=== design 1 ===
Fig. 1: design 1, floorplan with the power grid
Bar = 20 µm. Pins as bars on the die edge.
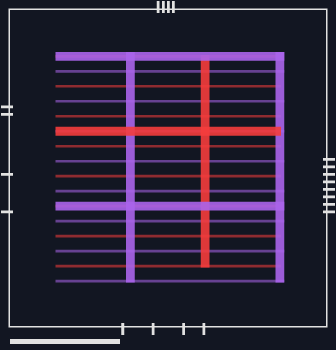
$ cat src/rtl/grostl_ctrl_pkg.sv
// Shared types and constants for the serial Grostl-256 compression sequencer.
package grostl_ctrl_pkg;

    typedef enum logic [3:0] {
        ST_IDLE,
        ST_LOAD_P,
        ST_XOR,
        ST_PERM_P,
        ST_FOLD_P,
        ST_LOAD_Q,
        ST_PERM_Q,
        ST_FOLD_Q,
        ST_DONE
    } state_t;

    localparam logic [1:0] SEL_M_IN  = 2'b00;
    localparam logic [1:0] SEL_M_RND = 2'b01;
    localparam logic [1:0] SEL_M_XOR = 2'b10;

    localparam int unsigned ROUNDS_DEFAULT = 10;
    localparam int unsigned COLS_DEFAULT   = 8;
    localparam int unsigned RND_W          = 4;
    localparam int unsigned COL_W          = 3;

endpackage

$ cat src/rtl/grostl_rnd_cnt.sv
// Phase/column/round walker for one permutation; wraps to zero after its last step.
module grostl_rnd_cnt
    import grostl_ctrl_pkg::*;
#(
    parameter int unsigned ROUNDS = ROUNDS_DEFAULT,
    parameter int unsigned COLS   = COLS_DEFAULT
) (
    input  logic             clk,
    input  logic             rst_n,
    input  logic             i_clr,
    input  logic             i_en,
    output logic             o_ph,
    output logic [RND_W-1:0] o_rnd,
    output logic [COL_W-1:0] o_col,
    output logic             o_last
);

    logic             r_ph;
    logic [RND_W-1:0] r_rnd;
    logic [COL_W-1:0] r_col;
    logic             w_col_end;
    logic             w_rnd_end;

    assign w_col_end = (r_col == COL_W'(COLS - 1));
    assign w_rnd_end = (r_rnd == RND_W'(ROUNDS - 1));

    always_ff @(posedge clk or negedge rst_n) begin
        if (!rst_n) begin
            r_ph  <= 1'b0;
            r_rnd <= '0;
            r_col <= '0;
        end else if (i_clr) begin
            r_ph  <= 1'b0;
            r_rnd <= '0;
            r_col <= '0;
        end else if (i_en) begin
            r_ph <= ~r_ph;
            if (r_ph) begin
                if (w_col_end) begin
                    r_col <= '0;
                    r_rnd <= w_rnd_end ? '0 : r_rnd + 1'b1;
                end else begin
                    r_col <= r_col + 1'b1;
                end
            end
        end
    end

    assign o_ph   = r_ph;
    assign o_rnd  = r_rnd;
    assign o_col  = r_col;
    assign o_last = r_ph && w_col_end && w_rnd_end;

endmodule

$ cat src/rtl/grostl_ctrl_serial.sv
// Control sequencer for the serial masked Grostl-256 compression datapath.
module grostl_ctrl_serial
    import grostl_ctrl_pkg::*;
#(
    parameter int unsigned ROUNDS = ROUNDS_DEFAULT,
    parameter int unsigned COLS   = COLS_DEFAULT
) (
    input  logic       clk,
    input  logic       rst_n,
    input  logic       start,
    input  logic       first,
    output logic       busy,
    output logic       done,
    output logic       wr_m,
    output logic       wr_h,
    output logic [1:0] sel_m,
    output logic       sel_h,
    output logic       sel_d,
    output logic       sel_pq,
    output logic [3:0] rnd,
    output logic [3-1:0] col
);

    state_t           r_state;
    state_t           w_next;
    logic             r_first;
    logic             w_ph;
    logic             w_last;
    logic             w_clr;
    logic             w_en;
    logic [RND_W-1:0] w_rnd;
    logic [COL_W-1:0] w_col;

    // Counter is zeroed in the state just before each PERM so both passes start at rnd 0.
    assign w_clr = (r_state == ST_XOR) || (r_state == ST_LOAD_Q);
    assign w_en  = (r_state == ST_PERM_P) || (r_state == ST_PERM_Q);

    grostl_rnd_cnt #(
        .ROUNDS(ROUNDS),
        .COLS  (COLS)
    ) u_cnt (
        .clk   (clk),
        .rst_n (rst_n),
        .i_clr (w_clr),
        .i_en  (w_en),
        .o_ph  (w_ph),
        .o_rnd (w_rnd),
        .o_col (w_col),
        .o_last(w_last)
    );

    always_ff @(posedge clk or negedge rst_n) begin
        if (!rst_n) begin
            r_state <= ST_IDLE;
            r_first <= 1'b0;
        end else begin
            r_state <= w_next;
            if (r_state == ST_IDLE && start) begin
                r_first <= first;
            end
        end
    end

    always_comb begin
        w_next = r_state;
        busy   = 1'b0;
        done   = 1'b0;
        wr_m   = 1'b0;
        wr_h   = 1'b0;
        sel_m  = SEL_M_RND;
        sel_h  = 1'b1;
        sel_d  = 1'b0;
        sel_pq = 1'b0;
        rnd    = w_rnd;
        col    = w_col;
        unique case (r_state)
            ST_IDLE: begin
                if (start) w_next = ST_LOAD_P;
            end
            ST_LOAD_P: begin
                busy   = 1'b1;
                sel_m  = SEL_M_IN;
                wr_m   = 1'b1;
                if (r_first) begin
                    wr_h  = 1'b1;
                    sel_h = 1'b0;
                end
                w_next = ST_XOR;
            end
            ST_XOR: begin
                busy   = 1'b1;
                sel_m  = SEL_M_XOR;
                wr_m   = 1'b1;
                w_next = ST_PERM_P;
            end
            ST_PERM_P, ST_PERM_Q: begin
                busy   = 1'b1;
                sel_pq = (r_state == ST_PERM_Q);
                if (w_ph) begin
                    wr_m = 1'b1;
                end else begin
                    sel_d = (w_col == '0);
                end
                if (w_last) w_next = (r_state == ST_PERM_P) ? ST_FOLD_P : ST_FOLD_Q;
            end
            ST_FOLD_P: begin
                busy   = 1'b1;
                wr_h   = 1'b1;
                w_next = ST_LOAD_Q;
            end
            ST_LOAD_Q: begin
                busy   = 1'b1;
                sel_m  = SEL_M_IN;
                wr_m   = 1'b1;
                w_next = ST_PERM_Q;
            end
            ST_FOLD_Q: begin
                busy   = 1'b1;
                sel_m  = SEL_M_XOR;
                wr_m   = 1'b1;
                wr_h   = 1'b1;
                w_next = ST_DONE;
            end
            ST_DONE: begin
                done   = 1'b1;
                w_next = ST_IDLE;
            end
            default: w_next = ST_IDLE;
        endcase
    end

endmodule

$ cat config.mk
export PLATFORM = sky130hd
export DESIGN_NAME = grostl_ctrl_serial
export DESIGN_NICKNAME = d
export VERILOG_FILES = /design/src/rtl/grostl_ctrl_pkg.sv /design/src/rtl/grostl_rnd_cnt.sv /design/src/rtl/grostl_ctrl_serial.sv
export SDC_FILE = /design/constraint.sdc
export NUM_CORES = 1
export LEC_CHECK = 0
export ABC_AREA = 1
export CORE_MARGIN = 8
export CORE_UTILIZATION = 53
export CTS_BUF_LIST = sky130_fd_sc_hd__clkbuf_16
export CTS_CLUSTER_DIAMETER = 200
export DETAILED_ROUTE_END_ITERATION = 12
export GPL_TIMING_DRIVEN = 0
export PLACE_DENSITY = 0.87
export SYNTH_ARGS = -nofsm -noshare
export SYNTH_HDL_FRONTEND = slang
export SYNTH_SLANG_ARGS = --single-unit
$ cat constraint.sdc
create_clock -name clk -period 2.6 [get_ports clk]
set_input_delay 0.52 -clock clk [delete_from_list [all_inputs] [get_ports clk]]
set_output_delay 0.52 -clock clk [all_outputs]
set_load 0.02 [all_outputs]
==> flow_metrics.py <==
# Flow results
metrics = {
    "route": {
        "vias_per_cell": 5.273,
        "top_layer_used": "met4",
        "wl_per_cell_um": 12.46,
        "routed_wl_mm": 2.056,
    },
    "final_timing": {
        "timing.fmax_mhz": 397.7,
        "setup-tns-final_ps": 0,
    },
    "yosys": {
        "yosys_cells": 125,
        "netlist.area_leader.share": 0.3586,
        "most_common_cell": "nand2_1",
        "flop_cell": "dfrtp_1",
        "synthMuxAreaShare": 0,
        "ys_sh_aoi": 0.03724,
        "synth_area_per_cell_um2": 7.257,
        "syn_area_um2": 907.1,
        "yosysUniqueCellTypes": 21,
    },
    "min_path": {
        "holdPathEnd": "r_first",
        "min_path_cells": 2,
    },
    "final_layout": {
        "final_cell_count_no_fill": 165,
        "drive_gt1_frac": 0.1419,
        "areaGrowthSynthToFinish_pct": 32.00,
    },
    "setup_path": {
        "slowest_stage": "clkdlybuf4s50_1",
        "worst-r2r-cell-count": 9,
        "r2r-start": "u_cnt.o_col[0]",
        "ff2ff_setup_slack_ps": 1160,
        "critPathBufInv": 2,
    },
    "floorplanning": {
        "ios": 20,
    },
    "clocking": {
        "cts.sinks": 13,
        "numCtsBuffers": 3,
        "htreeDepth": 1,
        "cts_tree": "built",
        "cts_setup_buffers": 0,
        "cts.repair.resized": 0,
    },
    "power": {
        "comb_power_share": 0.018,
        "pwr-share-seq": 0.406,
        "p_clk_mw": 0.289,
    },
    "grt": {
        "grt_max_degree": 14,
        "grt_pass1_wl_mm": 3.346,
    },
    "placement": {
        "place.gp.congestion": 0.8906,
        "portBuffers": 19,
    },
    "status": {
        "status": "complete, no violations",
    },
    "job": {
        "maxCapViolCount": 0,
    },
}
Notes on Fig. 1 above:
VSS -> purple
VDD -> red
signal pins = 20
met4 straps = 3
met1 rails = 16
met5 straps = 3
rows = 15
chip width: 57.37 µm
peak supply drop: 0.0002797 V
Core Area: 0.001670 mm²
die height: 57.37 µm

[layout make-up]
cell class                 count  area, µm²
timing repair buffer          19      190.2
inverter                      20      77.57
clock inverter                 1      3.754
fill                         136      473.0
sequential                    13      325.3
clock buffer                   3      75.07
multi-input combinational     92      504.2
tap                           17      21.27
[routing by layer]
| layer | global-route usage | up-vias |
|---|---|---|
| met2 | 0.2283 | 21 |
| met3 | 0.03363 | 2 |
| met4 | 0.04286 | 0 |
| li1 | - | 441 |
| met1 | 0.1367 | 406 |
| met5 | 0 | - |

=== design 2 ===
**src/rtl/dytr3_pkg.sv**
```systemverilog
// Shared definitions for the dytr3 redundancy controller: FSM encoding and
// phase-window constants.
package dytr3_pkg;

    typedef enum logic [2:0] {
        ST_IDLE = 3'd0,
        ST_RUN  = 3'd1,
        ST_REC1 = 3'd2,
        ST_REC2 = 3'd3,
        ST_HALT = 3'd4
    } state_t;

    localparam logic [1:0] PH_LAST = 2'd2;
    localparam int         REC_LEN = 2;

    // True for both recovery states; used to drive fetchA/recov together.
    function automatic logic is_rec(input state_t st);
        return (st == ST_REC1) || (st == ST_REC2);
    endfunction

endpackage

```
**src/rtl/dytr3_phase_cnt.sv**
```systemverilog
// Mod-3 redundancy phase counter (0,1,2,0,...) with hold and clear controls.
module dytr3_phase_cnt
    import dytr3_pkg::*;
(
    input  logic       clk,
    input  logic       rst_n,
    input  logic       hold,
    input  logic       clear,
    output logic [1:0] phase
);

    logic [1:0] phase_r;

    // Phase register: clear beats hold, otherwise wrap after PH_LAST.
    always_ff @(posedge clk or negedge rst_n) begin
        if (!rst_n) begin
            phase_r <= 2'd0;
        end else if (clear) begin
            phase_r <= 2'd0;
        end else if (hold) begin
            phase_r <= phase_r;
        end else if (phase_r == PH_LAST) begin
            phase_r <= 2'd0;
        end else begin
            phase_r <= phase_r + 2'd1;
        end
    end

    assign phase = phase_r;

endmodule

```
**src/rtl/dytr3_ctrl.sv**
```systemverilog
// Redundancy controller: sequences save/fetch phases for protected flip-flop
// blocks, counts detected mismatches and halts on a persistent fault.
module dytr3_ctrl
    import dytr3_pkg::*;
#(
    parameter int NFF    = 8,
    parameter int CNTW   = 8,
    parameter int MAXREC = 3
) (
    input  logic            clk,
    input  logic            rst_n,
    input  logic            en,
    input  logic [NFF-1:0]  fail,
    input  logic            clr,
    output logic            modeS,
    output logic            fetchA,
    output logic [1:0]      phase,
    output logic            recov,
    output logic [CNTW-1:0] err_cnt,
    output logic            alarm
);

    localparam int CW = $clog2(MAXREC + 1);

    state_t          state_r;
    state_t          state_s;
    logic            armed_r;
    logic [CW-1:0]   cons_r;
    logic [CW-1:0]   cons_s;
    logic [CNTW-1:0] err_cnt_r;
    logic            alarm_r;
    logic            modes_r;
    logic            fetcha_r;
    logic            recov_r;
    logic            fail_any_s;
    logic            ph_hold_s;
    logic            ph_clear_s;
    logic            err_inc_s;
    logic            alarm_set_s;
    logic            modes_s;
    logic [1:0]      phase_s;

    assign fail_any_s = |fail;

    dytr3_phase_cnt u_phase (
        .clk   (clk),
        .rst_n (rst_n),
        .hold  (ph_hold_s),
        .clear (ph_clear_s),
        .phase (phase_s)
    );

    // Next-state, phase control and error/recovery bookkeeping.
    always_comb begin
        state_s     = state_r;
        cons_s      = cons_r;
        ph_hold_s   = 1'b0;
        ph_clear_s  = 1'b0;
        err_inc_s   = 1'b0;
        alarm_set_s = 1'b0;
        case (state_r)
            ST_IDLE: begin
                ph_clear_s = 1'b1;
                if (armed_r && en) begin
                    state_s = ST_RUN;
                end else begin
                    state_s = ST_IDLE;
                end
            end
            ST_RUN: begin
                // A detection beats the en-driven exit at the end of a window.
                if (fail_any_s) begin
                    state_s   = ST_REC1;
                    ph_hold_s = 1'b1;
                    err_inc_s = 1'b1;
                end else if (phase_s == PH_LAST) begin
                    cons_s = {CW{1'b0}};
                    if (!en) begin
                        state_s = ST_IDLE;
                    end else begin
                        state_s = ST_RUN;
                    end
                end else begin
                    state_s = ST_RUN;
                end
            end
            ST_REC1: begin
                state_s   = ST_REC2;
                ph_hold_s = 1'b1;
            end
            ST_REC2: begin
                ph_clear_s = 1'b1;
                cons_s     = cons_r + CW'(1);
                if (cons_r == CW'(MAXREC - 1)) begin
                    state_s     = ST_HALT;
                    alarm_set_s = 1'b1;
                end else if (en) begin
                    state_s = ST_RUN;
                end else begin
                    state_s = ST_IDLE;
                end
            end
            ST_HALT: begin
                ph_clear_s = 1'b1;
                if (clr) begin
                    state_s = ST_IDLE;
                end else begin
                    state_s = ST_HALT;
                end
            end
            default: begin
                state_s    = ST_IDLE;
                ph_clear_s = 1'b1;
            end
        endcase
    end

    // modeS leads phase by one edge: high when the next RUN phase is PH_LAST.
    always_comb begin
        if ((state_r == ST_RUN) && (phase_s == 2'd1) && !fail_any_s) begin
            modes_s = 1'b1;
        end else begin
            modes_s = 1'b0;
        end
    end

    // FSM state and the reset-release arming flop.
    always_ff @(posedge clk or negedge rst_n) begin
        if (!rst_n) begin
            state_r <= ST_IDLE;
            armed_r <= 1'b0;
        end else begin
            state_r <= state_s;
            armed_r <= 1'b1;
        end
    end

    // Error counter, consecutive-recovery counter and alarm; clr wins.
    always_ff @(posedge clk or negedge rst_n) begin
        if (!rst_n) begin
            err_cnt_r <= {CNTW{1'b0}};
            cons_r    <= {CW{1'b0}};
            alarm_r   <= 1'b0;
        end else if (clr) begin
            err_cnt_r <= {CNTW{1'b0}};
            cons_r    <= {CW{1'b0}};
            alarm_r   <= 1'b0;
        end else begin
            if (err_inc_s && (err_cnt_r != {CNTW{1'b1}})) begin
                err_cnt_r <= err_cnt_r + CNTW'(1);
            end else begin
                err_cnt_r <= err_cnt_r;
            end
            cons_r  <= cons_s;
            alarm_r <= alarm_r | alarm_set_s;
        end
    end

    // Registered broadcast strobes decoded from the next state.
    always_ff @(posedge clk or negedge rst_n) begin
        if (!rst_n) begin
            modes_r  <= 1'b0;
            fetcha_r <= 1'b0;
            recov_r  <= 1'b0;
        end else begin
            modes_r  <= modes_s;
            fetcha_r <= is_rec(state_s);
            recov_r  <= is_rec(state_s);
        end
    end

    assign modeS   = modes_r;
    assign fetchA  = fetcha_r;
    assign recov   = recov_r;
    assign phase   = phase_s;
    assign err_cnt = err_cnt_r;
    assign alarm   = alarm_r;

endmodule

```
**config.mk**
```make
export PLATFORM = sky130hd
export DESIGN_NAME = dytr3_ctrl
export DESIGN_NICKNAME = d
export VERILOG_FILES = /design/src/rtl/dytr3_pkg.sv /design/src/rtl/dytr3_phase_cnt.sv /design/src/rtl/dytr3_ctrl.sv
export SDC_FILE = /design/constraint.sdc
export NUM_CORES = 1
export LEC_CHECK = 0
export CAP_MARGIN = 30
export CORE_UTILIZATION = 47
export CTS_BUF_LIST = sky130_fd_sc_hd__clkbuf_16
export DETAILED_ROUTE_END_ITERATION = 10
export PLACE_DENSITY_LB_ADDON = 0.05
export SYNTH_ARGS = -nofsm -noshare
export SYNTH_HDL_FRONTEND = slang
export SYNTH_SLANG_ARGS = --single-unit
```
**constraint.sdc**
```tcl
create_clock -name clk -period 2.2 [get_ports clk]
set_clock_uncertainty 0.05 [all_clocks]
set_input_delay 0.44 -clock clk [delete_from_list [all_inputs] [get_ports clk]]
set_output_delay 0.44 -clock clk [all_outputs]
set_load 0.02 [all_outputs]
```
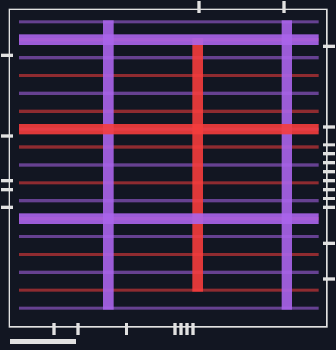
Fig. 2. Floorplan with the power grid (design 2).
Bar = 10 µm. Pins as bars on the die edge.
VDD -> red
VSS -> purple
signal pins = 26
met1 rails = 17
die height: 48.04 µm
Core Area: 0.001982 mm²
chip width: 48.04 µm
peak supply drop: 0.0005395 V

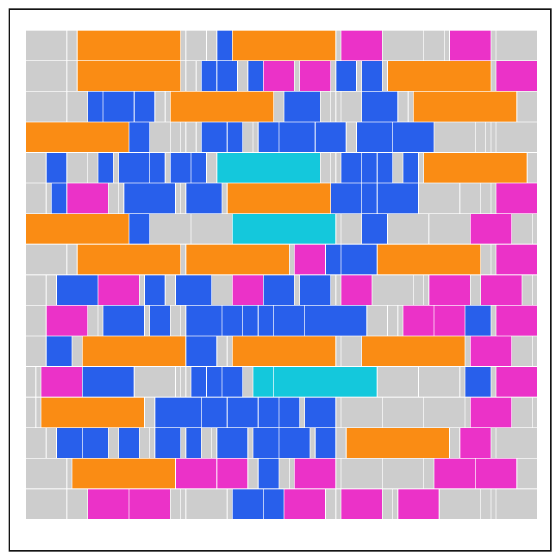
Fig. 3. Placed cells, one colour a class (design 2).
Fill, decap, tap and diode cells in grey.
clock drivers and dummy loads -> cyan  # cells 4, share of their area 5.9%
flops -> orange  # cells 19, share of their area 35%
other buffers and delay cells -> magenta  # cells 34, share of their area 23%
all other logic -> blue  # cells 78, share of their area 36%
fin area: 0.001400 mm²
post-layout util: 0.7064
num rows: 16
Seq/total area: 0.3396

==> flow_metrics.py <==
# Flow results
metrics = {
    "setup_path": {
        "worst-r2r-cell-count": 4,
        "cp-startpoint": "state_r[0]",
        "crit_family": "simple AND/OR/NAND/NOR gates",
    },
    "final_layout": {
        "comb_area_um2": 466.7,
        "layout_top_cells": "25 x clkdlybuf4s50_1, 19 x dfrtp_1, 10 x a21oi_1, 9 x buf_4",
        "clock_buffers": 3,
        "inv_count": 7,
        "ff_count": 19,
    },
    "status": {
        "status": "complete, no violations",
    },
    "route": {
        "drc": 0,
        "drt.antenna.violating_nets": 0,
        "vias_per_cell": 5.537,
    },
    "grt": {
        "grt_max_degree": 20,
    },
    "final_timing": {
        "worst_hold_slack_ps": 433.2,
        "drv_slew": 0,
        "worst_slack_ps": 264.3,
        "post-route-period-util": 0.8798,
    },
    "floorplanning": {
        "fp-utilization": 0.5025,
    },
    "clocking": {
        "htreeDepth": 1,
        "path_clk_slew_ps": 50,
        "cts.repair.resized": 0,
    },
    "power": {
        "total_power_mw": 1.231,
        "sequentialPower_mw": 0.456,
        "pwr-share-seq": 0.370,
    },
    "job": {
        "warnings": 26,
    },
    "yosys": {
        "synth_area_per_cell_um2": 9.861,
        "yosysWarnings": 0,
        "syn_area_um2": 996.0,
    },
    "placement": {
        "dp_cells": 158,
        "portBuffers": 25,
    },
}
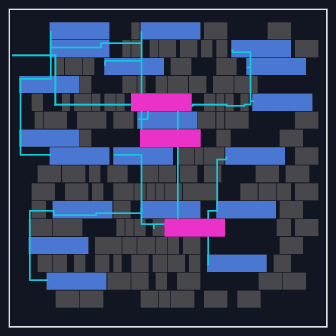
Fig. 4. Clock distribution (design 2).
flip-flops -> blue  # count 19
cells driving clock nets -> magenta  # count 3
clock wires -> cyan  # length 228 µm
flops lie = widely spread
clock share of power: 0.299
Clock Power: 0.368 mW
clk ins delay skew pair: 250 ps

## flip-flops by register name (all words and copies together), names as in the netlist
| register | cells |
|---|---|
| armed_r | 1 |
| cons_r | 2 |
| modeS | 1 |
| recov | 1 |
| u_phase.phase | 2 |
| state_r | 3 |
| alarm | 1 |
| err_cnt | 8 |
## routing by layer
layer  vias up  GRT usage
li1        449          -
met4         0    0.05556
met5         -          0
met1       423     0.2600
met3         2    0.03774
met2        23     0.3595

=== design 3 ===
<file path="src/rtl/pipe_ctrl_pkg.sv">
// Shared pipeline control definitions: forwarding selects, writeback encodings, mul/div FSM states.
package pipe_ctrl_pkg;

   localparam int unsigned REG_W = 5;
   localparam int unsigned SEL_W = 2;

   localparam logic [SEL_W-1:0] FWD_REG = 2'b00;
   localparam logic [SEL_W-1:0] FWD_MEM = 2'b01;
   localparam logic [SEL_W-1:0] FWD_WB  = 2'b10;

   localparam logic [1:0] WB_LOAD = 2'b01;

   typedef enum logic [1:0] {
      MD_IDLE = 2'b00,
      MD_BUSY = 2'b01,
      MD_DONE = 2'b10
   } md_state_e;

   // A producer only matters when it targets a real register (x0 is hardwired zero).
   function automatic logic reg_match(input logic [REG_W-1:0] rd, input logic [REG_W-1:0] rs);
      return (rd != '0) && (rd == rs);
   endfunction

endpackage

</file>
<file path="src/rtl/pipe_ctrl_fwd_unit.sv">
// Operand forwarding select for one execute-stage source register.
module fwd_unit
   import pipe_ctrl_pkg::*;
(
   input  logic       rst,
   input  logic [4:0] rs,
   input  logic [4:0] rdm,
   input  logic       reg_wem,
   input  logic [4:0] rdw,
   input  logic       reg_wew,
   output logic [1:0] sel
);

   // Memory stage holds the younger result, so it takes priority over writeback.
   always_comb begin
      sel = FWD_REG;
      if (!rst) begin
         if (reg_wem && reg_match(rdm, rs)) begin
            sel = FWD_MEM;
         end else if (reg_wew && reg_match(rdw, rs)) begin
            sel = FWD_WB;
         end
      end
   end

endmodule

</file>
<file path="src/rtl/pipe_ctrl.sv">
// Pipeline hazard control: forwarding, load-use stall, branch flush and mul/div stall sequencing.
module pipe_ctrl
   import pipe_ctrl_pkg::*;
#(
   parameter int unsigned CNT_WIDTH = 32
) (
   input  logic                 clk,
   input  logic                 rst,
   input  logic [4:0]           rs1d,
   input  logic [4:0]           rs2d,
   input  logic [4:0]           rs1e,
   input  logic [4:0]           rs2e,
   input  logic [4:0]           rde,
   input  logic [1:0]           wb_ctre,
   input  logic [4:0]           rdm,
   input  logic [4:0]           rdw,
   input  logic                 reg_wem,
   input  logic                 reg_wew,
   input  logic                 taken,
   input  logic                 md_reqe,
   input  logic                 md_done,
   output logic [1:0]           rd1_ctr,
   output logic [1:0]           rd2_ctr,
   output logic                 stall_f,
   output logic                 stall_d,
   output logic                 stall_e,
   output logic                 flush_d,
   output logic                 flush_e,
   output logic                 flush_m,
   output logic                 md_start,
   output logic                 md_busy,
   output logic [CNT_WIDTH-1:0] stall_cnt
);

   md_state_e            state_q, state_d;
   logic [CNT_WIDTH-1:0] stall_cnt_q, stall_cnt_d;
   logic                 load_use;
   logic                 md_hold;

   fwd_unit u_fwd_rs1 (
      .rst     (rst),
      .rs      (rs1e),
      .rdm     (rdm),
      .reg_wem (reg_wem),
      .rdw     (rdw),
      .reg_wew (reg_wew),
      .sel     (rd1_ctr)
   );

   fwd_unit u_fwd_rs2 (
      .rst     (rst),
      .rs      (rs2e),
      .rdm     (rdm),
      .reg_wem (reg_wem),
      .rdw     (rdw),
      .reg_wew (reg_wew),
      .sel     (rd2_ctr)
   );

   // Priority: mul/div hold, then taken redirect, then load-use bubble.
   always_comb begin
      load_use = (wb_ctre == WB_LOAD) && (reg_match(rde, rs1d) || reg_match(rde, rs2d));
      md_hold  = ((state_q == MD_IDLE) && md_reqe && !taken) || (state_q == MD_BUSY);
      stall_f  = 1'b0;
      stall_d  = 1'b0;
      stall_e  = 1'b0;
      flush_d  = 1'b0;
      flush_e  = 1'b0;
      flush_m  = 1'b0;
      md_start = 1'b0;
      if (!rst) begin
         if (md_hold) begin
            stall_f  = 1'b1;
            stall_d  = 1'b1;
            stall_e  = 1'b1;
            flush_m  = 1'b1;
            md_start = (state_q == MD_IDLE);
         end else if (taken) begin
            flush_d = 1'b1;
            flush_e = 1'b1;
         end else if (load_use) begin
            stall_f = 1'b1;
            stall_d = 1'b1;
            flush_e = 1'b1;
         end
      end
   end

   // DONE always returns to IDLE so the finishing op cannot retrigger the unit.
   always_comb begin
      state_d = state_q;
      case (state_q)
         MD_IDLE: if (md_reqe && !taken) state_d = MD_BUSY;
         MD_BUSY: if (md_done) state_d = MD_DONE;
         MD_DONE: state_d = MD_IDLE;
         default: state_d = MD_IDLE;
      endcase
   end

   always_comb begin
      stall_cnt_d = stall_cnt_q;
      if (stall_f && (stall_cnt_q != '1)) begin
         stall_cnt_d = stall_cnt_q + CNT_WIDTH'(1);
      end
   end

   always_ff @(posedge clk) begin
      if (rst) begin
         state_q     <= MD_IDLE;
         stall_cnt_q <= '0;
      end else begin
         state_q     <= state_d;
         stall_cnt_q <= stall_cnt_d;
      end
   end

   assign md_busy   = (state_q != MD_IDLE);
   assign stall_cnt = stall_cnt_q;

endmodule

</file>
<file path="config.mk">
export PLATFORM = sky130hd
export DESIGN_NAME = pipe_ctrl
export DESIGN_NICKNAME = d
export VERILOG_FILES = /design/src/rtl/pipe_ctrl_pkg.sv /design/src/rtl/pipe_ctrl_fwd_unit.sv /design/src/rtl/pipe_ctrl.sv
export SDC_FILE = /design/constraint.sdc
export NUM_CORES = 1
export LEC_CHECK = 0
export CAP_MARGIN = 10
export CORE_UTILIZATION = 45
export CTS_CLUSTER_SIZE = 14
export DETAILED_ROUTE_END_ITERATION = 7
export HOLD_SLACK_MARGIN = 0.03
export PLACE_DENSITY_LB_ADDON = 0.05
export SLEW_MARGIN = 5
export SYNTH_ARGS = -nofsm -noshare
export SYNTH_HDL_FRONTEND = slang
export SYNTH_HIERARCHICAL = 1
export SYNTH_SLANG_ARGS = --single-unit
</file>
<file path="constraint.sdc">
create_clock -name clk -period 2.68 [get_ports clk]
set_input_delay 0.402 -clock clk [delete_from_list [all_inputs] [get_ports clk]]
set_output_delay 0.402 -clock clk [all_outputs]
set_load 0.02 [all_outputs]
</file>
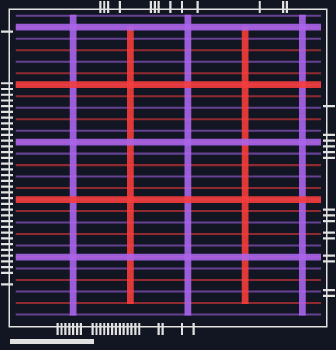
Fig. 5. Floorplan with the power grid (design 3).
Bar = 20 µm. Pins as bars on the die edge.
VSS -> purple
VDD -> red
signal pins = 88
rows = 26
met1 rails = 27
met4 straps = 5
peak supply drop: 0.0001990 V
Core Area: 0.005107 mm²
die height: 74.80 µm

==> flow_metrics.py <==
# Flow results
metrics = {
    "grt": {
        "grt_pass1_wl_mm": 10.57,
        "grt_overflow": 0,
        "grt_max_degree": 20,
    },
    "floorplanning": {
        "n_tap_cell": 70,
        "ios": 88,
    },
    "placement": {
        "dp_cells": 471,
        "place.gp.congestion": 0.8967,
        "dpl_worst_slack_ps": -145.9,
        "postPlaceCellArea_mm2": 0.003493,
        "portBuffers": 87,
    },
    "power": {
        "total_power_mw": 1.136,
        "p_clk_mw": 0.396,
        "pwr-share-seq": 0.448,
        "p_int_mw": 0.8430,
        "leakagePower_nw": 1.317,
    },
    "final_layout": {
        "final_layout_top_logic_cell": "clkdlybuf4s50_1",
        "clock_buffers": 7,
        "layout_top_cells": "82 x clkdlybuf4s50_1, 34 x dfxtp_1, 31 x buf_4, 27 x nand2_1, 22 x nor2_1",
        "drive_gt1_frac": 0.1418,
        "n_all_buffers": 118,
        "layout.nets": 453,
        "ff_count": 34,
    },
    "yosys": {
        "synth_area_per_cell_um2": 8.084,
        "most_common_cell": "dfxtp_1",
        "edf_count": 0,
        "flop_cell": "dfxtp_1",
        "top_cells_by_count": "34 x dfxtp_1, 27 x nand2_1, 22 x nor2_1, 20 x xor2_1, 16 x a21oi_1",
        "yosys_cells": 295,
        "synth_chip_area_mm2": 0.002385,
        "synth_nets": 340,
        "synth_flops": 34,
        "ys_seq_share": 0.2854,
        "ys_async_sr_fraction": 0,
        "ys_top_logic_family": "simple AND/OR/NAND/NOR gates",
        "ys_sh_xor": 0.1128,
        "netlist.area_leader.share": 0.2854,
        "ys_sh_aoi": 0.1605,
        "area_leaders": "dfxtp_1 29%, xor2_1 7.3%, nand2_1 4.2%, or4_1 3.8%, nor2_1 3.5%",
        "synth_top_cell_by_area": "dfxtp_1",
    },
    "clocking": {
        "path_clk_slew_ps": 70,
        "cts-root-buf": "clkbuf_8",
        "cts_setup_buffers": 0,
        "numCtsBuffers": 5,
    },
    "final_timing": {
        "tightestPinTransition_ps": 523.6,
        "worst_slack_ps": 76.17,
        "grt_setup_unrepaired": "no",
    },
    "route": {
        "top_layer_used": "met4",
        "drt.antenna.violating_nets": 0,
        "route.met3.wl_um": 347,
        "wl_met1_mm": 2.990,
    },
    "setup_path": {
        "end_kind": "primary output",
        "r2r-start": "stall_cnt[0]",
        "ff2ff_setup_slack_ps": 280,
        "start_kind": "primary input",
        "worst-r2r-cell-count": 7,
        "cp.arrival_ps": 2200,
    },
    "min_path": {
        "worstHoldStart": "stall_cnt[1]",
    },
    "status": {
        "status": "complete, no violations",
    },
}
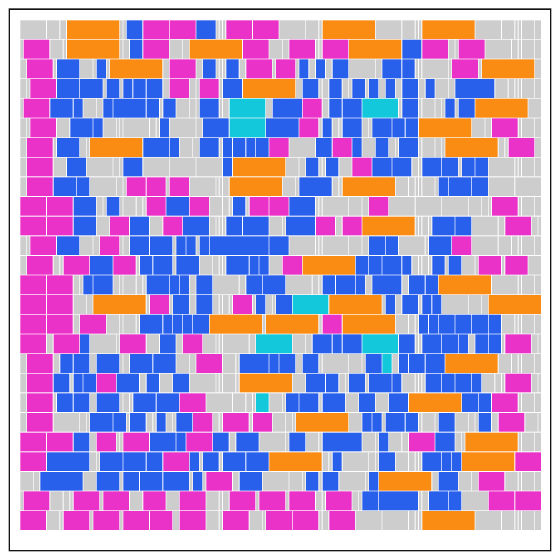
Fig. 6. Placed cells, one colour a class (design 3).
Fill, decap, tap and diode cells in grey.
other buffers and delay cells -> magenta  # cells 118, share of their area 31%
all other logic -> blue  # cells 249, share of their area 47%
flops -> orange  # cells 34, share of their area 19%
clock drivers and dummy loads -> cyan  # cells 8, share of their area 2.6%
Seq/total area: 0.1900
fin area: 0.003582 mm²

[worst max-delay path: stages]
cell,delay (ps)
clkdlybuf4s50_1,450
buf_4,160
xor2_1,130
nor3_1,200
nand4_1,140
nor2_1,100
clkdlybuf4s50_1,610
[timing repair]
action | 4_1_cts | 5_1_grt
resized | 5 | 1
endpoints found under the hold margin | 0 | 0
pin swaps | 0 | 0
setup endpoints to repair | 5 | 2
[registers in the layout (all words and copies together) (netlist names)]
name / cells
stall_cnt: 32
state_q: 2

=== design 4 ===
### config.mk
export PLATFORM = sky130hd
export DESIGN_NAME = unified_mem_arbiter_flat
export DESIGN_NICKNAME = d
export VERILOG_FILES = /design/src/rtl/unified_mem_arbiter_if.sv /design/src/rtl/unified_mem_arbiter.sv /design/src/flat_wrapper.sv
export SDC_FILE = /design/constraint.sdc
export NUM_CORES = 1
export LEC_CHECK = 0
export CAP_MARGIN = 20
export CORE_UTILIZATION = 45
export DETAILED_ROUTE_END_ITERATION = 6
export GPL_ROUTABILITY_DRIVEN = 1
export MAX_ROUTING_LAYER = met4
export PLACE_DENSITY_LB_ADDON = 0.2
export SETUP_SLACK_MARGIN = 0.15
export SLEW_MARGIN = 20
export SYNTH_ARGS = -nofsm -noshare
export SYNTH_HDL_FRONTEND = slang
export SYNTH_SLANG_ARGS = --single-unit
### constraint.sdc
create_clock -name clk -period 5.3 [get_ports clk]
set_input_delay 0.53 -clock clk [delete_from_list [all_inputs] [get_ports clk]]
set_output_delay 0.53 -clock clk [all_outputs]
set_load 0.005 [all_outputs]
### src/rtl/unified_mem_arbiter_if.sv
// Bus bundle for the unified memory arbiter: fetch port, data port and the
// single-port memory side.
interface unified_mem_arbiter_if #(
   parameter int ADDR_W = 32,
   parameter int DATA_W = 32
);
   logic              if_req;
   logic [ADDR_W-1:0] if_addr;
   logic [DATA_W-1:0] if_rdata;
   logic              if_valid;
   logic              if_stall;

   logic              dm_req;
   logic              dm_we;
   logic [ADDR_W-1:0] dm_addr;
   logic [DATA_W-1:0] dm_wdata;
   logic [DATA_W-1:0] dm_rdata;
   logic              dm_valid;
   logic              dm_stall;

   logic              mem_en;
   logic              mem_we;
   logic [ADDR_W-1:0] mem_addr;
   logic [DATA_W-1:0] mem_wdata;
   logic [DATA_W-1:0] mem_rdata;

   // Arbiter side: serves the two pipeline ports and drives the memory.
   modport slave (
      input  if_req, if_addr,
      output if_rdata, if_valid, if_stall,
      input  dm_req, dm_we, dm_addr, dm_wdata,
      output dm_rdata, dm_valid, dm_stall,
      output mem_en, mem_we, mem_addr, mem_wdata,
      input  mem_rdata
   );

   // Environment side: pipeline requesters plus the memory array.
   modport master (
      output if_req, if_addr,
      input  if_rdata, if_valid, if_stall,
      output dm_req, dm_we, dm_addr, dm_wdata,
      input  dm_rdata, dm_valid, dm_stall,
      input  mem_en, mem_we, mem_addr, mem_wdata,
      output mem_rdata
   );
endinterface

### src/rtl/unified_mem_arbiter.sv
// Arbitrates a single-port memory between instruction fetch and data access,
// favouring data but bounding how long a waiting fetch can be starved.
module unified_mem_arbiter #(
   parameter int ADDR_W     = 32,
   parameter int DATA_W     = 32,
   parameter int MEM_LAT    = 2,
   parameter int STARVE_MAX = 3
) (
   input logic                  clk,
   input logic                  rst,
   unified_mem_arbiter_if.slave bus
);
   typedef enum logic [1:0] {IDLE = 2'd0, BUSY_I = 2'd1, BUSY_D = 2'd2} state_t;

   localparam logic [3:0] LAT_M1     = 4'(MEM_LAT - 1);
   localparam logic [3:0] STARVE_LIM = 4'(STARVE_MAX);

   state_t            state_r, state_s;
   logic [3:0]        cnt_r, cnt_s;
   logic [3:0]        starve_r, starve_s;
   logic [ADDR_W-1:0] addr_r, addr_s;
   logic [DATA_W-1:0] wdata_r, wdata_s;
   logic              we_r, we_s;
   logic [DATA_W-1:0] if_rdata_r, if_rdata_s, dm_rdata_r, dm_rdata_s;
   logic              if_valid_r, if_valid_s, dm_valid_r, dm_valid_s;
   logic              if_elig_s, dm_elig_s, grant_d_s, grant_i_s;

   // Eligibility excludes a port in its own valid cycle so a held request is not re-granted.
   always_comb begin
      if_elig_s = bus.if_req & ~if_valid_r;
      dm_elig_s = bus.dm_req & ~dm_valid_r;
      if (state_r == IDLE) begin
         grant_d_s = dm_elig_s & (~if_elig_s | (starve_r != STARVE_LIM));
         grant_i_s = if_elig_s & ~grant_d_s;
      end else begin
         grant_d_s = 1'b0;
         grant_i_s = 1'b0;
      end
   end

   // Next state, busy counter, starvation counter and completion capture.
   always_comb begin
      state_s    = state_r;
      cnt_s      = cnt_r;
      starve_s   = starve_r;
      addr_s     = addr_r;
      wdata_s    = wdata_r;
      we_s       = we_r;
      if_rdata_s = if_rdata_r;
      dm_rdata_s = dm_rdata_r;
      if_valid_s = 1'b0;
      dm_valid_s = 1'b0;
      case (state_r)
         IDLE: begin
            if (grant_d_s) begin
               state_s = BUSY_D;
               cnt_s   = LAT_M1;
               addr_s  = bus.dm_addr;
               wdata_s = bus.dm_wdata;
               we_s    = bus.dm_we;
               if (bus.if_req && (starve_r != STARVE_LIM)) begin
                  starve_s = starve_r + 4'd1;
               end else begin
                  starve_s = starve_r;
               end
            end else if (grant_i_s) begin
               state_s  = BUSY_I;
               cnt_s    = LAT_M1;
               addr_s   = bus.if_addr;
               wdata_s  = {DATA_W{1'b0}};
               we_s     = 1'b0;
               starve_s = 4'd0;
            end else begin
               state_s = IDLE;
            end
         end
         BUSY_I, BUSY_D: begin
            if (cnt_r != 4'd0) begin
               cnt_s = cnt_r - 4'd1;
            end else begin
               state_s = IDLE;
               if (state_r == BUSY_I) begin
                  if_rdata_s = bus.mem_rdata;
                  if_valid_s = 1'b1;
               end else begin
                  dm_rdata_s = bus.mem_rdata;
                  dm_valid_s = 1'b1;
               end
            end
         end
         default: begin
            state_s = IDLE;
         end
      endcase
   end

   // State and output registers with synchronous reset.
   always_ff @(posedge clk) begin
      if (rst) begin
         state_r    <= IDLE;
         cnt_r      <= 4'd0;
         starve_r   <= 4'd0;
         addr_r     <= {ADDR_W{1'b0}};
         wdata_r    <= {DATA_W{1'b0}};
         we_r       <= 1'b0;
         if_rdata_r <= {DATA_W{1'b0}};
         dm_rdata_r <= {DATA_W{1'b0}};
         if_valid_r <= 1'b0;
         dm_valid_r <= 1'b0;
      end else begin
         state_r    <= state_s;
         cnt_r      <= cnt_s;
         starve_r   <= starve_s;
         addr_r     <= addr_s;
         wdata_r    <= wdata_s;
         we_r       <= we_s;
         if_rdata_r <= if_rdata_s;
         dm_rdata_r <= dm_rdata_s;
         if_valid_r <= if_valid_s;
         dm_valid_r <= dm_valid_s;
      end
   end

   // The write strobe is gated by rst so a reset in the last busy cycle aborts the store.
   assign bus.mem_en    = (state_r != IDLE);
   assign bus.mem_we    = (state_r == BUSY_D) & (cnt_r == 4'd0) & we_r & ~rst;
   assign bus.mem_addr  = (state_r != IDLE) ? addr_r  : {ADDR_W{1'b0}};
   assign bus.mem_wdata = (state_r != IDLE) ? wdata_r : {DATA_W{1'b0}};

   assign bus.if_rdata  = if_rdata_r;
   assign bus.if_valid  = if_valid_r;
   assign bus.if_stall  = bus.if_req & ~if_valid_r;
   assign bus.dm_rdata  = dm_rdata_r;
   assign bus.dm_valid  = dm_valid_r;
   assign bus.dm_stall  = bus.dm_req & ~dm_valid_r;
endmodule

### src/flat_wrapper.sv
// flat-port wrapper written by rule: the top's interface ports become plain ports
module unified_mem_arbiter_flat 
#(
   parameter int ADDR_W     = 32,
   parameter int DATA_W     = 32,
   parameter int MEM_LAT    = 2,
   parameter int STARVE_MAX = 3
)
  (clk, rst, bus_if_req, bus_if_addr, bus_if_rdata, bus_if_valid, bus_if_stall, bus_dm_req, bus_dm_we, bus_dm_addr, bus_dm_wdata, bus_dm_rdata, bus_dm_valid, bus_dm_stall, bus_mem_en, bus_mem_we, bus_mem_addr, bus_mem_wdata, bus_mem_rdata);
  unified_mem_arbiter_if #(.ADDR_W(ADDR_W), .DATA_W(DATA_W)) bus_i ();
  input logic clk;
  input logic rst;
  input wire logic [$bits(bus_i.if_req)-1:0] bus_if_req;
  input wire logic [$bits(bus_i.if_addr)-1:0] bus_if_addr;
  output wire logic [$bits(bus_i.if_rdata)-1:0] bus_if_rdata;
  output wire logic [$bits(bus_i.if_valid)-1:0] bus_if_valid;
  output wire logic [$bits(bus_i.if_stall)-1:0] bus_if_stall;
  input wire logic [$bits(bus_i.dm_req)-1:0] bus_dm_req;
  input wire logic [$bits(bus_i.dm_we)-1:0] bus_dm_we;
  input wire logic [$bits(bus_i.dm_addr)-1:0] bus_dm_addr;
  input wire logic [$bits(bus_i.dm_wdata)-1:0] bus_dm_wdata;
  output wire logic [$bits(bus_i.dm_rdata)-1:0] bus_dm_rdata;
  output wire logic [$bits(bus_i.dm_valid)-1:0] bus_dm_valid;
  output wire logic [$bits(bus_i.dm_stall)-1:0] bus_dm_stall;
  output wire logic [$bits(bus_i.mem_en)-1:0] bus_mem_en;
  output wire logic [$bits(bus_i.mem_we)-1:0] bus_mem_we;
  output wire logic [$bits(bus_i.mem_addr)-1:0] bus_mem_addr;
  output wire logic [$bits(bus_i.mem_wdata)-1:0] bus_mem_wdata;
  input wire logic [$bits(bus_i.mem_rdata)-1:0] bus_mem_rdata;
  assign bus_i.if_req = bus_if_req;
  assign bus_i.if_addr = bus_if_addr;
  assign bus_if_rdata = bus_i.if_rdata;
  assign bus_if_valid = bus_i.if_valid;
  assign bus_if_stall = bus_i.if_stall;
  assign bus_i.dm_req = bus_dm_req;
  assign bus_i.dm_we = bus_dm_we;
  assign bus_i.dm_addr = bus_dm_addr;
  assign bus_i.dm_wdata = bus_dm_wdata;
  assign bus_dm_rdata = bus_i.dm_rdata;
  assign bus_dm_valid = bus_i.dm_valid;
  assign bus_dm_stall = bus_i.dm_stall;
  assign bus_mem_en = bus_i.mem_en;
  assign bus_mem_we = bus_i.mem_we;
  assign bus_mem_addr = bus_i.mem_addr;
  assign bus_mem_wdata = bus_i.mem_wdata;
  assign bus_i.mem_rdata = bus_mem_rdata;
  unified_mem_arbiter #(.ADDR_W(ADDR_W), .DATA_W(DATA_W), .MEM_LAT(MEM_LAT), .STARVE_MAX(STARVE_MAX)) u_core (.clk(clk), .rst(rst), .bus(bus_i));
endmodule
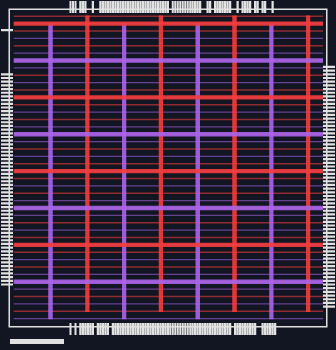
Fig. 7. Floorplan with the power grid (design 4).
Bar = 20 µm. Pins as bars on the die edge.
VDD -> red
VSS -> purple
rows = 41
signal pins = 267
met4 straps = 8
met1 rails = 42
peak supply drop: 0.0002516 V
Core Area: 0.01272 mm²
chip width: 116.5 µm
die height: 116.5 µm

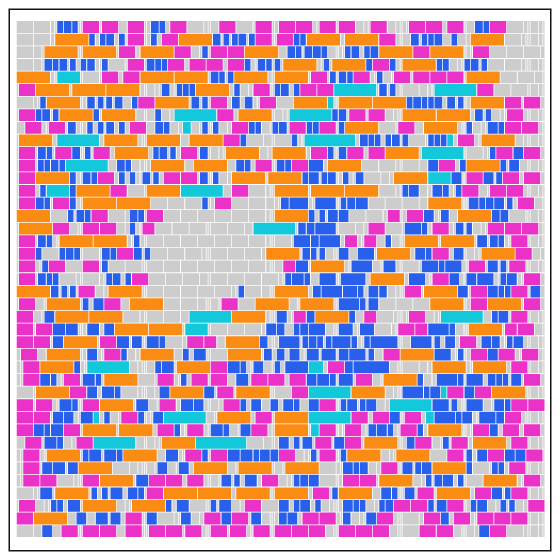
Fig. 8. Placed cells, one colour a class (design 4).
Fill, decap, tap and diode cells in grey.
clock drivers and dummy loads -> cyan  # cells 31, share of their area 6.5%
other buffers and delay cells -> magenta  # cells 275, share of their area 31%
flops -> orange  # cells 141, share of their area 32%
all other logic -> blue  # cells 525, share of their area 31%
num rows: 41
Seq/total area: 0.3090

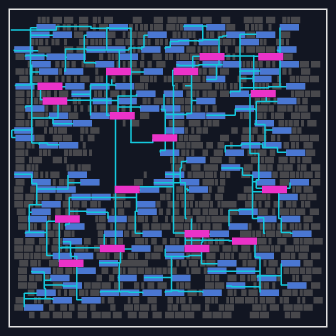
Fig. 9. Clock distribution (design 4).
clock wires -> cyan  # length 1,640 µm
cells driving clock nets -> magenta  # count 17
flip-flops -> blue  # count 141
routed clock nets = 18
flops lie = widely spread
Clock Power: 1.16 mW
clk ins delay skew pair: 410 ps
clock share of power: 0.389
skew final: 8.872 ps

-- how the worst max path moves through the flow --
stage	depth (start not counted)	from	slack (ps)	to
after global placement	7	bus_dm_req	2330	u_core.addr_r[2]
after floorplan	6	u_core.state_r[0]	3420	bus_mem_addr[0]
after global routing	5	u_core.state_r[0]	2230	bus_mem_en
after CTS	5	u_core.state_r[0]	2350	bus_mem_en
final	5	u_core.state_r[0]	2370	bus_mem_en
after detailed placement	7	bus_dm_req	2250	u_core.addr_r[2]
==> flow_metrics.py <==
# Flow results
metrics = {
    "status": {
        "status": "complete, no violations",
    },
    "final_layout": {
        "design_area_mm2": 0.009136,
        "final_layout_top_logic_cell": "clkdlybuf4s50_1",
        "utilization": 0.7181,
        "comb_area_mm2": 0.002750,
        "comb_cells": 514,
        "inv_count": 11,
        "clock_buffers": 25,
        "comb_area_share": 0.3010,
        "num-fill-cells": 1033,
        "diodes": 0,
    },
    "yosys": {
        "synthCells": 725,
        "edf_count": 0,
        "ys_top_logic_family": "simple AND/OR/NAND/NOR gates",
        "top_cells_by_count": "141 x dfxtp_1, 131 x nand2_1, 102 x nor2_1, 73 x a21oi_1, 65 x nor2b_1",
        "fa_ha_area_frac": 0.01483,
        "simple_gate_share": 0.3174,
        "ys_seq_share": 0.4781,
        "syn_area_mm2": 0.005904,
        "area_leaders": "dfxtp_1 48%, nand2_1 8.3%, nor2b_1 6.9%, nor2_1 6.5%, a21oi_1 6.2%",
        "synth_nets": 865,
    },
    "grt": {
        "use_met1": 0.3169,
        "grt_max_degree": 74,
        "gr-usage-all-layers": 0.2579,
    },
    "setup_path": {
        "path_cells": "inv_1, ha_2, buf_4, inv_1, clkdlybuf4s50_1",
        "r2r_end": "u_core.wdata_r[26]",
        "path_max_fanout": 73,
        "worstPathRequired_ps": 4770,
        "end_kind": "primary output",
        "critPathMostFrequentCell": "inv_1",
        "r2r-start": "u_core.state_r[0]",
    },
    "final_timing": {
        "tightestPinTransition_ps": 1060,
        "setup_violations": 0,
        "fin_crit_ps": 2928,
        "worst_slack_ps": 2372,
        "slew_headroom": 0.2935,
        "post-route-period-util": 0.5525,
        "drv_slew": 0,
    },
    "clocking": {
        "cts.sinks": 141,
        "cts_setup_buffers": 0,
        "cts-root-buf": "clkbuf_16",
        "clockBufferDepth": 2,
        "path_clk_slew_ps": 60,
        "numCtsBuffers": 17,
        "cts.repair.resized": 0,
    },
    "placement": {
        "place.gp.congestion": 0.8583,
        "postPlaceCellArea_mm2": 0.008557,
        "place_hpwl_mm": 11.39,
        "dp_cells": 1113,
    },
    "power": {
        "comb_power_share": 0.209,
        "p_int_mw": 2.194,
        "p_switching_mw": 0.7784,
    },
    "route": {
        "route.met3.wl_mm": 1.239,
        "routed_wl_mm": 17.33,
        "wl_per_cell_um": 15.14,
        "drt_pass1_iterations": 5,
        "wl_met1_mm": 7.324,
    },
    "floorplanning": {
        "fp-utilization": 0.4641,
    },
}

=== design 5 ===
==> config.mk <==
export PLATFORM = sky130hd
export DESIGN_NAME = cfg_scan_chain_flat
export DESIGN_NICKNAME = d
export VERILOG_FILES = /design/src/rtl/cfg_scan_chain_if.sv /design/src/rtl/cfg_scan_chain.sv /design/src/flat_wrapper.sv
export SDC_FILE = /design/constraint.sdc
export NUM_CORES = 1
export LEC_CHECK = 0
export CAP_MARGIN = 15
export CORE_UTILIZATION = 35
export CTS_BUF_LIST = sky130_fd_sc_hd__clkbuf_4
export CTS_CLUSTER_DIAMETER = 40
export CTS_CLUSTER_SIZE = 10
export DETAILED_ROUTE_END_ITERATION = 16
export PLACE_DENSITY = 0.54
export SLEW_MARGIN = 10
export SYNTH_ARGS = -nofsm -noshare
export SYNTH_HDL_FRONTEND = slang
export SYNTH_SLANG_ARGS = --single-unit
==> constraint.sdc <==
create_clock -name clk -period 3.02 [get_ports clk]
set_input_delay 0.302 -clock clk [delete_from_list [all_inputs] [get_ports clk]]
set_output_delay 0.302 -clock clk [all_outputs]
set_load 0.005 [all_outputs]
==> src/rtl/cfg_scan_chain_if.sv <==
// Scan segment bus: shift/capture/update controls in, live config and status out.
// Latency: n/a (wiring only).
// Backpressure: none; every control is sampled every clock.
//
// Signals:
//   scan_en, scan_in, capture, update   controls driven by the scan controller
//   scan_out                            registered scan data towards the next segment
//   out                                 live configuration bits
//   shift_cnt, chain_full, update_err   load progress and error status
interface cfg_scan_chain_if #(
  parameter int SIZE   = 32,
  parameter int SCAN_W = 1
);
  localparam int DEPTH = SIZE / SCAN_W;
  localparam int CNT_W = $clog2(DEPTH + 1);

  logic              scan_en;
  logic [SCAN_W-1:0] scan_in;
  logic [SCAN_W-1:0] scan_out;
  logic              capture;
  logic              update;
  logic [SIZE-1:0]   out;
  logic [CNT_W-1:0]  shift_cnt;
  logic              chain_full;
  logic              update_err;

  // Scan controller side.
  modport master (
    output scan_en, scan_in, capture, update,
    input  scan_out, out, shift_cnt, chain_full, update_err
  );

  // Scan segment side.
  modport slave (
    input  scan_en, scan_in, capture, update,
    output scan_out, out, shift_cnt, chain_full, update_err
  );
endinterface

==> src/rtl/cfg_scan_chain.sv <==
// Config scan segment: SCAN_W-lane shift register plus shadow register driving the fabric.
// Latency: a word shifted in on shift k leaves on scan_out after shift k+DEPTH; update visible next cycle.
// Backpressure: none; capture > scan_en > update each cycle, losing requests are dropped silently.
//
// Ports:
//   clk    rising-edge clock
//   rst_n  asynchronous active-low reset (discards any partial load, out returns to RESET_VAL)
//   bus    cfg_scan_chain_if slave: scan_en/scan_in/capture/update in;
//          scan_out/out/shift_cnt/chain_full/update_err out
module cfg_scan_chain #(
  parameter int              SIZE      = 32,
  parameter int              SCAN_W    = 1,
  parameter logic [SIZE-1:0] RESET_VAL = '0
) (
  input  logic                  clk,
  input  logic                  rst_n,
  cfg_scan_chain_if.slave       bus
);
  localparam int DEPTH = SIZE / SCAN_W;
  localparam int CNT_W = $clog2(DEPTH + 1);
  localparam logic [CNT_W-1:0] DEPTH_C = CNT_W'(DEPTH);

  // The load state lives entirely in shift_cnt; this enum is a decoded view of it.
  typedef enum logic [1:0] {
    LS_IDLE    = 2'd0,
    LS_LOADING = 2'd1,
    LS_FULL    = 2'd2
  } load_state_t;

  logic [SIZE-1:0]   sreg_q;
  logic [SIZE-1:0]   shadow_q;
  logic [SCAN_W-1:0] scan_out_q;
  logic [CNT_W-1:0]  cnt_q;
  logic              err_q;

  logic [SIZE-1:0]   sreg_shifted;
  load_state_t       load_state;

  // Guard against a width that would leave a partial word at the top of the chain.
  if ((SIZE % SCAN_W) != 0 || SIZE < SCAN_W) begin : g_bad_size
    $error("cfg_scan_chain: SIZE must be a non-zero multiple of SCAN_W");
  end

  // A one-word segment has no lower bits to carry along, so the concat collapses.
  if (DEPTH == 1) begin : g_one_word
    assign sreg_shifted = bus.scan_in;
  end else begin : g_multi_word
    assign sreg_shifted = {sreg_q[SIZE-SCAN_W-1:0], bus.scan_in};
  end

  always_comb begin
    load_state = LS_LOADING;
    if (cnt_q == '0) begin
      load_state = LS_IDLE;
    end else if (cnt_q == DEPTH_C) begin
      load_state = LS_FULL;
    end
  end

  always_ff @(posedge clk or negedge rst_n) begin
    if (!rst_n) begin
      sreg_q     <= '0;
      shadow_q   <= RESET_VAL;
      scan_out_q <= '0;
      cnt_q      <= '0;
      err_q      <= 1'b0;
    end else if (bus.capture) begin
      // Readback: live config goes into the chain, load restarts, error is acknowledged.
      sreg_q <= shadow_q;
      cnt_q  <= '0;
      err_q  <= 1'b0;
    end else if (bus.scan_en) begin
      scan_out_q <= sreg_q[SIZE-1 -: SCAN_W];
      sreg_q     <= sreg_shifted;
      // Keep shifting once full so data passes through to downstream segments.
      if (cnt_q != DEPTH_C) begin
        cnt_q <= cnt_q + 1'b1;
      end
    end else if (bus.update) begin
      if (load_state == LS_FULL) begin
        shadow_q <= sreg_q;
        cnt_q    <= '0;
      end else begin
        // Premature update: keep the old config and flag it until capture/reset.
        err_q <= 1'b1;
      end
    end
  end

  assign bus.scan_out   = scan_out_q;
  assign bus.out        = shadow_q;
  assign bus.shift_cnt  = cnt_q;
  assign bus.chain_full = (load_state == LS_FULL);
  assign bus.update_err = err_q;

endmodule

==> src/flat_wrapper.sv <==
// flat-port wrapper written by rule: the top's interface ports become plain ports
module cfg_scan_chain_flat 
#(
  parameter int              SIZE      = 32,
  parameter int              SCAN_W    = 1,
  parameter logic [SIZE-1:0] RESET_VAL = '0
)
  (clk, rst_n, bus_scan_en, bus_scan_in, bus_capture, bus_update, bus_scan_out, bus_out, bus_shift_cnt, bus_chain_full, bus_update_err);
  cfg_scan_chain_if #(.SIZE(SIZE), .SCAN_W(SCAN_W)) bus_i ();
  input  logic clk;
  input  logic rst_n;
  input wire logic [$bits(bus_i.scan_en)-1:0] bus_scan_en;
  input wire logic [$bits(bus_i.scan_in)-1:0] bus_scan_in;
  input wire logic [$bits(bus_i.capture)-1:0] bus_capture;
  input wire logic [$bits(bus_i.update)-1:0] bus_update;
  output wire logic [$bits(bus_i.scan_out)-1:0] bus_scan_out;
  output wire logic [$bits(bus_i.out)-1:0] bus_out;
  output wire logic [$bits(bus_i.shift_cnt)-1:0] bus_shift_cnt;
  output wire logic [$bits(bus_i.chain_full)-1:0] bus_chain_full;
  output wire logic [$bits(bus_i.update_err)-1:0] bus_update_err;
  assign bus_i.scan_en = bus_scan_en;
  assign bus_i.scan_in = bus_scan_in;
  assign bus_i.capture = bus_capture;
  assign bus_i.update = bus_update;
  assign bus_scan_out = bus_i.scan_out;
  assign bus_out = bus_i.out;
  assign bus_shift_cnt = bus_i.shift_cnt;
  assign bus_chain_full = bus_i.chain_full;
  assign bus_update_err = bus_i.update_err;
  cfg_scan_chain #(.SIZE(SIZE), .SCAN_W(SCAN_W), .RESET_VAL(RESET_VAL)) u_core (.clk(clk), .rst_n(rst_n), .bus(bus_i));
endmodule
==> flow_metrics.py <==
# Flow results
metrics = {
    "route": {
        "routed-wl-met2_mm": 2.772,
        "vias_per_cell": 4.981,
        "drc": 0,
        "drt_pass1_iterations": 4,
    },
    "final_timing": {
        "fin_crit_ps": 2363,
        "tightestPinTransition_ps": 898.0,
        "setup-tns-final_ps": 0,
        "worst_hold_slack_ps": 15.50,
        "drv_slew": 0,
        "worst_slack_ps": 657.1,
    },
    "yosys": {
        "flop_cell": "dfrtp_1",
        "fa_ha_area_frac": 0.008055,
        "most_common_cell": "dfrtp_1",
        "netlist.area_leader.share": 0.5799,
        "simple_gate_share": 0.08780,
        "synth_area_per_cell_um2": 12.23,
        "synth_nets": 262,
        "yosysWarnings": 0,
        "yosysUniqueCellTypes": 27,
        "syn_area_mm2": 0.003107,
        "ys_top_logic_family": "multiplexers",
        "top_cells_by_count": "72 x dfrtp_1, 36 x nand2_1, 33 x mux2i_1, 32 x mux2_2, 32 x o21ai_0",
        "synth_top_cell_by_area": "dfrtp_1",
        "synth_flops": 72,
    },
    "setup_path": {
        "critPathBufInv": 3,
        "worstPathRequired_ps": 2720,
        "cp-startpoint": "u_core.bus.shift_cnt[1]",
        "cp.arrival_ps": 2060,
        "end_kind": "primary output",
        "r2r-start": "u_core.bus.shift_cnt[1]",
        "path_cells": "inv_1, ha_1, nor4b_4, nand2_2, inv_1, clkdlybuf4s50_1",
        "slowest_stage": "clkdlybuf4s50_1",
        "critPathMaxStageDelay_ps": 490,
    },
    "placement": {
        "postPlaceCellArea_mm2": 0.003630,
        "dp_cells": 396,
        "place.gp.congestion": 0.7288,
        "dpl_worst_slack_ps": 810.6,
    },
    "floorplanning": {
        "dieArea_mm2": 0.009257,
        "ios": 47,
    },
    "final_layout": {
        "design_area_mm2": 0.003754,
        "comb_area_mm2": 0.001211,
        "regArea_mm2": 0.001802,
        "layout.nets": 307,
        "drive_gt1_frac": 0.1815,
    },
    "min_path": {
        "hold_path.class": "primary input to asynchronous set/reset pin",
    },
    "grt": {
        "use_met1": 0.1851,
        "top_usage_layer": "met2",
        "grt_max_degree": 73,
        "antenna_found_initial": 0,
    },
    "clocking": {
        "hold_buffers": 0,
        "htreeDepth": 3,
    },
    "power": {
        "p_switching_mw": 0.3838,
    },
    "status": {
        "status": "complete, no violations",
    },
    "job": {
        "warnings": 27,
    },
}
==> power groups by stage <==
stage / sequential, mW / clock (mW) / combinational (mW)
floorplan: 0.994 / 0 / 0.0521
global placement: 0.994 / 0 / 0.0949
detailed placement: 0.995 / 0 / 0.0951
CTS: 0.976 / 0.602 / 0.0954
global route: 0.977 / 0.634 / 0.104
finish: 0.976 / 0.570 / 0.0917
==> layout make-up <==
type	instances	share of cell area
Clock buffer	10	0.02000
Clock inverter	5	0.01300
Inverter	3	0.003000
Multi-Input combinational cell	164	0.3227
Sequential cell	72	0.4800
Tap cell	108	0.03600
Timing Repair Buffer	49	0.1253
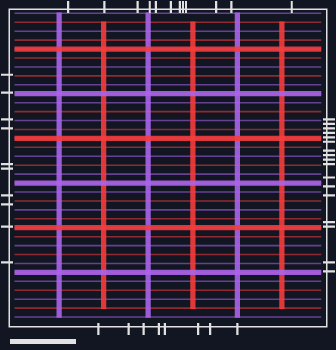
Fig. 10. Floorplan with the power grid (design 5).
Bar = 20 µm. Pins as bars on the die edge.
VDD -> red
VSS -> purple
met5 straps = 6
signal pins = 47
chip width: 96.22 µm
die height: 96.22 µm
Core Area: 0.008636 mm²
peak supply drop: 0.0002807 V

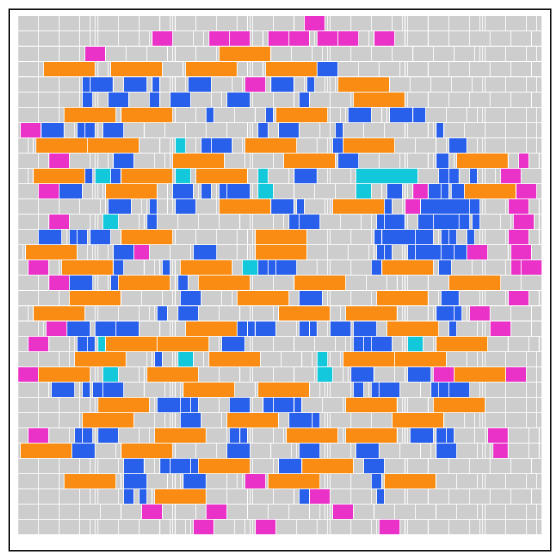
Fig. 11. Placed cells, one colour a class (design 5).
Fill, decap, tap and diode cells in grey.
other buffers and delay cells -> magenta  # cells 49, share of their area 13%
all other logic -> blue  # cells 167, share of their area 34%
flops -> orange  # cells 72, share of their area 50%
clock drivers and dummy loads -> cyan  # cells 15, share of their area 3.4%
post-layout util: 0.4347
Seq/total area: 0.4800
num rows: 34

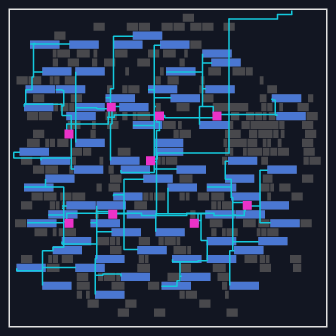
Fig. 12. Clock distribution (design 5).
flip-flops -> blue  # count 72
cells driving clock nets -> magenta  # count 9
clock wires -> cyan  # length 915 µm
flops lie = widely spread
routed clock nets = 10
clock share of power: 0.348
skew final: 10.05 ps
Clock Power: 0.570 mW


=== design 6 ===
## src/rtl/regfile_wr_arbiter_pkg.sv

```systemverilog
`default_nettype none
// ============================================================================
// Module      : regfile_wr_arbiter_pkg
// Description : Shared widths, register-zero index and requester encoding for
//               the register-file write-port arbiter.
// Revision    : 1.0 - initial release
// ============================================================================
package regfile_wr_arbiter_pkg;

    localparam int unsigned ADDR_W   = 5;
    localparam int unsigned DATA_W   = 64;
    localparam int unsigned REG_ZERO = 31;

    typedef enum logic {
        REQ_WB0 = 1'b0,
        REQ_WB1 = 1'b1
    } req_e;

endpackage
`default_nettype wire

```

## src/rtl/reg_scoreboard.sv

```systemverilog
`default_nettype none
// ============================================================================
// Module      : reg_scoreboard
// Description : Pending-write bit per register with set/clear and three
//               combinational lookups (two read ports plus issue check).
// Revision    : 1.0 - initial release
// ============================================================================
module reg_scoreboard
    import regfile_wr_arbiter_pkg::*;
#(
    parameter int ADDR_W = 5
) (
    input  logic              clk,
    input  logic              rst,
    input  logic              i_set_en,
    input  logic [ADDR_W-1:0] i_set_addr,
    input  logic              i_clr_en,
    input  logic [ADDR_W-1:0] i_clr_addr,
    input  logic [ADDR_W-1:0] i_addr_a,
    input  logic [ADDR_W-1:0] i_addr_b,
    input  logic [ADDR_W-1:0] i_addr_issue,
    output logic              o_hit_a,
    output logic              o_hit_b,
    output logic              o_hit_issue
);

    localparam int                c_NREGS = 1 << ADDR_W;
    localparam logic [ADDR_W-1:0] c_ZERO  = ADDR_W'(REG_ZERO);

    logic [c_NREGS-1:0] r_pend;

    // A fresh reservation outranks a stale clear of the same register.
    always_ff @(posedge clk) begin
        if (rst) begin
            r_pend <= '0;
        end else begin
            if (i_clr_en) begin
                r_pend[i_clr_addr] <= 1'b0;
            end
            if (i_set_en && (i_set_addr != c_ZERO)) begin
                r_pend[i_set_addr] <= 1'b1;
            end
        end
    end

    assign o_hit_a     = r_pend[i_addr_a]     && (i_addr_a != c_ZERO);
    assign o_hit_b     = r_pend[i_addr_b]     && (i_addr_b != c_ZERO);
    assign o_hit_issue = r_pend[i_addr_issue] && (i_addr_issue != c_ZERO);

endmodule
`default_nettype wire

```

## src/rtl/regfile_wr_arbiter.sv

```systemverilog
`default_nettype none
// ============================================================================
// Module      : regfile_wr_arbiter
// Description : Shares the register-file write port between a single-cycle
//               writeback (priority) and a multi-cycle unit with starvation guard.
// Revision    : 1.0 - initial release
// ============================================================================
module regfile_wr_arbiter #(
    parameter int DATA_W       = regfile_wr_arbiter_pkg::DATA_W,
    parameter int ADDR_W       = regfile_wr_arbiter_pkg::ADDR_W,
    parameter int STARVE_LIMIT = 4
) (
    input  logic              Clk,
    input  logic              Reset,
    input  logic              Wb0Valid,
    input  logic [ADDR_W-1:0] Wb0Rd,
    input  logic [DATA_W-1:0] Wb0Data,
    output logic              Wb0Ready,
    input  logic              Wb1Valid,
    input  logic [ADDR_W-1:0] Wb1Rd,
    input  logic [DATA_W-1:0] Wb1Data,
    output logic              Wb1Ready,
    input  logic              IssueValid,
    input  logic [ADDR_W-1:0] IssueRd,
    output logic              IssueReady,
    input  logic [ADDR_W-1:0] RA,
    input  logic [ADDR_W-1:0] RB,
    output logic              HazA,
    output logic              HazB,
    output logic              RegWr,
    output logic [ADDR_W-1:0] RW,
    output logic [DATA_W-1:0] BusW
);

    import regfile_wr_arbiter_pkg::*;

    localparam logic [ADDR_W-1:0] c_ZERO  = ADDR_W'(REG_ZERO);
    localparam logic [3:0]        c_LIMIT = 4'(STARVE_LIMIT);

    logic [3:0]        r_starve_cnt;
    logic              r_regwr;
    logic [ADDR_W-1:0] r_rw;
    logic [DATA_W-1:0] r_busw;

    logic              w_at_limit;
    logic              w_grant0;
    logic              w_grant1;
    req_e              w_winner;
    logic [ADDR_W-1:0] w_win_rd;
    logic [DATA_W-1:0] w_win_data;
    logic              w_issue_hit;
    logic              w_issue_fire;

    assign w_at_limit = (r_starve_cnt == c_LIMIT);

    always_comb begin
        w_grant0 = 1'b0;
        w_grant1 = 1'b0;
        w_winner = REQ_WB0;
        if (!Reset) begin
            if (w_at_limit && Wb1Valid) begin
                w_grant1 = 1'b1;
                w_winner = REQ_WB1;
            end else if (Wb0Valid) begin
                w_grant0 = 1'b1;
            end else if (Wb1Valid) begin
                w_grant1 = 1'b1;
                w_winner = REQ_WB1;
            end
        end
    end

    assign w_win_rd   = (w_winner == REQ_WB1) ? Wb1Rd   : Wb0Rd;
    assign w_win_data = (w_winner == REQ_WB1) ? Wb1Data : Wb0Data;

    assign Wb0Ready = w_grant0;
    assign Wb1Ready = w_grant1;

    // Counter only grows while WB1 is actually waiting; any release of Valid resets it.
    always_ff @(posedge Clk) begin
        if (Reset) begin
            r_starve_cnt <= 4'd0;
        end else if (!Wb1Valid || w_grant1) begin
            r_starve_cnt <= 4'd0;
        end else if (!w_at_limit) begin
            r_starve_cnt <= r_starve_cnt + 4'd1;
        end
    end

    // Writes to register 31 complete the handshake but never reach the file.
    always_ff @(posedge Clk) begin
        if (Reset) begin
            r_regwr <= 1'b0;
            r_rw    <= c_ZERO;
            r_busw  <= '0;
        end else if (w_grant0 || w_grant1) begin
            r_regwr <= (w_win_rd != c_ZERO);
            r_rw    <= w_win_rd;
            r_busw  <= w_win_data;
        end else begin
            r_regwr <= 1'b0;
        end
    end

    assign RegWr = r_regwr;
    assign RW    = r_rw;
    assign BusW  = r_busw;

    assign IssueReady   = !Reset && !w_issue_hit;
    assign w_issue_fire = IssueValid && IssueReady;

    reg_scoreboard #(
        .ADDR_W (ADDR_W)
    ) u_scoreboard (
        .clk          (Clk),
        .rst          (Reset),
        .i_set_en     (w_issue_fire),
        .i_set_addr   (IssueRd),
        .i_clr_en     (w_grant1),
        .i_clr_addr   (Wb1Rd),
        .i_addr_a     (RA),
        .i_addr_b     (RB),
        .i_addr_issue (IssueRd),
        .o_hit_a      (HazA),
        .o_hit_b      (HazB),
        .o_hit_issue  (w_issue_hit)
    );

endmodule
`default_nettype wire

```

## config.mk

```make
export PLATFORM = sky130hd
export DESIGN_NAME = regfile_wr_arbiter
export DESIGN_NICKNAME = d
export VERILOG_FILES = /design/src/rtl/regfile_wr_arbiter_pkg.sv /design/src/rtl/reg_scoreboard.sv /design/src/rtl/regfile_wr_arbiter.sv
export SDC_FILE = /design/constraint.sdc
export NUM_CORES = 1
export LEC_CHECK = 0
export CAP_MARGIN = 30
export CORE_ASPECT_RATIO = 0.5
export CORE_MARGIN = 8
export CORE_UTILIZATION = 35
export DETAILED_ROUTE_END_ITERATION = 6
export HOLD_SLACK_MARGIN = 0.15
export PLACE_DENSITY = 0.78
export SLEW_MARGIN = 15
export SYNTH_ARGS = -nofsm -noshare
export SYNTH_HDL_FRONTEND = slang
export SYNTH_SLANG_ARGS = --single-unit
```

## constraint.sdc

```tcl
create_clock -name Clk -period 5.9 [get_ports Clk]
set_input_delay 0.885 -clock Clk [delete_from_list [all_inputs] [get_ports Clk]]
set_output_delay 0.885 -clock Clk [all_outputs]
set_load 0.01 [all_outputs]
```

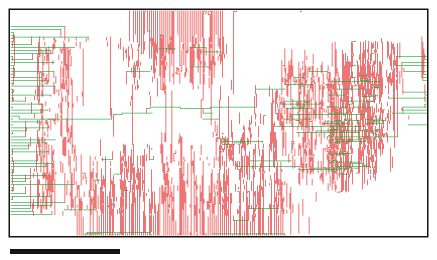
Fig. 13. Signal wires by layer (design 6).
Bar = 50 µm. Only two layers are drawn.
met3 -> green  # wire length 1,750 µm
met2 -> red  # wire length 9,790 µm
GRT Total Usage: 0.1962
drt wl/cell: 19.45 µm
via count: 5,548

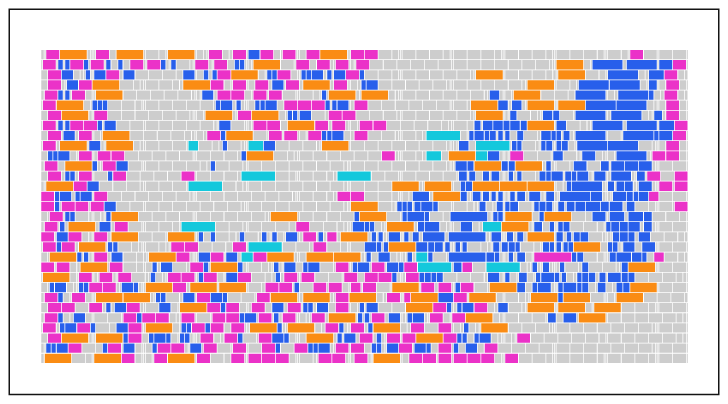
Fig. 14. Placed cells, one colour a class (design 6).
Fill, decap, tap and diode cells in grey.
other buffers and delay cells -> magenta  # cells 239, share of their area 31%
flops -> orange  # cells 106, share of their area 27%
all other logic -> blue  # cells 449, share of their area 38%
clock drivers and dummy loads -> cyan  # cells 16, share of their area 3.8%
fin area: 0.008028 mm²
post-layout util: 0.5475
Seq/total area: 0.2643
num rows: 31
Core Area: 0.01466 mm²

==> flow_metrics.py <==
# Flow results
metrics = {
    "status": {
        "status": "complete, no violations",
    },
    "final_layout": {
        "final_cell_count_no_fill": 1008,
        "diodes": 0,
        "layout.nets": 965,
        "drive_gt1_frac": 0.07160,
    },
    "yosys": {
        "ys_sh_aoi": 0.1925,
        "yosysWarnings": 0,
        "synth_top_cell_by_area": "dfxtp_1",
    },
    "clocking": {
        "cts_setup_buffers": 0,
        "path_clk_slew_ps": 70,
        "htreeDepth": 3,
    },
    "placement": {
        "portBuffers": 232,
    },
    "power": {
        "p_comb_mw": 0.359,
    },
    "setup_path": {
        "worstPathRequired_ps": 5020,
    },
    "route": {
        "drc": 0,
    },
    "final_timing": {
        "post-route-period-util": 0.8214,
    },
}
-- final cells by class --
| cell class | count | area [µm²] |
|---|---|---|
| Multi-Input combinational cell | 440 | 2937 |
| Timing Repair Buffer | 239 | 2392 |
| Inverter | 9 | 33.78 |
| Tap cell | 198 | 247.7 |
| Fill cell | 1314 | 6634 |
| Clock inverter | 6 | 56.30 |
| Clock buffer | 10 | 239.0 |
| Sequential cell | 106 | 2122 |
-- worst max-delay path, stage by stage --
cell and delay [ps]:
clkdlybuf4s50_1 810, buf_4 300, mux2i_1 200, nor3_1 60, nor3_1 260, o221ai_2 360
o41ai_1 480, clkdlybuf4s50_1 600

=== design 7 ===
Fig. 15: design 7, floorplan with the power grid
Bar = 20 µm. Pins as bars on the die edge.
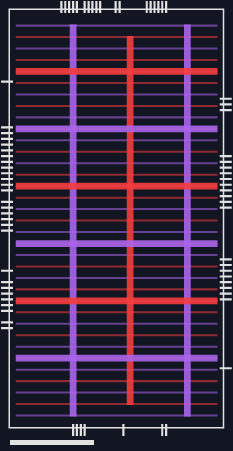
<file path="src/rtl/sap1_pkg.sv">
// Shared definitions for the SAP-1 style RAM arbiter: FSM states, owner
// encoding and default RAM geometry.
package sap1_pkg;

    typedef enum logic [1:0] {
        IDLE   = 2'd0,
        SETUP  = 2'd1,
        ACCESS = 2'd2,
        DONE   = 2'd3
    } state_t;

    typedef enum logic {
        OWN_CPU = 1'b0,
        OWN_LD  = 1'b1
    } owner_t;

    localparam int RAM_AW = 4;
    localparam int RAM_DW = 8;

endpackage

</file>
<file path="src/rtl/mem_arb.sv">
// Arbiter/sequencer for the shared 16x8 RAM: CPU vs front-panel loader, fixed
// IDLE->SETUP->ACCESS->DONE cycle. Optional macro MEM_ARB_LD_PEEK_EN lets the loader read in run mode.
//
// Handshake: a requester holds req (and its we/addr/wdata) until it sees its
// one-cycle ack, then drops req on that same edge; rdata is valid with ack and
// held until the next read by the same requester. ld_err marks a rejected
// loader request and only ever pulses together with ld_ack.
module mem_arb
    import sap1_pkg::*;
#(
    parameter int AW = RAM_AW,
    parameter int DW = RAM_DW
) (
    input  logic          CLK,
    input  logic          nCLR,
    input  logic          run,
    input  logic          cpu_req,
    input  logic          cpu_we,
    input  logic [AW-1:0] cpu_addr,
    input  logic [DW-1:0] cpu_wdata,
    output logic          cpu_ack,
    output logic [DW-1:0] cpu_rdata,
    input  logic          ld_req,
    input  logic          ld_we,
    input  logic [AW-1:0] ld_addr,
    input  logic [DW-1:0] ld_wdata,
    output logic          ld_ack,
    output logic          ld_err,
    output logic [DW-1:0] ld_rdata,
    output logic [AW-1:0] ram_addr,
    output logic [DW-1:0] ram_wdata,
    input  logic [DW-1:0] ram_rdata,
    output logic          ram_nCE,
    output logic          ram_nWE,
    output logic          busy,
    output logic [1:0]    fsm_state
);

`ifdef MEM_ARB_LD_PEEK_EN
    localparam bit PEEK_EN = 1'b1;
`else
    localparam bit PEEK_EN = 1'b0;
`endif

    state_t state;
    owner_t owner;
    logic   we_r;

    logic grant_cpu;
    logic grant_ld;
    logic reject_ld;

    // In program mode the CPU simply stalls; only the loader can be rejected.
    assign grant_cpu = run & cpu_req;
    assign grant_ld  = ld_req & (~run | (~cpu_req & PEEK_EN & ~ld_we));
    assign reject_ld = ld_req & run & ~cpu_req & ~(PEEK_EN & ~ld_we);

    assign fsm_state = state;

    always_ff @(posedge CLK or negedge nCLR) begin
        if (!nCLR) begin
            state     <= IDLE;
            owner     <= OWN_CPU;
            we_r      <= 1'b0;
            ram_addr  <= '0;
            ram_wdata <= '0;
            ram_nCE   <= 1'b1;
            ram_nWE   <= 1'b1;
            cpu_ack   <= 1'b0;
            ld_ack    <= 1'b0;
            ld_err    <= 1'b0;
            cpu_rdata <= '0;
            ld_rdata  <= '0;
            busy      <= 1'b0;
        end else begin
            case (state)
                IDLE: begin
                    if (grant_cpu || grant_ld) begin
                        state     <= SETUP;
                        busy      <= 1'b1;
                        owner     <= grant_cpu ? OWN_CPU : OWN_LD;
                        we_r      <= grant_cpu ? cpu_we : ld_we;
                        ram_addr  <= grant_cpu ? cpu_addr : ld_addr;
                        ram_wdata <= grant_cpu ? cpu_wdata : ld_wdata;
                    end else if (reject_ld) begin
                        state  <= DONE;
                        busy   <= 1'b1;
                        ld_ack <= 1'b1;
                        ld_err <= 1'b1;
                    end
                end
                SETUP: begin
                    state <= ACCESS;
                    if (we_r) ram_nWE <= 1'b0;
                    else      ram_nCE <= 1'b0;
                end
                ACCESS: begin
                    state   <= DONE;
                    ram_nCE <= 1'b1;
                    ram_nWE <= 1'b1;
                    if (owner == OWN_CPU) begin
                        cpu_ack <= 1'b1;
                        if (!we_r) cpu_rdata <= ram_rdata;
                    end else begin
                        ld_ack <= 1'b1;
                        if (!we_r) ld_rdata <= ram_rdata;
                    end
                end
                DONE: begin
                    state   <= IDLE;
                    busy    <= 1'b0;
                    cpu_ack <= 1'b0;
                    ld_ack  <= 1'b0;
                    ld_err  <= 1'b0;
                end
                default: state <= IDLE;
            endcase
        end
    end

endmodule
</file>
<file path="config.mk">
export PLATFORM = sky130hd
export DESIGN_NAME = mem_arb
export DESIGN_NICKNAME = d
export VERILOG_FILES = /design/src/rtl/sap1_pkg.sv /design/src/rtl/mem_arb.sv
export SDC_FILE = /design/constraint.sdc
export NUM_CORES = 1
export LEC_CHECK = 0
export CORE_ASPECT_RATIO = 2
export CORE_UTILIZATION = 38
export CTS_CLUSTER_DIAMETER = 30
export CTS_CLUSTER_SIZE = 12
export DETAILED_ROUTE_END_ITERATION = 16
export HOLD_SLACK_MARGIN = 0.02
export PLACE_DENSITY_LB_ADDON = 0.12
export SYNTH_ARGS = -nofsm -noshare
export SYNTH_HDL_FRONTEND = slang
export SYNTH_SLANG_ARGS = --single-unit
</file>
<file path="constraint.sdc">
create_clock -name CLK -period 1.7 [get_ports CLK]
set_input_delay 0.17 -clock CLK [delete_from_list [all_inputs] [get_ports CLK]]
set_output_delay 0.17 -clock CLK [all_outputs]
set_load 0.05 [all_outputs]
</file>
==> flow_metrics.py <==
# Flow results
metrics = {
    "status": {
        "status": "complete, no violations",
    },
    "setup_path": {
        "path_class": "register to primary output",
        "end_kind": "primary output",
        "cp.arrival_ps": 1460,
        "r2r-start": "fsm_state[1]",
        "cp-startpoint": "ld_rdata[5]",
    },
    "route": {
        "vias": 1477,
        "route.met3.wl_um": 206,
        "vias_per_cell": 5.128,
        "routed_wl_mm": 4.168,
        "first_iter_violations": 18,
    },
    "final_layout": {
        "final_cell_count_no_fill": 288,
        "regArea_um2": 955.9,
        "areaGrowthSynthToFinish_pct": 57.43,
        "buffer_area_frac": 0.2976,
        "ff_count": 38,
        "clock_buffers": 5,
    },
    "grt": {
        "top_usage_layer": "met2",
    },
    "final_timing": {
        "fin_crit_ps": 1631,
        "slew_headroom": 0.5012,
    },
    "min_path": {
        "hold_path.class": "primary input to asynchronous set/reset pin",
    },
    "yosys": {
        "top_cells_by_count": "36 x dfrtp_1, 27 x o21ai_0, 17 x mux2_2, 14 x mux2i_1",
    },
}
Notes on Fig. 15 above:
VDD -> red
VSS -> purple
met5 straps = 6
signal pins = 75
rows = 34
met1 rails = 35
chip width: 50.45 µm
peak supply drop: 0.001210 V

==> path summary, 6_finish.rpt <==
path / to / cells after the start
worst max-delay path: ld_rdata[5] / 1
worst min-delay path: ld_rdata[7] / 2
worst min register to register: ld_rdata[1] / 1
min in group CLK: ld_rdata[1] / 1
worst max register to register: ram_wdata[2] / 6
max in group asynchronous: ram_addr[2] / 3
==> report_power, final <==
part | leakage, nW | internal (mW) | total, mW | switching [mW]
clock | 0.0683 | 0.588 | 0.920 | 0.332
sequential | 0.453 | 1.37 | 1.66 | 0.288
combinational | 0.719 | 1.31 | 3.53 | 2.22

=== design 8 ===
Fig. 16: design 8, signal wires by layer
Bar = 20 µm. Only two layers are drawn.
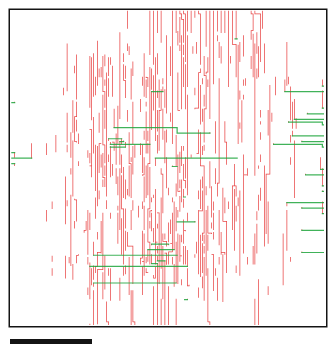
==> config.mk <==
export PLATFORM = sky130hd
export DESIGN_NAME = pic_fetch
export DESIGN_NICKNAME = d
export VERILOG_FILES = /design/src/rtl/pic_fetch.sv
export SDC_FILE = /design/constraint.sdc
export NUM_CORES = 1
export LEC_CHECK = 0
export CORE_MARGIN = 4
export CORE_UTILIZATION = 48
export CTS_CLUSTER_DIAMETER = 120
export DETAILED_ROUTE_END_ITERATION = 10
export GPL_ROUTABILITY_DRIVEN = 0
export PLACE_DENSITY = 0.84
export SLEW_MARGIN = 20
export SYNTH_ARGS = -nofsm -noshare
export SYNTH_HDL_FRONTEND = slang
export SYNTH_SLANG_ARGS = --single-unit
==> constraint.sdc <==
create_clock -name i_clk -period 2 [get_ports i_clk]
set_input_delay 0.4 -clock i_clk [delete_from_list [all_inputs] [get_ports i_clk]]
set_output_delay 0.4 -clock i_clk [all_outputs]
set_load 0.02 [all_outputs]
==> src/rtl/pic_fetch.sv <==
// Instruction-fetch stage: owns the PC, drives the combinational program ROM,
// captures the returned word into the IR and keeps a 2-entry return stack.
// Redirects from execute (ret > call > jump > skip) flush the IR with a bubble.
module pic_fetch #(
    parameter int unsigned              ADDR_W       = 9,
    parameter int unsigned              DATA_W       = 12,
    parameter logic [DATA_W-1:0]        NOP_WORD     = '0,
    parameter logic [ADDR_W-1:0]        RESET_VECTOR = '0
) (
    input  logic              i_clk,
    input  logic              i_rst,
    output logic [ADDR_W-1:0] o_rom_addr,
    input  logic [DATA_W-1:0] i_rom_data,
    input  logic              i_stall,
    input  logic              i_jump_en,
    input  logic              i_call_en,
    input  logic              i_ret_en,
    input  logic              i_skip,
    input  logic [ADDR_W-1:0] i_jump_addr,
    output logic [DATA_W-1:0] o_ir,
    output logic              o_ir_valid,
    output logic [ADDR_W-1:0] o_ir_pc,
    output logic              o_stack_ovf,
    output logic              o_stack_unf
);

    logic [ADDR_W-1:0] r_pc;
    logic [DATA_W-1:0] r_ir;
    logic              r_ir_valid;
    logic [ADDR_W-1:0] r_ir_pc;
    logic [ADDR_W-1:0] r_stack0;
    logic [ADDR_W-1:0] r_stack1;
    logic [1:0]        r_depth;
    logic              r_ovf;
    logic              r_unf;

    logic [ADDR_W-1:0] w_pc_nxt;
    logic [DATA_W-1:0] w_ir_nxt;
    logic              w_ir_valid_nxt;
    logic [ADDR_W-1:0] w_ir_pc_nxt;
    logic [ADDR_W-1:0] w_stack0_nxt;
    logic [ADDR_W-1:0] w_stack1_nxt;
    logic [1:0]        w_depth_nxt;
    logic              w_ovf_nxt;
    logic              w_unf_nxt;
    logic [ADDR_W-1:0] w_pc_inc;

    // PC wraps naturally modulo 2^ADDR_W.
    assign w_pc_inc   = r_pc + ADDR_W'(1);
    assign o_rom_addr = r_pc;

    // Next-state selection: one action per unstalled edge, ret > call > jump > skip > sequential.
    always_comb begin
        w_pc_nxt       = r_pc;
        w_ir_nxt       = r_ir;
        w_ir_valid_nxt = r_ir_valid;
        w_ir_pc_nxt    = r_ir_pc;
        w_stack0_nxt   = r_stack0;
        w_stack1_nxt   = r_stack1;
        w_depth_nxt    = r_depth;
        w_ovf_nxt      = r_ovf;
        w_unf_nxt      = r_unf;
        if (!i_stall) begin
            if (i_ret_en) begin
                // Pop; stack1 is duplicated into stack0. Underflow still loads stack0.
                w_pc_nxt       = r_stack0;
                w_stack0_nxt   = r_stack1;
                if (r_depth == 2'd0) begin
                    w_unf_nxt = 1'b1;
                end else begin
                    w_depth_nxt = r_depth - 2'd1;
                end
                w_ir_nxt       = NOP_WORD;
                w_ir_valid_nxt = 1'b0;
            end else if (i_call_en) begin
                // Push the not-yet-executed PC as return address; oldest entry drops on overflow.
                w_pc_nxt       = i_jump_addr;
                w_stack1_nxt   = r_stack0;
                w_stack0_nxt   = r_pc;
                if (r_depth == 2'd2) begin
                    w_ovf_nxt = 1'b1;
                end else begin
                    w_depth_nxt = r_depth + 2'd1;
                end
                w_ir_nxt       = NOP_WORD;
                w_ir_valid_nxt = 1'b0;
            end else if (i_jump_en) begin
                w_pc_nxt       = i_jump_addr;
                w_ir_nxt       = NOP_WORD;
                w_ir_valid_nxt = 1'b0;
            end else if (i_skip) begin
                // Squash the word at pc but keep fetching sequentially.
                w_pc_nxt       = w_pc_inc;
                w_ir_nxt       = NOP_WORD;
                w_ir_valid_nxt = 1'b0;
                w_ir_pc_nxt    = r_pc;
            end else begin
                w_pc_nxt       = w_pc_inc;
                w_ir_nxt       = i_rom_data;
                w_ir_valid_nxt = 1'b1;
                w_ir_pc_nxt    = r_pc;
            end
        end
    end

    // State registers with asynchronous reset.
    always_ff @(posedge i_clk or posedge i_rst) begin
        if (i_rst) begin
            r_pc       <= RESET_VECTOR;
            r_ir       <= NOP_WORD;
            r_ir_valid <= 1'b0;
            r_ir_pc    <= '0;
            r_stack0   <= '0;
            r_stack1   <= '0;
            r_depth    <= 2'd0;
            r_ovf      <= 1'b0;
            r_unf      <= 1'b0;
        end else begin
            r_pc       <= w_pc_nxt;
            r_ir       <= w_ir_nxt;
            r_ir_valid <= w_ir_valid_nxt;
            r_ir_pc    <= w_ir_pc_nxt;
            r_stack0   <= w_stack0_nxt;
            r_stack1   <= w_stack1_nxt;
            r_depth    <= w_depth_nxt;
            r_ovf      <= w_ovf_nxt;
            r_unf      <= w_unf_nxt;
        end
    end

    assign o_ir        = r_ir;
    assign o_ir_valid  = r_ir_valid;
    assign o_ir_pc     = r_ir_pc;
    assign o_stack_ovf = r_ovf;
    assign o_stack_unf = r_unf;

endmodule

==> flow_metrics.py <==
# Flow results
metrics = {
    "final_layout": {
        "inv_count": 4,
        "largest_register_ffs": 12,
        "clk_share": 0.03666,
        "comb_area_share": 0.2776,
        "layout_top_cells": "60 x clkdlybuf4s50_1, 53 x dfrtp_1, 45 x nand2_1, 21 x o21ai_0, 21 x buf_4",
        "areaGrowthSynthToFinish_pct": 41.49,
    },
    "setup_path": {
        "path_class": "register to primary output",
        "worst-r2r-cell-count": 5,
        "slowest_stage": "clkdlybuf4s50_1",
    },
    "route": {
        "first_iter_violations": 153,
        "top_layer_used": "met4",
        "route.met3.wl_um": 243,
        "wl_met1_mm": 2.523,
    },
    "power": {
        "switching_share": 0.2976,
        "top_power_group": "sequential cells",
    },
    "yosys": {
        "synthCells": 210,
        "most_common_cell": "dfrtp_1",
        "top_cells_by_count": "53 x dfrtp_1, 45 x nand2_1, 21 x o21ai_0, 13 x a22o_1, 10 x mux2i_1",
        "flop_cell": "dfrtp_1",
        "synth_nets": 239,
        "area_leaders": "dfrtp_1 57%, nand2_1 7.3%, a22o_1 4.9%, o21ai_0 4.5%, mux2_2 4.4%",
    },
    "clocking": {
        "clkLatencyLatePin_ps": 310,
        "cts_setup_buffers": 0,
    },
    "floorplanning": {
        "n_tap_cell": 54,
    },
    "final_timing": {
        "hold_viol": 0,
    },
    "placement": {
        "portBuffers": 60,
    },
    "status": {
        "status": "complete, no violations",
    },
}
About Fig. 16:
met2 -> red  # wire length 2,630 µm
met3 -> green  # wire length 244 µm
GRT Total Usage: 0.1948
via count: 1,868
drt wl/cell: 15.88 µm

[cells by family after synthesis]
group	synth area share
XOR/XNOR	0.02647
flip-flops	0.5727
AND/OR/NAND/NOR	0.1226
adder cells (fa/ha/maj)	0.005402
AND-OR/OR-AND	0.1513
multiplexers	0.08698
buffers and inverters	0.03457
[through the flow]
stage / cell area [µm²] / cells / worst slack (ps)
final: 3277 / 345 / 76.42
after global routing: 3277 / 345 / 11.83
after CTS: 3277 / 345 / 63.48
after detailed placement: 3157 / 337 / 1.871
after global placement: 3157 / 337 / 40.13
after floorplan: 2316 / 210 / 313.8

=== design 9 ===
Fig. 17: design 9, floorplan with the power grid
Bar = 20 µm. Pins as bars on the die edge.
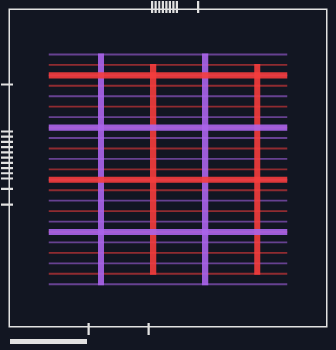
$ cat config.mk
export PLATFORM = sky130hd
export DESIGN_NAME = arb8_sched_flat
export DESIGN_NICKNAME = d
export VERILOG_FILES = /design/src/rtl/arb8_sched_pkg.sv /design/src/rtl/arb8_sched_if.sv /design/src/rtl/arb8_sched_prio_pick8.sv /design/src/rtl/arb8_sched.sv /design/src/flat_wrapper.sv
export SDC_FILE = /design/constraint.sdc
export NUM_CORES = 1
export LEC_CHECK = 0
export CAP_MARGIN = 20
export CELL_PAD_IN_SITES_DETAIL_PLACEMENT = 0
export CELL_PAD_IN_SITES_GLOBAL_PLACEMENT = 1
export CORE_MARGIN = 10
export CORE_UTILIZATION = 45
export CTS_CLUSTER_DIAMETER = 40
export DETAILED_ROUTE_END_ITERATION = 10
export HOLD_SLACK_MARGIN = 0.12
export PLACE_DENSITY_LB_ADDON = 0.1
export SKIP_CTS_REPAIR_TIMING = 1
export SLEW_MARGIN = 20
export SYNTH_ARGS = -nofsm -noshare
export SYNTH_HDL_FRONTEND = slang
export SYNTH_SLANG_ARGS = --single-unit
$ cat constraint.sdc
create_clock -name clk -period 8.65 [get_ports clk]
set_input_delay 2.595 -clock clk [delete_from_list [all_inputs] [get_ports clk]]
set_output_delay 2.595 -clock clk [all_outputs]
set_load 0.02 [all_outputs]
$ cat src/rtl/arb8_sched_pkg.sv
// Shared definitions for the 8-client grant arbiter: sizes, FSM states and
// the gnt_id value presented while no client owns the resource.
package arb8_sched_pkg;

  localparam int N   = 8;
  localparam int IDW = 3;

  typedef enum logic {
    ST_IDLE  = 1'b0,
    ST_GRANT = 1'b1
  } state_t;

  function automatic logic [IDW-1:0] idle_id();
    return '0;
  endfunction

endpackage

$ cat src/rtl/arb8_sched_if.sv
// Request/grant bundle between the clients (master) and the arbiter (slave).
interface arb8_sched_if;
  import arb8_sched_pkg::*;

  logic [N-1:0]   req;
  logic           rr_en;
  logic [N-1:0]   gnt;
  logic [IDW-1:0] gnt_id;
  logic           gnt_vld;
  logic           preempt;

  modport master (output req, rr_en, input gnt, gnt_id, gnt_vld, preempt);
  modport slave  (input req, rr_en, output gnt, gnt_id, gnt_vld, preempt);

endinterface

$ cat src/rtl/arb8_sched_prio_pick8.sv
// Combinational 8-bit picker: the highest set index wins; vld flags a non-empty set.
module prio_pick8
  import arb8_sched_pkg::*;
(
  input  logic [N-1:0]   c,
  output logic [IDW-1:0] idx,
  output logic           vld
);

  always_comb begin
    idx = '0;
    for (int i = 0; i < N; i++) begin
      if (c[i]) idx = IDW'(i);
    end
  end

  assign vld = |c;

endmodule

$ cat src/rtl/arb8_sched.sv
// 8-requester arbiter with fixed-priority / round-robin selection, grant hold
// until release, and timeout preemption when other clients are waiting.
module arb8_sched
  import arb8_sched_pkg::*;
#(
  parameter int MAX_HOLD = 16,
  parameter int HW       = 8
) (
  input  logic        clk,
  input  logic        rst,
  arb8_sched_if.slave bus
);

  localparam logic [HW-1:0] CNT_MAX = HW'(MAX_HOLD - 1);

  state_t         state, state_nxt;
  logic [HW-1:0]  cnt, cnt_nxt;
  logic [IDW-1:0] ptr, ptr_nxt;
  logic [N-1:0]   gnt_q, gnt_nxt;
  logic [IDW-1:0] id_q, id_nxt;
  logic           vld_q, vld_nxt;
  logic           pre_q, pre_nxt;

  logic [N-1:0]   cand, rr_vec;
  logic [IDW-1:0] fix_id, rr_k, win_id;
  logic           fix_vld, rr_vld, win_vld;
  logic           holder_req, others, at_max, take;

  // The holder is never a candidate; when idle gnt_q is zero so this is just req.
  assign cand = bus.req & ~gnt_q;

  // Bit k of rr_vec is client (ptr - k): k=7 maps to ptr+1, so the picker's
  // highest-index preference becomes "first set bit upward from ptr+1".
  always_comb begin
    rr_vec = '0;
    for (int k = 0; k < N; k++) begin
      rr_vec[k] = cand[ptr - IDW'(k)];
    end
  end

  prio_pick8 u_fix (.c(cand),   .idx(fix_id), .vld(fix_vld));
  prio_pick8 u_rr  (.c(rr_vec), .idx(rr_k),   .vld(rr_vld));

  assign win_id  = bus.rr_en ? (ptr - rr_k) : fix_id;
  assign win_vld = bus.rr_en ? rr_vld : fix_vld;

  assign holder_req = bus.req[id_q];
  assign others     = |cand;
  assign at_max     = (cnt == CNT_MAX);

  always_comb begin
    state_nxt = state;
    cnt_nxt   = cnt;
    ptr_nxt   = ptr;
    gnt_nxt   = gnt_q;
    id_nxt    = id_q;
    vld_nxt   = vld_q;
    pre_nxt   = 1'b0;
    take      = 1'b0;
    case (state)
      ST_IDLE: begin
        if (win_vld) take = 1'b1;
      end
      ST_GRANT: begin
        if (!holder_req) begin
          if (win_vld) begin
            take = 1'b1;
          end else begin
            state_nxt = ST_IDLE;
            gnt_nxt   = '0;
            id_nxt    = idle_id();
            vld_nxt   = 1'b0;
            cnt_nxt   = '0;
          end
        end else if (at_max && others) begin
          take    = 1'b1;
          pre_nxt = 1'b1;
        end else if (!at_max) begin
          cnt_nxt = cnt + HW'(1);
        end
      end
      default: state_nxt = ST_IDLE;
    endcase
    if (take) begin
      state_nxt = ST_GRANT;
      gnt_nxt   = N'(1) << win_id;
      id_nxt    = win_id;
      vld_nxt   = 1'b1;
      cnt_nxt   = '0;
      ptr_nxt   = win_id;
    end
  end

  always_ff @(posedge clk) begin
    if (rst) begin
      state <= ST_IDLE;
      cnt   <= '0;
      ptr   <= '1;
      gnt_q <= '0;
      id_q  <= idle_id();
      vld_q <= 1'b0;
      pre_q <= 1'b0;
    end else begin
      state <= state_nxt;
      cnt   <= cnt_nxt;
      ptr   <= ptr_nxt;
      gnt_q <= gnt_nxt;
      id_q  <= id_nxt;
      vld_q <= vld_nxt;
      pre_q <= pre_nxt;
    end
  end

  assign bus.gnt     = gnt_q;
  assign bus.gnt_id  = id_q;
  assign bus.gnt_vld = vld_q;
  assign bus.preempt = pre_q;

endmodule
$ cat src/flat_wrapper.sv
// flat-port wrapper written by rule: the top's interface ports become plain ports
module arb8_sched_flat import arb8_sched_pkg::*;
#(
  parameter int MAX_HOLD = 16,
  parameter int HW       = 8
)
  (clk, rst, bus_req, bus_rr_en, bus_gnt, bus_gnt_id, bus_gnt_vld, bus_preempt);
  arb8_sched_if bus_i ();
  input  logic clk;
  input  logic rst;
  input wire logic [$bits(bus_i.req)-1:0] bus_req;
  input wire logic [$bits(bus_i.rr_en)-1:0] bus_rr_en;
  output wire logic [$bits(bus_i.gnt)-1:0] bus_gnt;
  output wire logic [$bits(bus_i.gnt_id)-1:0] bus_gnt_id;
  output wire logic [$bits(bus_i.gnt_vld)-1:0] bus_gnt_vld;
  output wire logic [$bits(bus_i.preempt)-1:0] bus_preempt;
  assign bus_i.req = bus_req;
  assign bus_i.rr_en = bus_rr_en;
  assign bus_gnt = bus_i.gnt;
  assign bus_gnt_id = bus_i.gnt_id;
  assign bus_gnt_vld = bus_i.gnt_vld;
  assign bus_preempt = bus_i.preempt;
  arb8_sched #(.MAX_HOLD(MAX_HOLD), .HW(HW)) u_core (.clk(clk), .rst(rst), .bus(bus_i));
endmodule
==> flow_metrics.py <==
# Flow results
metrics = {
    "status": {
        "status": "complete, no violations",
    },
    "setup_path": {
        "slowest_stage": "clkdlybuf4s50_1",
        "worst-r2r-cell-count": 14,
        "end_kind": "register",
        "critPathMaxStageDelay_ps": 490,
        "critical_path_depth": 15,
        "r2r_end": "u_core.bus.gnt[2]",
        "cp-startpoint": "bus_req[1]",
        "crit_family": "AND-OR/OR-AND gates",
        "critPathBufInv": 2,
        "ff2ff_setup_slack_ps": 4760,
        "start_kind": "primary input",
    },
    "final_layout": {
        "sh_seq_area": 0.2443,
        "regArea_um2": 500.5,
        "design_area_mm2": 0.002048,
        "largestClassByArea": "logic gates",
        "layout.nets": 228,
        "utilization": 0.5512,
        "drive_gt1_frac": 0.1280,
        "num-fill-cells": 338,
    },
    "yosys": {
        "flop_cell": "dfxtp_1",
        "synthCells": 190,
        "synthMuxAreaShare": 0.1884,
        "simple_gate_share": 0.2493,
        "ys_async_sr_fraction": 0,
        "yosys_cells": 190,
        "ys_sh_aoi": 0.1726,
        "synth_area_per_cell_um2": 9.193,
        "ys_sh_xor": 0.03009,
        "top_cells_by_count": "25 x dfxtp_1, 16 x nand2_1, 12 x nand2b_1, 12 x nor2_1, 11 x a21oi_1",
        "synth_nets": 206,
    },
    "placement": {
        "dpl_worst_slack_ps": 2378,
        "postPlaceCellArea_mm2": 0.002002,
        "dp_cells": 255,
        "place.gp.congestion": 0.8995,
    },
    "grt": {
        "grt_pass1_vias": 1531,
        "gr-usage-all-layers": 0.1413,
        "grt_use_met2": 0.2271,
        "grt_max_degree": 15,
        "grt_overflow": 0,
    },
    "final_timing": {
        "hold_viol": 0,
        "timing.fmax_mhz": 165.3,
        "finClkSkew_ps": 2.870,
        "post-route-period-util": 0.6992,
        "setup_violations": 0,
        "setup-tns-final_ps": 0,
    },
    "route": {
        "drt_pass1_iterations": 5,
        "wl_met1_mm": 2.074,
        "routed-wl-met2_mm": 2.159,
        "wl_per_cell_um": 17.66,
        "drc": 0,
        "first_iter_violations": 134,
        "route.met3.wl_um": 304,
        "drt.antenna.violating_nets": 0,
    },
    "clocking": {
        "htreeDepth": 1,
        "clockBufferDepth": 2,
    },
    "power": {
        "switching_share": 0.4504,
        "power_density_mw_per_mm2": 359.6,
        "p_clk_mw": 0.0697,
    },
    "floorplanning": {
        "fp-utilization": 0.4700,
    },
    "min_path": {
        "worstHoldStart": "u_core.bus.gnt_vld",
    },
}
About Fig. 17:
VDD -> red
VSS -> purple
signal pins = 24
met5 straps = 4
met4 straps = 4
met1 rails = 23
Core Area: 0.003716 mm²
peak supply drop: 0.0001666 V
chip width: 82.30 µm

[worst min-delay path by stage]
| stage | to | cells past startpoint |
|---|---|---|
| after CTS | u_core.bus.gnt_vld | 2 |
| final | u_core.bus.gnt_vld | 2 |
| after global placement | u_core.bus.gnt_vld | 2 |
| after detailed placement | u_core.bus.gnt_vld | 2 |
| after floorplan | u_core.cnt[7] | 2 |
| after global routing | u_core.bus.gnt_vld | 2 |
[kinds of logic after synthesis]
group / count (synthesis)
mux: 19
buf+inv: 12
flops: 25
fa+ha+maj: 5
xor+xnor: 6
simple gates: 80
compound gates: 43

=== design 10 ===
Fig. 18: design 10, floorplan with the power grid
Bar = 50 µm. Pins as bars on the die edge.
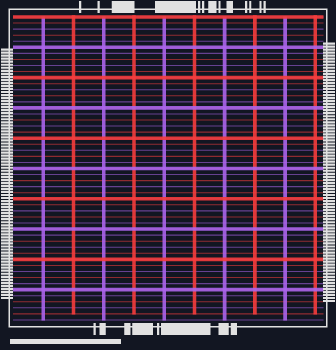
Fig. 19: design 10, clock routing
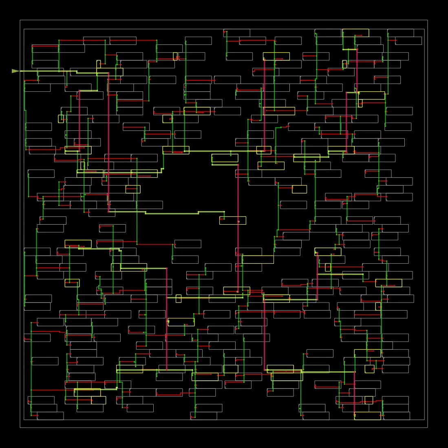
<file path="src/rtl/pe_nic.sv">
// NIC between one processing element and the PE port of a mesh router.
// One packet of buffering per direction; the PE sees a 4-entry register map.
module pe_nic #(
    parameter int DATA_WIDTH = 64
) (
    input  logic                  clk,
    input  logic                  reset_n,
    input  logic [1:0]            addr,
    input  logic [DATA_WIDTH-1:0] d_in,
    output logic [DATA_WIDTH-1:0] d_out,
    input  logic                  nic_en,
    input  logic                  nic_wr_en,
    output logic                  net_so,
    input  logic                  net_ro,
    output logic [DATA_WIDTH-1:0] net_do,
    input  logic                  net_si,
    output logic                  net_ri,
    input  logic [DATA_WIDTH-1:0] net_di
);

    typedef enum logic {TX_EMPTY = 1'b0, TX_FULL = 1'b1} tx_state_t;
    typedef enum logic {RX_EMPTY = 1'b0, RX_FULL = 1'b1} rx_state_t;

    localparam logic [1:0] ADDR_RX_BUF  = 2'b00;
    localparam logic [1:0] ADDR_RX_STAT = 2'b01;
    localparam logic [1:0] ADDR_TX_BUF  = 2'b10;
    localparam logic [1:0] ADDR_TX_STAT = 2'b11;

    tx_state_t             tx_state;
    rx_state_t             rx_state;
    logic [DATA_WIDTH-1:0] tx_buf;
    logic [DATA_WIDTH-1:0] rx_buf;

    logic tx_full;
    logic rx_full;
    logic pe_rd;
    logic tx_write;
    logic rx_read;
    logic rx_capture;

    assign tx_full    = (tx_state == TX_FULL);
    assign rx_full    = (rx_state == RX_FULL);
    assign pe_rd      = nic_en & ~nic_wr_en;
    assign tx_write   = nic_en & nic_wr_en & (addr == ADDR_TX_BUF);
    assign rx_read    = pe_rd & (addr == ADDR_RX_BUF);
    // Capture is gated by the registered ready the router actually saw.
    assign rx_capture = net_si & net_ri;

    always_ff @(posedge clk or negedge reset_n) begin
        if (!reset_n) begin
            tx_state <= TX_EMPTY;
            rx_state <= RX_EMPTY;
            tx_buf   <= '0;
            rx_buf   <= '0;
            d_out    <= '0;
            net_so   <= 1'b0;
            net_do   <= '0;
            net_ri   <= 1'b0;
        end else begin
            // Send pulse is one cycle wide; the drain empties the buffer,
            // so a back-to-back pulse is impossible.
            net_so <= 1'b0;
            net_do <= '0;
            case (tx_state)
                TX_EMPTY: begin
                    if (tx_write) begin
                        tx_buf   <= d_in;
                        tx_state <= TX_FULL;
                    end
                end
                TX_FULL: begin
                    if (net_ro) begin
                        net_so   <= 1'b1;
                        net_do   <= tx_buf;
                        tx_state <= TX_EMPTY;
                    end
                end
                default: tx_state <= TX_EMPTY;
            endcase

            net_ri <= ~rx_full;
            if (rx_read) begin
                rx_state <= RX_EMPTY;
            end
            if (rx_capture) begin
                rx_buf   <= net_di;
                rx_state <= RX_FULL;
            end

            if (pe_rd) begin
                case (addr)
                    ADDR_RX_BUF:  d_out <= rx_buf;
                    ADDR_RX_STAT: d_out <= {{(DATA_WIDTH-1){1'b0}}, rx_full};
                    ADDR_TX_BUF:  d_out <= '0;
                    ADDR_TX_STAT: d_out <= {{(DATA_WIDTH-1){1'b0}}, tx_full};
                    default:      d_out <= '0;
                endcase
            end
        end
    end

endmodule

</file>
<file path="config.mk">
export PLATFORM = sky130hd
export DESIGN_NAME = pe_nic
export DESIGN_NICKNAME = d
export VERILOG_FILES = /design/src/rtl/pe_nic.sv
export SDC_FILE = /design/constraint.sdc
export NUM_CORES = 1
export LEC_CHECK = 0
export ABC_CLOCK_PERIOD_IN_PS = 1850
export CAP_MARGIN = 20
export CORE_UTILIZATION = 48
export DETAILED_ROUTE_END_ITERATION = 10
export PLACE_DENSITY = 0.8
export SYNTH_ARGS = -nofsm -noshare
export SYNTH_HDL_FRONTEND = slang
export SYNTH_SLANG_ARGS = --single-unit
</file>
<file path="constraint.sdc">
create_clock -name clk -period 1.85 [get_ports clk]
set_input_delay 0.555 -clock clk [delete_from_list [all_inputs] [get_ports clk]]
set_output_delay 0.555 -clock clk [all_outputs]
set_load 0.005 [all_outputs]
</file>
==> flow_metrics.py <==
# Flow results
metrics = {
    "status": {
        "status": "complete, no violations",
    },
    "clocking": {
        "hold_buffers": 1,
        "htreeDepth": 1,
        "clockBufferDepth": 3,
        "cts_setup_buffers": 12,
        "clkLatencyLatePin_ps": 510,
        "cts_tree": "built",
        "numCtsBuffers": 27,
    },
    "yosys": {
        "ys_async_sr_fraction": 1.000,
        "ys_top_logic_family": "multiplexers",
        "yosysWarnings": 0,
        "synthCells": 571,
        "ys_sh_aoi": 0.06128,
        "yosysUniqueCellTypes": 20,
        "synth_nets": 707,
        "synth_top_cell_by_area": "dfrtp_1",
        "synth_flops": 260,
        "ys_seq_share": 0.6928,
        "flop_cell": "dfrtp_1",
    },
    "final_layout": {
        "drive_gt1_frac": 0.2463,
        "regArea_mm2": 0.006506,
        "buffer_area_frac": 0.2205,
        "clk_share": 0.06882,
        "comb_cells": 267,
        "n_all_buffers": 306,
        "largestClassByArea": "flip-flops and latches",
        "sh_seq_area": 0.4863,
        "layout.nets": 1001,
        "num-fill-cells": 1280,
        "areaGrowthSynthToFinish_pct": 42.47,
        "utilization": 0.7059,
        "design_area_mm2": 0.01338,
        "comb_area_share": 0.1991,
        "layout_top_cells": "260 x dfrtp_1, 133 x clkdlybuf4s50_1, 130 x dlygate4sd2_1, 80 x mux2_2, 64 x and3_1",
        "inv_count": 3,
    },
    "setup_path": {
        "critPathMaxStageDelay_ps": 400,
        "r2r-start": "tx_full",
        "r2r_end": "tx_buf[57]",
        "end_kind": "primary output",
        "path_cells": "dlygate4sd2_1",
        "path_class": "register to primary output",
        "critPathBufInv": 1,
    },
    "placement": {
        "postPlaceCellArea_mm2": 0.01252,
        "portBuffers": 265,
        "place_hpwl_mm": 14.97,
        "place.gp.congestion": 0.7995,
    },
    "route": {
        "vias": 5903,
        "first_iter_violations": 156,
    },
    "power": {
        "power_density_mw_per_mm2": 1207,
        "comb_power_share": 0.178,
        "pwr-share-seq": 0.482,
        "top_power_group": "sequential cells",
    },
    "job": {
        "maxCapViolCount": 0,
        "warnings": 26,
    },
    "min_path": {
        "holdPathEnd": "net_ri",
        "hold_path.class": "register to register",
        "worstHoldStart": "rx_full",
    },
    "floorplanning": {
        "rows": 50,
        "n_tap_cell": 260,
    },
    "grt": {
        "grt_pass1_wl_mm": 35.64,
        "antenna_found_initial": 0,
        "grt_overflow": 0,
        "gr-usage-all-layers": 0.2272,
    },
    "final_timing": {
        "drv_slew": 0,
        "worst_slack_ps": 107.8,
        "timing.fmax_mhz": 574.0,
        "tightestPinTransition_ps": 987.7,
    },
}
Notes on Fig. 18 above:
VSS -> purple
VDD -> red
met5 straps = 10
signal pins = 266
met1 rails = 51
die height: 141.9 µm
peak supply drop: 0.0006769 V
Core Area: 0.01896 mm²
chip width: 141.9 µm

Notes on Fig. 19 above:
Clock Power: 5.49 mW
# clock sinks: 260
Flops: 260
Layout clock buffers: 38

[metal layers]
metal	global-route usage	vias to the layer above	part of all wire
li1	-	2628	-
met1	0.2834	3014	0.41
met2	0.3837	223	0.49
met3	0.06682	38	0.078
met4	0.06791	0	0.024
met5	0	-	0
[cell usage after synthesis, drive strengths merged, types with 2 or more instances]
cell	n
o21ai	2
buf	26
clkbuf	15
dfrtp	260
a22o	63
inv	3
mux2	129
nor2	2
and3	64
[sequential cells by signal (all words and copies together), names as in the netlist]
register / count
tx_buf: 64
tx_full: 1
d_out: 64
rx_full: 1
net_so: 1
net_do: 64
net_ri: 1
rx_buf: 64

=== design 11 ===
==> src/rtl/alu_pkg.sv <==
// Shared ALU encodings, decode helper and EX-stage register layout for the ID/EX stage.
// Latency: n/a (types, constants and a pure function only).
// Backpressure: n/a.
package alu_pkg;

  // The ALU datapath is fixed at 32 bits, and register addresses are 5 bits.
  localparam int ALU_W  = 32;
  localparam int REG_AW = 5;

  // ALU mode codes. m[2] drives the ALU carry-in/invert, so SUB and SLT both have it set.
  typedef enum logic [2:0] {
    ALU_OR   = 3'b000,
    ALU_AND  = 3'b001,
    ALU_XOR  = 3'b010,
    ALU_ADD  = 3'b011,
    ALU_NOR  = 3'b100,
    ALU_NAND = 3'b101,
    ALU_SLT  = 3'b110,
    ALU_SUB  = 3'b111
  } alu_m_e;

  // Main-decoder alu_op classes.
  typedef enum logic [1:0] {
    ALUOP_MEM   = 2'b00,  // load/store address: ADD
    ALUOP_BR    = 2'b01,  // branch compare: SUB
    ALUOP_RTYPE = 2'b10,  // use funct field
    ALUOP_ORI   = 2'b11   // OR-immediate
  } alu_op_e;

  // R-type funct field values.
  localparam logic [5:0] FUNCT_ADD  = 6'h20;
  localparam logic [5:0] FUNCT_SUB  = 6'h22;
  localparam logic [5:0] FUNCT_AND  = 6'h24;
  localparam logic [5:0] FUNCT_OR   = 6'h25;
  localparam logic [5:0] FUNCT_XOR  = 6'h26;
  localparam logic [5:0] FUNCT_NOR  = 6'h27;
  localparam logic [5:0] FUNCT_SLT  = 6'h2A;
  localparam logic [5:0] FUNCT_NAND = 6'h2C;

  // Everything the EX stage holds for one instruction.
  typedef struct packed {
    logic               valid;
    logic               reg_write;
    logic               mem_read;
    logic               mem_write;
    logic               alu_src;
    alu_m_e             m;
    logic [REG_AW-1:0]  rd;
    logic [REG_AW-1:0]  rs1;
    logic [REG_AW-1:0]  rs2;
    logic [ALU_W-1:0]   rs1_data;
    logic [ALU_W-1:0]   rs2_data;
    logic [ALU_W-1:0]   imm;
  } ex_regs_t;

  // A bubble has every control low, m = OR, and zeroed data so nothing stale lingers.
  localparam ex_regs_t EX_BUBBLE = '0;

  // Map alu_op/funct to the ALU mode; unknown funct values fall back to ADD.
  function automatic alu_m_e alu_decode(input logic [1:0] alu_op, input logic [5:0] funct);
    alu_m_e m;
    m = ALU_ADD;
    case (alu_op)
      ALUOP_MEM: m = ALU_ADD;
      ALUOP_BR:  m = ALU_SUB;
      ALUOP_ORI: m = ALU_OR;
      default: begin
        case (funct)
          FUNCT_ADD:  m = ALU_ADD;
          FUNCT_SUB:  m = ALU_SUB;
          FUNCT_AND:  m = ALU_AND;
          FUNCT_OR:   m = ALU_OR;
          FUNCT_XOR:  m = ALU_XOR;
          FUNCT_NOR:  m = ALU_NOR;
          FUNCT_SLT:  m = ALU_SLT;
          FUNCT_NAND: m = ALU_NAND;
          default:    m = ALU_ADD;
        endcase
      end
    endcase
    return m;
  endfunction

endpackage

==> src/rtl/fwd_unit.sv <==
// Operand forwarding mux: picks EX/MEM, then MEM/WB, then register-file data for one source register.
// Latency: combinational.
// Backpressure: none; pure function of its inputs.
module fwd_unit
  import alu_pkg::*;
#(
  parameter int W  = ALU_W,
  parameter int AW = REG_AW
) (
  input  logic [AW-1:0] rs,
  input  logic [W-1:0]  rf_data,
  input  logic          exmem_we,
  input  logic [AW-1:0] exmem_rd,
  input  logic [W-1:0]  exmem_data,
  input  logic          memwb_we,
  input  logic [AW-1:0] memwb_rd,
  input  logic [W-1:0]  memwb_data,
  output logic [W-1:0]  fwd_data
);

  // Later assignment wins, so the younger EX/MEM result overrides MEM/WB; x0 is never forwarded.
  always_comb begin
    fwd_data = rf_data;
    if (memwb_we && (memwb_rd != '0) && (memwb_rd == rs)) begin
      fwd_data = memwb_data;
    end
    if (exmem_we && (exmem_rd != '0) && (exmem_rd == rs)) begin
      fwd_data = exmem_data;
    end
  end

endmodule

==> src/rtl/id_ex_stage.sv <==
// ID/EX pipeline register with ALU-mode decode, load-use bubble and EX/MEM, MEM/WB operand forwarding.
// Latency: 1 clk from ID inputs to EX outputs; load_use_stall is combinational.
// Backpressure: stall holds all stage registers; flush/load-use load a bubble. Forwarding needs ID_EX_FWD_EN.
module id_ex_stage
  import alu_pkg::*;
#(
  parameter int XLEN    = 32,
  parameter int RADDR_W = 5
) (
  input  logic               clk,
  input  logic               rst,
  input  logic               stall,
  input  logic               flush,
  input  logic               id_valid,
  input  logic [XLEN-1:0]    id_rs1_data,
  input  logic [XLEN-1:0]    id_rs2_data,
  input  logic [XLEN-1:0]    id_imm,
  input  logic [RADDR_W-1:0] id_rs1,
  input  logic [RADDR_W-1:0] id_rs2,
  input  logic [RADDR_W-1:0] id_rd,
  input  logic [1:0]         id_alu_op,
  input  logic [5:0]         id_funct,
  input  logic               id_alu_src,
  input  logic               id_reg_write,
  input  logic               id_mem_read,
  input  logic               id_mem_write,
  input  logic               exmem_reg_write,
  input  logic [RADDR_W-1:0] exmem_rd,
  input  logic [XLEN-1:0]    exmem_result,
  input  logic               memwb_reg_write,
  input  logic [RADDR_W-1:0] memwb_rd,
  input  logic [XLEN-1:0]    memwb_result,
  output logic [XLEN-1:0]    alu_a,
  output logic [XLEN-1:0]    alu_b,
  output logic [2:0]         alu_m,
  output logic               ex_valid,
  output logic               ex_reg_write,
  output logic               ex_mem_read,
  output logic               ex_mem_write,
  output logic [RADDR_W-1:0] ex_rd,
  output logic [XLEN-1:0]    ex_store_data,
  output logic               load_use_stall
);

  // With forwarding compiled out the bypass enables are tied low, leaving only register-file data.
`ifdef ID_EX_FWD_EN
  localparam logic FWD_ON = 1'b1;
`else
  localparam logic FWD_ON = 1'b0;
`endif

  ex_regs_t ex_q;
  ex_regs_t ex_d;
  ex_regs_t id_fields;

  logic [XLEN-1:0] rs1_fwd;
  logic [XLEN-1:0] rs2_fwd;

  // A load in EX whose destination is read by ID must wait one cycle; rs2 only matters when it is
  // actually consumed (as ALU operand B or as store data).
  assign load_use_stall = ex_q.valid && ex_q.mem_read && (ex_q.rd != '0) && id_valid &&
                          ((id_rs1 == ex_q.rd) ||
                           ((id_rs2 == ex_q.rd) && (!id_alu_src || id_mem_write)));

  // Decode in ID and pack the fields that EX will hold; controls are killed for non-instructions.
  always_comb begin
    id_fields           = EX_BUBBLE;
    id_fields.valid     = id_valid;
    id_fields.reg_write = id_reg_write & id_valid;
    id_fields.mem_read  = id_mem_read & id_valid;
    id_fields.mem_write = id_mem_write & id_valid;
    id_fields.alu_src   = id_alu_src;
    id_fields.m         = alu_decode(id_alu_op, id_funct);
    id_fields.rd        = id_rd;
    id_fields.rs1       = id_rs1;
    id_fields.rs2       = id_rs2;
    id_fields.rs1_data  = id_rs1_data;
    id_fields.rs2_data  = id_rs2_data;
    id_fields.imm       = id_imm;
  end

  // Next-state priority: flush beats stall, stall beats the load-use bubble, then normal capture.
  always_comb begin
    ex_d = ex_q;
    if (flush) begin
      ex_d = EX_BUBBLE;
    end else if (stall) begin
      ex_d = ex_q;
    end else if (load_use_stall) begin
      ex_d = EX_BUBBLE;
    end else begin
      ex_d = id_fields;
    end
  end

  // Stage register; reset clears it asynchronously so no held or stalled state survives.
  always_ff @(posedge clk or posedge rst) begin
    if (rst) begin
      ex_q <= EX_BUBBLE;
    end else begin
      ex_q <= ex_d;
    end
  end

  fwd_unit #(.W(XLEN), .AW(RADDR_W)) u_fwd_rs1 (
    .rs         (ex_q.rs1),
    .rf_data    (ex_q.rs1_data),
    .exmem_we   (FWD_ON & exmem_reg_write),
    .exmem_rd   (exmem_rd),
    .exmem_data (exmem_result),
    .memwb_we   (FWD_ON & memwb_reg_write),
    .memwb_rd   (memwb_rd),
    .memwb_data (memwb_result),
    .fwd_data   (rs1_fwd)
  );

  fwd_unit #(.W(XLEN), .AW(RADDR_W)) u_fwd_rs2 (
    .rs         (ex_q.rs2),
    .rf_data    (ex_q.rs2_data),
    .exmem_we   (FWD_ON & exmem_reg_write),
    .exmem_rd   (exmem_rd),
    .exmem_data (exmem_result),
    .memwb_we   (FWD_ON & memwb_reg_write),
    .memwb_rd   (memwb_rd),
    .memwb_data (memwb_result),
    .fwd_data   (rs2_fwd)
  );

  assign alu_a         = rs1_fwd;
  assign alu_b         = ex_q.alu_src ? ex_q.imm : rs2_fwd;
  assign ex_store_data = rs2_fwd;
  assign alu_m         = ex_q.m;
  assign ex_valid      = ex_q.valid;
  assign ex_reg_write  = ex_q.reg_write;
  assign ex_mem_read   = ex_q.mem_read;
  assign ex_mem_write  = ex_q.mem_write;
  assign ex_rd         = ex_q.rd;

endmodule

==> config.mk <==
export PLATFORM = sky130hd
export DESIGN_NAME = id_ex_stage
export DESIGN_NICKNAME = d
export VERILOG_FILES = /design/src/rtl/alu_pkg.sv /design/src/rtl/fwd_unit.sv /design/src/rtl/id_ex_stage.sv
export SDC_FILE = /design/constraint.sdc
export NUM_CORES = 1
export LEC_CHECK = 0
export ABC_AREA = 1
export CAP_MARGIN = 15
export CORE_AREA = 2 2 123 125
export CTS_CLUSTER_DIAMETER = 100
export CTS_CLUSTER_SIZE = 16
export DETAILED_ROUTE_END_ITERATION = 8
export DIE_AREA = 0 0 125 127
export PLACE_DENSITY = 0.81
export SETUP_SLACK_MARGIN = 0.3
export SYNTH_ARGS = -nofsm -noshare
export SYNTH_HDL_FRONTEND = slang
export SYNTH_SLANG_ARGS = --single-unit
==> constraint.sdc <==
create_clock -name clk -period 7.3 [get_ports clk]
set_input_delay 1.095 -clock clk [delete_from_list [all_inputs] [get_ports clk]]
set_output_delay 1.095 -clock clk [all_outputs]
set_load 0.01 [all_outputs]
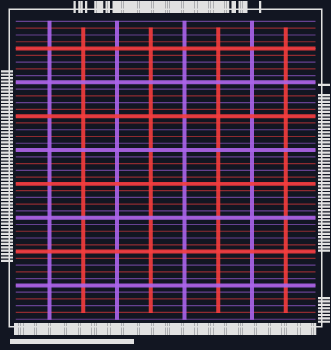
Fig. 20. Floorplan with the power grid (design 11).
Bar = 50 µm. Pins as bars on the die edge.
VSS -> purple
VDD -> red
signal pins = 313
met4 straps = 8
die height: 127 µm
Core Area: 0.01442 mm²
peak supply drop: 0.00008886 V
chip width: 125 µm

==> flow_metrics.py <==
# Flow results
metrics = {
    "grt": {
        "use_met3": 0.03936,
    },
    "floorplanning": {
        "ios": 313,
        "dieArea_mm2": 0.01588,
        "n_tap_cell": 184,
    },
    "yosys": {
        "ys_async_sr_fraction": 1.000,
        "edf_count": 0,
        "synth_area_per_cell_um2": 8.344,
        "area_leaders": "dfrtp_1 49%, nand2_1 17%, nand3_1 10%, buf_4 9.6%, mux2_2 6.4%",
        "most_common_cell": "nand2_1",
        "netlist.area_leader.share": 0.4857,
    },
    "final_layout": {
        "design_area_mm2": 0.007760,
        "n_all_buffers": 241,
        "layout_top_cells": "258 x nand2_1, 236 x clkdlybuf4s50_1, 114 x nand3_1, 109 x dfrtp_1, 32 x mux2_2",
    },
    "status": {
        "status": "complete, no violations",
    },
    "setup_path": {
        "crit_family": "buffers and inverters",
        "path_cells": "clkdlybuf4s50_1, inv_1, nand2_1, nand2_1, nor2_1, nand3_1, nand2_1, nand2_4, inv_1, clkdlybuf4s50_1",
    },
    "route": {
        "drt_pass1_iterations": 6,
    },
    "placement": {
        "place.gp.congestion": 0.7882,
        "place_hpwl_mm": 9.816,
    },
    "final_timing": {
        "timing.fmax_mhz": 238.7,
    },
    "power": {
        "leakagePower_nw": 3.841,
        "power_density_mw_per_mm2": 177.3,
    },
}
state kept, by name (all words and copies together), names as in the netlist:
register,count
ex_q,97
ex_rd,5
alu_m,3
ex_mem_read,1
ex_mem_write,1
ex_reg_write,1
ex_valid,1
where the power goes:
part / leakage, nW / internal [mW] / total [mW] / switching (mW)
Clock: 0.129 / 0.240 / 0.452 / 0.212
Sequential: 1.45 / 0.637 / 0.659 / 0.0219
Combinational: 2.26 / 0.154 / 0.265 / 0.111
worst register-to-register path, delay by kind of cell, from the launching register on:
family,cells,cell delay (ps)
simple gates,8,1150
buf+inv,2,710
flops,1,430

=== design 12 ===
==> src/rtl/fetch_unit.sv <==
// Instruction fetch unit: 16x8 program memory, PC, IDLE/RUN/HALT control.
// Ports: clk, reset (sync, active-high), prog_we/prog_addr/prog_data (load),
//   run_req (start at address 0), step (only with FETCH_STEP_EN), pc_load
//   (jump from decoder), op_out/im_out (fetched word), pc_out, instr_valid,
//   state_out, retired (saturating count). Optional macro: FETCH_STEP_EN.
module fetch_unit (
    input  logic       clk,
    input  logic       reset,
    input  logic       prog_we,
    input  logic [3:0] prog_addr,
    input  logic [7:0] prog_data,
    input  logic       run_req,
`ifdef FETCH_STEP_EN
    input  logic       step,
`endif
    input  logic       pc_load,
    output logic [3:0] op_out,
    output logic [3:0] im_out,
    output logic [3:0] pc_out,
    output logic       instr_valid,
    output logic [1:0] state_out,
    output logic [7:0] retired
);

    typedef enum logic [1:0] {
        IDLE = 2'b00,
        RUN  = 2'b01,
        HALT = 2'b10
    } state_t;

    state_t     state_q, state_d;
    logic [3:0] pc_q, pc_d;
    logic [7:0] ret_q, ret_d;
    logic [7:0] mem_q [16];
    logic [7:0] word;
    logic       adv;
    logic       run;

    assign run  = (state_q == RUN);
    assign word = mem_q[pc_q];

`ifdef FETCH_STEP_EN
    assign adv = run && step;
`else
    assign adv = run;
`endif

    // Memory is deliberately left out of reset so programs survive it.
    always_ff @(posedge clk) begin
        if (!reset && prog_we && (state_q == IDLE)) begin
            mem_q[prog_addr] <= prog_data;
        end
    end

    always_ff @(posedge clk) begin
        if (reset) begin
            state_q <= IDLE;
            pc_q    <= 4'd0;
            ret_q   <= 8'd0;
        end else begin
            state_q <= state_d;
            pc_q    <= pc_d;
            ret_q   <= ret_d;
        end
    end

    always_comb begin
        state_d = state_q;
        pc_d    = pc_q;
        ret_d   = ret_q;
        unique case (state_q)
            IDLE, HALT: begin
                if (run_req) begin
                    state_d = RUN;
                    pc_d    = 4'd0;
                    ret_d   = 8'd0;
                end
            end
            RUN: begin
                if (adv) begin
                    pc_d  = pc_load ? word[3:0] : pc_q + 4'd1;
                    ret_d = (ret_q == 8'hFF) ? ret_q : ret_q + 8'd1;
                    // A jump onto itself retires and then parks the unit.
                    if (pc_load && (word[3:0] == pc_q)) begin
                        state_d = HALT;
                    end
                end
            end
            default: begin
                state_d = IDLE;
            end
        endcase
    end

    assign op_out      = run ? word[7:4] : 4'd0;
    assign im_out      = run ? word[3:0] : 4'd0;
    assign pc_out      = pc_q;
    assign instr_valid = adv;
    assign state_out   = state_q;
    assign retired     = ret_q;

endmodule
==> config.mk <==
export PLATFORM = sky130hd
export DESIGN_NAME = fetch_unit
export DESIGN_NICKNAME = d
export VERILOG_FILES = /design/src/rtl/fetch_unit.sv
export SDC_FILE = /design/constraint.sdc
export NUM_CORES = 1
export LEC_CHECK = 0
export ABC_AREA = 1
export CAP_MARGIN = 20
export CORE_AREA = 2 2 104 106
export DETAILED_ROUTE_END_ITERATION = 10
export DIE_AREA = 0 0 106 108
export DONT_BUFFER_PORTS = 1
export PLACE_DENSITY = 0.77
export SLEW_MARGIN = 15
export SYNTH_ARGS = -nofsm -noshare
export SYNTH_HDL_FRONTEND = slang
export SYNTH_SLANG_ARGS = --single-unit
==> constraint.sdc <==
create_clock -name clk -period 2.2 [get_ports clk]
set_input_delay 0.44 -clock clk [delete_from_list [all_inputs] [get_ports clk]]
set_output_delay 0.44 -clock clk [all_outputs]
set_load 0.005 [all_outputs]
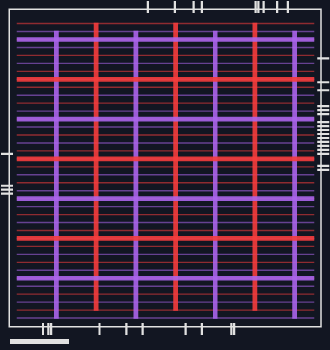
Fig. 21. Floorplan with the power grid (design 12).
Bar = 20 µm. Pins as bars on the die edge.
VSS -> purple
VDD -> red
met1 rails = 38
rows = 37
met5 straps = 7
met4 straps = 7
signal pins = 40
chip width: 106 µm
Core Area: 0.01023 mm²

==> flow_metrics.py <==
# Flow results
metrics = {
    "status": {
        "status": "complete, but fails checks",
        "violations": "setup timing",
    },
    "final_layout": {
        "ff_count": 146,
        "final_cell_count_no_fill": 749,
        "layout_top_cells": "128 x edfxtp_1, 85 x nand2_1, 80 x nor2_1, 36 x inv_1, 33 x buf_4",
        "clk_share": 0.07289,
        "clock_buffers": 21,
        "areaGrowthSynthToFinish_pct": 24.39,
        "inv_count": 44,
    },
    "route": {
        "vias": 4784,
        "routed-wl-met2_mm": 8.043,
        "top_layer_used": "met4",
        "wl_met1_mm": 6.150,
        "route.met3.wl_mm": 2.359,
        "drt_pass1_iterations": 7,
        "drc": 0,
    },
    "power": {
        "top_power_group": "sequential cells",
        "p_clk_mw": 2.72,
        "comb_power_share": 0.112,
        "sequentialPower_mw": 3.08,
        "pwr-share-seq": 0.471,
        "total_power_mw": 6.541,
        "power_density_mw_per_mm2": 862.1,
    },
    "floorplanning": {
        "ios": 40,
        "n_tap_cell": 136,
    },
    "yosys": {
        "ys_sh_aoi": 0.09826,
        "simple_gate_share": 0.1571,
        "synthMuxAreaShare": 0,
        "synth_flops": 146,
        "yosysUniqueCellTypes": 32,
        "synth_area_per_cell_um2": 11.17,
        "syn_area_mm2": 0.006100,
    },
    "clocking": {
        "path_clk_slew_ps": 60,
        "cts-root-buf": "clkbuf_8",
    },
    "setup_path": {
        "path_class": "register to primary output",
        "critPathMostFrequentCell": "nor2_1",
        "start_kind": "register",
    },
    "final_timing": {
        "worst_slack_ps": -257.4,
        "hold_viol": 0,
        "drv_slew": 0,
        "worst_hold_slack_ps": 59.89,
        "setup_violations": 8,
        "timing.fmax_mhz": 406.9,
    },
    "min_path": {
        "holdPathEnd": "state_out[0]",
    },
    "job": {
        "warnings": 28,
    },
}
==> worst min-delay path: stages <==
cell     delay [ps]
inv_1            30
nand2_1          50
nor2_1           40
==> what timing repair did <==
action | 4_1_cts | 5_1_grt
buffers inserted | 6 | 9
hold endpoints to repair | 138 | 0
setup endpoints to repair | 8 | 8
pin swaps | 8 | 26
hold buffers | 9 | 0
gates cloned | 4 | 3
gates resized | 43 | 37

=== design 13 ===
[src/rtl/lc4_regfile_nzp.sv]
// lc4_regfile_nzp: LC4 architectural state for the execute stage.
// Holds the 8x16 register file (two combinational read ports, one write port),
// the NZP condition register, the PC and the PSR privilege bit. It also resolves
// branches against the NZP value.
// Optional macro LC4_RF_BYPASS_EN: the read ports and the NZP/branch outputs
// forward the value being written in the current cycle.
module lc4_regfile_nzp #(
    parameter int unsigned W        = 16,
    parameter logic [15:0] RESET_PC = 16'h8200
) (
    input  logic         clk,
    input  logic         rst,
    input  logic         gwe,
    input  logic [2:0]   i_rs,
    output logic [W-1:0] o_rs_data,
    input  logic [2:0]   i_rt,
    output logic [W-1:0] o_rt_data,
    input  logic [2:0]   i_rd,
    input  logic [W-1:0] i_wdata,
    input  logic         i_rd_we,
    input  logic         i_nzp_we,
    input  logic [2:0]   i_br_mask,
    output logic         o_br_taken,
    input  logic [W-1:0] i_next_pc,
    input  logic         i_pc_we,
    output logic [W-1:0] o_pc,
    input  logic         i_trap,
    input  logic         i_rti,
    output logic         o_priv,
    output logic [2:0]   o_nzp
);

    localparam int unsigned NUM_REGS = 8;

    logic [W-1:0] regs [NUM_REGS];
    logic [2:0]   nzp_q;
    logic [W-1:0] pc_q;
    logic         priv_q;
    logic [2:0]   nzp_new;
    logic [2:0]   nzp_eff;
    logic         rd_wr;
    logic         nzp_wr;

    assign rd_wr  = gwe & i_rd_we;
    assign nzp_wr = gwe & i_nzp_we;

    // Two's complement sign/zero classification of the incoming write data
    always_comb begin
        nzp_new = 3'b001;
        if (i_wdata[W-1])
            nzp_new = 3'b100;
        else if (i_wdata == W'(0))
            nzp_new = 3'b010;
    end

    // Register file: async reset clears all eight entries, R0 included
    always_ff @(posedge clk or posedge rst) begin
        if (rst) begin
            for (int i = 0; i < int'(NUM_REGS); i++)
                regs[i] <= '0;
        end else if (rd_wr) begin
            regs[i_rd] <= i_wdata;
        end
    end

    // NZP, PC and privilege state; TRAP has priority over RTI
    always_ff @(posedge clk or posedge rst) begin
        if (rst) begin
            nzp_q  <= 3'b000;
            pc_q   <= W'(RESET_PC);
            priv_q <= 1'b1;
        end else if (gwe) begin
            if (i_nzp_we)
                nzp_q <= nzp_new;
            if (i_pc_we)
                pc_q <= i_next_pc;
            if (i_trap)
                priv_q <= 1'b1;
            else if (i_rti)
                priv_q <= 1'b0;
        end
    end

`ifdef LC4_RF_BYPASS_EN
    // Read ports and NZP forward the in-flight write; reset masks forwarding
    always_comb begin
        o_rs_data = regs[i_rs];
        o_rt_data = regs[i_rt];
        nzp_eff   = nzp_q;
        if (!rst) begin
            if (rd_wr && (i_rd == i_rs))
                o_rs_data = i_wdata;
            if (rd_wr && (i_rd == i_rt))
                o_rt_data = i_wdata;
            if (nzp_wr)
                nzp_eff = nzp_new;
        end
    end
`else
    // Read ports and NZP reflect stored state only
    always_comb begin
        o_rs_data = regs[i_rs];
        o_rt_data = regs[i_rt];
        nzp_eff   = nzp_q;
    end
`endif

    assign o_nzp      = nzp_eff;
    assign o_br_taken = |(i_br_mask & nzp_eff);
    assign o_pc       = pc_q;
    assign o_priv     = priv_q;

endmodule

[config.mk]
export PLATFORM = sky130hd
export DESIGN_NAME = lc4_regfile_nzp
export DESIGN_NICKNAME = d
export VERILOG_FILES = /design/src/rtl/lc4_regfile_nzp.sv
export SDC_FILE = /design/constraint.sdc
export NUM_CORES = 1
export LEC_CHECK = 0
export CAP_MARGIN = 10
export CORE_MARGIN = 4
export CORE_UTILIZATION = 34
export CTS_BUF_LIST = sky130_fd_sc_hd__clkbuf_8
export DETAILED_ROUTE_END_ITERATION = 6
export GPL_TIMING_DRIVEN = 0
export PLACE_DENSITY = 0.6
export SYNTH_ARGS = -nofsm -noshare
export SYNTH_HDL_FRONTEND = slang
export SYNTH_SLANG_ARGS = --single-unit
[constraint.sdc]
create_clock -name clk -period 10.8 [get_ports clk]
set_input_delay 2.16 -clock clk [delete_from_list [all_inputs] [get_ports clk]]
set_output_delay 2.16 -clock clk [all_outputs]
set_load 0.03 [all_outputs]
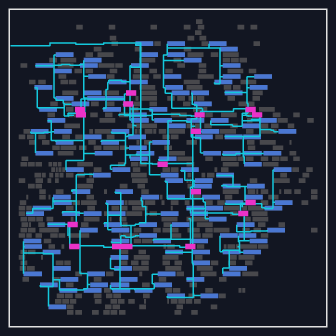
Fig. 22. Clock distribution (design 13).
cells driving clock nets -> magenta  # count 17
flip-flops -> blue  # count 148
clock wires -> cyan  # length 2,010 µm
flops lie = widely spread
Clock Power: 0.483 mW
skew final: 0 ps
clock share of power: 0.269

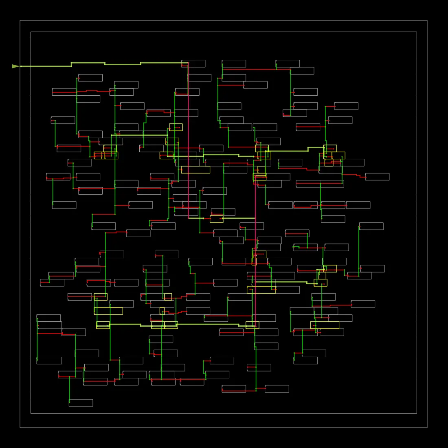
Fig. 23. Clock routing (design 13).
Layout clock buffers: 19
# clock sinks: 148
Flops: 148
clk ins delay skew pair: 440 ps
CTS Buf Count: 17

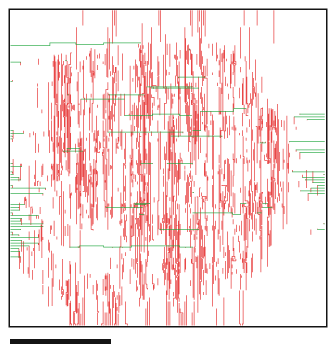
Fig. 24. Signal wires by layer (design 13).
Bar = 50 µm. Only two layers are drawn.
met2 -> red  # wire length 10,100 µm
met3 -> green  # wire length 836 µm
drt wl/cell: 23.73 µm
via count: 4,589
Routed WL: 20.44 mm

==> flow_metrics.py <==
# Flow results
metrics = {
    "setup_path": {
        "worstPathRequired_ps": 8640,
        "critPathMaxStageDelay_ps": 770,
        "r2r_end": "o_nzp[2]",
        "cp-startpoint": "i_rt[2]",
        "path_cells": "buf_1, clkbuf_1, mux2_2, clkdlybuf4s50_1",
    },
    "status": {
        "status": "complete, no violations",
    },
    "grt": {
        "use_met1": 0.2311,
        "antenna_found_initial": 0,
    },
    "floorplanning": {
        "fp-utilization": 0.3447,
        "rows": 54,
    },
    "final_timing": {
        "slew_headroom": 0.3227,
        "setup-tns-final_ps": 0,
    },
    "yosys": {
        "yosysWarnings": 0,
        "synth_flops": 148,
    },
    "final_layout": {
        "n_all_buffers": 131,
        "sh_seq_area": 0.3974,
        "comb_area_share": 0.3907,
    },
    "route": {
        "first_iter_violations": 218,
        "route.met3.wl_um": 835,
    },
}
-- cell families (layout without fill, tap and decap cells) --
family,count (synthesis),count (layout),share of synthesized area
AND/OR/NAND/NOR,23,23,0.01830
flip-flops,148,148,0.4928
buffers and inverters,34,165,0.02262
AND-OR/OR-AND,4,4,0.004658
multiplexers,241,241,0.4616
-- stage by stage --
step | utilization | hold slack (ps) | instances
final | 0.4275 | 509.3 | 861
after global routing | 0.4275 | 536.1 | 861
after CTS | 0.4275 | 512.3 | 861
after detailed placement | 0.4072 | 493.3 | 829
after global placement | 0.4057 | 486.9 | 828
after floorplan | - | 477.3 | 450

=== design 14 ===
File: src/rtl/ripple_sampler_if.sv
// +--------------------------------------------------------------------------+
// | Module      : ripple_sampler_if                                          |
// | Description : Ripple-bit input and settled-count valid/ready bundle.     |
// |               Optional delta output under RIPPLE_SAMPLER_DELTA_EN.       |
// | Revision    : 1.0 - initial release                                      |
// +--------------------------------------------------------------------------+
`default_nettype none

interface ripple_sampler_if #(
  parameter int WIDTH = 5
);

  logic [WIDTH-1:0] ripple_in;
  logic             out_ready;
  logic [WIDTH-1:0] count;
  logic             count_valid;
  logic             wrap_pulse;
  logic             lost;
`ifdef RIPPLE_SAMPLER_DELTA_EN
  logic [WIDTH-1:0] delta;

  modport master (
    output ripple_in,
    output out_ready,
    input  count,
    input  count_valid,
    input  wrap_pulse,
    input  lost,
    input  delta
  );

  modport slave (
    input  ripple_in,
    input  out_ready,
    output count,
    output count_valid,
    output wrap_pulse,
    output lost,
    output delta
  );
`else
  modport master (
    output ripple_in,
    output out_ready,
    input  count,
    input  count_valid,
    input  wrap_pulse,
    input  lost
  );

  modport slave (
    input  ripple_in,
    input  out_ready,
    output count,
    output count_valid,
    output wrap_pulse,
    output lost
  );
`endif

endinterface : ripple_sampler_if

`default_nettype wire

File: src/rtl/ripple_sampler.sv
// +--------------------------------------------------------------------------+
// | Module      : ripple_sampler                                             |
// | Description : Synchronises asynchronous ripple-counter bits, waits out   |
// |               ripple settling and publishes each settled count once over |
// |               valid/ready, with wrap detection and a sticky lost flag.   |
// |               Macro RIPPLE_SAMPLER_DELTA_EN adds the delta output.       |
// | Revision    : 1.0 - initial release                                      |
// +--------------------------------------------------------------------------+
`default_nettype none

module ripple_sampler #(
  parameter int WIDTH         = 5,
  parameter int SYNC_STAGES   = 2,
  parameter int STABLE_CYCLES = 2
) (
  input  wire logic         clk,
  input  wire logic         rst_n,
  ripple_sampler_if.slave   bus
);

  localparam int CNT_W = $clog2(STABLE_CYCLES + 2);

  localparam logic [1:0] ST_WAIT   = 2'd0;
  localparam logic [1:0] ST_SETTLE = 2'd1;
  localparam logic [1:0] ST_COMMIT = 2'd2;

  // ------------------------------------------------------------------------
  // Synchroniser chain; the only logic that sees ripple_in
  // ------------------------------------------------------------------------
  logic [WIDTH-1:0] sync_q [SYNC_STAGES];
  logic [WIDTH-1:0] s;

  always_ff @(posedge clk or negedge rst_n) begin
    if (!rst_n) begin
      for (int i = 0; i < SYNC_STAGES; i++) begin
        sync_q[i] <= '0;
      end
    end else begin
      sync_q[0] <= bus.ripple_in;
      for (int i = 1; i < SYNC_STAGES; i++) begin
        sync_q[i] <= sync_q[i-1];
      end
    end
  end

  assign s = sync_q[SYNC_STAGES-1];

  // ------------------------------------------------------------------------
  // Settle FSM
  // ------------------------------------------------------------------------
  logic [1:0]       state_q, state_d;
  logic [WIDTH-1:0] cand_q,  cand_d;
  logic [CNT_W-1:0] cnt_q,   cnt_d;
  logic [CNT_W-1:0] cnt_inc;
  logic [WIDTH-1:0] base_q,  base_d;
  logic             commit;

  assign cnt_inc = cnt_q + CNT_W'(1);
  assign commit  = (state_q == ST_COMMIT);

  always_comb begin
    state_d = state_q;
    cand_d  = cand_q;
    cnt_d   = cnt_q;
    base_d  = base_q;
    case (state_q)
      ST_WAIT: begin
        if (s != base_q) begin
          cand_d  = s;
          cnt_d   = CNT_W'(1);
          state_d = ST_SETTLE;
        end
      end
      ST_SETTLE: begin
        if (s != cand_q) begin
          cand_d = s;
          cnt_d  = CNT_W'(1);
        end else begin
          cnt_d = cnt_inc;
          // A glitch that settles back onto the baseline is not a new sample
          if (cnt_inc >= CNT_W'(STABLE_CYCLES)) begin
            state_d = (cand_q == base_q) ? ST_WAIT : ST_COMMIT;
          end
        end
      end
      ST_COMMIT: begin
        base_d  = cand_q;
        state_d = ST_WAIT;
      end
      default: begin
        state_d = ST_WAIT;
      end
    endcase
  end

  always_ff @(posedge clk or negedge rst_n) begin
    if (!rst_n) begin
      state_q <= ST_WAIT;
      cand_q  <= '0;
      cnt_q   <= '0;
      base_q  <= '0;
    end else begin
      state_q <= state_d;
      cand_q  <= cand_d;
      cnt_q   <= cnt_d;
      base_q  <= base_d;
    end
  end

  // ------------------------------------------------------------------------
  // Output register and handshake
  // ------------------------------------------------------------------------
  logic [WIDTH-1:0] count_q, count_d;
  logic             valid_q, valid_d;
  logic             wrap_q,  wrap_d;
  logic             lost_q,  lost_d;

  always_comb begin
    count_d = count_q;
    valid_d = valid_q;
    wrap_d  = 1'b0;
    lost_d  = lost_q;
    if (commit) begin
      // A commit always reloads; an unaccepted sample is overwritten
      count_d = cand_q;
      valid_d = 1'b1;
      wrap_d  = (cand_q < base_q);
      if (valid_q && !bus.out_ready) begin
        lost_d = 1'b1;
      end
    end else if (valid_q && bus.out_ready) begin
      valid_d = 1'b0;
    end
  end

  always_ff @(posedge clk or negedge rst_n) begin
    if (!rst_n) begin
      count_q <= '0;
      valid_q <= 1'b0;
      wrap_q  <= 1'b0;
      lost_q  <= 1'b0;
    end else begin
      count_q <= count_d;
      valid_q <= valid_d;
      wrap_q  <= wrap_d;
      lost_q  <= lost_d;
    end
  end

  assign bus.count       = count_q;
  assign bus.count_valid = valid_q;
  assign bus.wrap_pulse  = wrap_q;
  assign bus.lost        = lost_q;

`ifdef RIPPLE_SAMPLER_DELTA_EN
  logic [WIDTH-1:0] delta_q, delta_d;

  always_comb begin
    delta_d = delta_q;
    if (commit) begin
      delta_d = cand_q - base_q;
    end
  end

  always_ff @(posedge clk or negedge rst_n) begin
    if (!rst_n) begin
      delta_q <= '0;
    end else begin
      delta_q <= delta_d;
    end
  end

  assign bus.delta = delta_q;
`endif

endmodule : ripple_sampler

`default_nettype wire
File: src/flat_wrapper.sv
// flat-port wrapper written by rule: the top's interface ports become plain ports
module ripple_sampler_flat 
#(
  parameter int WIDTH         = 5,
  parameter int SYNC_STAGES   = 2,
  parameter int STABLE_CYCLES = 2
)
  (clk, rst_n, bus_ripple_in, bus_out_ready, bus_count, bus_count_valid, bus_wrap_pulse, bus_lost);
  ripple_sampler_if #(.WIDTH(WIDTH)) bus_i ();
  input  wire logic clk;
  input  wire logic rst_n;
  input wire logic [$bits(bus_i.ripple_in)-1:0] bus_ripple_in;
  input wire logic [$bits(bus_i.out_ready)-1:0] bus_out_ready;
  output wire logic [$bits(bus_i.count)-1:0] bus_count;
  output wire logic [$bits(bus_i.count_valid)-1:0] bus_count_valid;
  output wire logic [$bits(bus_i.wrap_pulse)-1:0] bus_wrap_pulse;
  output wire logic [$bits(bus_i.lost)-1:0] bus_lost;
  assign bus_i.ripple_in = bus_ripple_in;
  assign bus_i.out_ready = bus_out_ready;
  assign bus_count = bus_i.count;
  assign bus_count_valid = bus_i.count_valid;
  assign bus_wrap_pulse = bus_i.wrap_pulse;
  assign bus_lost = bus_i.lost;
  ripple_sampler #(.WIDTH(WIDTH), .SYNC_STAGES(SYNC_STAGES), .STABLE_CYCLES(STABLE_CYCLES)) u_core (.clk(clk), .rst_n(rst_n), .bus(bus_i));
endmodule
File: config.mk
export PLATFORM = sky130hd
export DESIGN_NAME = ripple_sampler_flat
export DESIGN_NICKNAME = d
export VERILOG_FILES = /design/src/rtl/ripple_sampler_if.sv /design/src/rtl/ripple_sampler.sv /design/src/flat_wrapper.sv
export SDC_FILE = /design/constraint.sdc
export NUM_CORES = 1
export LEC_CHECK = 0
export CAP_MARGIN = 20
export CELL_PAD_IN_SITES_DETAIL_PLACEMENT = 0
export CELL_PAD_IN_SITES_GLOBAL_PLACEMENT = 1
export CORE_MARGIN = 4
export CORE_UTILIZATION = 30
export DETAILED_ROUTE_END_ITERATION = 16
export GPL_TIMING_DRIVEN = 0
export PLACE_DENSITY = 0.61
export SYNTH_ARGS = -nofsm -noshare
export SYNTH_HDL_FRONTEND = slang
export SYNTH_SLANG_ARGS = --single-unit
File: constraint.sdc
create_clock -name clk -period 2.2 [get_ports clk]
set_input_delay 0.66 -clock clk [delete_from_list [all_inputs] [get_ports clk]]
set_output_delay 0.66 -clock clk [all_outputs]
set_load 0.005 [all_outputs]
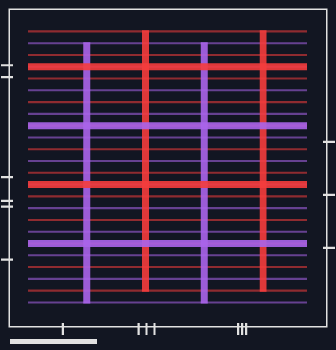
Fig. 25. Floorplan with the power grid (design 14).
Bar = 20 µm. Pins as bars on the die edge.
VSS -> purple
VDD -> red
met1 rails = 24
met4 straps = 4
peak supply drop: 0.0004681 V
chip width: 72.94 µm
Core Area: 0.004029 mm²
die height: 72.94 µm

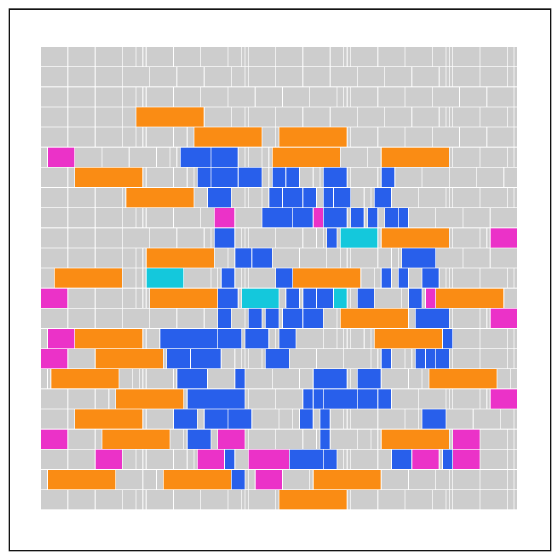
Fig. 26. Placed cells, one colour a class (design 14).
Fill, decap, tap and diode cells in grey.
clock drivers and dummy loads -> cyan  # cells 4, share of their area 3.1%
all other logic -> blue  # cells 81, share of their area 39%
other buffers and delay cells -> magenta  # cells 19, share of their area 12%
flops -> orange  # cells 27, share of their area 46%
fin area: 0.001539 mm²
Seq/total area: 0.4390
post-layout util: 0.3820
num rows: 23

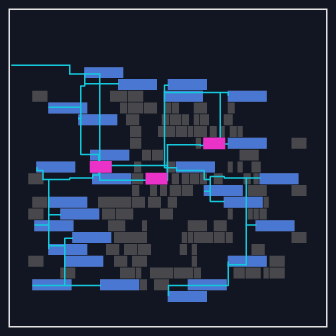
Fig. 27. Clock distribution (design 14).
flip-flops -> blue  # count 27
cells driving clock nets -> magenta  # count 3
clock wires -> cyan  # length 344 µm
routed clock nets = 4
Clock Power: 0.278 mW
clock share of power: 0.259
clk ins delay skew pair: 280 ps

routing by layer:
layer  share of wire  GRT usage  wire (µm)
met1            0.47     0.1437       1149
met2            0.48     0.1703       1155
met3           0.037    0.03306         91
met4           0.013    0.03689         32
met5               0          0          0
report_power, final:
group / switching (mW) / leakage, nW / internal [mW]
combinational: 0.114 / 0.285 / 0.102
sequential: 0.0455 / 0.332 / 0.533
clock: 0.151 / 0.0255 / 0.127
==> flow_metrics.py <==
# Flow results
metrics = {
    "setup_path": {
        "path_cells": "clkdlybuf4s50_1",
        "critical_path_depth": 1,
        "cp-endpoint": "bus_count[0]",
        "path_max_fanout": 4,
        "worst-r2r-cell-count": 5,
        "critPathMaxStageDelay_ps": 520,
        "crit_family": "buffers and inverters",
    },
    "route": {
        "first_iter_violations": 29,
        "drc": 0,
    },
    "final_layout": {
        "ff_count": 27,
        "layout.nets": 145,
        "inv_count": 7,
        "clk_share": 0.03008,
    },
    "final_timing": {
        "tightestPinTransition_ps": 768.1,
        "hold_viol": 0,
        "slew_headroom": 0.4863,
    },
    "job": {
        "maxCapViolCount": 0,
        "warnings": 26,
    },
    "placement": {
        "portBuffers": 15,
        "postPlaceCellArea_mm2": 0.001493,
    },
    "power": {
        "power_density_mw_per_mm2": 697.3,
        "total_power_mw": 1.073,
    },
    "floorplanning": {
        "dieArea_mm2": 0.005320,
        "n_tap_cell": 50,
    },
    "status": {
        "status": "complete, no violations",
    },
    "yosys": {
        "yosys_cells": 111,
        "yosysUniqueCellTypes": 32,
    },
}

=== design 15 ===
Fig. 28: design 15, floorplan with the power grid
Bar = 20 µm. Pins as bars on the die edge.
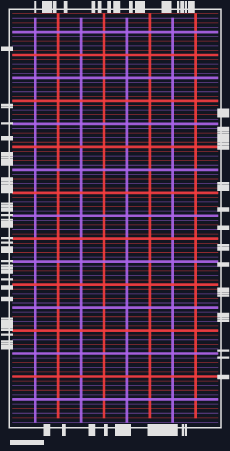
Fig. 29: design 15, placed cells, one colour a class
Fill, decap, tap and diode cells in grey.
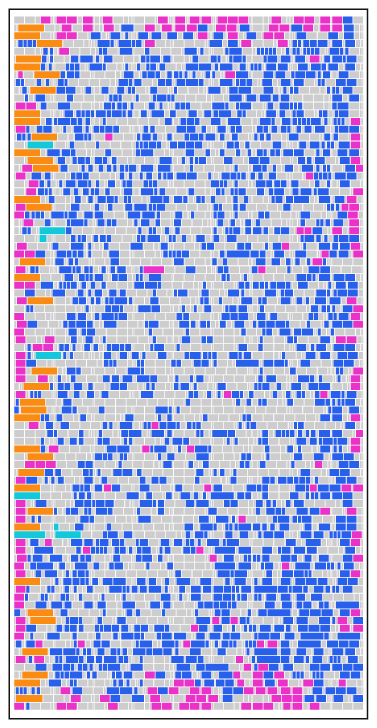
Fig. 30: design 15, clock distribution
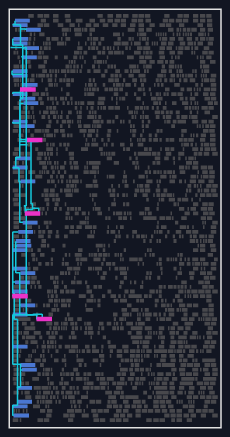
<file path="src/rtl/alu_share_arbiter_pkg.sv">
// Purpose : shared ALU opcode encodings and response-slot state type.
// Latency : n/a (definitions only).
// Backpr. : n/a.
// Contents: ALU_* opcode localparams (also consumed by the instruction
//           decoder), rsp_state_e for the one-entry response register.
package alu_share_arbiter_pkg;

  localparam int unsigned DATA_W = 32;
  localparam int unsigned OP_W   = 4;

  // ALU control codes. Bit 3 selects the "alternate" flavour of an
  // operation (SUB vs ADD, SRA vs SRL), matching the decoder's funct7 bit.
  localparam logic [OP_W-1:0] ALU_ADD  = 4'b0000;
  localparam logic [OP_W-1:0] ALU_SUB  = 4'b1000;
  localparam logic [OP_W-1:0] ALU_SLL  = 4'b0001;
  localparam logic [OP_W-1:0] ALU_SLT  = 4'b0010;
  localparam logic [OP_W-1:0] ALU_SLTU = 4'b0011;
  localparam logic [OP_W-1:0] ALU_XOR  = 4'b0100;
  localparam logic [OP_W-1:0] ALU_SRL  = 4'b0101;
  localparam logic [OP_W-1:0] ALU_SRA  = 4'b1101;
  localparam logic [OP_W-1:0] ALU_OR   = 4'b0110;
  localparam logic [OP_W-1:0] ALU_AND  = 4'b0111;
  localparam logic [OP_W-1:0] ALU_LUI  = 4'b1001;

  typedef enum logic {
    RSP_EMPTY = 1'b0,
    RSP_FULL  = 1'b1
  } rsp_state_e;

endpackage

</file>
<file path="src/rtl/alu_share_arbiter_alu.sv">
// Purpose : single-cycle 32-bit integer ALU with zero flag.
// Latency : purely combinational.
// Backpr. : none; caller registers the result.
// Ports   : a_i/b_i operands, op_i control code; result_o, zero_o.
module alu
  import alu_share_arbiter_pkg::*;
(
  input  logic [DATA_W-1:0] a_i,
  input  logic [DATA_W-1:0] b_i,
  input  logic [OP_W-1:0]   op_i,
  output logic [DATA_W-1:0] result_o,
  output logic              zero_o
);

  logic [4:0] shamt;
  assign shamt = b_i[4:0];

  always_comb begin
    result_o = '0;
    case (op_i)
      ALU_ADD:  result_o = a_i + b_i;
      ALU_SUB:  result_o = a_i - b_i;
      ALU_SLL:  result_o = a_i << shamt;
      ALU_SLT:  result_o = {31'b0, $signed(a_i) < $signed(b_i)};
      ALU_SLTU: result_o = {31'b0, a_i < b_i};
      ALU_XOR:  result_o = a_i ^ b_i;
      ALU_SRL:  result_o = a_i >> shamt;
      ALU_SRA:  result_o = $signed(a_i) >>> shamt;
      ALU_OR:   result_o = a_i | b_i;
      ALU_AND:  result_o = a_i & b_i;
      // LUI: the immediate is already positioned in b by the decoder.
      ALU_LUI:  result_o = b_i;
      default:  result_o = '0;
    endcase
  end

  assign zero_o = (result_o == '0);

endmodule

</file>
<file path="src/rtl/alu_share_arbiter_rr_arbiter.sv">
// Purpose : round-robin arbiter, searches from last_grant+1 with wrap.
// Latency : purely combinational.
// Backpr. : none; caller qualifies the grant with its own ready.
// Ports   : req_i request vector, last_grant_i pointer; grant_o one-hot,
//           grant_idx_o encoded winner, grant_vld_o any winner.
module rr_arbiter #(
  parameter int unsigned NUM_REQ = 2,
  parameter int unsigned ID_W    = 1
) (
  input  logic [NUM_REQ-1:0] req_i,
  input  logic [ID_W-1:0]    last_grant_i,
  output logic [NUM_REQ-1:0] grant_o,
  output logic [ID_W-1:0]    grant_idx_o,
  output logic               grant_vld_o
);

  logic found;

  // Two passes: first the requesters above the pointer (lowest wins),
  // then wrap to those at or below it. Equivalent to a rotating search.
  always_comb begin
    grant_o     = '0;
    grant_idx_o = '0;
    found       = 1'b0;
    for (int i = 0; i < int'(NUM_REQ); i++) begin
      if (!found && req_i[i] && (i > int'(last_grant_i))) begin
        found       = 1'b1;
        grant_o[i]  = 1'b1;
        grant_idx_o = ID_W'(i);
      end
    end
    for (int i = 0; i < int'(NUM_REQ); i++) begin
      if (!found && req_i[i] && (i <= int'(last_grant_i))) begin
        found       = 1'b1;
        grant_o[i]  = 1'b1;
        grant_idx_o = ID_W'(i);
      end
    end
    grant_vld_o = found;
  end

endmodule

</file>
<file path="src/rtl/alu_share_arbiter.sv">
// Purpose : shares one ALU among NUM_REQ requesters, round-robin.
// Latency : accept in cycle N -> response valid from cycle N+1.
// Backpr. : one-entry response slot; no grant while the owner stalls it,
//           same-cycle refill when the owner drains it.
// Ports   : req_valid/req_ready/req_a/req_b/req_op per requester (packed);
//           rsp_valid/rsp_ready per requester; rsp_result/rsp_zero/rsp_id
//           shared and registered.
module alu_share_arbiter
  import alu_share_arbiter_pkg::*;
#(
  parameter int unsigned NUM_REQ = 2,
  parameter int unsigned ID_W    = 1
) (
  input  logic                      clk,
  input  logic                      rst_n,
  input  logic [NUM_REQ-1:0]        req_valid,
  output logic [NUM_REQ-1:0]        req_ready,
  input  logic [NUM_REQ*DATA_W-1:0] req_a,
  input  logic [NUM_REQ*DATA_W-1:0] req_b,
  input  logic [NUM_REQ*OP_W-1:0]   req_op,
  output logic [NUM_REQ-1:0]        rsp_valid,
  input  logic [NUM_REQ-1:0]        rsp_ready,
  output logic [DATA_W-1:0]         rsp_result,
  output logic                      rsp_zero,
  output logic [ID_W-1:0]           rsp_id
);

  rsp_state_e        state_q;
  logic [DATA_W-1:0] result_q;
  logic              zero_q;
  logic [ID_W-1:0]   id_q;
  logic [ID_W-1:0]   last_grant_q;

  logic [DATA_W-1:0] a_arr  [NUM_REQ];
  logic [DATA_W-1:0] b_arr  [NUM_REQ];
  logic [OP_W-1:0]   op_arr [NUM_REQ];

  logic [NUM_REQ-1:0] grant;
  logic [ID_W-1:0]    grant_idx;
  logic               grant_vld;

  logic               rsp_full;
  logic               owner_rdy;
  logic               can_accept;
  logic               accept;
  logic               drain;

  logic [DATA_W-1:0]  alu_a;
  logic [DATA_W-1:0]  alu_b;
  logic [OP_W-1:0]    alu_op;
  logic [DATA_W-1:0]  alu_result;
  logic               alu_zero;

  for (genvar g = 0; g < NUM_REQ; g++) begin : g_unpack
    assign a_arr[g]  = req_a[g*DATA_W +: DATA_W];
    assign b_arr[g]  = req_b[g*DATA_W +: DATA_W];
    assign op_arr[g] = req_op[g*OP_W +: OP_W];
  end

  rr_arbiter #(
    .NUM_REQ (NUM_REQ),
    .ID_W    (ID_W)
  ) u_arb (
    .req_i        (req_valid),
    .last_grant_i (last_grant_q),
    .grant_o      (grant),
    .grant_idx_o  (grant_idx),
    .grant_vld_o  (grant_vld)
  );

  assign rsp_full  = (state_q == RSP_FULL);
  // Only the owner's ready can free the slot; other bits are ignored.
  assign owner_rdy = rsp_ready[id_q];
  assign drain     = rsp_full & owner_rdy;
  // Slot is free if empty or being drained this very cycle (pass-through).
  assign can_accept = !rsp_full | owner_rdy;
  assign accept     = grant_vld & can_accept;
  assign req_ready  = grant & {NUM_REQ{can_accept}};

  assign alu_a  = a_arr[grant_idx];
  assign alu_b  = b_arr[grant_idx];
  assign alu_op = op_arr[grant_idx];

  alu u_alu (
    .a_i      (alu_a),
    .b_i      (alu_b),
    .op_i     (alu_op),
    .result_o (alu_result),
    .zero_o   (alu_zero)
  );

  always_ff @(posedge clk or negedge rst_n) begin
    if (!rst_n) begin
      state_q      <= RSP_EMPTY;
      result_q     <= '0;
      zero_q       <= 1'b0;
      id_q         <= '0;
      last_grant_q <= ID_W'(NUM_REQ - 1);
    end else begin
      // Payload and priority move only on an accept; a drain alone keeps
      // the last response visible (though no longer valid).
      if (accept) begin
        result_q     <= alu_result;
        zero_q       <= alu_zero;
        id_q         <= grant_idx;
        last_grant_q <= grant_idx;
      end
      case (state_q)
        RSP_EMPTY: if (accept)          state_q <= RSP_FULL;
        RSP_FULL:  if (drain && !accept) state_q <= RSP_EMPTY;
        default:                        state_q <= RSP_EMPTY;
      endcase
    end
  end

  for (genvar g = 0; g < NUM_REQ; g++) begin : g_rsp_vld
    assign rsp_valid[g] = rsp_full & (id_q == ID_W'(g));
  end

  assign rsp_result = result_q;
  assign rsp_zero   = zero_q;
  assign rsp_id     = id_q;

endmodule

</file>
<file path="config.mk">
export PLATFORM = sky130hd
export DESIGN_NAME = alu_share_arbiter
export DESIGN_NICKNAME = d
export VERILOG_FILES = /design/src/rtl/alu_share_arbiter_pkg.sv /design/src/rtl/alu_share_arbiter_alu.sv /design/src/rtl/alu_share_arbiter_rr_arbiter.sv /design/src/rtl/alu_share_arbiter.sv
export SDC_FILE = /design/constraint.sdc
export NUM_CORES = 1
export LEC_CHECK = 0
export CORE_ASPECT_RATIO = 2
export CORE_UTILIZATION = 44
export CTS_CLUSTER_SIZE = 24
export DETAILED_ROUTE_END_ITERATION = 12
export PLACE_DENSITY_LB_ADDON = 0.2
export SYNTH_ARGS = -nofsm -noshare
export SYNTH_HDL_FRONTEND = slang
export SYNTH_SLANG_ARGS = --single-unit
</file>
<file path="constraint.sdc">
create_clock -name clk -period 9.7 [get_ports clk]
set_input_delay 1.455 -clock clk [delete_from_list [all_inputs] [get_ports clk]]
set_output_delay 1.455 -clock clk [all_outputs]
set_load 0.01 [all_outputs]
</file>
==> flow_metrics.py <==
# Flow results
metrics = {
    "clocking": {
        "hold_buffers": 0,
        "cts.repair.resized": 0,
        "numCtsBuffers": 5,
    },
    "final_timing": {
        "setup-tns-final_ps": 0,
        "fin_crit_ps": 8067,
        "drv_slew": 0,
    },
    "route": {
        "wl_met1_mm": 23.19,
    },
    "power": {
        "leakagePower_nw": 6.710,
        "power_density_mw_per_mm2": 144.9,
    },
    "grt": {
        "grt_use_met2": 0.7530,
        "antenna_found_initial": 1,
        "grt_pass1_vias": 15660,
    },
    "yosys": {
        "synth_flops": 36,
        "synthCells": 1868,
        "synth_nets": 2108,
        "ys_async_sr_fraction": 1.000,
        "top_cells_by_count": "258 x nand2_1, 248 x mux2i_1, 134 x nor2_1, 122 x a21oi_1, 109 x o21ai_0",
        "yosysWarnings": 0,
        "syn_area_mm2": 0.01320,
    },
    "final_layout": {
        "comb_area_share": 0.7410,
        "buffer_area_frac": 0.1350,
        "ff_count": 36,
        "diodes": 0,
    },
    "setup_path": {
        "worst-r2r-cell-count": 18,
    },
    "status": {
        "status": "complete, no violations",
    },
    "min_path": {
        "min_path_cells": 2,
    },
}
About Fig. 28:
VSS -> purple
VDD -> red
met5 straps = 17
met4 straps = 8
rows = 89
signal pins = 180
met1 rails = 90
die height: 247.0 µm
chip width: 124.5 µm
peak supply drop: 0.0002320 V
Core Area: 0.02951 mm²

About Fig. 29:
other buffers and delay cells -> magenta  # cells 216, share of their area 14%
clock drivers and dummy loads -> cyan  # cells 8, share of their area 1.1%
flops -> orange  # cells 36, share of their area 6.1%
all other logic -> blue  # cells 1,689, share of their area 79%
post-layout util: 0.5202
num rows: 89

About Fig. 30:
cells driving clock nets -> magenta  # count 5
flip-flops -> blue  # count 36
clock wires -> cyan  # length 715 µm
flops lie = a vertical strip on the left
clk ins delay skew pair: 300 ps
Clock Power: 0.192 mW
skew final: 4.158 ps
clock share of power: 0.086

## cell families after synthesis
logic type	Yosys count	share of synthesized area
simple gates	600	0.2110
compound gates	561	0.2869
mux	316	0.2539
buf+inv	244	0.07724
fa+ha+maj	98	0.09401
flops	36	0.06833
xor+xnor	13	0.008624
## power by group
group          switching, mW  internal [mW]  total, mW
clock                 0.0708          0.121      0.192
sequential            0.0381          0.211      0.249
combinational           1.13          0.655       1.78
total                   1.24          0.987       2.22
## flip-flops by register name, indices dropped and copies added (netlist names)
name and count:
rsp_full 1, last_grant_q 1, rsp_id 1, rsp_result 32
rsp_zero 1

=== design 16 ===
## config.mk

```make
export PLATFORM = sky130hd
export DESIGN_NAME = cdce62002_spi_config
export DESIGN_NICKNAME = d
export VERILOG_FILES = /design/src/rtl/cdce62002_spi_config.sv
export SDC_FILE = /design/constraint.sdc
export NUM_CORES = 1
export LEC_CHECK = 0
export CAP_MARGIN = 20
export CELL_PAD_IN_SITES_DETAIL_PLACEMENT = 1
export CELL_PAD_IN_SITES_GLOBAL_PLACEMENT = 2
export CORE_MARGIN = 3
export CORE_UTILIZATION = 43
export CTS_CLUSTER_DIAMETER = 30
export CTS_CLUSTER_SIZE = 14
export DETAILED_ROUTE_END_ITERATION = 12
export DONT_BUFFER_PORTS = 1
export GPL_TIMING_DRIVEN = 1
export PLACE_DENSITY = 0.91
export SYNTH_ARGS = -nofsm -noshare
export SYNTH_HDL_FRONTEND = slang
export SYNTH_SLANG_ARGS = --single-unit
```

## constraint.sdc

```tcl
create_clock -name sysclk -period 7 [get_ports sysclk]
set_clock_uncertainty 0.2 [all_clocks]
set_input_delay 1.4 -clock sysclk [delete_from_list [all_inputs] [get_ports sysclk]]
set_output_delay 1.4 -clock sysclk [all_outputs]
set_load 0.02 [all_outputs]
```

## src/rtl/cdce62002_spi_config.sv

```systemverilog
// rtl/cdce62002_spi_config.sv - writes two register words to a CDCE62002 over its
// LSB-first serial port, then waits for the PLL to report a stable lock.
module cdce62002_spi_config #(
    parameter logic [31:0] REG0_VALUE   = 32'h8184_0320,
    parameter logic [31:0] REG1_VALUE   = 32'h6000_0001,
    parameter int unsigned CLK_DIV      = 2,
    parameter int unsigned CS_GAP       = 4,
    parameter int unsigned LOCK_TIMEOUT = 65535
) (
    input  logic sysclk,
    input  logic reset_INV,
    input  logic start,
    input  logic pll_locked,
    output logic pll_spi_clk,
    output logic pll_spi_mosi,
    output logic pll_spi_cs_INV,
    output logic busy,
    output logic done,
    output logic error
);

    // The low nibble of each word is the CDCE62002 register address.
    localparam logic [31:0] WORD0    = {REG0_VALUE[31:4], 4'h0};
    localparam logic [31:0] WORD1    = {REG1_VALUE[31:4], 4'h1};
    localparam logic [7:0]  DIV_LAST = 8'(CLK_DIV - 1);
    localparam logic [7:0]  GAP_LAST = 8'(CS_GAP - 1);
    localparam logic [15:0] TMO_LAST = 16'(LOCK_TIMEOUT - 1);

    typedef enum logic [2:0] {
        S_IDLE,
        S_SETUP,
        S_SHIFT,
        S_LATCH,
        S_WAIT_LOCK,
        S_DONE,
        S_FAIL
    } state_t;

    state_t      r_state;
    state_t      w_state;
    logic [7:0]  r_div;
    logic [7:0]  w_div;
    logic [4:0]  r_bit;
    logic [4:0]  w_bit;
    logic        r_word_sel;
    logic        w_word_sel;
    logic [15:0] r_tmo;
    logic [15:0] w_tmo;
    logic [3:0]  r_run;
    logic [3:0]  w_run;
    logic        r_spi_clk;
    logic        w_spi_clk;
    logic        r_mosi;
    logic        w_mosi;
    logic        r_cs_n;
    logic        w_cs_n;
    logic        r_busy;
    logic        w_busy;
    logic        r_done;
    logic        w_done;
    logic        r_error;
    logic        w_error;
    logic        r_lock_meta;
    logic        r_lock_sync;
    logic [31:0] w_cur_word;

    assign w_cur_word = r_word_sel ? WORD1 : WORD0;

    always_ff @(posedge sysclk or negedge reset_INV) begin
        if (!reset_INV) begin
            r_lock_meta <= 1'b0;
            r_lock_sync <= 1'b0;
        end else begin
            r_lock_meta <= pll_locked;
            r_lock_sync <= r_lock_meta;
        end
    end

    always_ff @(posedge sysclk or negedge reset_INV) begin
        if (!reset_INV) begin
            r_state <= S_IDLE;
        end else begin
            r_state <= w_state;
        end
    end

    always_ff @(posedge sysclk or negedge reset_INV) begin
        if (!reset_INV) begin
            r_div      <= 8'd0;
            r_bit      <= 5'd0;
            r_word_sel <= 1'b0;
            r_tmo      <= 16'd0;
            r_run      <= 4'd0;
            r_spi_clk  <= 1'b0;
            r_mosi     <= 1'b0;
            r_cs_n     <= 1'b1;
            r_busy     <= 1'b0;
            r_done     <= 1'b0;
            r_error    <= 1'b0;
        end else begin
            r_div      <= w_div;
            r_bit      <= w_bit;
            r_word_sel <= w_word_sel;
            r_tmo      <= w_tmo;
            r_run      <= w_run;
            r_spi_clk  <= w_spi_clk;
            r_mosi     <= w_mosi;
            r_cs_n     <= w_cs_n;
            r_busy     <= w_busy;
            r_done     <= w_done;
            r_error    <= w_error;
        end
    end

    always_comb begin
        w_state    = r_state;
        w_div      = r_div;
        w_bit      = r_bit;
        w_word_sel = r_word_sel;
        w_tmo      = r_tmo;
        w_run      = r_run;
        w_spi_clk  = r_spi_clk;
        w_mosi     = r_mosi;
        w_cs_n     = r_cs_n;
        w_busy     = r_busy;
        w_done     = r_done;
        w_error    = r_error;

        case (r_state)
            S_IDLE, S_DONE, S_FAIL: begin
                if (start) begin
                    w_state    = S_SETUP;
                    w_word_sel = 1'b0;
                    w_div      = 8'd0;
                    w_busy     = 1'b1;
                    w_done     = 1'b0;
                    w_error    = 1'b0;
                    w_cs_n     = 1'b0;
                    w_spi_clk  = 1'b0;
                    w_mosi     = WORD0[0];
                end
            end

            // SETUP doubles as the low phase of bit 0, so SHIFT opens on a rising edge.
            S_SETUP: begin
                if (r_div == DIV_LAST) begin
                    w_state   = S_SHIFT;
                    w_div     = 8'd0;
                    w_bit     = 5'd0;
                    w_spi_clk = 1'b1;
                end else begin
                    w_div = r_div + 8'd1;
                end
            end

            S_SHIFT: begin
                if (r_div == DIV_LAST) begin
                    w_div = 8'd0;
                    if (r_spi_clk) begin
                        w_spi_clk = 1'b0;
                        if (r_bit == 5'd31) begin
                            w_state = S_LATCH;
                        end else begin
                            w_bit  = r_bit + 5'd1;
                            w_mosi = w_cur_word[r_bit + 5'd1];
                        end
                    end else begin
                        w_spi_clk = 1'b1;
                    end
                end else begin
                    w_div = r_div + 8'd1;
                end
            end

            // cs low for one half-period after the last bit, then the inter-word gap.
            S_LATCH: begin
                if (!r_cs_n) begin
                    if (r_div == DIV_LAST) begin
                        w_cs_n = 1'b1;
                        w_mosi = 1'b0;
                        w_div  = 8'd0;
                    end else begin
                        w_div = r_div + 8'd1;
                    end
                end else if (r_div == GAP_LAST) begin
                    w_div = 8'd0;
                    if (!r_word_sel) begin
                        w_state    = S_SETUP;
                        w_word_sel = 1'b1;
                        w_cs_n     = 1'b0;
                        w_mosi     = WORD1[0];
                    end else begin
                        w_state = S_WAIT_LOCK;
                        w_tmo   = 16'd0;
                        w_run   = 4'd0;
                    end
                end else begin
                    w_div = r_div + 8'd1;
                end
            end

            S_WAIT_LOCK: begin
                w_tmo = r_tmo + 16'd1;
                w_run = r_lock_sync ? r_run + 4'd1 : 4'd0;
                if (r_lock_sync && (r_run == 4'hF)) begin
                    w_state = S_DONE;
                    w_busy  = 1'b0;
                    w_done  = 1'b1;
                end else if (r_tmo == TMO_LAST) begin
                    w_state = S_FAIL;
                    w_busy  = 1'b0;
                    w_error = 1'b1;
                end
            end

            default: begin
                w_state = S_IDLE;
            end
        endcase
    end

    assign pll_spi_clk    = r_spi_clk;
    assign pll_spi_mosi   = r_mosi;
    assign pll_spi_cs_INV = r_cs_n;
    assign busy           = r_busy;
    assign done           = r_done;
    assign error          = r_error;

endmodule

```

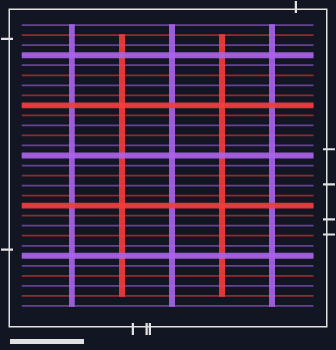
Fig. 31. Floorplan with the power grid (design 16).
Bar = 20 µm. Pins as bars on the die edge.
VDD -> red
VSS -> purple
signal pins = 10
met1 rails = 29
met4 straps = 5
met5 straps = 5
rows = 28
die height: 85.70 µm
peak supply drop: 0.00007314 V
Core Area: 0.006026 mm²
chip width: 85.70 µm

==> flow_metrics.py <==
# Flow results
metrics = {
    "final_timing": {
        "timing.fmax_mhz": 355.8,
        "post-route-period-util": 0.4015,
        "slew_headroom": 0.4141,
    },
    "yosys": {
        "synth_area_per_cell_um2": 9.044,
        "synth_chip_area_mm2": 0.002731,
        "edf_count": 0,
        "syn_area_mm2": 0.002731,
        "yosysWarnings": 0,
    },
    "route": {
        "drc": 0,
        "routed_wl_mm": 6.379,
        "first_iter_violations": 78,
        "vias_per_cell": 6.097,
        "routed-wl-met2_mm": 3.193,
        "drt.antenna.violating_nets": 0,
        "route.met3.wl_um": 139,
        "vias": 2268,
    },
    "final_layout": {
        "regArea_mm2": 0.001127,
        "largest_register_ffs": 16,
        "final_cell_count_no_fill": 372,
        "final_layout_top_logic_cell": "dfrtp_1",
        "drive_gt1_frac": 0.07071,
        "comb_area_mm2": 0.001483,
    },
    "setup_path": {
        "worstPathRequired_ps": 7050,
        "path_cells": "ha_1, and3_1, ha_1, or2_2, a211o_1, a211o_1, a31oi_1, mux2_2",
        "critPathBufInv": 0,
        "start_kind": "register",
        "end_kind": "register",
        "path_max_fanout": 7,
    },
    "min_path": {
        "hold_path.class": "register to register",
    },
    "status": {
        "status": "complete, no violations",
    },
    "clocking": {
        "cts_setup_buffers": 0,
        "clkLatencyLatePin_ps": 300,
        "cts-root-buf": "clkbuf_8",
        "numCtsBuffers": 5,
    },
    "placement": {
        "portBuffers": 0,
        "dp_cells": 364,
    },
    "grt": {
        "grt_overflow": 0,
        "gr-usage-all-layers": 0.1914,
    },
    "power": {
        "total_power_mw": 0.4213,
        "sequentialPower_mw": 0.261,
    },
    "floorplanning": {
        "dieArea_mm2": 0.007344,
    },
}
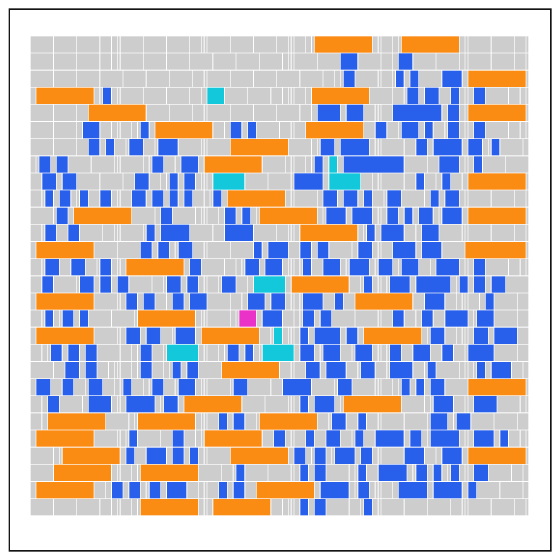
Fig. 32. Placed cells, one colour a class (design 16).
Fill, decap, tap and diode cells in grey.
flops -> orange  # cells 45, share of their area 41%
clock drivers and dummy loads -> cyan  # cells 8, share of their area 3.0%
other buffers and delay cells -> magenta  # cells 1, share of their area 0.27%
all other logic -> blue  # cells 243, share of their area 56%
Seq/total area: 0.3964
post-layout util: 0.4720

-- cells in the mapped netlist, drive strengths merged, types with 9 or more instances --
cell | count | share of area
a21oi | 9 | 0.016
a31oi | 10 | 0.023
dfrtp | 44 | 0.40
ha | 11 | 0.050
inv | 13 | 0.018
nand2 | 34 | 0.048
nand3 | 18 | 0.035
nor2 | 13 | 0.018
o21ai | 41 | 0.075
-- cell families after synthesis --
logic type / share of synthesized area
AOI/OAI and AO/OA: 0.2368
xor gates and xnor gates: 0.02886
adders and majority gates: 0.05039
buffers and inverters: 0.04444
DFF: 0.4127
muxes: 0.01924
and+or+nand+nor: 0.2075

=== design 17 ===
Fig. 33: design 17, clock distribution
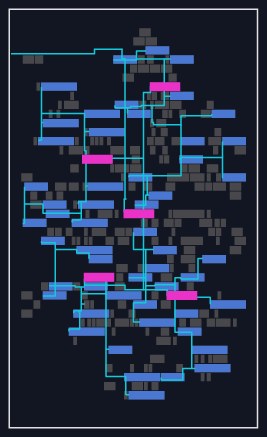
Fig. 34: design 17, placed cells, one colour a class
Fill, decap, tap and diode cells in grey.
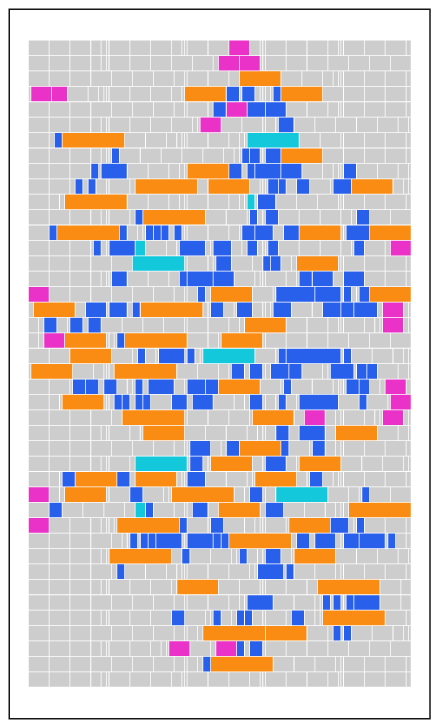
`src/rtl/omok_key_decoder.sv`:
```
// Omok key decoder: synchronizes, debounces and prioritizes six keys
// into cursor moves and one-cycle put/undo/move strobes.
// Ports: clk, rst (sync, active-low); left/right/up/down/put/undo raw keys;
//        game_over; cur_h/cur_v cursor; put_pulse/undo_pulse/move_pulse.
// Macro OMOK_KEY_AUTO_REPEAT_EN enables auto-repeat of held direction keys.
module omok_key_decoder #(
    parameter int DEBOUNCE_CYCLES = 4,
    parameter int BOARD_SIZE      = 10,
    parameter int REPEAT_DELAY    = 16,
    parameter int REPEAT_PERIOD   = 8
) (
    input  logic       clk,
    input  logic       rst,
    input  logic       left,
    input  logic       right,
    input  logic       up,
    input  logic       down,
    input  logic       put,
    input  logic       undo,
    input  logic       game_over,
    output logic [3:0] cur_h,
    output logic [3:0] cur_v,
    output logic       put_pulse,
    output logic       undo_pulse,
    output logic       move_pulse
);

    localparam int NK = 6;
    localparam int CW = $clog2(DEBOUNCE_CYCLES + 1);
    localparam logic [CW-1:0] CNT_LAST = CW'(DEBOUNCE_CYCLES - 1);
    localparam logic [3:0] MAX_POS = 4'(BOARD_SIZE - 1);

    // key order: 0 left, 1 right, 2 up, 3 down, 4 put, 5 undo
    logic [NK-1:0] raw, sync1, sync2, deb, deb_d;
    logic [NK-1:0] press, evt, act;
    logic [CW-1:0] cnt [NK];
    logic [3:0]    rep;

    logic [3:0] nxt_h, nxt_v;
    logic       nxt_put, nxt_undo, nxt_move;

    assign raw   = {undo, put, down, up, right, left};
    assign press = deb & ~deb_d;

    always_ff @(posedge clk) begin
        if (!rst) begin
            sync1 <= '0;
            sync2 <= '0;
            deb   <= '0;
            deb_d <= '0;
            for (int k = 0; k < NK; k++) cnt[k] <= '0;
        end else begin
            sync1 <= raw;
            sync2 <= sync1;
            deb_d <= deb;
            for (int k = 0; k < NK; k++) begin
                if (sync2[k] == deb[k]) begin
                    cnt[k] <= '0;
                end else if (cnt[k] == CNT_LAST) begin
                    deb[k] <= ~deb[k];
                    cnt[k] <= '0;
                end else begin
                    cnt[k] <= cnt[k] + 1'b1;
                end
            end
        end
    end

`ifdef OMOK_KEY_AUTO_REPEAT_EN
    // Each direction key times from its press: first repeat after
    // REPEAT_DELAY cycles, then every REPEAT_PERIOD until release.
    logic [15:0] rcnt [4];
    logic [3:0]  armed;

    always_comb begin
        rep = '0;
        for (int k = 0; k < 4; k++) begin
            if (deb[k] && deb_d[k]) begin
                if (armed[k])
                    rep[k] = (rcnt[k] == 16'(REPEAT_PERIOD - 1));
                else
                    rep[k] = (rcnt[k] == 16'(REPEAT_DELAY - 1));
            end
        end
    end

    always_ff @(posedge clk) begin
        if (!rst) begin
            armed <= '0;
            for (int k = 0; k < 4; k++) rcnt[k] <= '0;
        end else begin
            for (int k = 0; k < 4; k++) begin
                if (!deb[k] || press[k]) begin
                    rcnt[k]  <= '0;
                    armed[k] <= 1'b0;
                end else if (rep[k]) begin
                    rcnt[k]  <= '0;
                    armed[k] <= 1'b1;
                end else begin
                    rcnt[k] <= rcnt[k] + 16'd1;
                end
            end
        end
    end
`else
    assign rep = '0;
`endif

    assign evt = press | {2'b00, rep};
    // undo is always honoured; the rest are masked while game_over
    assign act = evt & {1'b1, {5{~game_over}}};

    always_comb begin
        nxt_h    = cur_h;
        nxt_v    = cur_v;
        nxt_put  = 1'b0;
        nxt_undo = 1'b0;
        nxt_move = 1'b0;
        priority case (1'b1)
            act[5]: nxt_undo = 1'b1;
            act[4]: nxt_put  = 1'b1;
            act[0]: if (cur_h != 4'd0) begin
                nxt_h    = cur_h - 4'd1;
                nxt_move = 1'b1;
            end
            act[1]: if (cur_h != MAX_POS) begin
                nxt_h    = cur_h + 4'd1;
                nxt_move = 1'b1;
            end
            act[2]: if (cur_v != 4'd0) begin
                nxt_v    = cur_v - 4'd1;
                nxt_move = 1'b1;
            end
            act[3]: if (cur_v != MAX_POS) begin
                nxt_v    = cur_v + 4'd1;
                nxt_move = 1'b1;
            end
            default: ;
        endcase
    end

    always_ff @(posedge clk) begin
        if (!rst) begin
            cur_h      <= '0;
            cur_v      <= '0;
            put_pulse  <= 1'b0;
            undo_pulse <= 1'b0;
            move_pulse <= 1'b0;
        end else begin
            cur_h      <= nxt_h;
            cur_v      <= nxt_v;
            put_pulse  <= nxt_put;
            undo_pulse <= nxt_undo;
            move_pulse <= nxt_move;
        end
    end

endmodule
```
`config.mk`:
```
export PLATFORM = sky130hd
export DESIGN_NAME = omok_key_decoder
export DESIGN_NICKNAME = d
export VERILOG_FILES = /design/src/rtl/omok_key_decoder.sv
export SDC_FILE = /design/constraint.sdc
export NUM_CORES = 1
export LEC_CHECK = 0
export CORE_AREA = 3 3 71 122
export DETAILED_ROUTE_END_ITERATION = 10
export DIE_AREA = 0 0 74 125
export PLACE_DENSITY = 0.51
export REMOVE_ABC_BUFFERS = 1
export SLEW_MARGIN = 0
export SYNTH_ARGS = -nofsm -noshare
export SYNTH_HDL_FRONTEND = slang
export SYNTH_SLANG_ARGS = --single-unit
```
`constraint.sdc`:
```
create_clock -name clk -period 3.3 [get_ports clk]
set_input_delay 0.495 -clock clk [delete_from_list [all_inputs] [get_ports clk]]
set_output_delay 0.495 -clock clk [all_outputs]
set_load 0.005 [all_outputs]
```
==> flow_metrics.py <==
# Flow results
metrics = {
    "placement": {
        "place.gp.congestion": 0.7818,
        "postPlaceCellArea_mm2": 0.002646,
        "portBuffers": 19,
        "dpl_worst_slack_ps": 792.3,
    },
    "yosys": {
        "flop_cell": "dfxtp_1",
        "fa_ha_area_frac": 0.07634,
        "synth_top_cell_by_area": "dfxtp_1",
        "syn_area_mm2": 0.002295,
        "area_leaders": "dfxtp_1 31%, edfxtp_1 24%, ha_1 7.6%, and2_1 5.5%, mux2i_1 3.9%",
        "ys_seq_share": 0.5409,
        "yosysUniqueCellTypes": 36,
        "edf_count": 18,
    },
    "clocking": {
        "cts-root-buf": "clkbuf_16",
        "numCtsBuffers": 5,
    },
    "final_layout": {
        "drive_gt1_frac": 0.06531,
        "layout.nets": 267,
        "num-fill-cells": 773,
        "final_layout_top_logic_cell": "dfxtp_1",
        "areaGrowthSynthToFinish_pct": 21.37,
    },
    "power": {
        "switching_share": 0.2028,
        "leakagePower_nw": 1.156,
        "p_switching_mw": 0.2540,
        "comb_power_share": 0.043,
    },
    "route": {
        "first_iter_violations": 32,
        "drt.antenna.violating_nets": 0,
        "wl_per_cell_um": 10.71,
        "drc": 0,
    },
    "floorplanning": {
        "n_tap_cell": 88,
        "dieArea_mm2": 0.009250,
        "die_h_um": 125,
    },
    "setup_path": {
        "critPathMaxStageDelay_ps": 540,
        "cp.arrival_ps": 2420,
        "path_max_fanout": 6,
    },
    "grt": {
        "grt_pass1_wl_mm": 6.099,
    },
    "status": {
        "status": "complete, no violations",
    },
    "job": {
        "maxCapViolCount": 0,
    },
}
About Fig. 33:
clock wires -> cyan  # length 702 µm
cells driving clock nets -> magenta  # count 5
flip-flops -> blue  # count 53
routed clock nets = 6
clk ins delay skew pair: 290 ps
Clock Power: 0.499 mW
skew final: 8.425 ps

About Fig. 34:
flops -> orange  # cells 53, share of their area 46%
all other logic -> blue  # cells 164, share of their area 41%
clock drivers and dummy loads -> cyan  # cells 8, share of their area 5.2%
other buffers and delay cells -> magenta  # cells 20, share of their area 7.4%
Seq/total area: 0.4456
post-layout util: 0.3605
Core Area: 0.007725 mm²

worst reg2reg max path, delay by kind of cell, from the launching register on:
kind,cells,cell delay (ps)
AOI/OAI and AO/OA,1,160
and+or+nand+nor,3,790
adders and majority gates,1,210
DFF,1,400
muxes,1,90
xor gates and xnor gates,1,120
routing by layer:
layer	vias up	GRT usage	routed length, µm
li1	748	-	-
met4	0	0.05870	143
met5	-	0	0
met3	10	0.02410	134
met2	23	0.1365	1824
met1	668	0.09505	1466

=== design 18 ===
Fig. 35: design 18, clock routing
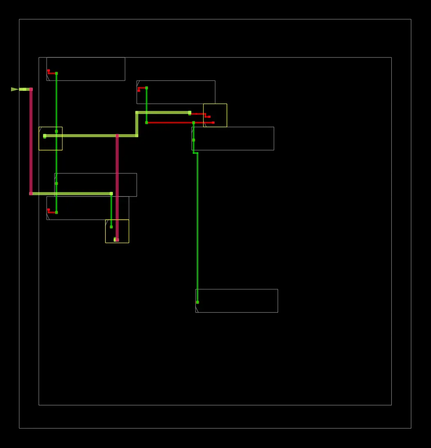
`src/rtl/ee357_ctrl_pkg.sv`:
```
// rtl/ee357_ctrl_pkg.sv - shared states, opcodes and mux encodings for the EE357 multicycle control
package ee357_ctrl_pkg;

  typedef enum logic [3:0] {
    S_RESET    = 4'd0,
    S_FETCH    = 4'd1,
    S_DECODE   = 4'd2,
    S_MEMADR   = 4'd3,
    S_MEMRD    = 4'd4,
    S_MEMWB    = 4'd5,
    S_MEMWR    = 4'd6,
    S_EXEC     = 4'd7,
    S_RTYPE_WB = 4'd8,
    S_BEQ      = 4'd9,
    S_JUMP     = 4'd10,
    S_ADDI_EX  = 4'd11,
    S_ADDI_WB  = 4'd12
  } state_t;

  localparam logic [5:0] OP_RTYPE = 6'h00;
  localparam logic [5:0] OP_J     = 6'h02;
  localparam logic [5:0] OP_BEQ   = 6'h04;
  localparam logic [5:0] OP_ADDI  = 6'h08;
  localparam logic [5:0] OP_LW    = 6'h23;
  localparam logic [5:0] OP_SW    = 6'h2B;

  localparam logic [1:0] ALUSRCB_B       = 2'd0;
  localparam logic [1:0] ALUSRCB_FOUR    = 2'd1;
  localparam logic [1:0] ALUSRCB_IMM     = 2'd2;
  localparam logic [1:0] ALUSRCB_IMM_SH2 = 2'd3;

  localparam logic [1:0] PCSRC_ALU    = 2'd0;
  localparam logic [1:0] PCSRC_ALUOUT = 2'd1;
  localparam logic [1:0] PCSRC_JUMP   = 2'd2;

  localparam logic [1:0] ALUOP_ADD   = 2'd0;
  localparam logic [1:0] ALUOP_SUB   = 2'd1;
  localparam logic [1:0] ALUOP_FUNCT = 2'd2;

  typedef struct packed {
    logic       pc_write;
    logic       pc_write_cond;
    logic       iord;
    logic       mem_read;
    logic       mem_write;
    logic       ir_write;
    logic       mem_to_reg;
    logic       reg_dst;
    logic       reg_write;
    logic       alu_src_a;
    logic [1:0] alu_src_b;
    logic [1:0] alu_op;
    logic [1:0] pc_source;
  } ctrl_t;

  // S_DECODE dispatch target; unsupported opcodes fall back to S_FETCH.
  function automatic state_t dispatch(input logic [5:0] op);
    case (op)
      OP_LW, OP_SW: dispatch = S_MEMADR;
      OP_RTYPE:     dispatch = S_EXEC;
      OP_BEQ:       dispatch = S_BEQ;
      OP_J:         dispatch = S_JUMP;
      OP_ADDI:      dispatch = S_ADDI_EX;
      default:      dispatch = S_FETCH;
    endcase
  endfunction

  function automatic logic op_supported(input logic [5:0] op);
    op_supported = (op == OP_LW) || (op == OP_SW) || (op == OP_RTYPE) ||
                   (op == OP_BEQ) || (op == OP_J) || (op == OP_ADDI);
  endfunction

endpackage

```
`src/rtl/ee357_ctrl_outdec.sv`:
```
// rtl/ee357_ctrl_outdec.sv - combinational state-to-control decode (Moore part of the outputs)
module ee357_ctrl_outdec
  import ee357_ctrl_pkg::*;
(
  input  state_t state,
  output ctrl_t  ctrl
);

  always_comb begin
    ctrl = '0;
    case (state)
      S_FETCH: begin
        // pc_write/ir_write are raw here; the top gates them with mem_ready.
        ctrl.mem_read  = 1'b1;
        ctrl.iord      = 1'b0;
        ctrl.alu_src_a = 1'b0;
        ctrl.alu_src_b = ALUSRCB_FOUR;
        ctrl.alu_op    = ALUOP_ADD;
        ctrl.pc_source = PCSRC_ALU;
        ctrl.pc_write  = 1'b1;
        ctrl.ir_write  = 1'b1;
      end
      S_DECODE: begin
        ctrl.alu_src_a = 1'b0;
        ctrl.alu_src_b = ALUSRCB_IMM_SH2;
        ctrl.alu_op    = ALUOP_ADD;
      end
      S_MEMADR, S_ADDI_EX: begin
        ctrl.alu_src_a = 1'b1;
        ctrl.alu_src_b = ALUSRCB_IMM;
        ctrl.alu_op    = ALUOP_ADD;
      end
      S_MEMRD: begin
        ctrl.mem_read = 1'b1;
        ctrl.iord     = 1'b1;
      end
      S_MEMWB: begin
        ctrl.reg_write  = 1'b1;
        ctrl.mem_to_reg = 1'b1;
        ctrl.reg_dst    = 1'b0;
      end
      S_MEMWR: begin
        ctrl.mem_write = 1'b1;
        ctrl.iord      = 1'b1;
      end
      S_EXEC: begin
        ctrl.alu_src_a = 1'b1;
        ctrl.alu_src_b = ALUSRCB_B;
        ctrl.alu_op    = ALUOP_FUNCT;
      end
      S_RTYPE_WB: begin
        ctrl.reg_write  = 1'b1;
        ctrl.reg_dst    = 1'b1;
        ctrl.mem_to_reg = 1'b0;
      end
      S_BEQ: begin
        ctrl.alu_src_a     = 1'b1;
        ctrl.alu_src_b     = ALUSRCB_B;
        ctrl.alu_op        = ALUOP_SUB;
        ctrl.pc_write_cond = 1'b1;
        ctrl.pc_source     = PCSRC_ALUOUT;
      end
      S_JUMP: begin
        ctrl.pc_write  = 1'b1;
        ctrl.pc_source = PCSRC_JUMP;
      end
      S_ADDI_WB: begin
        ctrl.reg_write  = 1'b1;
        ctrl.reg_dst    = 1'b0;
        ctrl.mem_to_reg = 1'b0;
      end
      default: ctrl = '0;
    endcase
  end

endmodule

```
`src/rtl/ee357_multicycle_ctrl.sv`:
```
// rtl/ee357_multicycle_ctrl.sv - main control FSM for the EE357 multicycle MIPS datapath
module ee357_multicycle_ctrl
  import ee357_ctrl_pkg::*;
#(
  parameter int RESET_STATE_HOLD = 0
) (
  input  logic       clk,
  input  logic       rst_n,
  input  logic [5:0] opcode,
  input  logic       mem_ready,
  output logic       pc_write,
  output logic       pc_write_cond,
  output logic       iord,
  output logic       mem_read,
  output logic       mem_write,
  output logic       ir_write,
  output logic       mem_to_reg,
  output logic       reg_dst,
  output logic       reg_write,
  output logic       alu_src_a,
  output logic [1:0] alu_src_b,
  output logic [1:0] alu_op,
  output logic [1:0] pc_source,
  output logic       illegal_op
);

  localparam logic [1:0] HOLD_CYCLES = 2'(RESET_STATE_HOLD);

  state_t     state;
  state_t     state_n;
  logic [1:0] hold_cnt;
  ctrl_t      ctrl;
  logic       fetch_done;

  always_ff @(posedge clk or negedge rst_n) begin
    if (!rst_n) begin
      state <= S_RESET;
    end else begin
      state <= state_n;
    end
  end

  always_ff @(posedge clk or negedge rst_n) begin
    if (!rst_n) begin
      hold_cnt <= 2'd0;
    end else if (state == S_RESET && hold_cnt != HOLD_CYCLES) begin
      hold_cnt <= hold_cnt + 2'd1;
    end
  end

  always_comb begin
    state_n = state;
    case (state)
      S_RESET:    state_n = (hold_cnt == HOLD_CYCLES) ? S_FETCH : S_RESET;
      S_FETCH:    state_n = mem_ready ? S_DECODE : S_FETCH;
      S_DECODE:   state_n = dispatch(opcode);
      S_MEMADR:   state_n = (opcode == OP_LW) ? S_MEMRD : S_MEMWR;
      S_MEMRD:    state_n = mem_ready ? S_MEMWB : S_MEMRD;
      S_MEMWB:    state_n = S_FETCH;
      S_MEMWR:    state_n = mem_ready ? S_FETCH : S_MEMWR;
      S_EXEC:     state_n = S_RTYPE_WB;
      S_RTYPE_WB: state_n = S_FETCH;
      S_BEQ:      state_n = S_FETCH;
      S_JUMP:     state_n = S_FETCH;
      S_ADDI_EX:  state_n = S_ADDI_WB;
      S_ADDI_WB:  state_n = S_FETCH;
      default:    state_n = S_RESET;
    endcase
  end

  ee357_ctrl_outdec u_outdec (
    .state (state),
    .ctrl  (ctrl)
  );

  // Only the fetch-cycle PC/IR loads wait on memory; jump's pc_write is unconditional.
  assign fetch_done = (state != S_FETCH) || mem_ready;

  assign pc_write      = ctrl.pc_write & fetch_done;
  assign ir_write      = ctrl.ir_write & fetch_done;
  assign pc_write_cond = ctrl.pc_write_cond;
  assign iord          = ctrl.iord;
  assign mem_read      = ctrl.mem_read;
  assign mem_write     = ctrl.mem_write;
  assign mem_to_reg    = ctrl.mem_to_reg;
  assign reg_dst       = ctrl.reg_dst;
  assign reg_write     = ctrl.reg_write;
  assign alu_src_a     = ctrl.alu_src_a;
  assign alu_src_b     = ctrl.alu_src_b;
  assign alu_op        = ctrl.alu_op;
  assign pc_source     = ctrl.pc_source;
  assign illegal_op    = (state == S_DECODE) && !op_supported(opcode);

endmodule

```
`config.mk`:
```
export PLATFORM = sky130hd
export DESIGN_NAME = ee357_multicycle_ctrl
export DESIGN_NICKNAME = d
export VERILOG_FILES = /design/src/rtl/ee357_ctrl_pkg.sv /design/src/rtl/ee357_ctrl_outdec.sv /design/src/rtl/ee357_multicycle_ctrl.sv
export SDC_FILE = /design/constraint.sdc
export NUM_CORES = 1
export LEC_CHECK = 0
export ABC_AREA = 1
export CORE_AREA = 2 2 44 46
export DETAILED_ROUTE_END_ITERATION = 7
export DIE_AREA = 0 0 46 48
export GPL_ROUTABILITY_DRIVEN = 0
export GPL_TIMING_DRIVEN = 0
export PLACE_DENSITY_LB_ADDON = 0.1
export SETUP_SLACK_MARGIN = 0.05
export SLEW_MARGIN = 20
export SYNTH_ARGS = -nofsm -noshare
export SYNTH_HDL_FRONTEND = slang
export SYNTH_HIERARCHICAL = 1
export SYNTH_SLANG_ARGS = --single-unit
export TNS_END_PERCENT = 100
```
`constraint.sdc`:
```
create_clock -name clk -period 1.6 [get_ports clk]
set_clock_uncertainty 0.05 [all_clocks]
set_input_delay 0.24 -clock clk [delete_from_list [all_inputs] [get_ports clk]]
set_output_delay 0.24 -clock clk [all_outputs]
set_load 0.005 [all_outputs]
```
==> flow_metrics.py <==
# Flow results
metrics = {
    "setup_path": {
        "cp-startpoint": "state[2]",
        "ff2ff_setup_slack_ps": 130,
        "critical_path_depth": 6,
        "crit_family": "flip-flops",
    },
    "floorplanning": {
        "core_mm2": 0.001689,
    },
    "yosys": {
        "syn_area_um2": 698.2,
        "synth_flops": 6,
        "netlist.area_leader.share": 0.2151,
        "ys_sh_aoi": 0.04659,
        "synthCells": 125,
        "synth_chip_area_um2": 698.2,
        "ys_top_logic_family": "simple AND/OR/NAND/NOR gates",
    },
    "status": {
        "status": "complete, but fails checks",
        "violations": "setup timing",
    },
    "final_layout": {
        "top_regs": "state (4), hold_cnt (2)",
        "utilization": 0.7659,
        "design_area_mm2": 0.001294,
        "num-fill-cells": 118,
        "largestClassByArea": "logic gates",
    },
    "clocking": {
        "cts_setup_buffers": 26,
        "path_clk_slew_ps": 50,
        "clockBufferDepth": 2,
    },
    "final_timing": {
        "worst_slack_ps": -106.2,
        "setup_violations": 3,
    },
    "grt": {
        "antenna_found_initial": 0,
    },
    "route": {
        "wl_per_cell_um": 12.75,
        "route.met3.wl_um": 129,
    },
}
Notes on Fig. 35 above:
Clock Power: 0.145 mW
Layout clock buffers: 3

==> power by group <==
part           internal (mW)  switching (mW)  leakage (nW)
clock network         0.0852          0.0602        0.0138
logic                  0.702           0.786         0.655
registers              0.196          0.0397        0.0741
total                  0.983           0.886         0.743
==> cells in the final DEF (no fill, tap or decap), drive strengths merged <==
cell	n
o211ai	1
xor2	1
clkbuf	4
o21ai	2
clkdlybuf4s50	7
dfrtp	6
nand4	5
nor3	5
dlygate4sd2	1
ha	1
a21oi	3
nand2	38
nor2	24
buf	42
inv	26
nand3b	1
nand3	11

=== design 19 ===
Fig. 36: design 19, floorplan with the power grid
Bar = 50 µm. Pins as bars on the die edge.
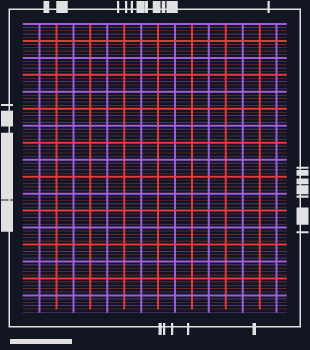
Fig. 37: design 19, placed cells, one colour a class
Fill, decap, tap and diode cells in grey.
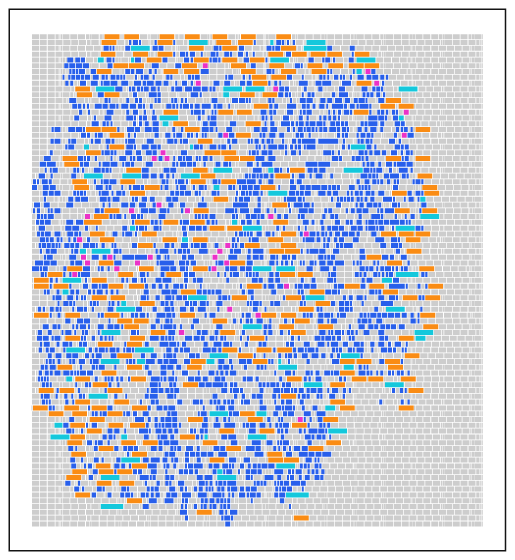
Fig. 38: design 19, clock distribution
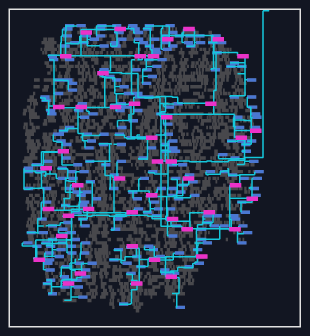
`src/rtl/muldiv_pkg.sv`:
```
// Shared definitions for the iterative multiply/divide unit: decoded opcodes,
// reset/valid constants, FSM state encoding and small arithmetic helpers.
package muldiv_pkg;

  localparam logic [5:0]  OP_NOP     = 6'h00;
  localparam logic [5:0]  OP_MULT    = 6'h18;
  localparam logic [5:0]  OP_MULTU   = 6'h19;
  localparam logic [5:0]  OP_DIV     = 6'h1a;
  localparam logic [5:0]  OP_DIVU    = 6'h1b;

  localparam logic        RST_ENABLE = 1'b1;
  localparam logic        VALID      = 1'b1;
  localparam logic        INVALID    = 1'b0;
  localparam logic [31:0] ZERO       = 32'd0;

  localparam logic [4:0]  LAST_ITER  = 5'd31;

  typedef enum logic [1:0] {
    ST_IDLE = 2'd0,
    ST_BUSY = 2'd1,
    ST_DONE = 2'd2
  } state_t;

  // True for the four opcodes this unit executes.
  function automatic logic is_muldiv(input logic [5:0] op);
    logic hit;
    case (op)
      OP_MULT, OP_MULTU, OP_DIV, OP_DIVU: hit = 1'b1;
      default:                           hit = 1'b0;
    endcase
    return hit;
  endfunction

  // Two's complement negate when neg is set, pass-through otherwise.
  function automatic logic [31:0] cond_neg32(input logic [31:0] v, input logic neg);
    return neg ? (32'd0 - v) : v;
  endfunction

  function automatic logic [63:0] cond_neg64(input logic [63:0] v, input logic neg);
    return neg ? (64'd0 - v) : v;
  endfunction

endpackage

```
`src/rtl/muldiv_if.sv`:
```
// Execute-stage bus between decode/pipeline control and the mul/div unit.
interface muldiv_if;
  import muldiv_pkg::*;

  logic [5:0]  op;
  logic [31:0] rega_data;
  logic [31:0] regb_data;
  logic        stall;
  logic        done;
  logic [31:0] hi;
  logic [31:0] lo;

  modport master (
    output op, rega_data, regb_data,
    input  stall, done, hi, lo
  );

  modport slave (
    input  op, rega_data, regb_data,
    output stall, done, hi, lo
  );
endinterface

```
`src/rtl/muldiv.sv`:
```
// Iterative 32-iteration multiply (radix-2 shift-add) and restoring divide.
// Operands are taken as magnitudes; the sign fix-up is applied only when the
// final iteration writes HI/LO, so the datapath itself is purely unsigned.
module muldiv
  import muldiv_pkg::*;
(
  input  logic    clk,
  input  logic    rst,
  muldiv_if.slave bus
);

  state_t       state_r, state_next_s;
  logic [4:0]   cnt_r;
  logic         is_div_r;
  logic         sign_a_r, sign_b_r;
  logic [31:0]  a_mag_r, b_mag_r;
  logic [31:0]  dividend_r;
  logic [63:0]  acc_r;        // mult: {partial product, multiplier}; div: low half is dividend/quotient
  logic [32:0]  rem_r;        // restoring-divide partial remainder
  logic [31:0]  hi_r, lo_r;
  logic         done_r;

  logic         start_s;
  logic         last_s;
  logic         start_sign_a_s, start_sign_b_s;
  logic [32:0]  mul_sum_s;
  logic [33:0]  rem_shift_s;
  logic [33:0]  diff_s;
  logic [32:0]  rem_next_s;
  logic [63:0]  acc_next_s;
  logic [63:0]  prod_s;
  logic [31:0]  res_hi_s, res_lo_s;

  assign start_s        = is_muldiv(bus.op);
  assign last_s         = (cnt_r == LAST_ITER);
  assign start_sign_a_s = ((bus.op == OP_MULT) || (bus.op == OP_DIV)) && bus.rega_data[31];
  assign start_sign_b_s = ((bus.op == OP_MULT) || (bus.op == OP_DIV)) && bus.regb_data[31];

  // State register.
  always_ff @(posedge clk) begin
    if (rst == RST_ENABLE) begin
      state_r <= ST_IDLE;
    end else begin
      state_r <= state_next_s;
    end
  end

  // Next-state logic and the stall request; stall is dropped whenever reset is high.
  always_comb begin
    state_next_s = state_r;
    bus.stall    = INVALID;
    case (state_r)
      ST_IDLE: begin
        if (start_s) begin
          state_next_s = ST_BUSY;
          bus.stall    = (rst != RST_ENABLE);
        end else begin
          state_next_s = ST_IDLE;
        end
      end
      ST_BUSY: begin
        bus.stall = (rst != RST_ENABLE);
        if (last_s) begin
          state_next_s = ST_DONE;
        end else begin
          state_next_s = ST_BUSY;
        end
      end
      ST_DONE: begin
        state_next_s = ST_IDLE;
      end
      default: begin
        state_next_s = ST_IDLE;
      end
    endcase
  end

  // One iteration of the shared datapath: shift-add for multiply, restoring step for divide.
  always_comb begin
    mul_sum_s   = {1'b0, acc_r[63:32]} + (acc_r[0] ? {1'b0, a_mag_r} : 33'd0);
    rem_shift_s = {rem_r, acc_r[31]};
    diff_s      = rem_shift_s - {2'b00, b_mag_r};
    rem_next_s  = rem_r;
    acc_next_s  = acc_r;
    if (is_div_r) begin
      if (diff_s[33] == 1'b0) begin
        rem_next_s = diff_s[32:0];
        acc_next_s = {acc_r[63:32], acc_r[30:0], 1'b1};
      end else begin
        rem_next_s = rem_shift_s[32:0];
        acc_next_s = {acc_r[63:32], acc_r[30:0], 1'b0};
      end
    end else begin
      acc_next_s = {mul_sum_s, acc_r[31:1]};
    end
  end

  // Sign fix-up of the final iteration's result, including the divide-by-zero convention.
  always_comb begin
    prod_s   = cond_neg64(acc_next_s, sign_a_r ^ sign_b_r);
    res_hi_s = prod_s[63:32];
    res_lo_s = prod_s[31:0];
    if (is_div_r) begin
      if (b_mag_r == ZERO) begin
        res_hi_s = dividend_r;
        res_lo_s = 32'hffff_ffff;
      end else begin
        res_hi_s = cond_neg32(rem_next_s[31:0], sign_a_r);
        res_lo_s = cond_neg32(acc_next_s[31:0], sign_a_r ^ sign_b_r);
      end
    end else begin
      res_hi_s = prod_s[63:32];
      res_lo_s = prod_s[31:0];
    end
  end

  // Operand capture in IDLE, iteration in BUSY, HI/LO write and done pulse on the last iteration.
  always_ff @(posedge clk) begin
    if (rst == RST_ENABLE) begin
      cnt_r      <= 5'd0;
      is_div_r   <= 1'b0;
      sign_a_r   <= 1'b0;
      sign_b_r   <= 1'b0;
      a_mag_r    <= ZERO;
      b_mag_r    <= ZERO;
      dividend_r <= ZERO;
      acc_r      <= 64'd0;
      rem_r      <= 33'd0;
      hi_r       <= ZERO;
      lo_r       <= ZERO;
      done_r     <= INVALID;
    end else begin
      done_r <= INVALID;
      case (state_r)
        ST_IDLE: begin
          if (start_s) begin
            is_div_r   <= (bus.op == OP_DIV) || (bus.op == OP_DIVU);
            sign_a_r   <= start_sign_a_s;
            sign_b_r   <= start_sign_b_s;
            a_mag_r    <= cond_neg32(bus.rega_data, start_sign_a_s);
            b_mag_r    <= cond_neg32(bus.regb_data, start_sign_b_s);
            dividend_r <= bus.rega_data;
            cnt_r      <= 5'd0;
            rem_r      <= 33'd0;
            if ((bus.op == OP_DIV) || (bus.op == OP_DIVU)) begin
              acc_r <= {32'd0, cond_neg32(bus.rega_data, start_sign_a_s)};
            end else begin
              acc_r <= {32'd0, cond_neg32(bus.regb_data, start_sign_b_s)};
            end
          end
        end
        ST_BUSY: begin
          acc_r <= acc_next_s;
          rem_r <= rem_next_s;
          cnt_r <= cnt_r + 5'd1;
          if (last_s) begin
            hi_r   <= res_hi_s;
            lo_r   <= res_lo_s;
            done_r <= VALID;
          end
        end
        default: begin
          done_r <= INVALID;
        end
      endcase
    end
  end

  assign bus.hi   = hi_r;
  assign bus.lo   = lo_r;
  assign bus.done = done_r;

endmodule
```
`src/flat_wrapper.sv`:
```
// flat-port wrapper written by rule: the top's interface ports become plain ports
module muldiv_flat import muldiv_pkg::*;
  (clk, rst, bus_op, bus_rega_data, bus_regb_data, bus_stall, bus_done, bus_hi, bus_lo);
  muldiv_if bus_i ();
  input  logic clk;
  input  logic rst;
  input wire logic [$bits(bus_i.op)-1:0] bus_op;
  input wire logic [$bits(bus_i.rega_data)-1:0] bus_rega_data;
  input wire logic [$bits(bus_i.regb_data)-1:0] bus_regb_data;
  output wire logic [$bits(bus_i.stall)-1:0] bus_stall;
  output wire logic [$bits(bus_i.done)-1:0] bus_done;
  output wire logic [$bits(bus_i.hi)-1:0] bus_hi;
  output wire logic [$bits(bus_i.lo)-1:0] bus_lo;
  assign bus_i.op = bus_op;
  assign bus_i.rega_data = bus_rega_data;
  assign bus_i.regb_data = bus_regb_data;
  assign bus_stall = bus_i.stall;
  assign bus_done = bus_i.done;
  assign bus_hi = bus_i.hi;
  assign bus_lo = bus_i.lo;
  muldiv u_core (.clk(clk), .rst(rst), .bus(bus_i));
endmodule
```
`config.mk`:
```
export PLATFORM = sky130hd
export DESIGN_NAME = muldiv_flat
export DESIGN_NICKNAME = d
export VERILOG_FILES = /design/src/rtl/muldiv_pkg.sv /design/src/rtl/muldiv_if.sv /design/src/rtl/muldiv.sv /design/src/flat_wrapper.sv
export SDC_FILE = /design/constraint.sdc
export NUM_CORES = 1
export LEC_CHECK = 0
export CAP_MARGIN = 10
export CORE_ASPECT_RATIO = 1.1
export CORE_MARGIN = 10
export CORE_UTILIZATION = 40
export CTS_BUF_LIST = sky130_fd_sc_hd__clkbuf_4 sky130_fd_sc_hd__clkbuf_8 sky130_fd_sc_hd__clkbuf_16
export CTS_CLUSTER_DIAMETER = 40
export DETAILED_ROUTE_END_ITERATION = 8
export DONT_BUFFER_PORTS = 1
export GPL_ROUTABILITY_DRIVEN = 0
export SLEW_MARGIN = 25
export SYNTH_ARGS = -nofsm -noshare
export SYNTH_HDL_FRONTEND = slang
export SYNTH_SLANG_ARGS = --single-unit
```
`constraint.sdc`:
```
create_clock -name clk -period 9 [get_ports clk]
set_input_delay 1.8 -clock clk [delete_from_list [all_inputs] [get_ports clk]]
set_output_delay 1.8 -clock clk [all_outputs]
set_load 0.01 [all_outputs]
```
==> flow_metrics.py <==
# Flow results
metrics = {
    "power": {
        "p_int_mw": 2.505,
        "power_density_mw_per_mm2": 163.4,
        "total_power_mw": 3.558,
        "sequentialPower_mw": 1.23,
    },
    "final_layout": {
        "diodes": 1,
        "drive_gt1_frac": 0.06890,
        "regArea_mm2": 0.005350,
        "largestClassByArea": "logic gates",
        "areaGrowthSynthToFinish_pct": 10.05,
        "layout.nets": 2707,
        "comb_area_mm2": 0.01350,
        "inv_count": 69,
        "top_regs": "u_core.acc_r (64), u_core.rem_r (33)",
        "buffer_area_frac": 0.01207,
        "comb_area_share": 0.6198,
        "clock_buffers": 56,
        "final_layout_top_logic_cell": "nor2_1",
    },
    "yosys": {
        "edf_count": 0,
        "yosysUniqueCellTypes": 99,
        "ys_seq_share": 0.2701,
        "most_common_cell": "nor2_1",
        "synth_top_cell_by_area": "dfxtp_1",
        "synthCells": 2659,
        "top_cells_by_count": "351 x nor2_1, 280 x nand2_1, 267 x dfxtp_1, 200 x a21oi_1, 150 x a211oi_1",
        "syn_area_mm2": 0.01979,
        "area_leaders": "dfxtp_1 27%, nor2_1 6.7%, a211oi_1 5.7%, nand2_1 5.3%, a21oi_1 5.1%",
        "synth_flops": 267,
        "yosysWarnings": 0,
        "netlist.area_leader.share": 0.2701,
    },
    "clocking": {
        "numCtsBuffers": 46,
        "path_clk_slew_ps": 60,
        "cts-root-buf": "clkbuf_16",
    },
    "grt": {
        "grt_overflow": 0,
        "antenna_found_initial": 2,
        "gr-usage-all-layers": 0.2526,
    },
    "final_timing": {
        "hold_viol": 0,
        "drv_slew": 0,
        "grt_setup_unrepaired": "no",
        "worst_slack_ps": 2354,
        "setup_violations": 0,
        "tightestPinTransition_ps": 1096,
        "slew_headroom": 0.2657,
    },
    "setup_path": {
        "slowest_stage": "nor3_4",
        "start_kind": "register",
        "worst-r2r-cell-count": 22,
        "end_kind": "register",
        "worstPathRequired_ps": 9480,
        "crit_family": "simple AND/OR/NAND/NOR gates",
        "critPathBufInv": 2,
        "r2r-start": "u_core.b_mag_r[20]",
        "critical_path_depth": 22,
        "ff2ff_setup_slack_ps": 2350,
        "cp-startpoint": "u_core.b_mag_r[20]",
        "cp-endpoint": "u_core.bus.hi[26]",
    },
    "floorplanning": {
        "fp-utilization": 0.4045,
        "dieArea_mm2": 0.05878,
    },
    "route": {
        "routed_wl_mm": 77.31,
        "drt_pass1_iterations": 6,
        "first_iter_violations": 2238,
        "vias": 20250,
        "vias_per_cell": 6.228,
        "wl_per_cell_um": 23.78,
        "drc": 0,
    },
    "job": {
        "maxCapViolCount": 0,
    },
    "placement": {
        "dpl_worst_slack_ps": 2543,
        "dp_cells": 3167,
        "postPlaceCellArea_mm2": 0.02018,
    },
    "status": {
        "status": "complete, no violations",
    },
    "min_path": {
        "holdPathEnd": "u_core.sign_a_r",
        "hold_path.class": "register to register",
    },
}
Notes on Fig. 36 above:
VSS -> purple
VDD -> red
met4 straps = 15
met5 straps = 17
peak supply drop: 0.0001252 V
Core Area: 0.04892 mm²
chip width: 232.1 µm

Notes on Fig. 37 above:
flops -> orange  # cells 267, share of their area 26%
clock drivers and dummy loads -> cyan  # cells 83, share of their area 7.6%
all other logic -> blue  # cells 2,213, share of their area 66%
other buffers and delay cells -> magenta  # cells 35, share of their area 1.3%
fin area: 0.02178 mm²
post-layout util: 0.4451
num rows: 85

Notes on Fig. 38 above:
clock wires -> cyan  # length 4,430 µm
flip-flops -> blue  # count 267
cells driving clock nets -> magenta  # count 46
flops lie = widely spread
clk ins delay skew pair: 600 ps
clock share of power: 0.514
Clock Power: 1.83 mW

cell families after synthesis:
logic type / count (synthesis) / share of synthesized area
AND-OR/OR-AND: 786 / 0.2682
XOR/XNOR: 190 / 0.08410
adder cells (fa/ha/maj): 72 / 0.04629
buffers and inverters: 248 / 0.05039
flip-flops: 267 / 0.2701
multiplexers: 82 / 0.04211
AND/OR/NAND/NOR: 1014 / 0.2388
routing by layer:
layer / vias up / track usage / wire length, µm
met2: 1027 / 0.3775 / 32740
met4: 0 / 0.1151 / 3771
met1: 9542 / 0.3316 / 32250
met5: - / 0 / 0
met3: 175 / 0.06929 / 8543
li1: 9504 / - / -

=== design 20 ===
**config.mk**
```make
export PLATFORM = sky130hd
export DESIGN_NAME = mem_arbiter
export DESIGN_NICKNAME = d
export VERILOG_FILES = /design/src/rtl/mem_arbiter.sv
export SDC_FILE = /design/constraint.sdc
export NUM_CORES = 1
export LEC_CHECK = 0
export ABC_AREA = 1
export ABC_CLOCK_PERIOD_IN_PS = 2900
export CAP_MARGIN = 20
export CORE_MARGIN = 10
export CORE_UTILIZATION = 34
export DETAILED_ROUTE_END_ITERATION = 8
export PLACE_DENSITY = 0.95
export SETUP_SLACK_MARGIN = 0.02
export SLEW_MARGIN = 40
export SYNTH_ARGS = -nofsm -noshare
export SYNTH_HDL_FRONTEND = slang
export SYNTH_SLANG_ARGS = --single-unit
```
**constraint.sdc**
```tcl
create_clock -name clk -period 2.9 [get_ports clk]
set_input_delay 0.58 -clock clk [delete_from_list [all_inputs] [get_ports clk]]
set_output_delay 0.58 -clock clk [all_outputs]
set_load 0.005 [all_outputs]
```
**src/rtl/mem_arbiter.sv**
```systemverilog
// Round-robin arbiter sharing one main-memory port between I-cache refills and
// D-cache refills/write-backs; each grant runs a fixed BURST_LEN-word burst to completion.
module mem_arbiter #(
  parameter int ADDR_WIDTH = 17,
  parameter int LEN        = 32,
  parameter int BURST_LEN  = 4,
  parameter int MEM_LAT    = 1
) (
  input  logic                  clk,
  input  logic                  rst,
  input  logic                  icache_req,
  input  logic [ADDR_WIDTH-1:0] icache_addr,
  output logic [LEN-1:0]        icache_rdata,
  output logic                  icache_rvalid,
  output logic                  icache_done,
  input  logic                  dcache_req,
  input  logic                  dcache_we,
  input  logic [ADDR_WIDTH-1:0] dcache_addr,
  input  logic [LEN-1:0]        dcache_wdata,
  output logic                  dcache_wnext,
  output logic [LEN-1:0]        dcache_rdata,
  output logic                  dcache_rvalid,
  output logic                  dcache_done,
  output logic                  mem_en,
  output logic                  mem_we,
  output logic [ADDR_WIDTH-1:0] mem_addr,
  output logic [LEN-1:0]        mem_wdata,
  input  logic [LEN-1:0]        mem_rdata,
  output logic                  busy,
  output logic [1:0]            grant
);

  localparam int IDX_W  = $clog2(BURST_LEN);
  localparam int BASE_W = ADDR_WIDTH - IDX_W;

  typedef enum logic [1:0] {IDLE, ISSUE, DRAIN, DONE} state_e;
  typedef enum logic [1:0] {GNT_NONE = 2'b00, GNT_I = 2'b01, GNT_D = 2'b10} grant_e;

  state_e              state_q, state_d;
  grant_e              grant_q, grant_d;
  grant_e              last_grant_q, last_grant_d;
  logic [BASE_W-1:0]   base_q, base_d;
  logic                we_q, we_d;
  logic                mem_en_q, mem_en_d;
  logic [IDX_W-1:0]    idx_q, idx_d;
  logic [IDX_W:0]      ret_cnt_q, ret_cnt_d;
  logic [MEM_LAT-1:0]  vld_q, vld_d;
  logic                icache_done_q, icache_done_d;
  logic                dcache_done_q, dcache_done_d;

  grant_e              pick;
  logic                burst_end;
  logic                rd_ret;
  logic [IDX_W:0]      ret_total;

  // The oldest stage of the valid pipeline marks the word arriving on mem_rdata now.
  assign rd_ret    = vld_q[MEM_LAT-1];
  assign ret_total = ret_cnt_q + (IDX_W+1)'(rd_ret);

  always_comb begin
    // NOTE: every signal gets a default before the case so no path can infer a latch.
    state_d       = state_q;
    grant_d       = grant_q;
    last_grant_d  = last_grant_q;
    base_d        = base_q;
    we_d          = we_q;
    idx_d         = idx_q;
    ret_cnt_d     = ret_total;
    mem_en_d      = 1'b0;
    pick          = GNT_NONE;
    burst_end     = 1'b0;
    vld_d         = vld_q << 1;
    vld_d[0]      = mem_en_q & ~we_q;

    case (state_q)
      IDLE: begin
        if (icache_req || dcache_req) begin
          if (icache_req && dcache_req)
            pick = (last_grant_q == GNT_I) ? GNT_D : GNT_I;
          else
            pick = dcache_req ? GNT_D : GNT_I;
          grant_d      = pick;
          last_grant_d = pick;
          base_d       = (pick == GNT_D) ? dcache_addr[ADDR_WIDTH-1:IDX_W]
                                         : icache_addr[ADDR_WIDTH-1:IDX_W];
          we_d         = (pick == GNT_D) && dcache_we;
          idx_d        = '0;
          ret_cnt_d    = '0;
          mem_en_d     = 1'b1;
          state_d      = ISSUE;
        end
      end
      ISSUE: begin
        if (idx_q == IDX_W'(BURST_LEN - 1)) begin
          // Writes have nothing to wait for; reads must collect every return first.
          if (we_q) begin
            state_d   = DONE;
            burst_end = 1'b1;
          end else begin
            state_d   = DRAIN;
          end
        end else begin
          idx_d    = idx_q + 1'b1;
          mem_en_d = 1'b1;
        end
      end
      DRAIN: begin
        if (ret_total == (IDX_W+1)'(BURST_LEN)) begin
          state_d   = DONE;
          burst_end = 1'b1;
        end
      end
      DONE: begin
        grant_d = GNT_NONE;
        state_d = IDLE;
      end
      default: state_d = IDLE;
    endcase

    icache_done_d = burst_end && (grant_q == GNT_I);
    dcache_done_d = burst_end && (grant_q == GNT_D);
  end

  // NOTE: sequential state uses non-blocking assignments only, so every flop samples pre-edge values.
  always_ff @(posedge clk or negedge rst) begin
    if (!rst) begin
      state_q       <= IDLE;
      grant_q       <= GNT_NONE;
      last_grant_q  <= GNT_I;
      base_q        <= '0;
      we_q          <= 1'b0;
      mem_en_q      <= 1'b0;
      idx_q         <= '0;
      ret_cnt_q     <= '0;
      vld_q         <= '0;
      icache_done_q <= 1'b0;
      dcache_done_q <= 1'b0;
    end else begin
      state_q       <= state_d;
      grant_q       <= grant_d;
      last_grant_q  <= last_grant_d;
      base_q        <= base_d;
      we_q          <= we_d;
      mem_en_q      <= mem_en_d;
      idx_q         <= idx_d;
      ret_cnt_q     <= ret_cnt_d;
      vld_q         <= vld_d;
      icache_done_q <= icache_done_d;
      dcache_done_q <= dcache_done_d;
    end
  end

  assign mem_en        = mem_en_q;
  assign mem_we        = mem_en_q & we_q;
  assign mem_addr      = mem_en_q ? {base_q, idx_q} : '0;
  assign mem_wdata     = (mem_en_q & we_q) ? dcache_wdata : '0;
  assign dcache_wnext  = mem_en_q & we_q;

  assign icache_rvalid = rd_ret && (grant_q == GNT_I);
  assign dcache_rvalid = rd_ret && (grant_q == GNT_D);
  assign icache_rdata  = icache_rvalid ? mem_rdata : '0;
  assign dcache_rdata  = dcache_rvalid ? mem_rdata : '0;
  assign icache_done   = icache_done_q;
  assign dcache_done   = dcache_done_q;

  assign busy          = (state_q != IDLE);
  assign grant         = grant_q;

endmodule

```
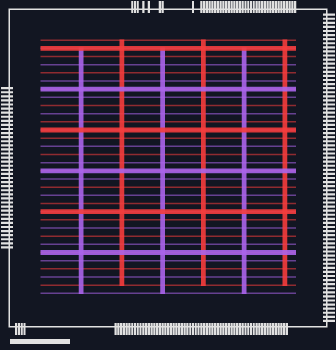
Fig. 39. Floorplan with the power grid (design 20).
Bar = 20 µm. Pins as bars on the die edge.
VSS -> purple
VDD -> red
rows = 31
signal pins = 226
met4 straps = 6
met1 rails = 32
chip width: 105.3 µm
peak supply drop: 0.0004715 V
die height: 105.3 µm
Core Area: 0.007176 mm²

==> flow_metrics.py <==
# Flow results
metrics = {
    "status": {
        "status": "complete, no violations",
    },
    "yosys": {
        "top_cells_by_count": "109 x inv_1, 94 x nor2_1, 83 x nand2_1, 32 x nand3_1, 30 x dfrtp_1",
        "most_common_cell": "inv_1",
        "ys_seq_share": 0.3144,
        "synthCells": 412,
        "ys_top_logic_family": "simple AND/OR/NAND/NOR gates",
        "synth_area_per_cell_um2": 5.998,
        "yosys_cells": 412,
        "yosysUniqueCellTypes": 21,
    },
    "placement": {
        "place_hpwl_mm": 9.905,
    },
    "clocking": {
        "clkLatencyLatePin_ps": 290,
        "path_clk_slew_ps": 70,
        "clockBufferDepth": 2,
        "hold_buffers": 0,
        "cts_tree": "built",
    },
    "route": {
        "top_layer_used": "met4",
        "wl_per_cell_um": 15.92,
        "route.met3.wl_um": 878,
        "routed-wl-met2_mm": 6.131,
    },
    "final_layout": {
        "comb_area_mm2": 0.001146,
        "buffer_area_frac": 0.4668,
        "num-fill-cells": 572,
        "clock_buffers": 5,
        "n_all_buffers": 225,
        "comb_cells": 250,
        "layout.nets": 735,
        "layout_top_cells": "221 x clkdlybuf4s50_1, 108 x inv_1, 94 x nor2_1, 83 x nand2_1, 32 x nand3_1",
        "largest_register_ffs": 15,
        "ff_count": 31,
        "largestClassByArea": "buffers",
    },
    "setup_path": {
        "end_kind": "primary output",
        "path_class": "register to primary output",
        "critPathBufInv": 2,
        "path_cells": "or2_4, nor2_4, inv_2, nor2_1, clkdlybuf4s50_1",
        "r2r_end": "grant[1]",
        "ff2ff_setup_slack_ps": 1070,
        "critPathMaxStageDelay_ps": 570,
    },
    "power": {
        "total_power_mw": 3.040,
        "pwr-share-seq": 0.252,
    },
    "min_path": {
        "min_path_cells": 2,
    },
    "grt": {
        "gr-usage-all-layers": 0.1950,
        "grt_max_degree": 34,
    },
    "floorplanning": {
        "ios": 226,
        "rows": 31,
        "dieArea_mm2": 0.01108,
    },
    "final_timing": {
        "setup-tns-final_ps": 0,
        "hold_viol": 0,
        "fin_crit_ps": 2685,
    },
    "job": {
        "warnings": 33,
        "maxCapViolCount": 0,
    },
}
[power by group through the flow]
| stage | logic (mW) | registers (mW) | clock network, mW |
|---|---|---|---|
| after CTS | 1.96 | 0.767 | 0.347 |
| after global routing | 2.15 | 0.793 | 0.362 |
| after floorplan | 0.977 | 0.739 | 0 |
| final | 1.93 | 0.767 | 0.340 |
| after global placement | 1.87 | 0.759 | 0 |
| after detailed placement | 1.95 | 0.770 | 0 |
[metal layers]
metal	up-vias	track usage
met5	-	0
met4	0	0.04412
met3	8	0.05542
met2	153	0.3760
met1	1422	0.2020
li1	1598	-

=== design 21 ===
Fig. 40: design 21, floorplan with the power grid
Bar = 20 µm. Pins as bars on the die edge.
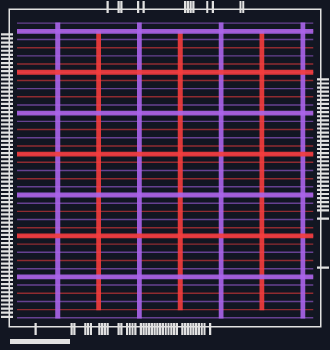
## config.mk

```make
export PLATFORM = sky130hd
export DESIGN_NAME = regfile_writer
export DESIGN_NICKNAME = d
export VERILOG_FILES = /design/src/rtl/regfile_writer.sv
export SDC_FILE = /design/constraint.sdc
export NUM_CORES = 1
export LEC_CHECK = 0
export CAP_MARGIN = 20
export CORE_AREA = 2 2 101 103
export DETAILED_ROUTE_END_ITERATION = 10
export DIE_AREA = 0 0 103 105
export GPL_ROUTABILITY_DRIVEN = 0
export GPL_TIMING_DRIVEN = 0
export PLACE_DENSITY = 0.93
export SETUP_SLACK_MARGIN = 0.4
export SKIP_LAST_GASP = 1
export SLEW_MARGIN = 10
export SYNTH_ARGS = -nofsm -noshare
export SYNTH_HDL_FRONTEND = slang
export SYNTH_SLANG_ARGS = --single-unit
```

## constraint.sdc

```tcl
create_clock -name clk -period 2.9 [get_ports clk]
set_clock_uncertainty 0.2 [all_clocks]
set_input_delay 0.87 -clock clk [delete_from_list [all_inputs] [get_ports clk]]
set_output_delay 0.87 -clock clk [all_outputs]
set_load 0.01 [all_outputs]
```

## src/rtl/regfile_writer.sv

```systemverilog
// Regfile write-port arbiter: in-order ALU results take priority over a one-entry
// mul/div result buffer, with an age-driven stall hint and a pending-write scoreboard.
module regfile_writer (
  input  logic        clk,
  input  logic        rst_n,
  input  logic        alu_valid,
  input  logic [4:0]  alu_dst,
  input  logic [31:0] alu_data,
  input  logic        alu_overflow,
  input  logic        md_valid,
  output logic        md_ready,
  input  logic [4:0]  md_dst,
  input  logic [31:0] md_data,
  input  logic        md_issue,
  input  logic [4:0]  md_issue_dst,
  output logic        wr,
  output logic [4:0]  RegWrDst_W,
  output logic [31:0] wd,
  output logic        if_overflow,
  output logic        stall_req,
  output logic [31:0] busy
);

  localparam int unsigned RegW  = 5;
  localparam int unsigned DataW = 32;
  localparam int unsigned NumRegs = 32;
  localparam int unsigned AgeW  = 2;

  logic              buf_valid_q, buf_valid_d;
  logic [RegW-1:0]   buf_dst_q, buf_dst_d;
  logic [DataW-1:0]  buf_data_q, buf_data_d;
  logic [AgeW-1:0]   age_q, age_d;
  logic              stall_q, stall_d;
  logic [NumRegs-1:0] busy_q, busy_d;
  logic              wr_q, wr_d;
  logic [RegW-1:0]   dst_q, dst_d;
  logic [DataW-1:0]  wd_q, wd_d;
  logic              ovf_q, ovf_d;

  logic alu_take, drain, accept;

  // Ready depends only on buffer state, so a freed entry cannot refill in its drain cycle.
  assign md_ready = !buf_valid_q;

  always_comb begin
    buf_valid_d = buf_valid_q;
    buf_dst_d   = buf_dst_q;
    buf_data_d  = buf_data_q;
    age_d       = age_q;
    busy_d      = busy_q;
    wr_d        = 1'b0;
    dst_d       = RegW'(0);
    wd_d        = DataW'(0);
    ovf_d       = 1'b0;

    alu_take = alu_valid && (alu_dst != RegW'(0));
    drain    = buf_valid_q && !alu_take;
    accept   = md_valid && !buf_valid_q;

    if (alu_take) begin
      wr_d  = !alu_overflow;
      dst_d = alu_overflow ? RegW'(0) : alu_dst;
      wd_d  = alu_data;
      ovf_d = alu_overflow;
    end else if (drain) begin
      wr_d  = 1'b1;
      dst_d = buf_dst_q;
      wd_d  = buf_data_q;
    end

    if (drain) begin
      buf_valid_d        = 1'b0;
      age_d              = AgeW'(0);
      busy_d[buf_dst_q]  = 1'b0;
    end else if (buf_valid_q && (age_q != AgeW'(3))) begin
      age_d = age_q + AgeW'(1);
    end

    // Results for r0 are consumed here and never occupy the buffer.
    if (accept) begin
      buf_valid_d = (md_dst != RegW'(0));
      buf_dst_d   = md_dst;
      buf_data_d  = md_data;
      age_d       = AgeW'(0);
    end

    if (md_issue) begin
      busy_d[md_issue_dst] = 1'b1;
    end
    busy_d[0] = 1'b0;

    stall_d = buf_valid_d && (age_d >= AgeW'(2));
  end

  always_ff @(posedge clk or negedge rst_n) begin
    if (!rst_n) begin
      buf_valid_q <= 1'b0;
      buf_dst_q   <= RegW'(0);
      buf_data_q  <= DataW'(0);
      age_q       <= AgeW'(0);
      stall_q     <= 1'b0;
      busy_q      <= NumRegs'(0);
      wr_q        <= 1'b0;
      dst_q       <= RegW'(0);
      wd_q        <= DataW'(0);
      ovf_q       <= 1'b0;
    end else begin
      buf_valid_q <= buf_valid_d;
      buf_dst_q   <= buf_dst_d;
      buf_data_q  <= buf_data_d;
      age_q       <= age_d;
      stall_q     <= stall_d;
      busy_q      <= busy_d;
      wr_q        <= wr_d;
      dst_q       <= dst_d;
      wd_q        <= wd_d;
      ovf_q       <= ovf_d;
    end
  end

  assign wr          = wr_q;
  assign RegWrDst_W  = dst_q;
  assign wd          = wd_q;
  assign if_overflow = ovf_q;
  assign stall_req   = stall_q;
  assign busy        = busy_q;

endmodule
```

==> flow_metrics.py <==
# Flow results
metrics = {
    "yosys": {
        "ys_top_logic_family": "AND-OR/OR-AND gates",
        "synth_top_cell_by_area": "dfrtp_1",
        "syn_area_mm2": 0.004692,
        "ys_async_sr_fraction": 1.000,
        "yosys_cells": 363,
        "edf_count": 0,
        "fa_ha_area_frac": 0.002667,
        "synth_area_per_cell_um2": 12.93,
        "yosysWarnings": 0,
        "flop_cell": "dfrtp_1",
        "synthMuxAreaShare": 0.09333,
        "synth_nets": 449,
        "yosysUniqueCellTypes": 41,
        "synth_chip_area_mm2": 0.004692,
    },
    "status": {
        "status": "complete, no violations",
    },
    "final_timing": {
        "hold_viol": 0,
        "worst_slack_ps": 426.4,
        "slew_headroom": 0.5399,
        "grt_setup_unrepaired": "yes",
        "fin_crit_ps": 2474,
        "drv_slew": 0,
        "post-route-period-util": 0.8530,
    },
    "setup_path": {
        "ff2ff_setup_slack_ps": 950,
        "path_max_fanout": 10,
        "critical_path_depth": 3,
        "start_kind": "register",
        "crit_family": "buffers and inverters",
        "r2r-start": "buf_dst_q[1]",
        "cp-startpoint": "buf_valid_q",
        "critPathMaxStageDelay_ps": 430,
        "path_cells": "clkbuf_4, inv_2, dlygate4sd2_1",
        "cp.arrival_ps": 1400,
    },
    "clocking": {
        "cts.sinks": 111,
        "cts_setup_buffers": 0,
        "cts-root-buf": "clkbuf_8",
        "path_clk_slew_ps": 100,
        "cts_tree": "built",
        "hold_buffers": 0,
        "clockBufferDepth": 2,
        "cts.repair.resized": 4,
    },
    "grt": {
        "grt_pass1_wl_mm": 21.67,
        "antenna_found_initial": 0,
    },
    "route": {
        "vias_per_cell": 5.733,
        "wl_per_cell_um": 19.59,
        "drc": 0,
    },
    "final_layout": {
        "ff_count": 111,
        "inv_count": 1,
        "regArea_mm2": 0.002778,
        "num-fill-cells": 664,
        "comb_area_mm2": 0.001764,
        "areaGrowthSynthToFinish_pct": 43.07,
        "drive_gt1_frac": 0.1599,
        "utilization": 0.6964,
        "clk_share": 0.02982,
        "comb_cells": 220,
        "final_cell_count_no_fill": 671,
    },
    "floorplanning": {
        "core_mm2": 0.009639,
        "dieArea_mm2": 0.01082,
        "n_tap_cell": 133,
        "fp-utilization": 0.4868,
    },
    "power": {
        "total_power_mw": 3.742,
    },
}
Notes on Fig. 40 above:
VDD -> red
VSS -> purple
met5 straps = 7
met1 rails = 37
chip width: 103 µm
die height: 105 µm

## layer usage
layer	share of wire	GRT usage
met1	0.37	0.3013
met4	0.026	0.09586
met2	0.50	0.4355
met3	0.11	0.09565
met5	0	0
## where the power goes
part | switching [mW] | leakage [nW] | internal (mW)
Clock | 0.519 | 0.0968 | 0.428
Sequential | 0.109 | 1.25 | 1.75
Combinational | 0.412 | 1.48 | 0.524
Total | 1.04 | 2.82 | 2.70
## sequential cells by signal (all words and copies together), names as in the netlist
name         cells
if_overflow      1
wd              32
buf_data_q      32
wr               1
buf_valid_q      1
busy            31
stall_req        1
age_q            2
buf_dst_q        5
RegWrDst_W       5

=== design 22 ===
Fig. 41: design 22, floorplan with the power grid
Bar = 20 µm. Pins as bars on the die edge.
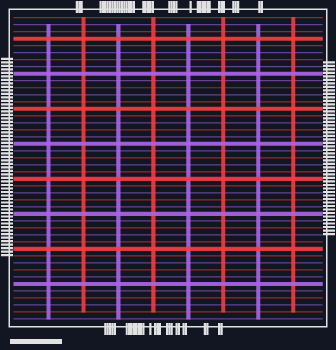
Fig. 42: design 22, placed cells, one colour a class
Fill, decap, tap and diode cells in grey.
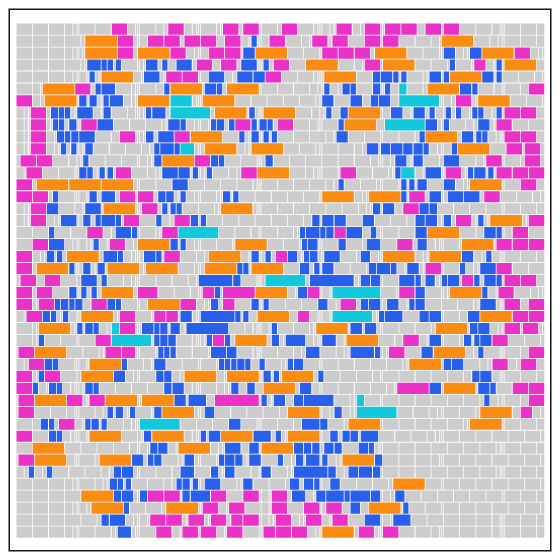
==> src/rtl/mem_stage_lsu_pkg.sv <==
// Shared pipeline definitions for the MEM-stage load/store unit:
// func3 encodings, FSM state type and the access legality check.
package mem_stage_lsu_pkg;

  localparam int NUM_LANES = 4;
  localparam int LANE_W    = 8;

  localparam logic [2:0] F3_B  = 3'd0;
  localparam logic [2:0] F3_H  = 3'd1;
  localparam logic [2:0] F3_W  = 3'd2;
  localparam logic [2:0] F3_BU = 3'd4;
  localparam logic [2:0] F3_HU = 3'd5;

  typedef enum logic [1:0] {IDLE, BUSY, RESP} lsu_state_t;

  // True when the access is naturally aligned and func3 is valid for its direction.
  function automatic logic lsu_legal(input logic we, input logic [2:0] f3,
                                     input logic [1:0] lo);
    logic ok;
    ok = 1'b0;
    if (we) begin
      case (f3)
        F3_B:    ok = 1'b1;
        F3_H:    ok = !lo[0];
        F3_W:    ok = (lo == 2'b00);
        default: ok = 1'b0;
      endcase
    end else begin
      case (f3)
        F3_B, F3_BU: ok = 1'b1;
        F3_H, F3_HU: ok = !lo[0];
        F3_W:        ok = (lo == 2'b00);
        default:     ok = 1'b0;
      endcase
    end
    return ok;
  endfunction

endpackage

==> src/rtl/mem_stage_lsu_align.sv <==
// Combinational lane logic: byte enables and replicated store data for the
// outgoing access, and byte/half selection with sign/zero extension for loads.
module lsu_align
  import mem_stage_lsu_pkg::*;
#(
  parameter int DATA_W = 32
) (
  input  logic [1:0]           st_lo,
  input  logic [1:0]           st_size,
  input  logic [DATA_W-1:0]    st_data,
  output logic [NUM_LANES-1:0] st_be,
  output logic [DATA_W-1:0]    st_wdata,
  input  logic [1:0]           ld_lo,
  input  logic [2:0]           ld_func3,
  input  logic [DATA_W-1:0]    ld_word,
  output logic [DATA_W-1:0]    ld_data
);

  // Per byte lane: enable and source byte, chosen by access size.
  // Size comes from func3[1:0] so unsigned loads get the same enables as signed ones.
  for (genvar g = 0; g < NUM_LANES; g++) begin : g_lane
    logic             be_g;
    logic [LANE_W-1:0] wd_g;

    // Lane enable and replicated data for this byte position
    always_comb begin
      be_g = 1'b0;
      wd_g = st_data[LANE_W*g +: LANE_W];
      case (st_size)
        2'd0: begin
          be_g = (st_lo == 2'(g));
          wd_g = st_data[LANE_W-1:0];
        end
        2'd1: begin
          be_g = (st_lo[1] == 1'(g / 2));
          wd_g = st_data[LANE_W*(g % 2) +: LANE_W];
        end
        2'd2: be_g = 1'b1;
        default: be_g = 1'b0;
      endcase
    end

    assign st_be[g]                      = be_g;
    assign st_wdata[LANE_W*g +: LANE_W] = wd_g;
  end

  logic [7:0]  ld_byte;
  logic [15:0] ld_half;

  assign ld_byte = ld_word[{ld_lo, 3'b000} +: 8];
  assign ld_half = ld_lo[1] ? ld_word[DATA_W-1:16] : ld_word[15:0];

  // Extend the selected byte/half according to func3; words pass through
  always_comb begin
    ld_data = ld_word;
    case (ld_func3)
      F3_B:    ld_data = {{(DATA_W-8){ld_byte[7]}}, ld_byte};
      F3_BU:   ld_data = {{(DATA_W-8){1'b0}}, ld_byte};
      F3_H:    ld_data = {{(DATA_W-16){ld_half[15]}}, ld_half};
      F3_HU:   ld_data = {{(DATA_W-16){1'b0}}, ld_half};
      default: ld_data = ld_word;
    endcase
  end

endmodule

==> src/rtl/mem_stage_lsu.sv <==
// MEM-stage load/store unit: accepts one access from EX/MEM, issues it to a
// variable-latency word memory over req/ack, stalls the pipeline until the
// response, and rejects misaligned/illegal accesses without touching memory.
module mem_stage_lsu
  import mem_stage_lsu_pkg::*;
#(
  parameter int DM_ADDRESS = 9,
  parameter int DATA_W     = 32,
  parameter int CNT_W      = 16
) (
  input  logic                  clk,
  input  logic                  reset,
  input  logic                  req_read,
  input  logic                  req_write,
  input  logic [DM_ADDRESS-1:0] req_addr,
  input  logic [DATA_W-1:0]     req_wdata,
  input  logic [2:0]            req_func3,
  output logic                  stall,
  output logic                  ld_valid,
  output logic [DATA_W-1:0]     ld_data,
  output logic                  acc_err,
  output logic                  mem_req,
  output logic                  mem_we,
  output logic [DM_ADDRESS-3:0] mem_addr,
  output logic [3:0]            mem_be,
  output logic [DATA_W-1:0]     mem_wdata,
  input  logic                  mem_ack,
  input  logic [DATA_W-1:0]     mem_rdata,
  output logic [CNT_W-1:0]      wait_cnt
);

  lsu_state_t state, state_nxt;

  logic                 req_any;
  logic                 req_legal;
  logic                 accept;
  logic                 done;
  logic [1:0]           lat_lo;
  logic [2:0]           lat_func3;
  logic [3:0]           st_be;
  logic [DATA_W-1:0]    st_wdata;
  logic [DATA_W-1:0]    ld_ext;

  // A simultaneous read and write is treated as a write.
  assign req_any   = req_read | req_write;
  assign req_legal = lsu_legal(req_write, req_func3, req_addr[1:0]);
  assign accept    = (state == IDLE) && req_any && req_legal;
  assign done      = (state == BUSY) && mem_ack;

  // Store lanes come from the live request (registered at acceptance);
  // load extraction uses the latched request against the returning word.
  lsu_align #(.DATA_W(DATA_W)) u_align (
    .st_lo    (req_addr[1:0]),
    .st_size  (req_func3[1:0]),
    .st_data  (req_wdata),
    .st_be    (st_be),
    .st_wdata (st_wdata),
    .ld_lo    (lat_lo),
    .ld_func3 (lat_func3),
    .ld_word  (mem_rdata),
    .ld_data  (ld_ext)
  );

  // Next state, stall, error and load-valid decode
  always_comb begin
    state_nxt = state;
    stall     = 1'b0;
    acc_err   = 1'b0;
    ld_valid  = 1'b0;
    case (state)
      IDLE: begin
        if (req_any) begin
          if (req_legal) begin
            stall     = 1'b1;
            state_nxt = BUSY;
          end else begin
            acc_err = 1'b1;
          end
        end
      end
      BUSY: begin
        stall = 1'b1;
        if (mem_ack) state_nxt = RESP;
      end
      RESP: begin
        // The request is still visible here; it is already served, so ignore it.
        ld_valid  = !mem_we;
        state_nxt = IDLE;
      end
      default: state_nxt = IDLE;
    endcase
  end

  // State register
  always_ff @(posedge clk) begin
    if (reset) state <= IDLE;
    else       state <= state_nxt;
  end

  // Request latch: memory-side outputs are registered so they stay stable through BUSY
  always_ff @(posedge clk) begin
    if (reset) begin
      mem_req   <= 1'b0;
      mem_we    <= 1'b0;
      mem_addr  <= '0;
      mem_be    <= '0;
      mem_wdata <= '0;
      lat_lo    <= '0;
      lat_func3 <= '0;
    end else if (accept) begin
      mem_req   <= 1'b1;
      mem_we    <= req_write;
      mem_addr  <= req_addr[DM_ADDRESS-1:2];
      mem_be    <= st_be;
      mem_wdata <= st_wdata;
      lat_lo    <= req_addr[1:0];
      lat_func3 <= req_func3;
    end else if (done) begin
      mem_req <= 1'b0;
    end
  end

  // Load result: captured on ack, held until the next load completes
  always_ff @(posedge clk) begin
    if (reset)                ld_data <= '0;
    else if (done && !mem_we) ld_data <= ld_ext;
  end

  // Saturating count of cycles spent waiting on the memory
  always_ff @(posedge clk) begin
    if (reset)
      wait_cnt <= '0;
    else if ((state == BUSY) && !mem_ack && (wait_cnt != {CNT_W{1'b1}}))
      wait_cnt <= wait_cnt + 1'b1;
  end

endmodule

==> config.mk <==
export PLATFORM = sky130hd
export DESIGN_NAME = mem_stage_lsu
export DESIGN_NICKNAME = d
export VERILOG_FILES = /design/src/rtl/mem_stage_lsu_pkg.sv /design/src/rtl/mem_stage_lsu_align.sv /design/src/rtl/mem_stage_lsu.sv
export SDC_FILE = /design/constraint.sdc
export NUM_CORES = 1
export LEC_CHECK = 0
export CAP_MARGIN = 40
export CORE_UTILIZATION = 33
export DETAILED_ROUTE_END_ITERATION = 7
export SETUP_SLACK_MARGIN = 0.4
export SKIP_LAST_GASP = 1
export SYNTH_ARGS = -nofsm -noshare
export SYNTH_HDL_FRONTEND = slang
export SYNTH_SLANG_ARGS = --single-unit
==> constraint.sdc <==
create_clock -name clk -period 2.8 [get_ports clk]
set_input_delay 0.42 -clock clk [delete_from_list [all_inputs] [get_ports clk]]
set_output_delay 0.42 -clock clk [all_outputs]
set_load 0.03 [all_outputs]
==> flow_metrics.py <==
# Flow results
metrics = {
    "yosys": {
        "simple_gate_share": 0.2547,
        "synthCells": 591,
        "edf_count": 0,
        "ys_sh_aoi": 0.2104,
        "synth_nets": 673,
    },
    "status": {
        "status": "complete, no violations",
    },
    "power": {
        "comb_power_share": 0.220,
        "pwr-share-seq": 0.426,
        "sequentialPower_mw": 1.55,
        "leakagePower_nw": 2.459,
        "top_power_group": "sequential cells",
        "p_comb_mw": 0.796,
    },
    "final_layout": {
        "diodes": 1,
        "comb_area_mm2": 0.002625,
        "areaGrowthSynthToFinish_pct": 47.45,
        "regArea_mm2": 0.002002,
        "ff_count": 100,
        "largestClassByArea": "logic gates",
        "inv_count": 6,
    },
    "placement": {
        "place_hpwl_mm": 10.73,
        "place.gp.congestion": 0.8451,
    },
    "min_path": {
        "hold_path.class": "register to register",
    },
    "floorplanning": {
        "fp-utilization": 0.3422,
        "dieArea_mm2": 0.01505,
    },
    "grt": {
        "grt_max_degree": 59,
        "use_met3": 0.05716,
    },
    "job": {
        "warnings": 26,
        "maxCapViolCount": 0,
    },
    "route": {
        "vias_per_cell": 5.212,
        "wl_met1_mm": 6.781,
        "drt.antenna.violating_nets": 0,
        "route.met3.wl_mm": 1.134,
        "first_iter_violations": 273,
    },
    "clocking": {
        "cts_tree": "built",
        "numCtsBuffers": 9,
        "hold_buffers": 0,
        "clkLatencyLatePin_ps": 350,
        "cts-root-buf": "clkbuf_16",
        "path_clk_slew_ps": 60,
    },
    "final_timing": {
        "timing.fmax_mhz": 433.2,
        "worst_slack_ps": 491.6,
        "grt_setup_unrepaired": "no",
        "finClkSkew_ps": 7.975,
        "post-route-period-util": 0.8244,
        "setup-tns-final_ps": 0,
    },
    "setup_path": {
        "cp.arrival_ps": 1890,
        "r2r-start": "lat_lo[1]",
    },
}
About Fig. 41:
VDD -> red
VSS -> purple
met5 straps = 8
met4 straps = 8
peak supply drop: 0.0003299 V
Core Area: 0.01404 mm²
die height: 122.7 µm

About Fig. 42:
clock drivers and dummy loads -> cyan  # cells 16, share of their area 4.4%
flops -> orange  # cells 100, share of their area 29%
other buffers and delay cells -> magenta  # cells 190, share of their area 28%
all other logic -> blue  # cells 447, share of their area 39%
Seq/total area: 0.2826
fin area: 0.007084 mm²
num rows: 43
post-layout util: 0.5045

-- state kept, by name, summed over array words and instances (netlist names) --
register / count
lat_func3: 3
lat_lo: 2
ld_data: 32
mem_addr: 7
mem_be: 4
mem_req: 1
mem_wdata: 32
mem_we: 1
state: 2
wait_cnt: 16
-- final timing paths --
path                       end  cells past startpoint
setup reg to reg   ld_data[13]                      5
hold reg to reg   mem_wdata[4]                      2
hold / removal    mem_wdata[4]                      2
setup / recovery         stall                      6

=== design 23 ===
`src/rtl/prog_timer_bank.sv`:
```
// prog_timer_bank: NUM_CH loadable down-counting interval timers that share
// one clock-enable prescaler. The controller loads a duration and waits for
// a one-cycle expired pulse. Each channel can pause, and can run one-shot or
// auto-reload.

// One timer channel. It advances only on the shared tick.
module prog_timer_ch #(
    parameter int WIDTH = 6
) (
    input  logic             clk,
    input  logic             rst_n,
    input  logic             tick,
    input  logic             load,
    input  logic [WIDTH-1:0] load_val,
    input  logic             auto_reload,
    input  logic             pause,
    output logic [WIDTH-1:0] count,
    output logic             running,
    output logic             expired
);
    localparam logic [0:0] ST_IDLE = 1'b0;
    localparam logic [0:0] ST_RUN  = 1'b1;

    logic [0:0]       state;
    logic [WIDTH-1:0] reload_reg;

    // Load has priority over a decrement. A zero-length load expires at once.
    // Auto-reload is sampled on the expiring tick, not when the load happens.
    always_ff @(posedge clk or negedge rst_n) begin
        if (!rst_n) begin
            state      <= ST_IDLE;
            count      <= '0;
            reload_reg <= '0;
            expired    <= 1'b0;
        end else begin
            expired <= 1'b0;
            if (load) begin
                reload_reg <= load_val;
                count      <= load_val;
                state      <= (load_val != '0) ? ST_RUN : ST_IDLE;
                expired    <= (load_val == '0);
            end else if (state == ST_RUN && tick && !pause) begin
                if (count > WIDTH'(1)) begin
                    count <= count - WIDTH'(1);
                end else if (count == WIDTH'(1)) begin
                    expired <= 1'b1;
                    if (auto_reload) begin
                        count <= reload_reg;
                    end else begin
                        count <= '0;
                        state <= ST_IDLE;
                    end
                end
            end
        end
    end

    assign running = (state == ST_RUN);
endmodule

module prog_timer_bank #(
    parameter int WIDTH    = 6,
    parameter int NUM_CH   = 2,
    parameter int PRESCALE = 1
) (
    input  logic                    clk,
    input  logic                    rst_n,
    input  logic                    ps_clr,
    input  logic [NUM_CH-1:0]       load,
    input  logic [NUM_CH*WIDTH-1:0] load_val,
    input  logic [NUM_CH-1:0]       auto_reload,
    input  logic [NUM_CH-1:0]       pause,
    output logic [NUM_CH*WIDTH-1:0] count,
    output logic [NUM_CH-1:0]       running,
    output logic [NUM_CH-1:0]       expired
);
    localparam int PS_W = (PRESCALE > 1) ? $clog2(PRESCALE) : 1;
    localparam logic [PS_W-1:0] PS_MAX = PS_W'(PRESCALE - 1);

    logic [PS_W-1:0]                ps_cnt;
    logic                           tick;
    logic [NUM_CH-1:0][WIDTH-1:0]   lv_arr;
    logic [NUM_CH-1:0][WIDTH-1:0]   cnt_arr;

    assign lv_arr = load_val;
    assign count  = cnt_arr;

    // A clear suppresses the tick in the cycle it is asserted.
    assign tick = (ps_cnt == PS_MAX) && !ps_clr;

    // Shared free-running prescaler. It is not restarted by a channel load.
    always_ff @(posedge clk or negedge rst_n) begin
        if (!rst_n)                ps_cnt <= '0;
        else if (ps_clr)           ps_cnt <= '0;
        else if (ps_cnt == PS_MAX) ps_cnt <= '0;
        else                       ps_cnt <= ps_cnt + PS_W'(1);
    end

    for (genvar gi = 0; gi < NUM_CH; gi++) begin : g_ch
        prog_timer_ch #(.WIDTH(WIDTH)) u_ch (
            .clk         (clk),
            .rst_n       (rst_n),
            .tick        (tick),
            .load        (load[gi]),
            .load_val    (lv_arr[gi]),
            .auto_reload (auto_reload[gi]),
            .pause       (pause[gi]),
            .count       (cnt_arr[gi]),
            .running     (running[gi]),
            .expired     (expired[gi])
        );
    end
endmodule

```
`config.mk`:
```
export PLATFORM = sky130hd
export DESIGN_NAME = prog_timer_bank
export DESIGN_NICKNAME = d
export VERILOG_FILES = /design/src/rtl/prog_timer_bank.sv
export SDC_FILE = /design/constraint.sdc
export NUM_CORES = 1
export LEC_CHECK = 0
export CORE_MARGIN = 2
export CORE_UTILIZATION = 54
export DETAILED_ROUTE_END_ITERATION = 8
export GPL_TIMING_DRIVEN = 0
export PLACE_DENSITY_LB_ADDON = 0.12
export SLEW_MARGIN = 20
export SYNTH_ARGS = -nofsm -noshare
export SYNTH_HDL_FRONTEND = slang
export SYNTH_SLANG_ARGS = --single-unit
```
`constraint.sdc`:
```
create_clock -name clk -period 3.15 [get_ports clk]
set_input_delay 0.63 -clock clk [delete_from_list [all_inputs] [get_ports clk]]
set_output_delay 0.63 -clock clk [all_outputs]
set_load 0.03 [all_outputs]
```
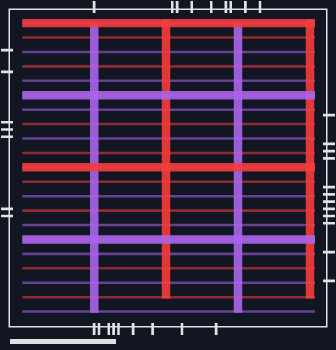
Fig. 43. Floorplan with the power grid (design 23).
Bar = 20 µm. Pins as bars on the die edge.
VSS -> purple
VDD -> red
met5 straps = 4
met4 straps = 4
rows = 20
met1 rails = 21
signal pins = 37
chip width: 59.60 µm
Core Area: 0.003003 mm²
peak supply drop: 0.0004098 V
die height: 59.60 µm

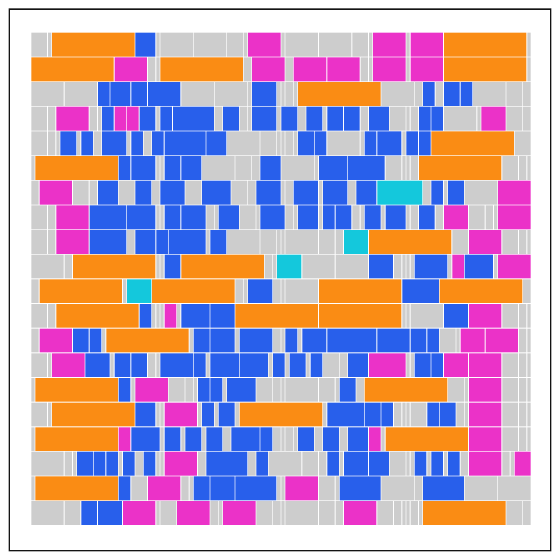
Fig. 44. Placed cells, one colour a class (design 23).
Fill, decap, tap and diode cells in grey.
flops -> orange  # cells 28, share of their area 34%
clock drivers and dummy loads -> cyan  # cells 4, share of their area 1.8%
all other logic -> blue  # cells 146, share of their area 44%
other buffers and delay cells -> magenta  # cells 47, share of their area 20%
Seq/total area: 0.3333
num rows: 20

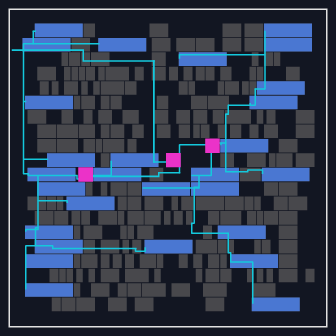
Fig. 45. Clock distribution (design 23).
cells driving clock nets -> magenta  # count 3
flip-flops -> blue  # count 28
clock wires -> cyan  # length 321 µm
flops lie = widely spread
skew final: 7.510 ps
Clock Power: 0.173 mW
clock share of power: 0.187
clk ins delay skew pair: 320 ps

==> flow_metrics.py <==
# Flow results
metrics = {
    "grt": {
        "top_usage_layer": "met2",
        "use_met3": 0.06332,
        "gr-usage-all-layers": 0.2561,
        "grt_pass1_vias": 1489,
    },
    "final_timing": {
        "tightestPinTransition_ps": 734.9,
        "worst_slack_ps": 926.9,
        "fin_crit_ps": 2223,
    },
    "final_layout": {
        "layout.nets": 251,
        "final_cell_count_no_fill": 258,
        "clk_share": 0.01726,
        "design_area_mm2": 0.002102,
    },
    "floorplanning": {
        "dieArea_mm2": 0.003552,
        "ios": 37,
    },
    "setup_path": {
        "ff2ff_setup_slack_ps": 1040,
        "worstPathRequired_ps": 2520,
        "worst-r2r-cell-count": 7,
        "path_cells": "clkdlybuf4s50_1",
    },
    "power": {
        "p_comb_mw": 0.313,
        "p_switching_mw": 0.3222,
        "power_density_mw_per_mm2": 439.7,
        "comb_power_share": 0.339,
        "sequentialPower_mw": 0.439,
        "total_power_mw": 0.9242,
        "top_power_group": "sequential cells",
    },
    "min_path": {
        "hold_path.class": "primary input to asynchronous set/reset pin",
    },
    "clocking": {
        "cts_tree": "built",
        "path_clk_slew_ps": 150,
        "htreeDepth": 1,
    },
    "job": {
        "maxCapViolCount": 0,
        "warnings": 28,
    },
    "yosys": {
        "edf_count": 0,
        "yosysWarnings": 0,
        "netlist.area_leader.share": 0.4198,
    },
    "route": {
        "drt.antenna.violating_nets": 0,
        "first_iter_violations": 68,
        "drc": 0,
        "routed-wl-met2_mm": 1.906,
        "wl_met1_mm": 1.962,
    },
    "status": {
        "status": "complete, no violations",
    },
}
-- cell families (layout without fill, tap and decap cells) --
group | after synthesis | in the layout | share of synthesized area
flops | 28 | 28 | 0.4198
simple gates | 65 | 65 | 0.2114
mux | 6 | 6 | 0.03898
compound gates | 53 | 53 | 0.2121
xor+xnor | 3 | 3 | 0.01575
fa+ha+maj | 4 | 4 | 0.02999
buf+inv | 26 | 66 | 0.07196

=== design 24 ===
Fig. 46: design 24, floorplan with the power grid
Bar = 20 µm. Pins as bars on the die edge.
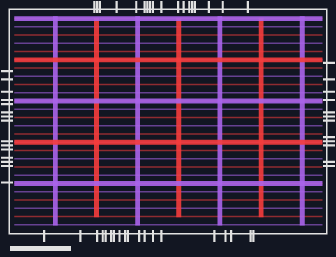
Fig. 47: design 24, signal wires by layer
Bar = 20 µm. Only two layers are drawn.
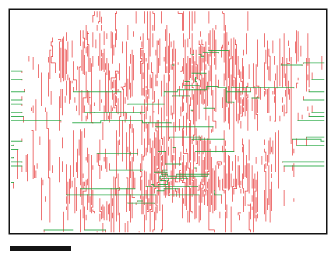
## src/rtl/array_sort_check_datapath.sv

```systemverilog
// ----------------------------------------------------------------------------
// ArraySortCheckDatapath
//
// Purpose:
//   Walks an array held in an external word memory one element per advance
//   and reports whether any adjacent pair is out of order (prev > next).
//   The controlling FSM lives outside this block. It drives load_input to
//   capture a new array descriptor. It drives load_index to restart or
//   advance the scan index.
//
// Configuration:
//   ARRAY_SORT_UNSIGNED_EN - when defined, elements are compared as unsigned
//                            32-bit values. The default build compares them
//                            as signed two's complement.
//
// Ports:
//   clock             - sole clock, rising edge
//   reset             - asynchronous, active-high, clears every register
//   load_input        - capture start/length and restart the scan
//   load_index        - index register write enable
//   select_index      - 0: restart index at 0, 1: advance index by 1
//   start[7:0]        - word address of element 0
//   length[7:0]       - element count, 0..255
//   mem_addr[7:0]     - read address into the external memory
//   mem_rdata[31:0]   - word at mem_addr (combinational read)
//   inversion_found   - an out-of-order adjacent pair has been seen
//   end_of_array      - current index is the last element, or array is empty
//   zero_length_array - captured length is 0
// ----------------------------------------------------------------------------
module array_sort_check_datapath (
    input  logic        clock,
    input  logic        reset,
    input  logic        load_input,
    input  logic        load_index,
    input  logic        select_index,
    input  logic [7:0]  start,
    input  logic [7:0]  length,
    output logic [7:0]  mem_addr,
    input  logic [31:0] mem_rdata,
    output logic        inversion_found,
    output logic        end_of_array,
    output logic        zero_length_array
);

    logic [7:0]  startR;
    logic [7:0]  lenR;
    logic [7:0]  idx;
    logic [31:0] prevData;
    logic        prevValid;
    logic        invSticky;
    logic        prevGreater;
    logic        cmpInv;

    // Element ordering test between the previously read word and the word
    // currently on the memory bus. Equal values are never an inversion.
    always_comb begin
        prevGreater = 1'b0;
`ifdef ARRAY_SORT_UNSIGNED_EN
        prevGreater = (prevData > mem_rdata);
`else
        prevGreater = ($signed(prevData) > $signed(mem_rdata));
`endif
    end

    // A comparison only means something once a previous element is held.
    // The sticky flag remembers pairs that have already scrolled past.
    // The 9-bit end test keeps idx+1 from wrapping when idx is 255.
    always_comb begin
        cmpInv            = prevValid & prevGreater;
        inversion_found   = invSticky | cmpInv;
        zero_length_array = (lenR == 8'd0);
        end_of_array      = (lenR == 8'd0) |
                            (({1'b0, idx} + 9'd1) >= {1'b0, lenR});
        mem_addr          = startR + idx;
    end

    // Scan state registers. load_input wins over load_index. An advance on
    // the last element still folds the final pair into the sticky flag.
    // The index stays put so mem_addr never leaves the array.
    always_ff @(posedge clock or posedge reset) begin
        if (reset) begin
            startR    <= 8'd0;
            lenR      <= 8'd0;
            idx       <= 8'd0;
            prevData  <= 32'd0;
            prevValid <= 1'b0;
            invSticky <= 1'b0;
        end else if (load_input) begin
            startR    <= start;
            lenR      <= length;
            idx       <= 8'd0;
            prevValid <= 1'b0;
            invSticky <= 1'b0;
        end else if (load_index) begin
            if (!select_index) begin
                idx       <= 8'd0;
                prevValid <= 1'b0;
                invSticky <= 1'b0;
            end else begin
                prevData  <= mem_rdata;
                prevValid <= 1'b1;
                invSticky <= inversion_found;
                if (!end_of_array) begin
                    idx <= idx + 8'd1;
                end
            end
        end
    end

endmodule
```

## config.mk

```make
export PLATFORM = sky130hd
export DESIGN_NAME = array_sort_check_datapath
export DESIGN_NICKNAME = d
export VERILOG_FILES = /design/src/rtl/array_sort_check_datapath.sv
export SDC_FILE = /design/constraint.sdc
export NUM_CORES = 1
export LEC_CHECK = 0
export ABC_CLOCK_PERIOD_IN_PS = 3700
export CORE_ASPECT_RATIO = 0.7
export CORE_MARGIN = 1
export CORE_UTILIZATION = 50
export CTS_CLUSTER_SIZE = 40
export DETAILED_ROUTE_END_ITERATION = 12
export GPL_TIMING_DRIVEN = 0
export PLACE_DENSITY = 0.85
export SLEW_MARGIN = 20
export SYNTH_ARGS = -nofsm -noshare
export SYNTH_HDL_FRONTEND = slang
export SYNTH_SLANG_ARGS = --single-unit
```

## constraint.sdc

```tcl
create_clock -name clock -period 3.7 [get_ports clock]
set_input_delay 0.74 -clock clock [delete_from_list [all_inputs] [get_ports clock]]
set_output_delay 0.74 -clock clock [all_outputs]
set_load 0.05 [all_outputs]
```

==> flow_metrics.py <==
# Flow results
metrics = {
    "status": {
        "status": "complete, no violations",
    },
    "route": {
        "drc": 0,
        "routed-wl-met2_mm": 4.446,
        "vias_per_cell": 5.474,
    },
    "grt": {
        "antenna_found_initial": 0,
        "use_met1": 0.3228,
        "grt_max_degree": 39,
        "grt_use_met2": 0.4274,
        "use_met3": 0.07365,
    },
    "final_timing": {
        "worst_slack_ps": 1.619,
        "tightestPinTransition_ps": 626.3,
        "finClkSkew_ps": 3.668,
    },
    "placement": {
        "postPlaceCellArea_mm2": 0.004417,
        "dpl_worst_slack_ps": -712.8,
    },
    "final_layout": {
        "clk_share": 0.04196,
        "final_cell_count_no_fill": 586,
        "comb_area_mm2": 0.002067,
        "ff_count": 58,
        "largest-register": "prevData",
        "largestClassByArea": "logic gates",
        "sh_seq_area": 0.2999,
    },
    "job": {
        "maxCapViolCount": 0,
        "warnings": 28,
    },
    "setup_path": {
        "r2r_end": "idx[5]",
        "critPathMaxStageDelay_ps": 450,
        "cp.arrival_ps": 2960,
        "path_max_fanout": 4,
    },
    "floorplanning": {
        "fp-utilization": 0.5289,
        "n_tap_cell": 94,
    },
    "yosys": {
        "flop_cell": "dfrtp_1",
        "synth_area_per_cell_um2": 9.209,
        "edf_count": 0,
    },
    "min_path": {
        "holdPathEnd": "prevData[3]",
    },
}
## Picture notes: Fig. 46
VSS -> purple
VDD -> red
met4 straps = 7
rows = 25
signal pins = 64
met1 rails = 26
die height: 73.55 µm
peak supply drop: 0.0002144 V

## Picture notes: Fig. 47
met2 -> red  # wire length 4,450 µm
met3 -> green  # wire length 582 µm
Routed WL: 9.324 mm
via count: 3,208
drt wl/cell: 15.91 µm
GRT Total Usage: 0.2549

placed cells by master (no fill, tap or decap), types with 5 or more instances in the layout:
cell type and n:
nand4_1 9, mux2_2 9, dfrtp_2 5, nand2_1 52
buf_4 16, ha_1 45, nor2_1 6, clkbuf_8 11
dfrtp_1 53, nand3_1 16, clkdlybuf4s50_1 57, clkbuf_1 12
o21ai_0 44, xnor2_1 8, a21o_1 8, a21oi_1 23
inv_1 49
where the power goes:
group	internal (mW)	switching, mW
Clock	0.344	0.261
Combinational	0.214	0.261
Sequential	0.709	0.0491
Total	1.27	0.571


## Gallery

Signal wires by layer.
picture 1
Bar = 20 µm. Only two layers are drawn.
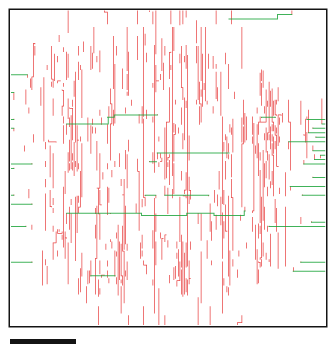
picture 2
Bar = 20 µm. Only two layers are drawn.
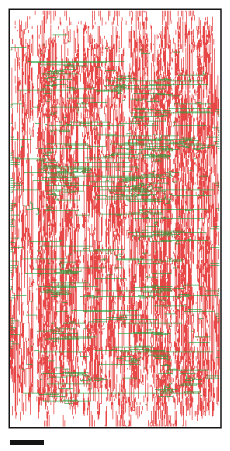
picture 3
Bar = 20 µm. Only two layers are drawn.
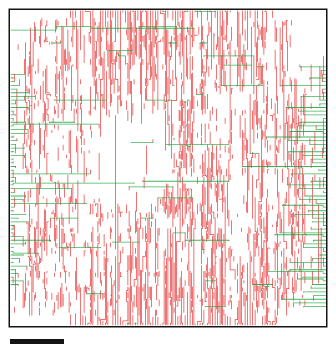
picture 4
Bar = 50 µm. Only two layers are drawn.
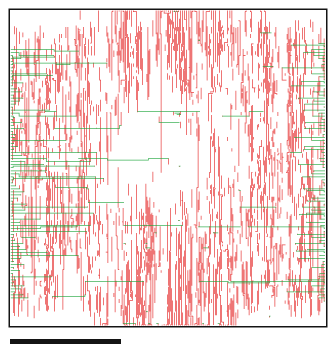
picture 5
Bar = 20 µm. Only two layers are drawn.
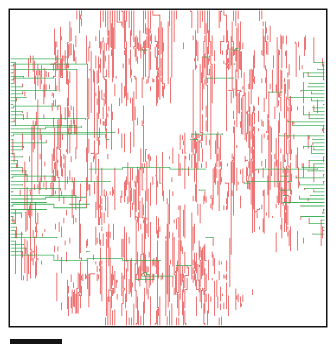
picture 6
Bar = 20 µm. Only two layers are drawn.
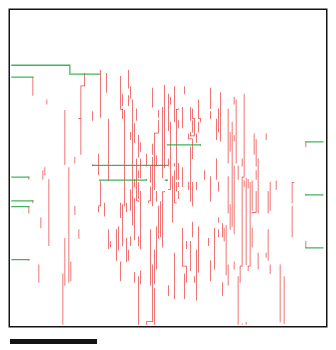
design 14: picture 6
design 15: picture 2
design 22: picture 5
design 10: picture 4
design 5: picture 1
design 4: picture 3


==> screenshots <==
Placed cells, one colour a class.
Fill, decap, tap and diode cells in grey.
shot_01.png
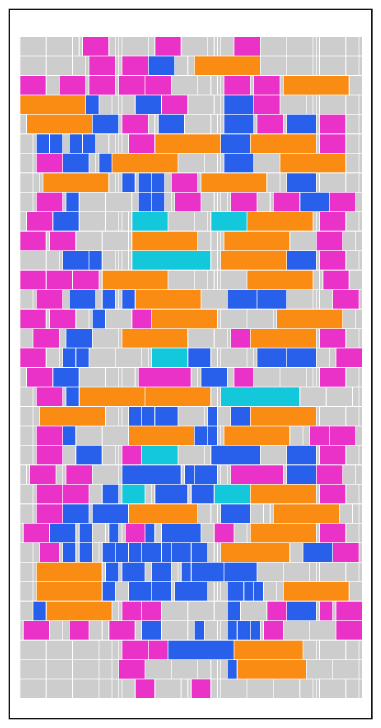
shot_02.png
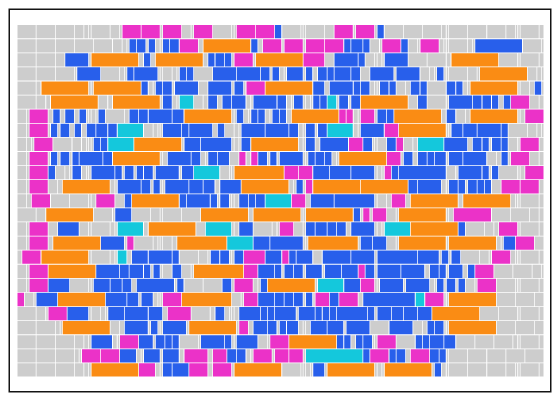
shot_03.png
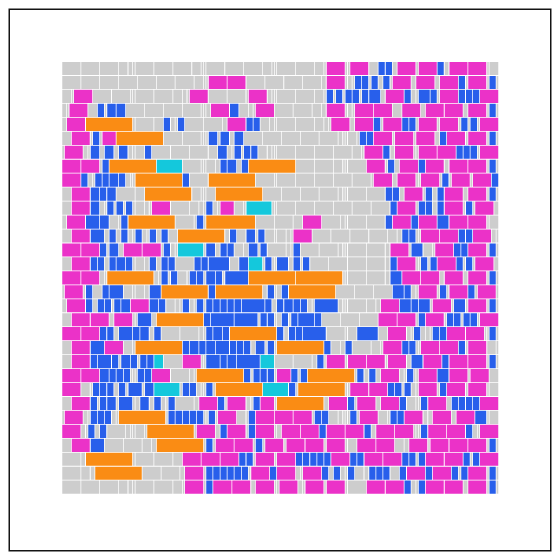
shot_04.png
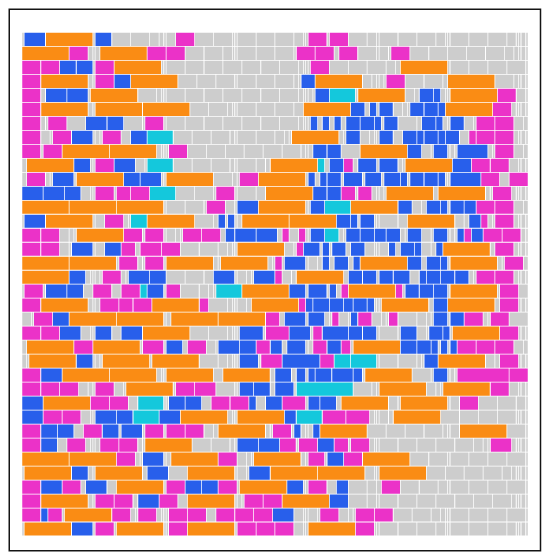
shot_05.png
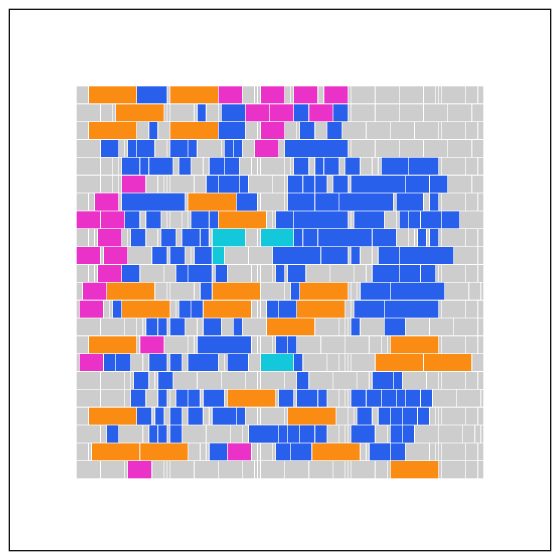
shot_06.png
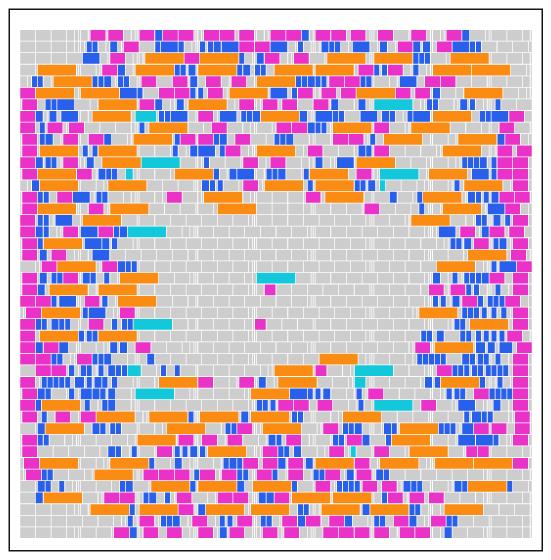
- shot_05.png = design 9
- shot_01.png = design 7
- shot_06.png = design 11
- shot_02.png = design 24
- shot_03.png = design 20
- shot_04.png = design 21
- fewest sequential cells: shot_05.png
- most cells: shot_06.png

Key to shot_01.png:
clock drivers and dummy loads -> cyan  # cells 8, share of their area 5.0%
flops -> orange  # cells 38, share of their area 35%
all other logic -> blue  # cells 102, share of their area 30%
other buffers and delay cells -> magenta  # cells 86, share of their area 30%

Power figures rest on the tool's default switching activity, not on a simulated workload.
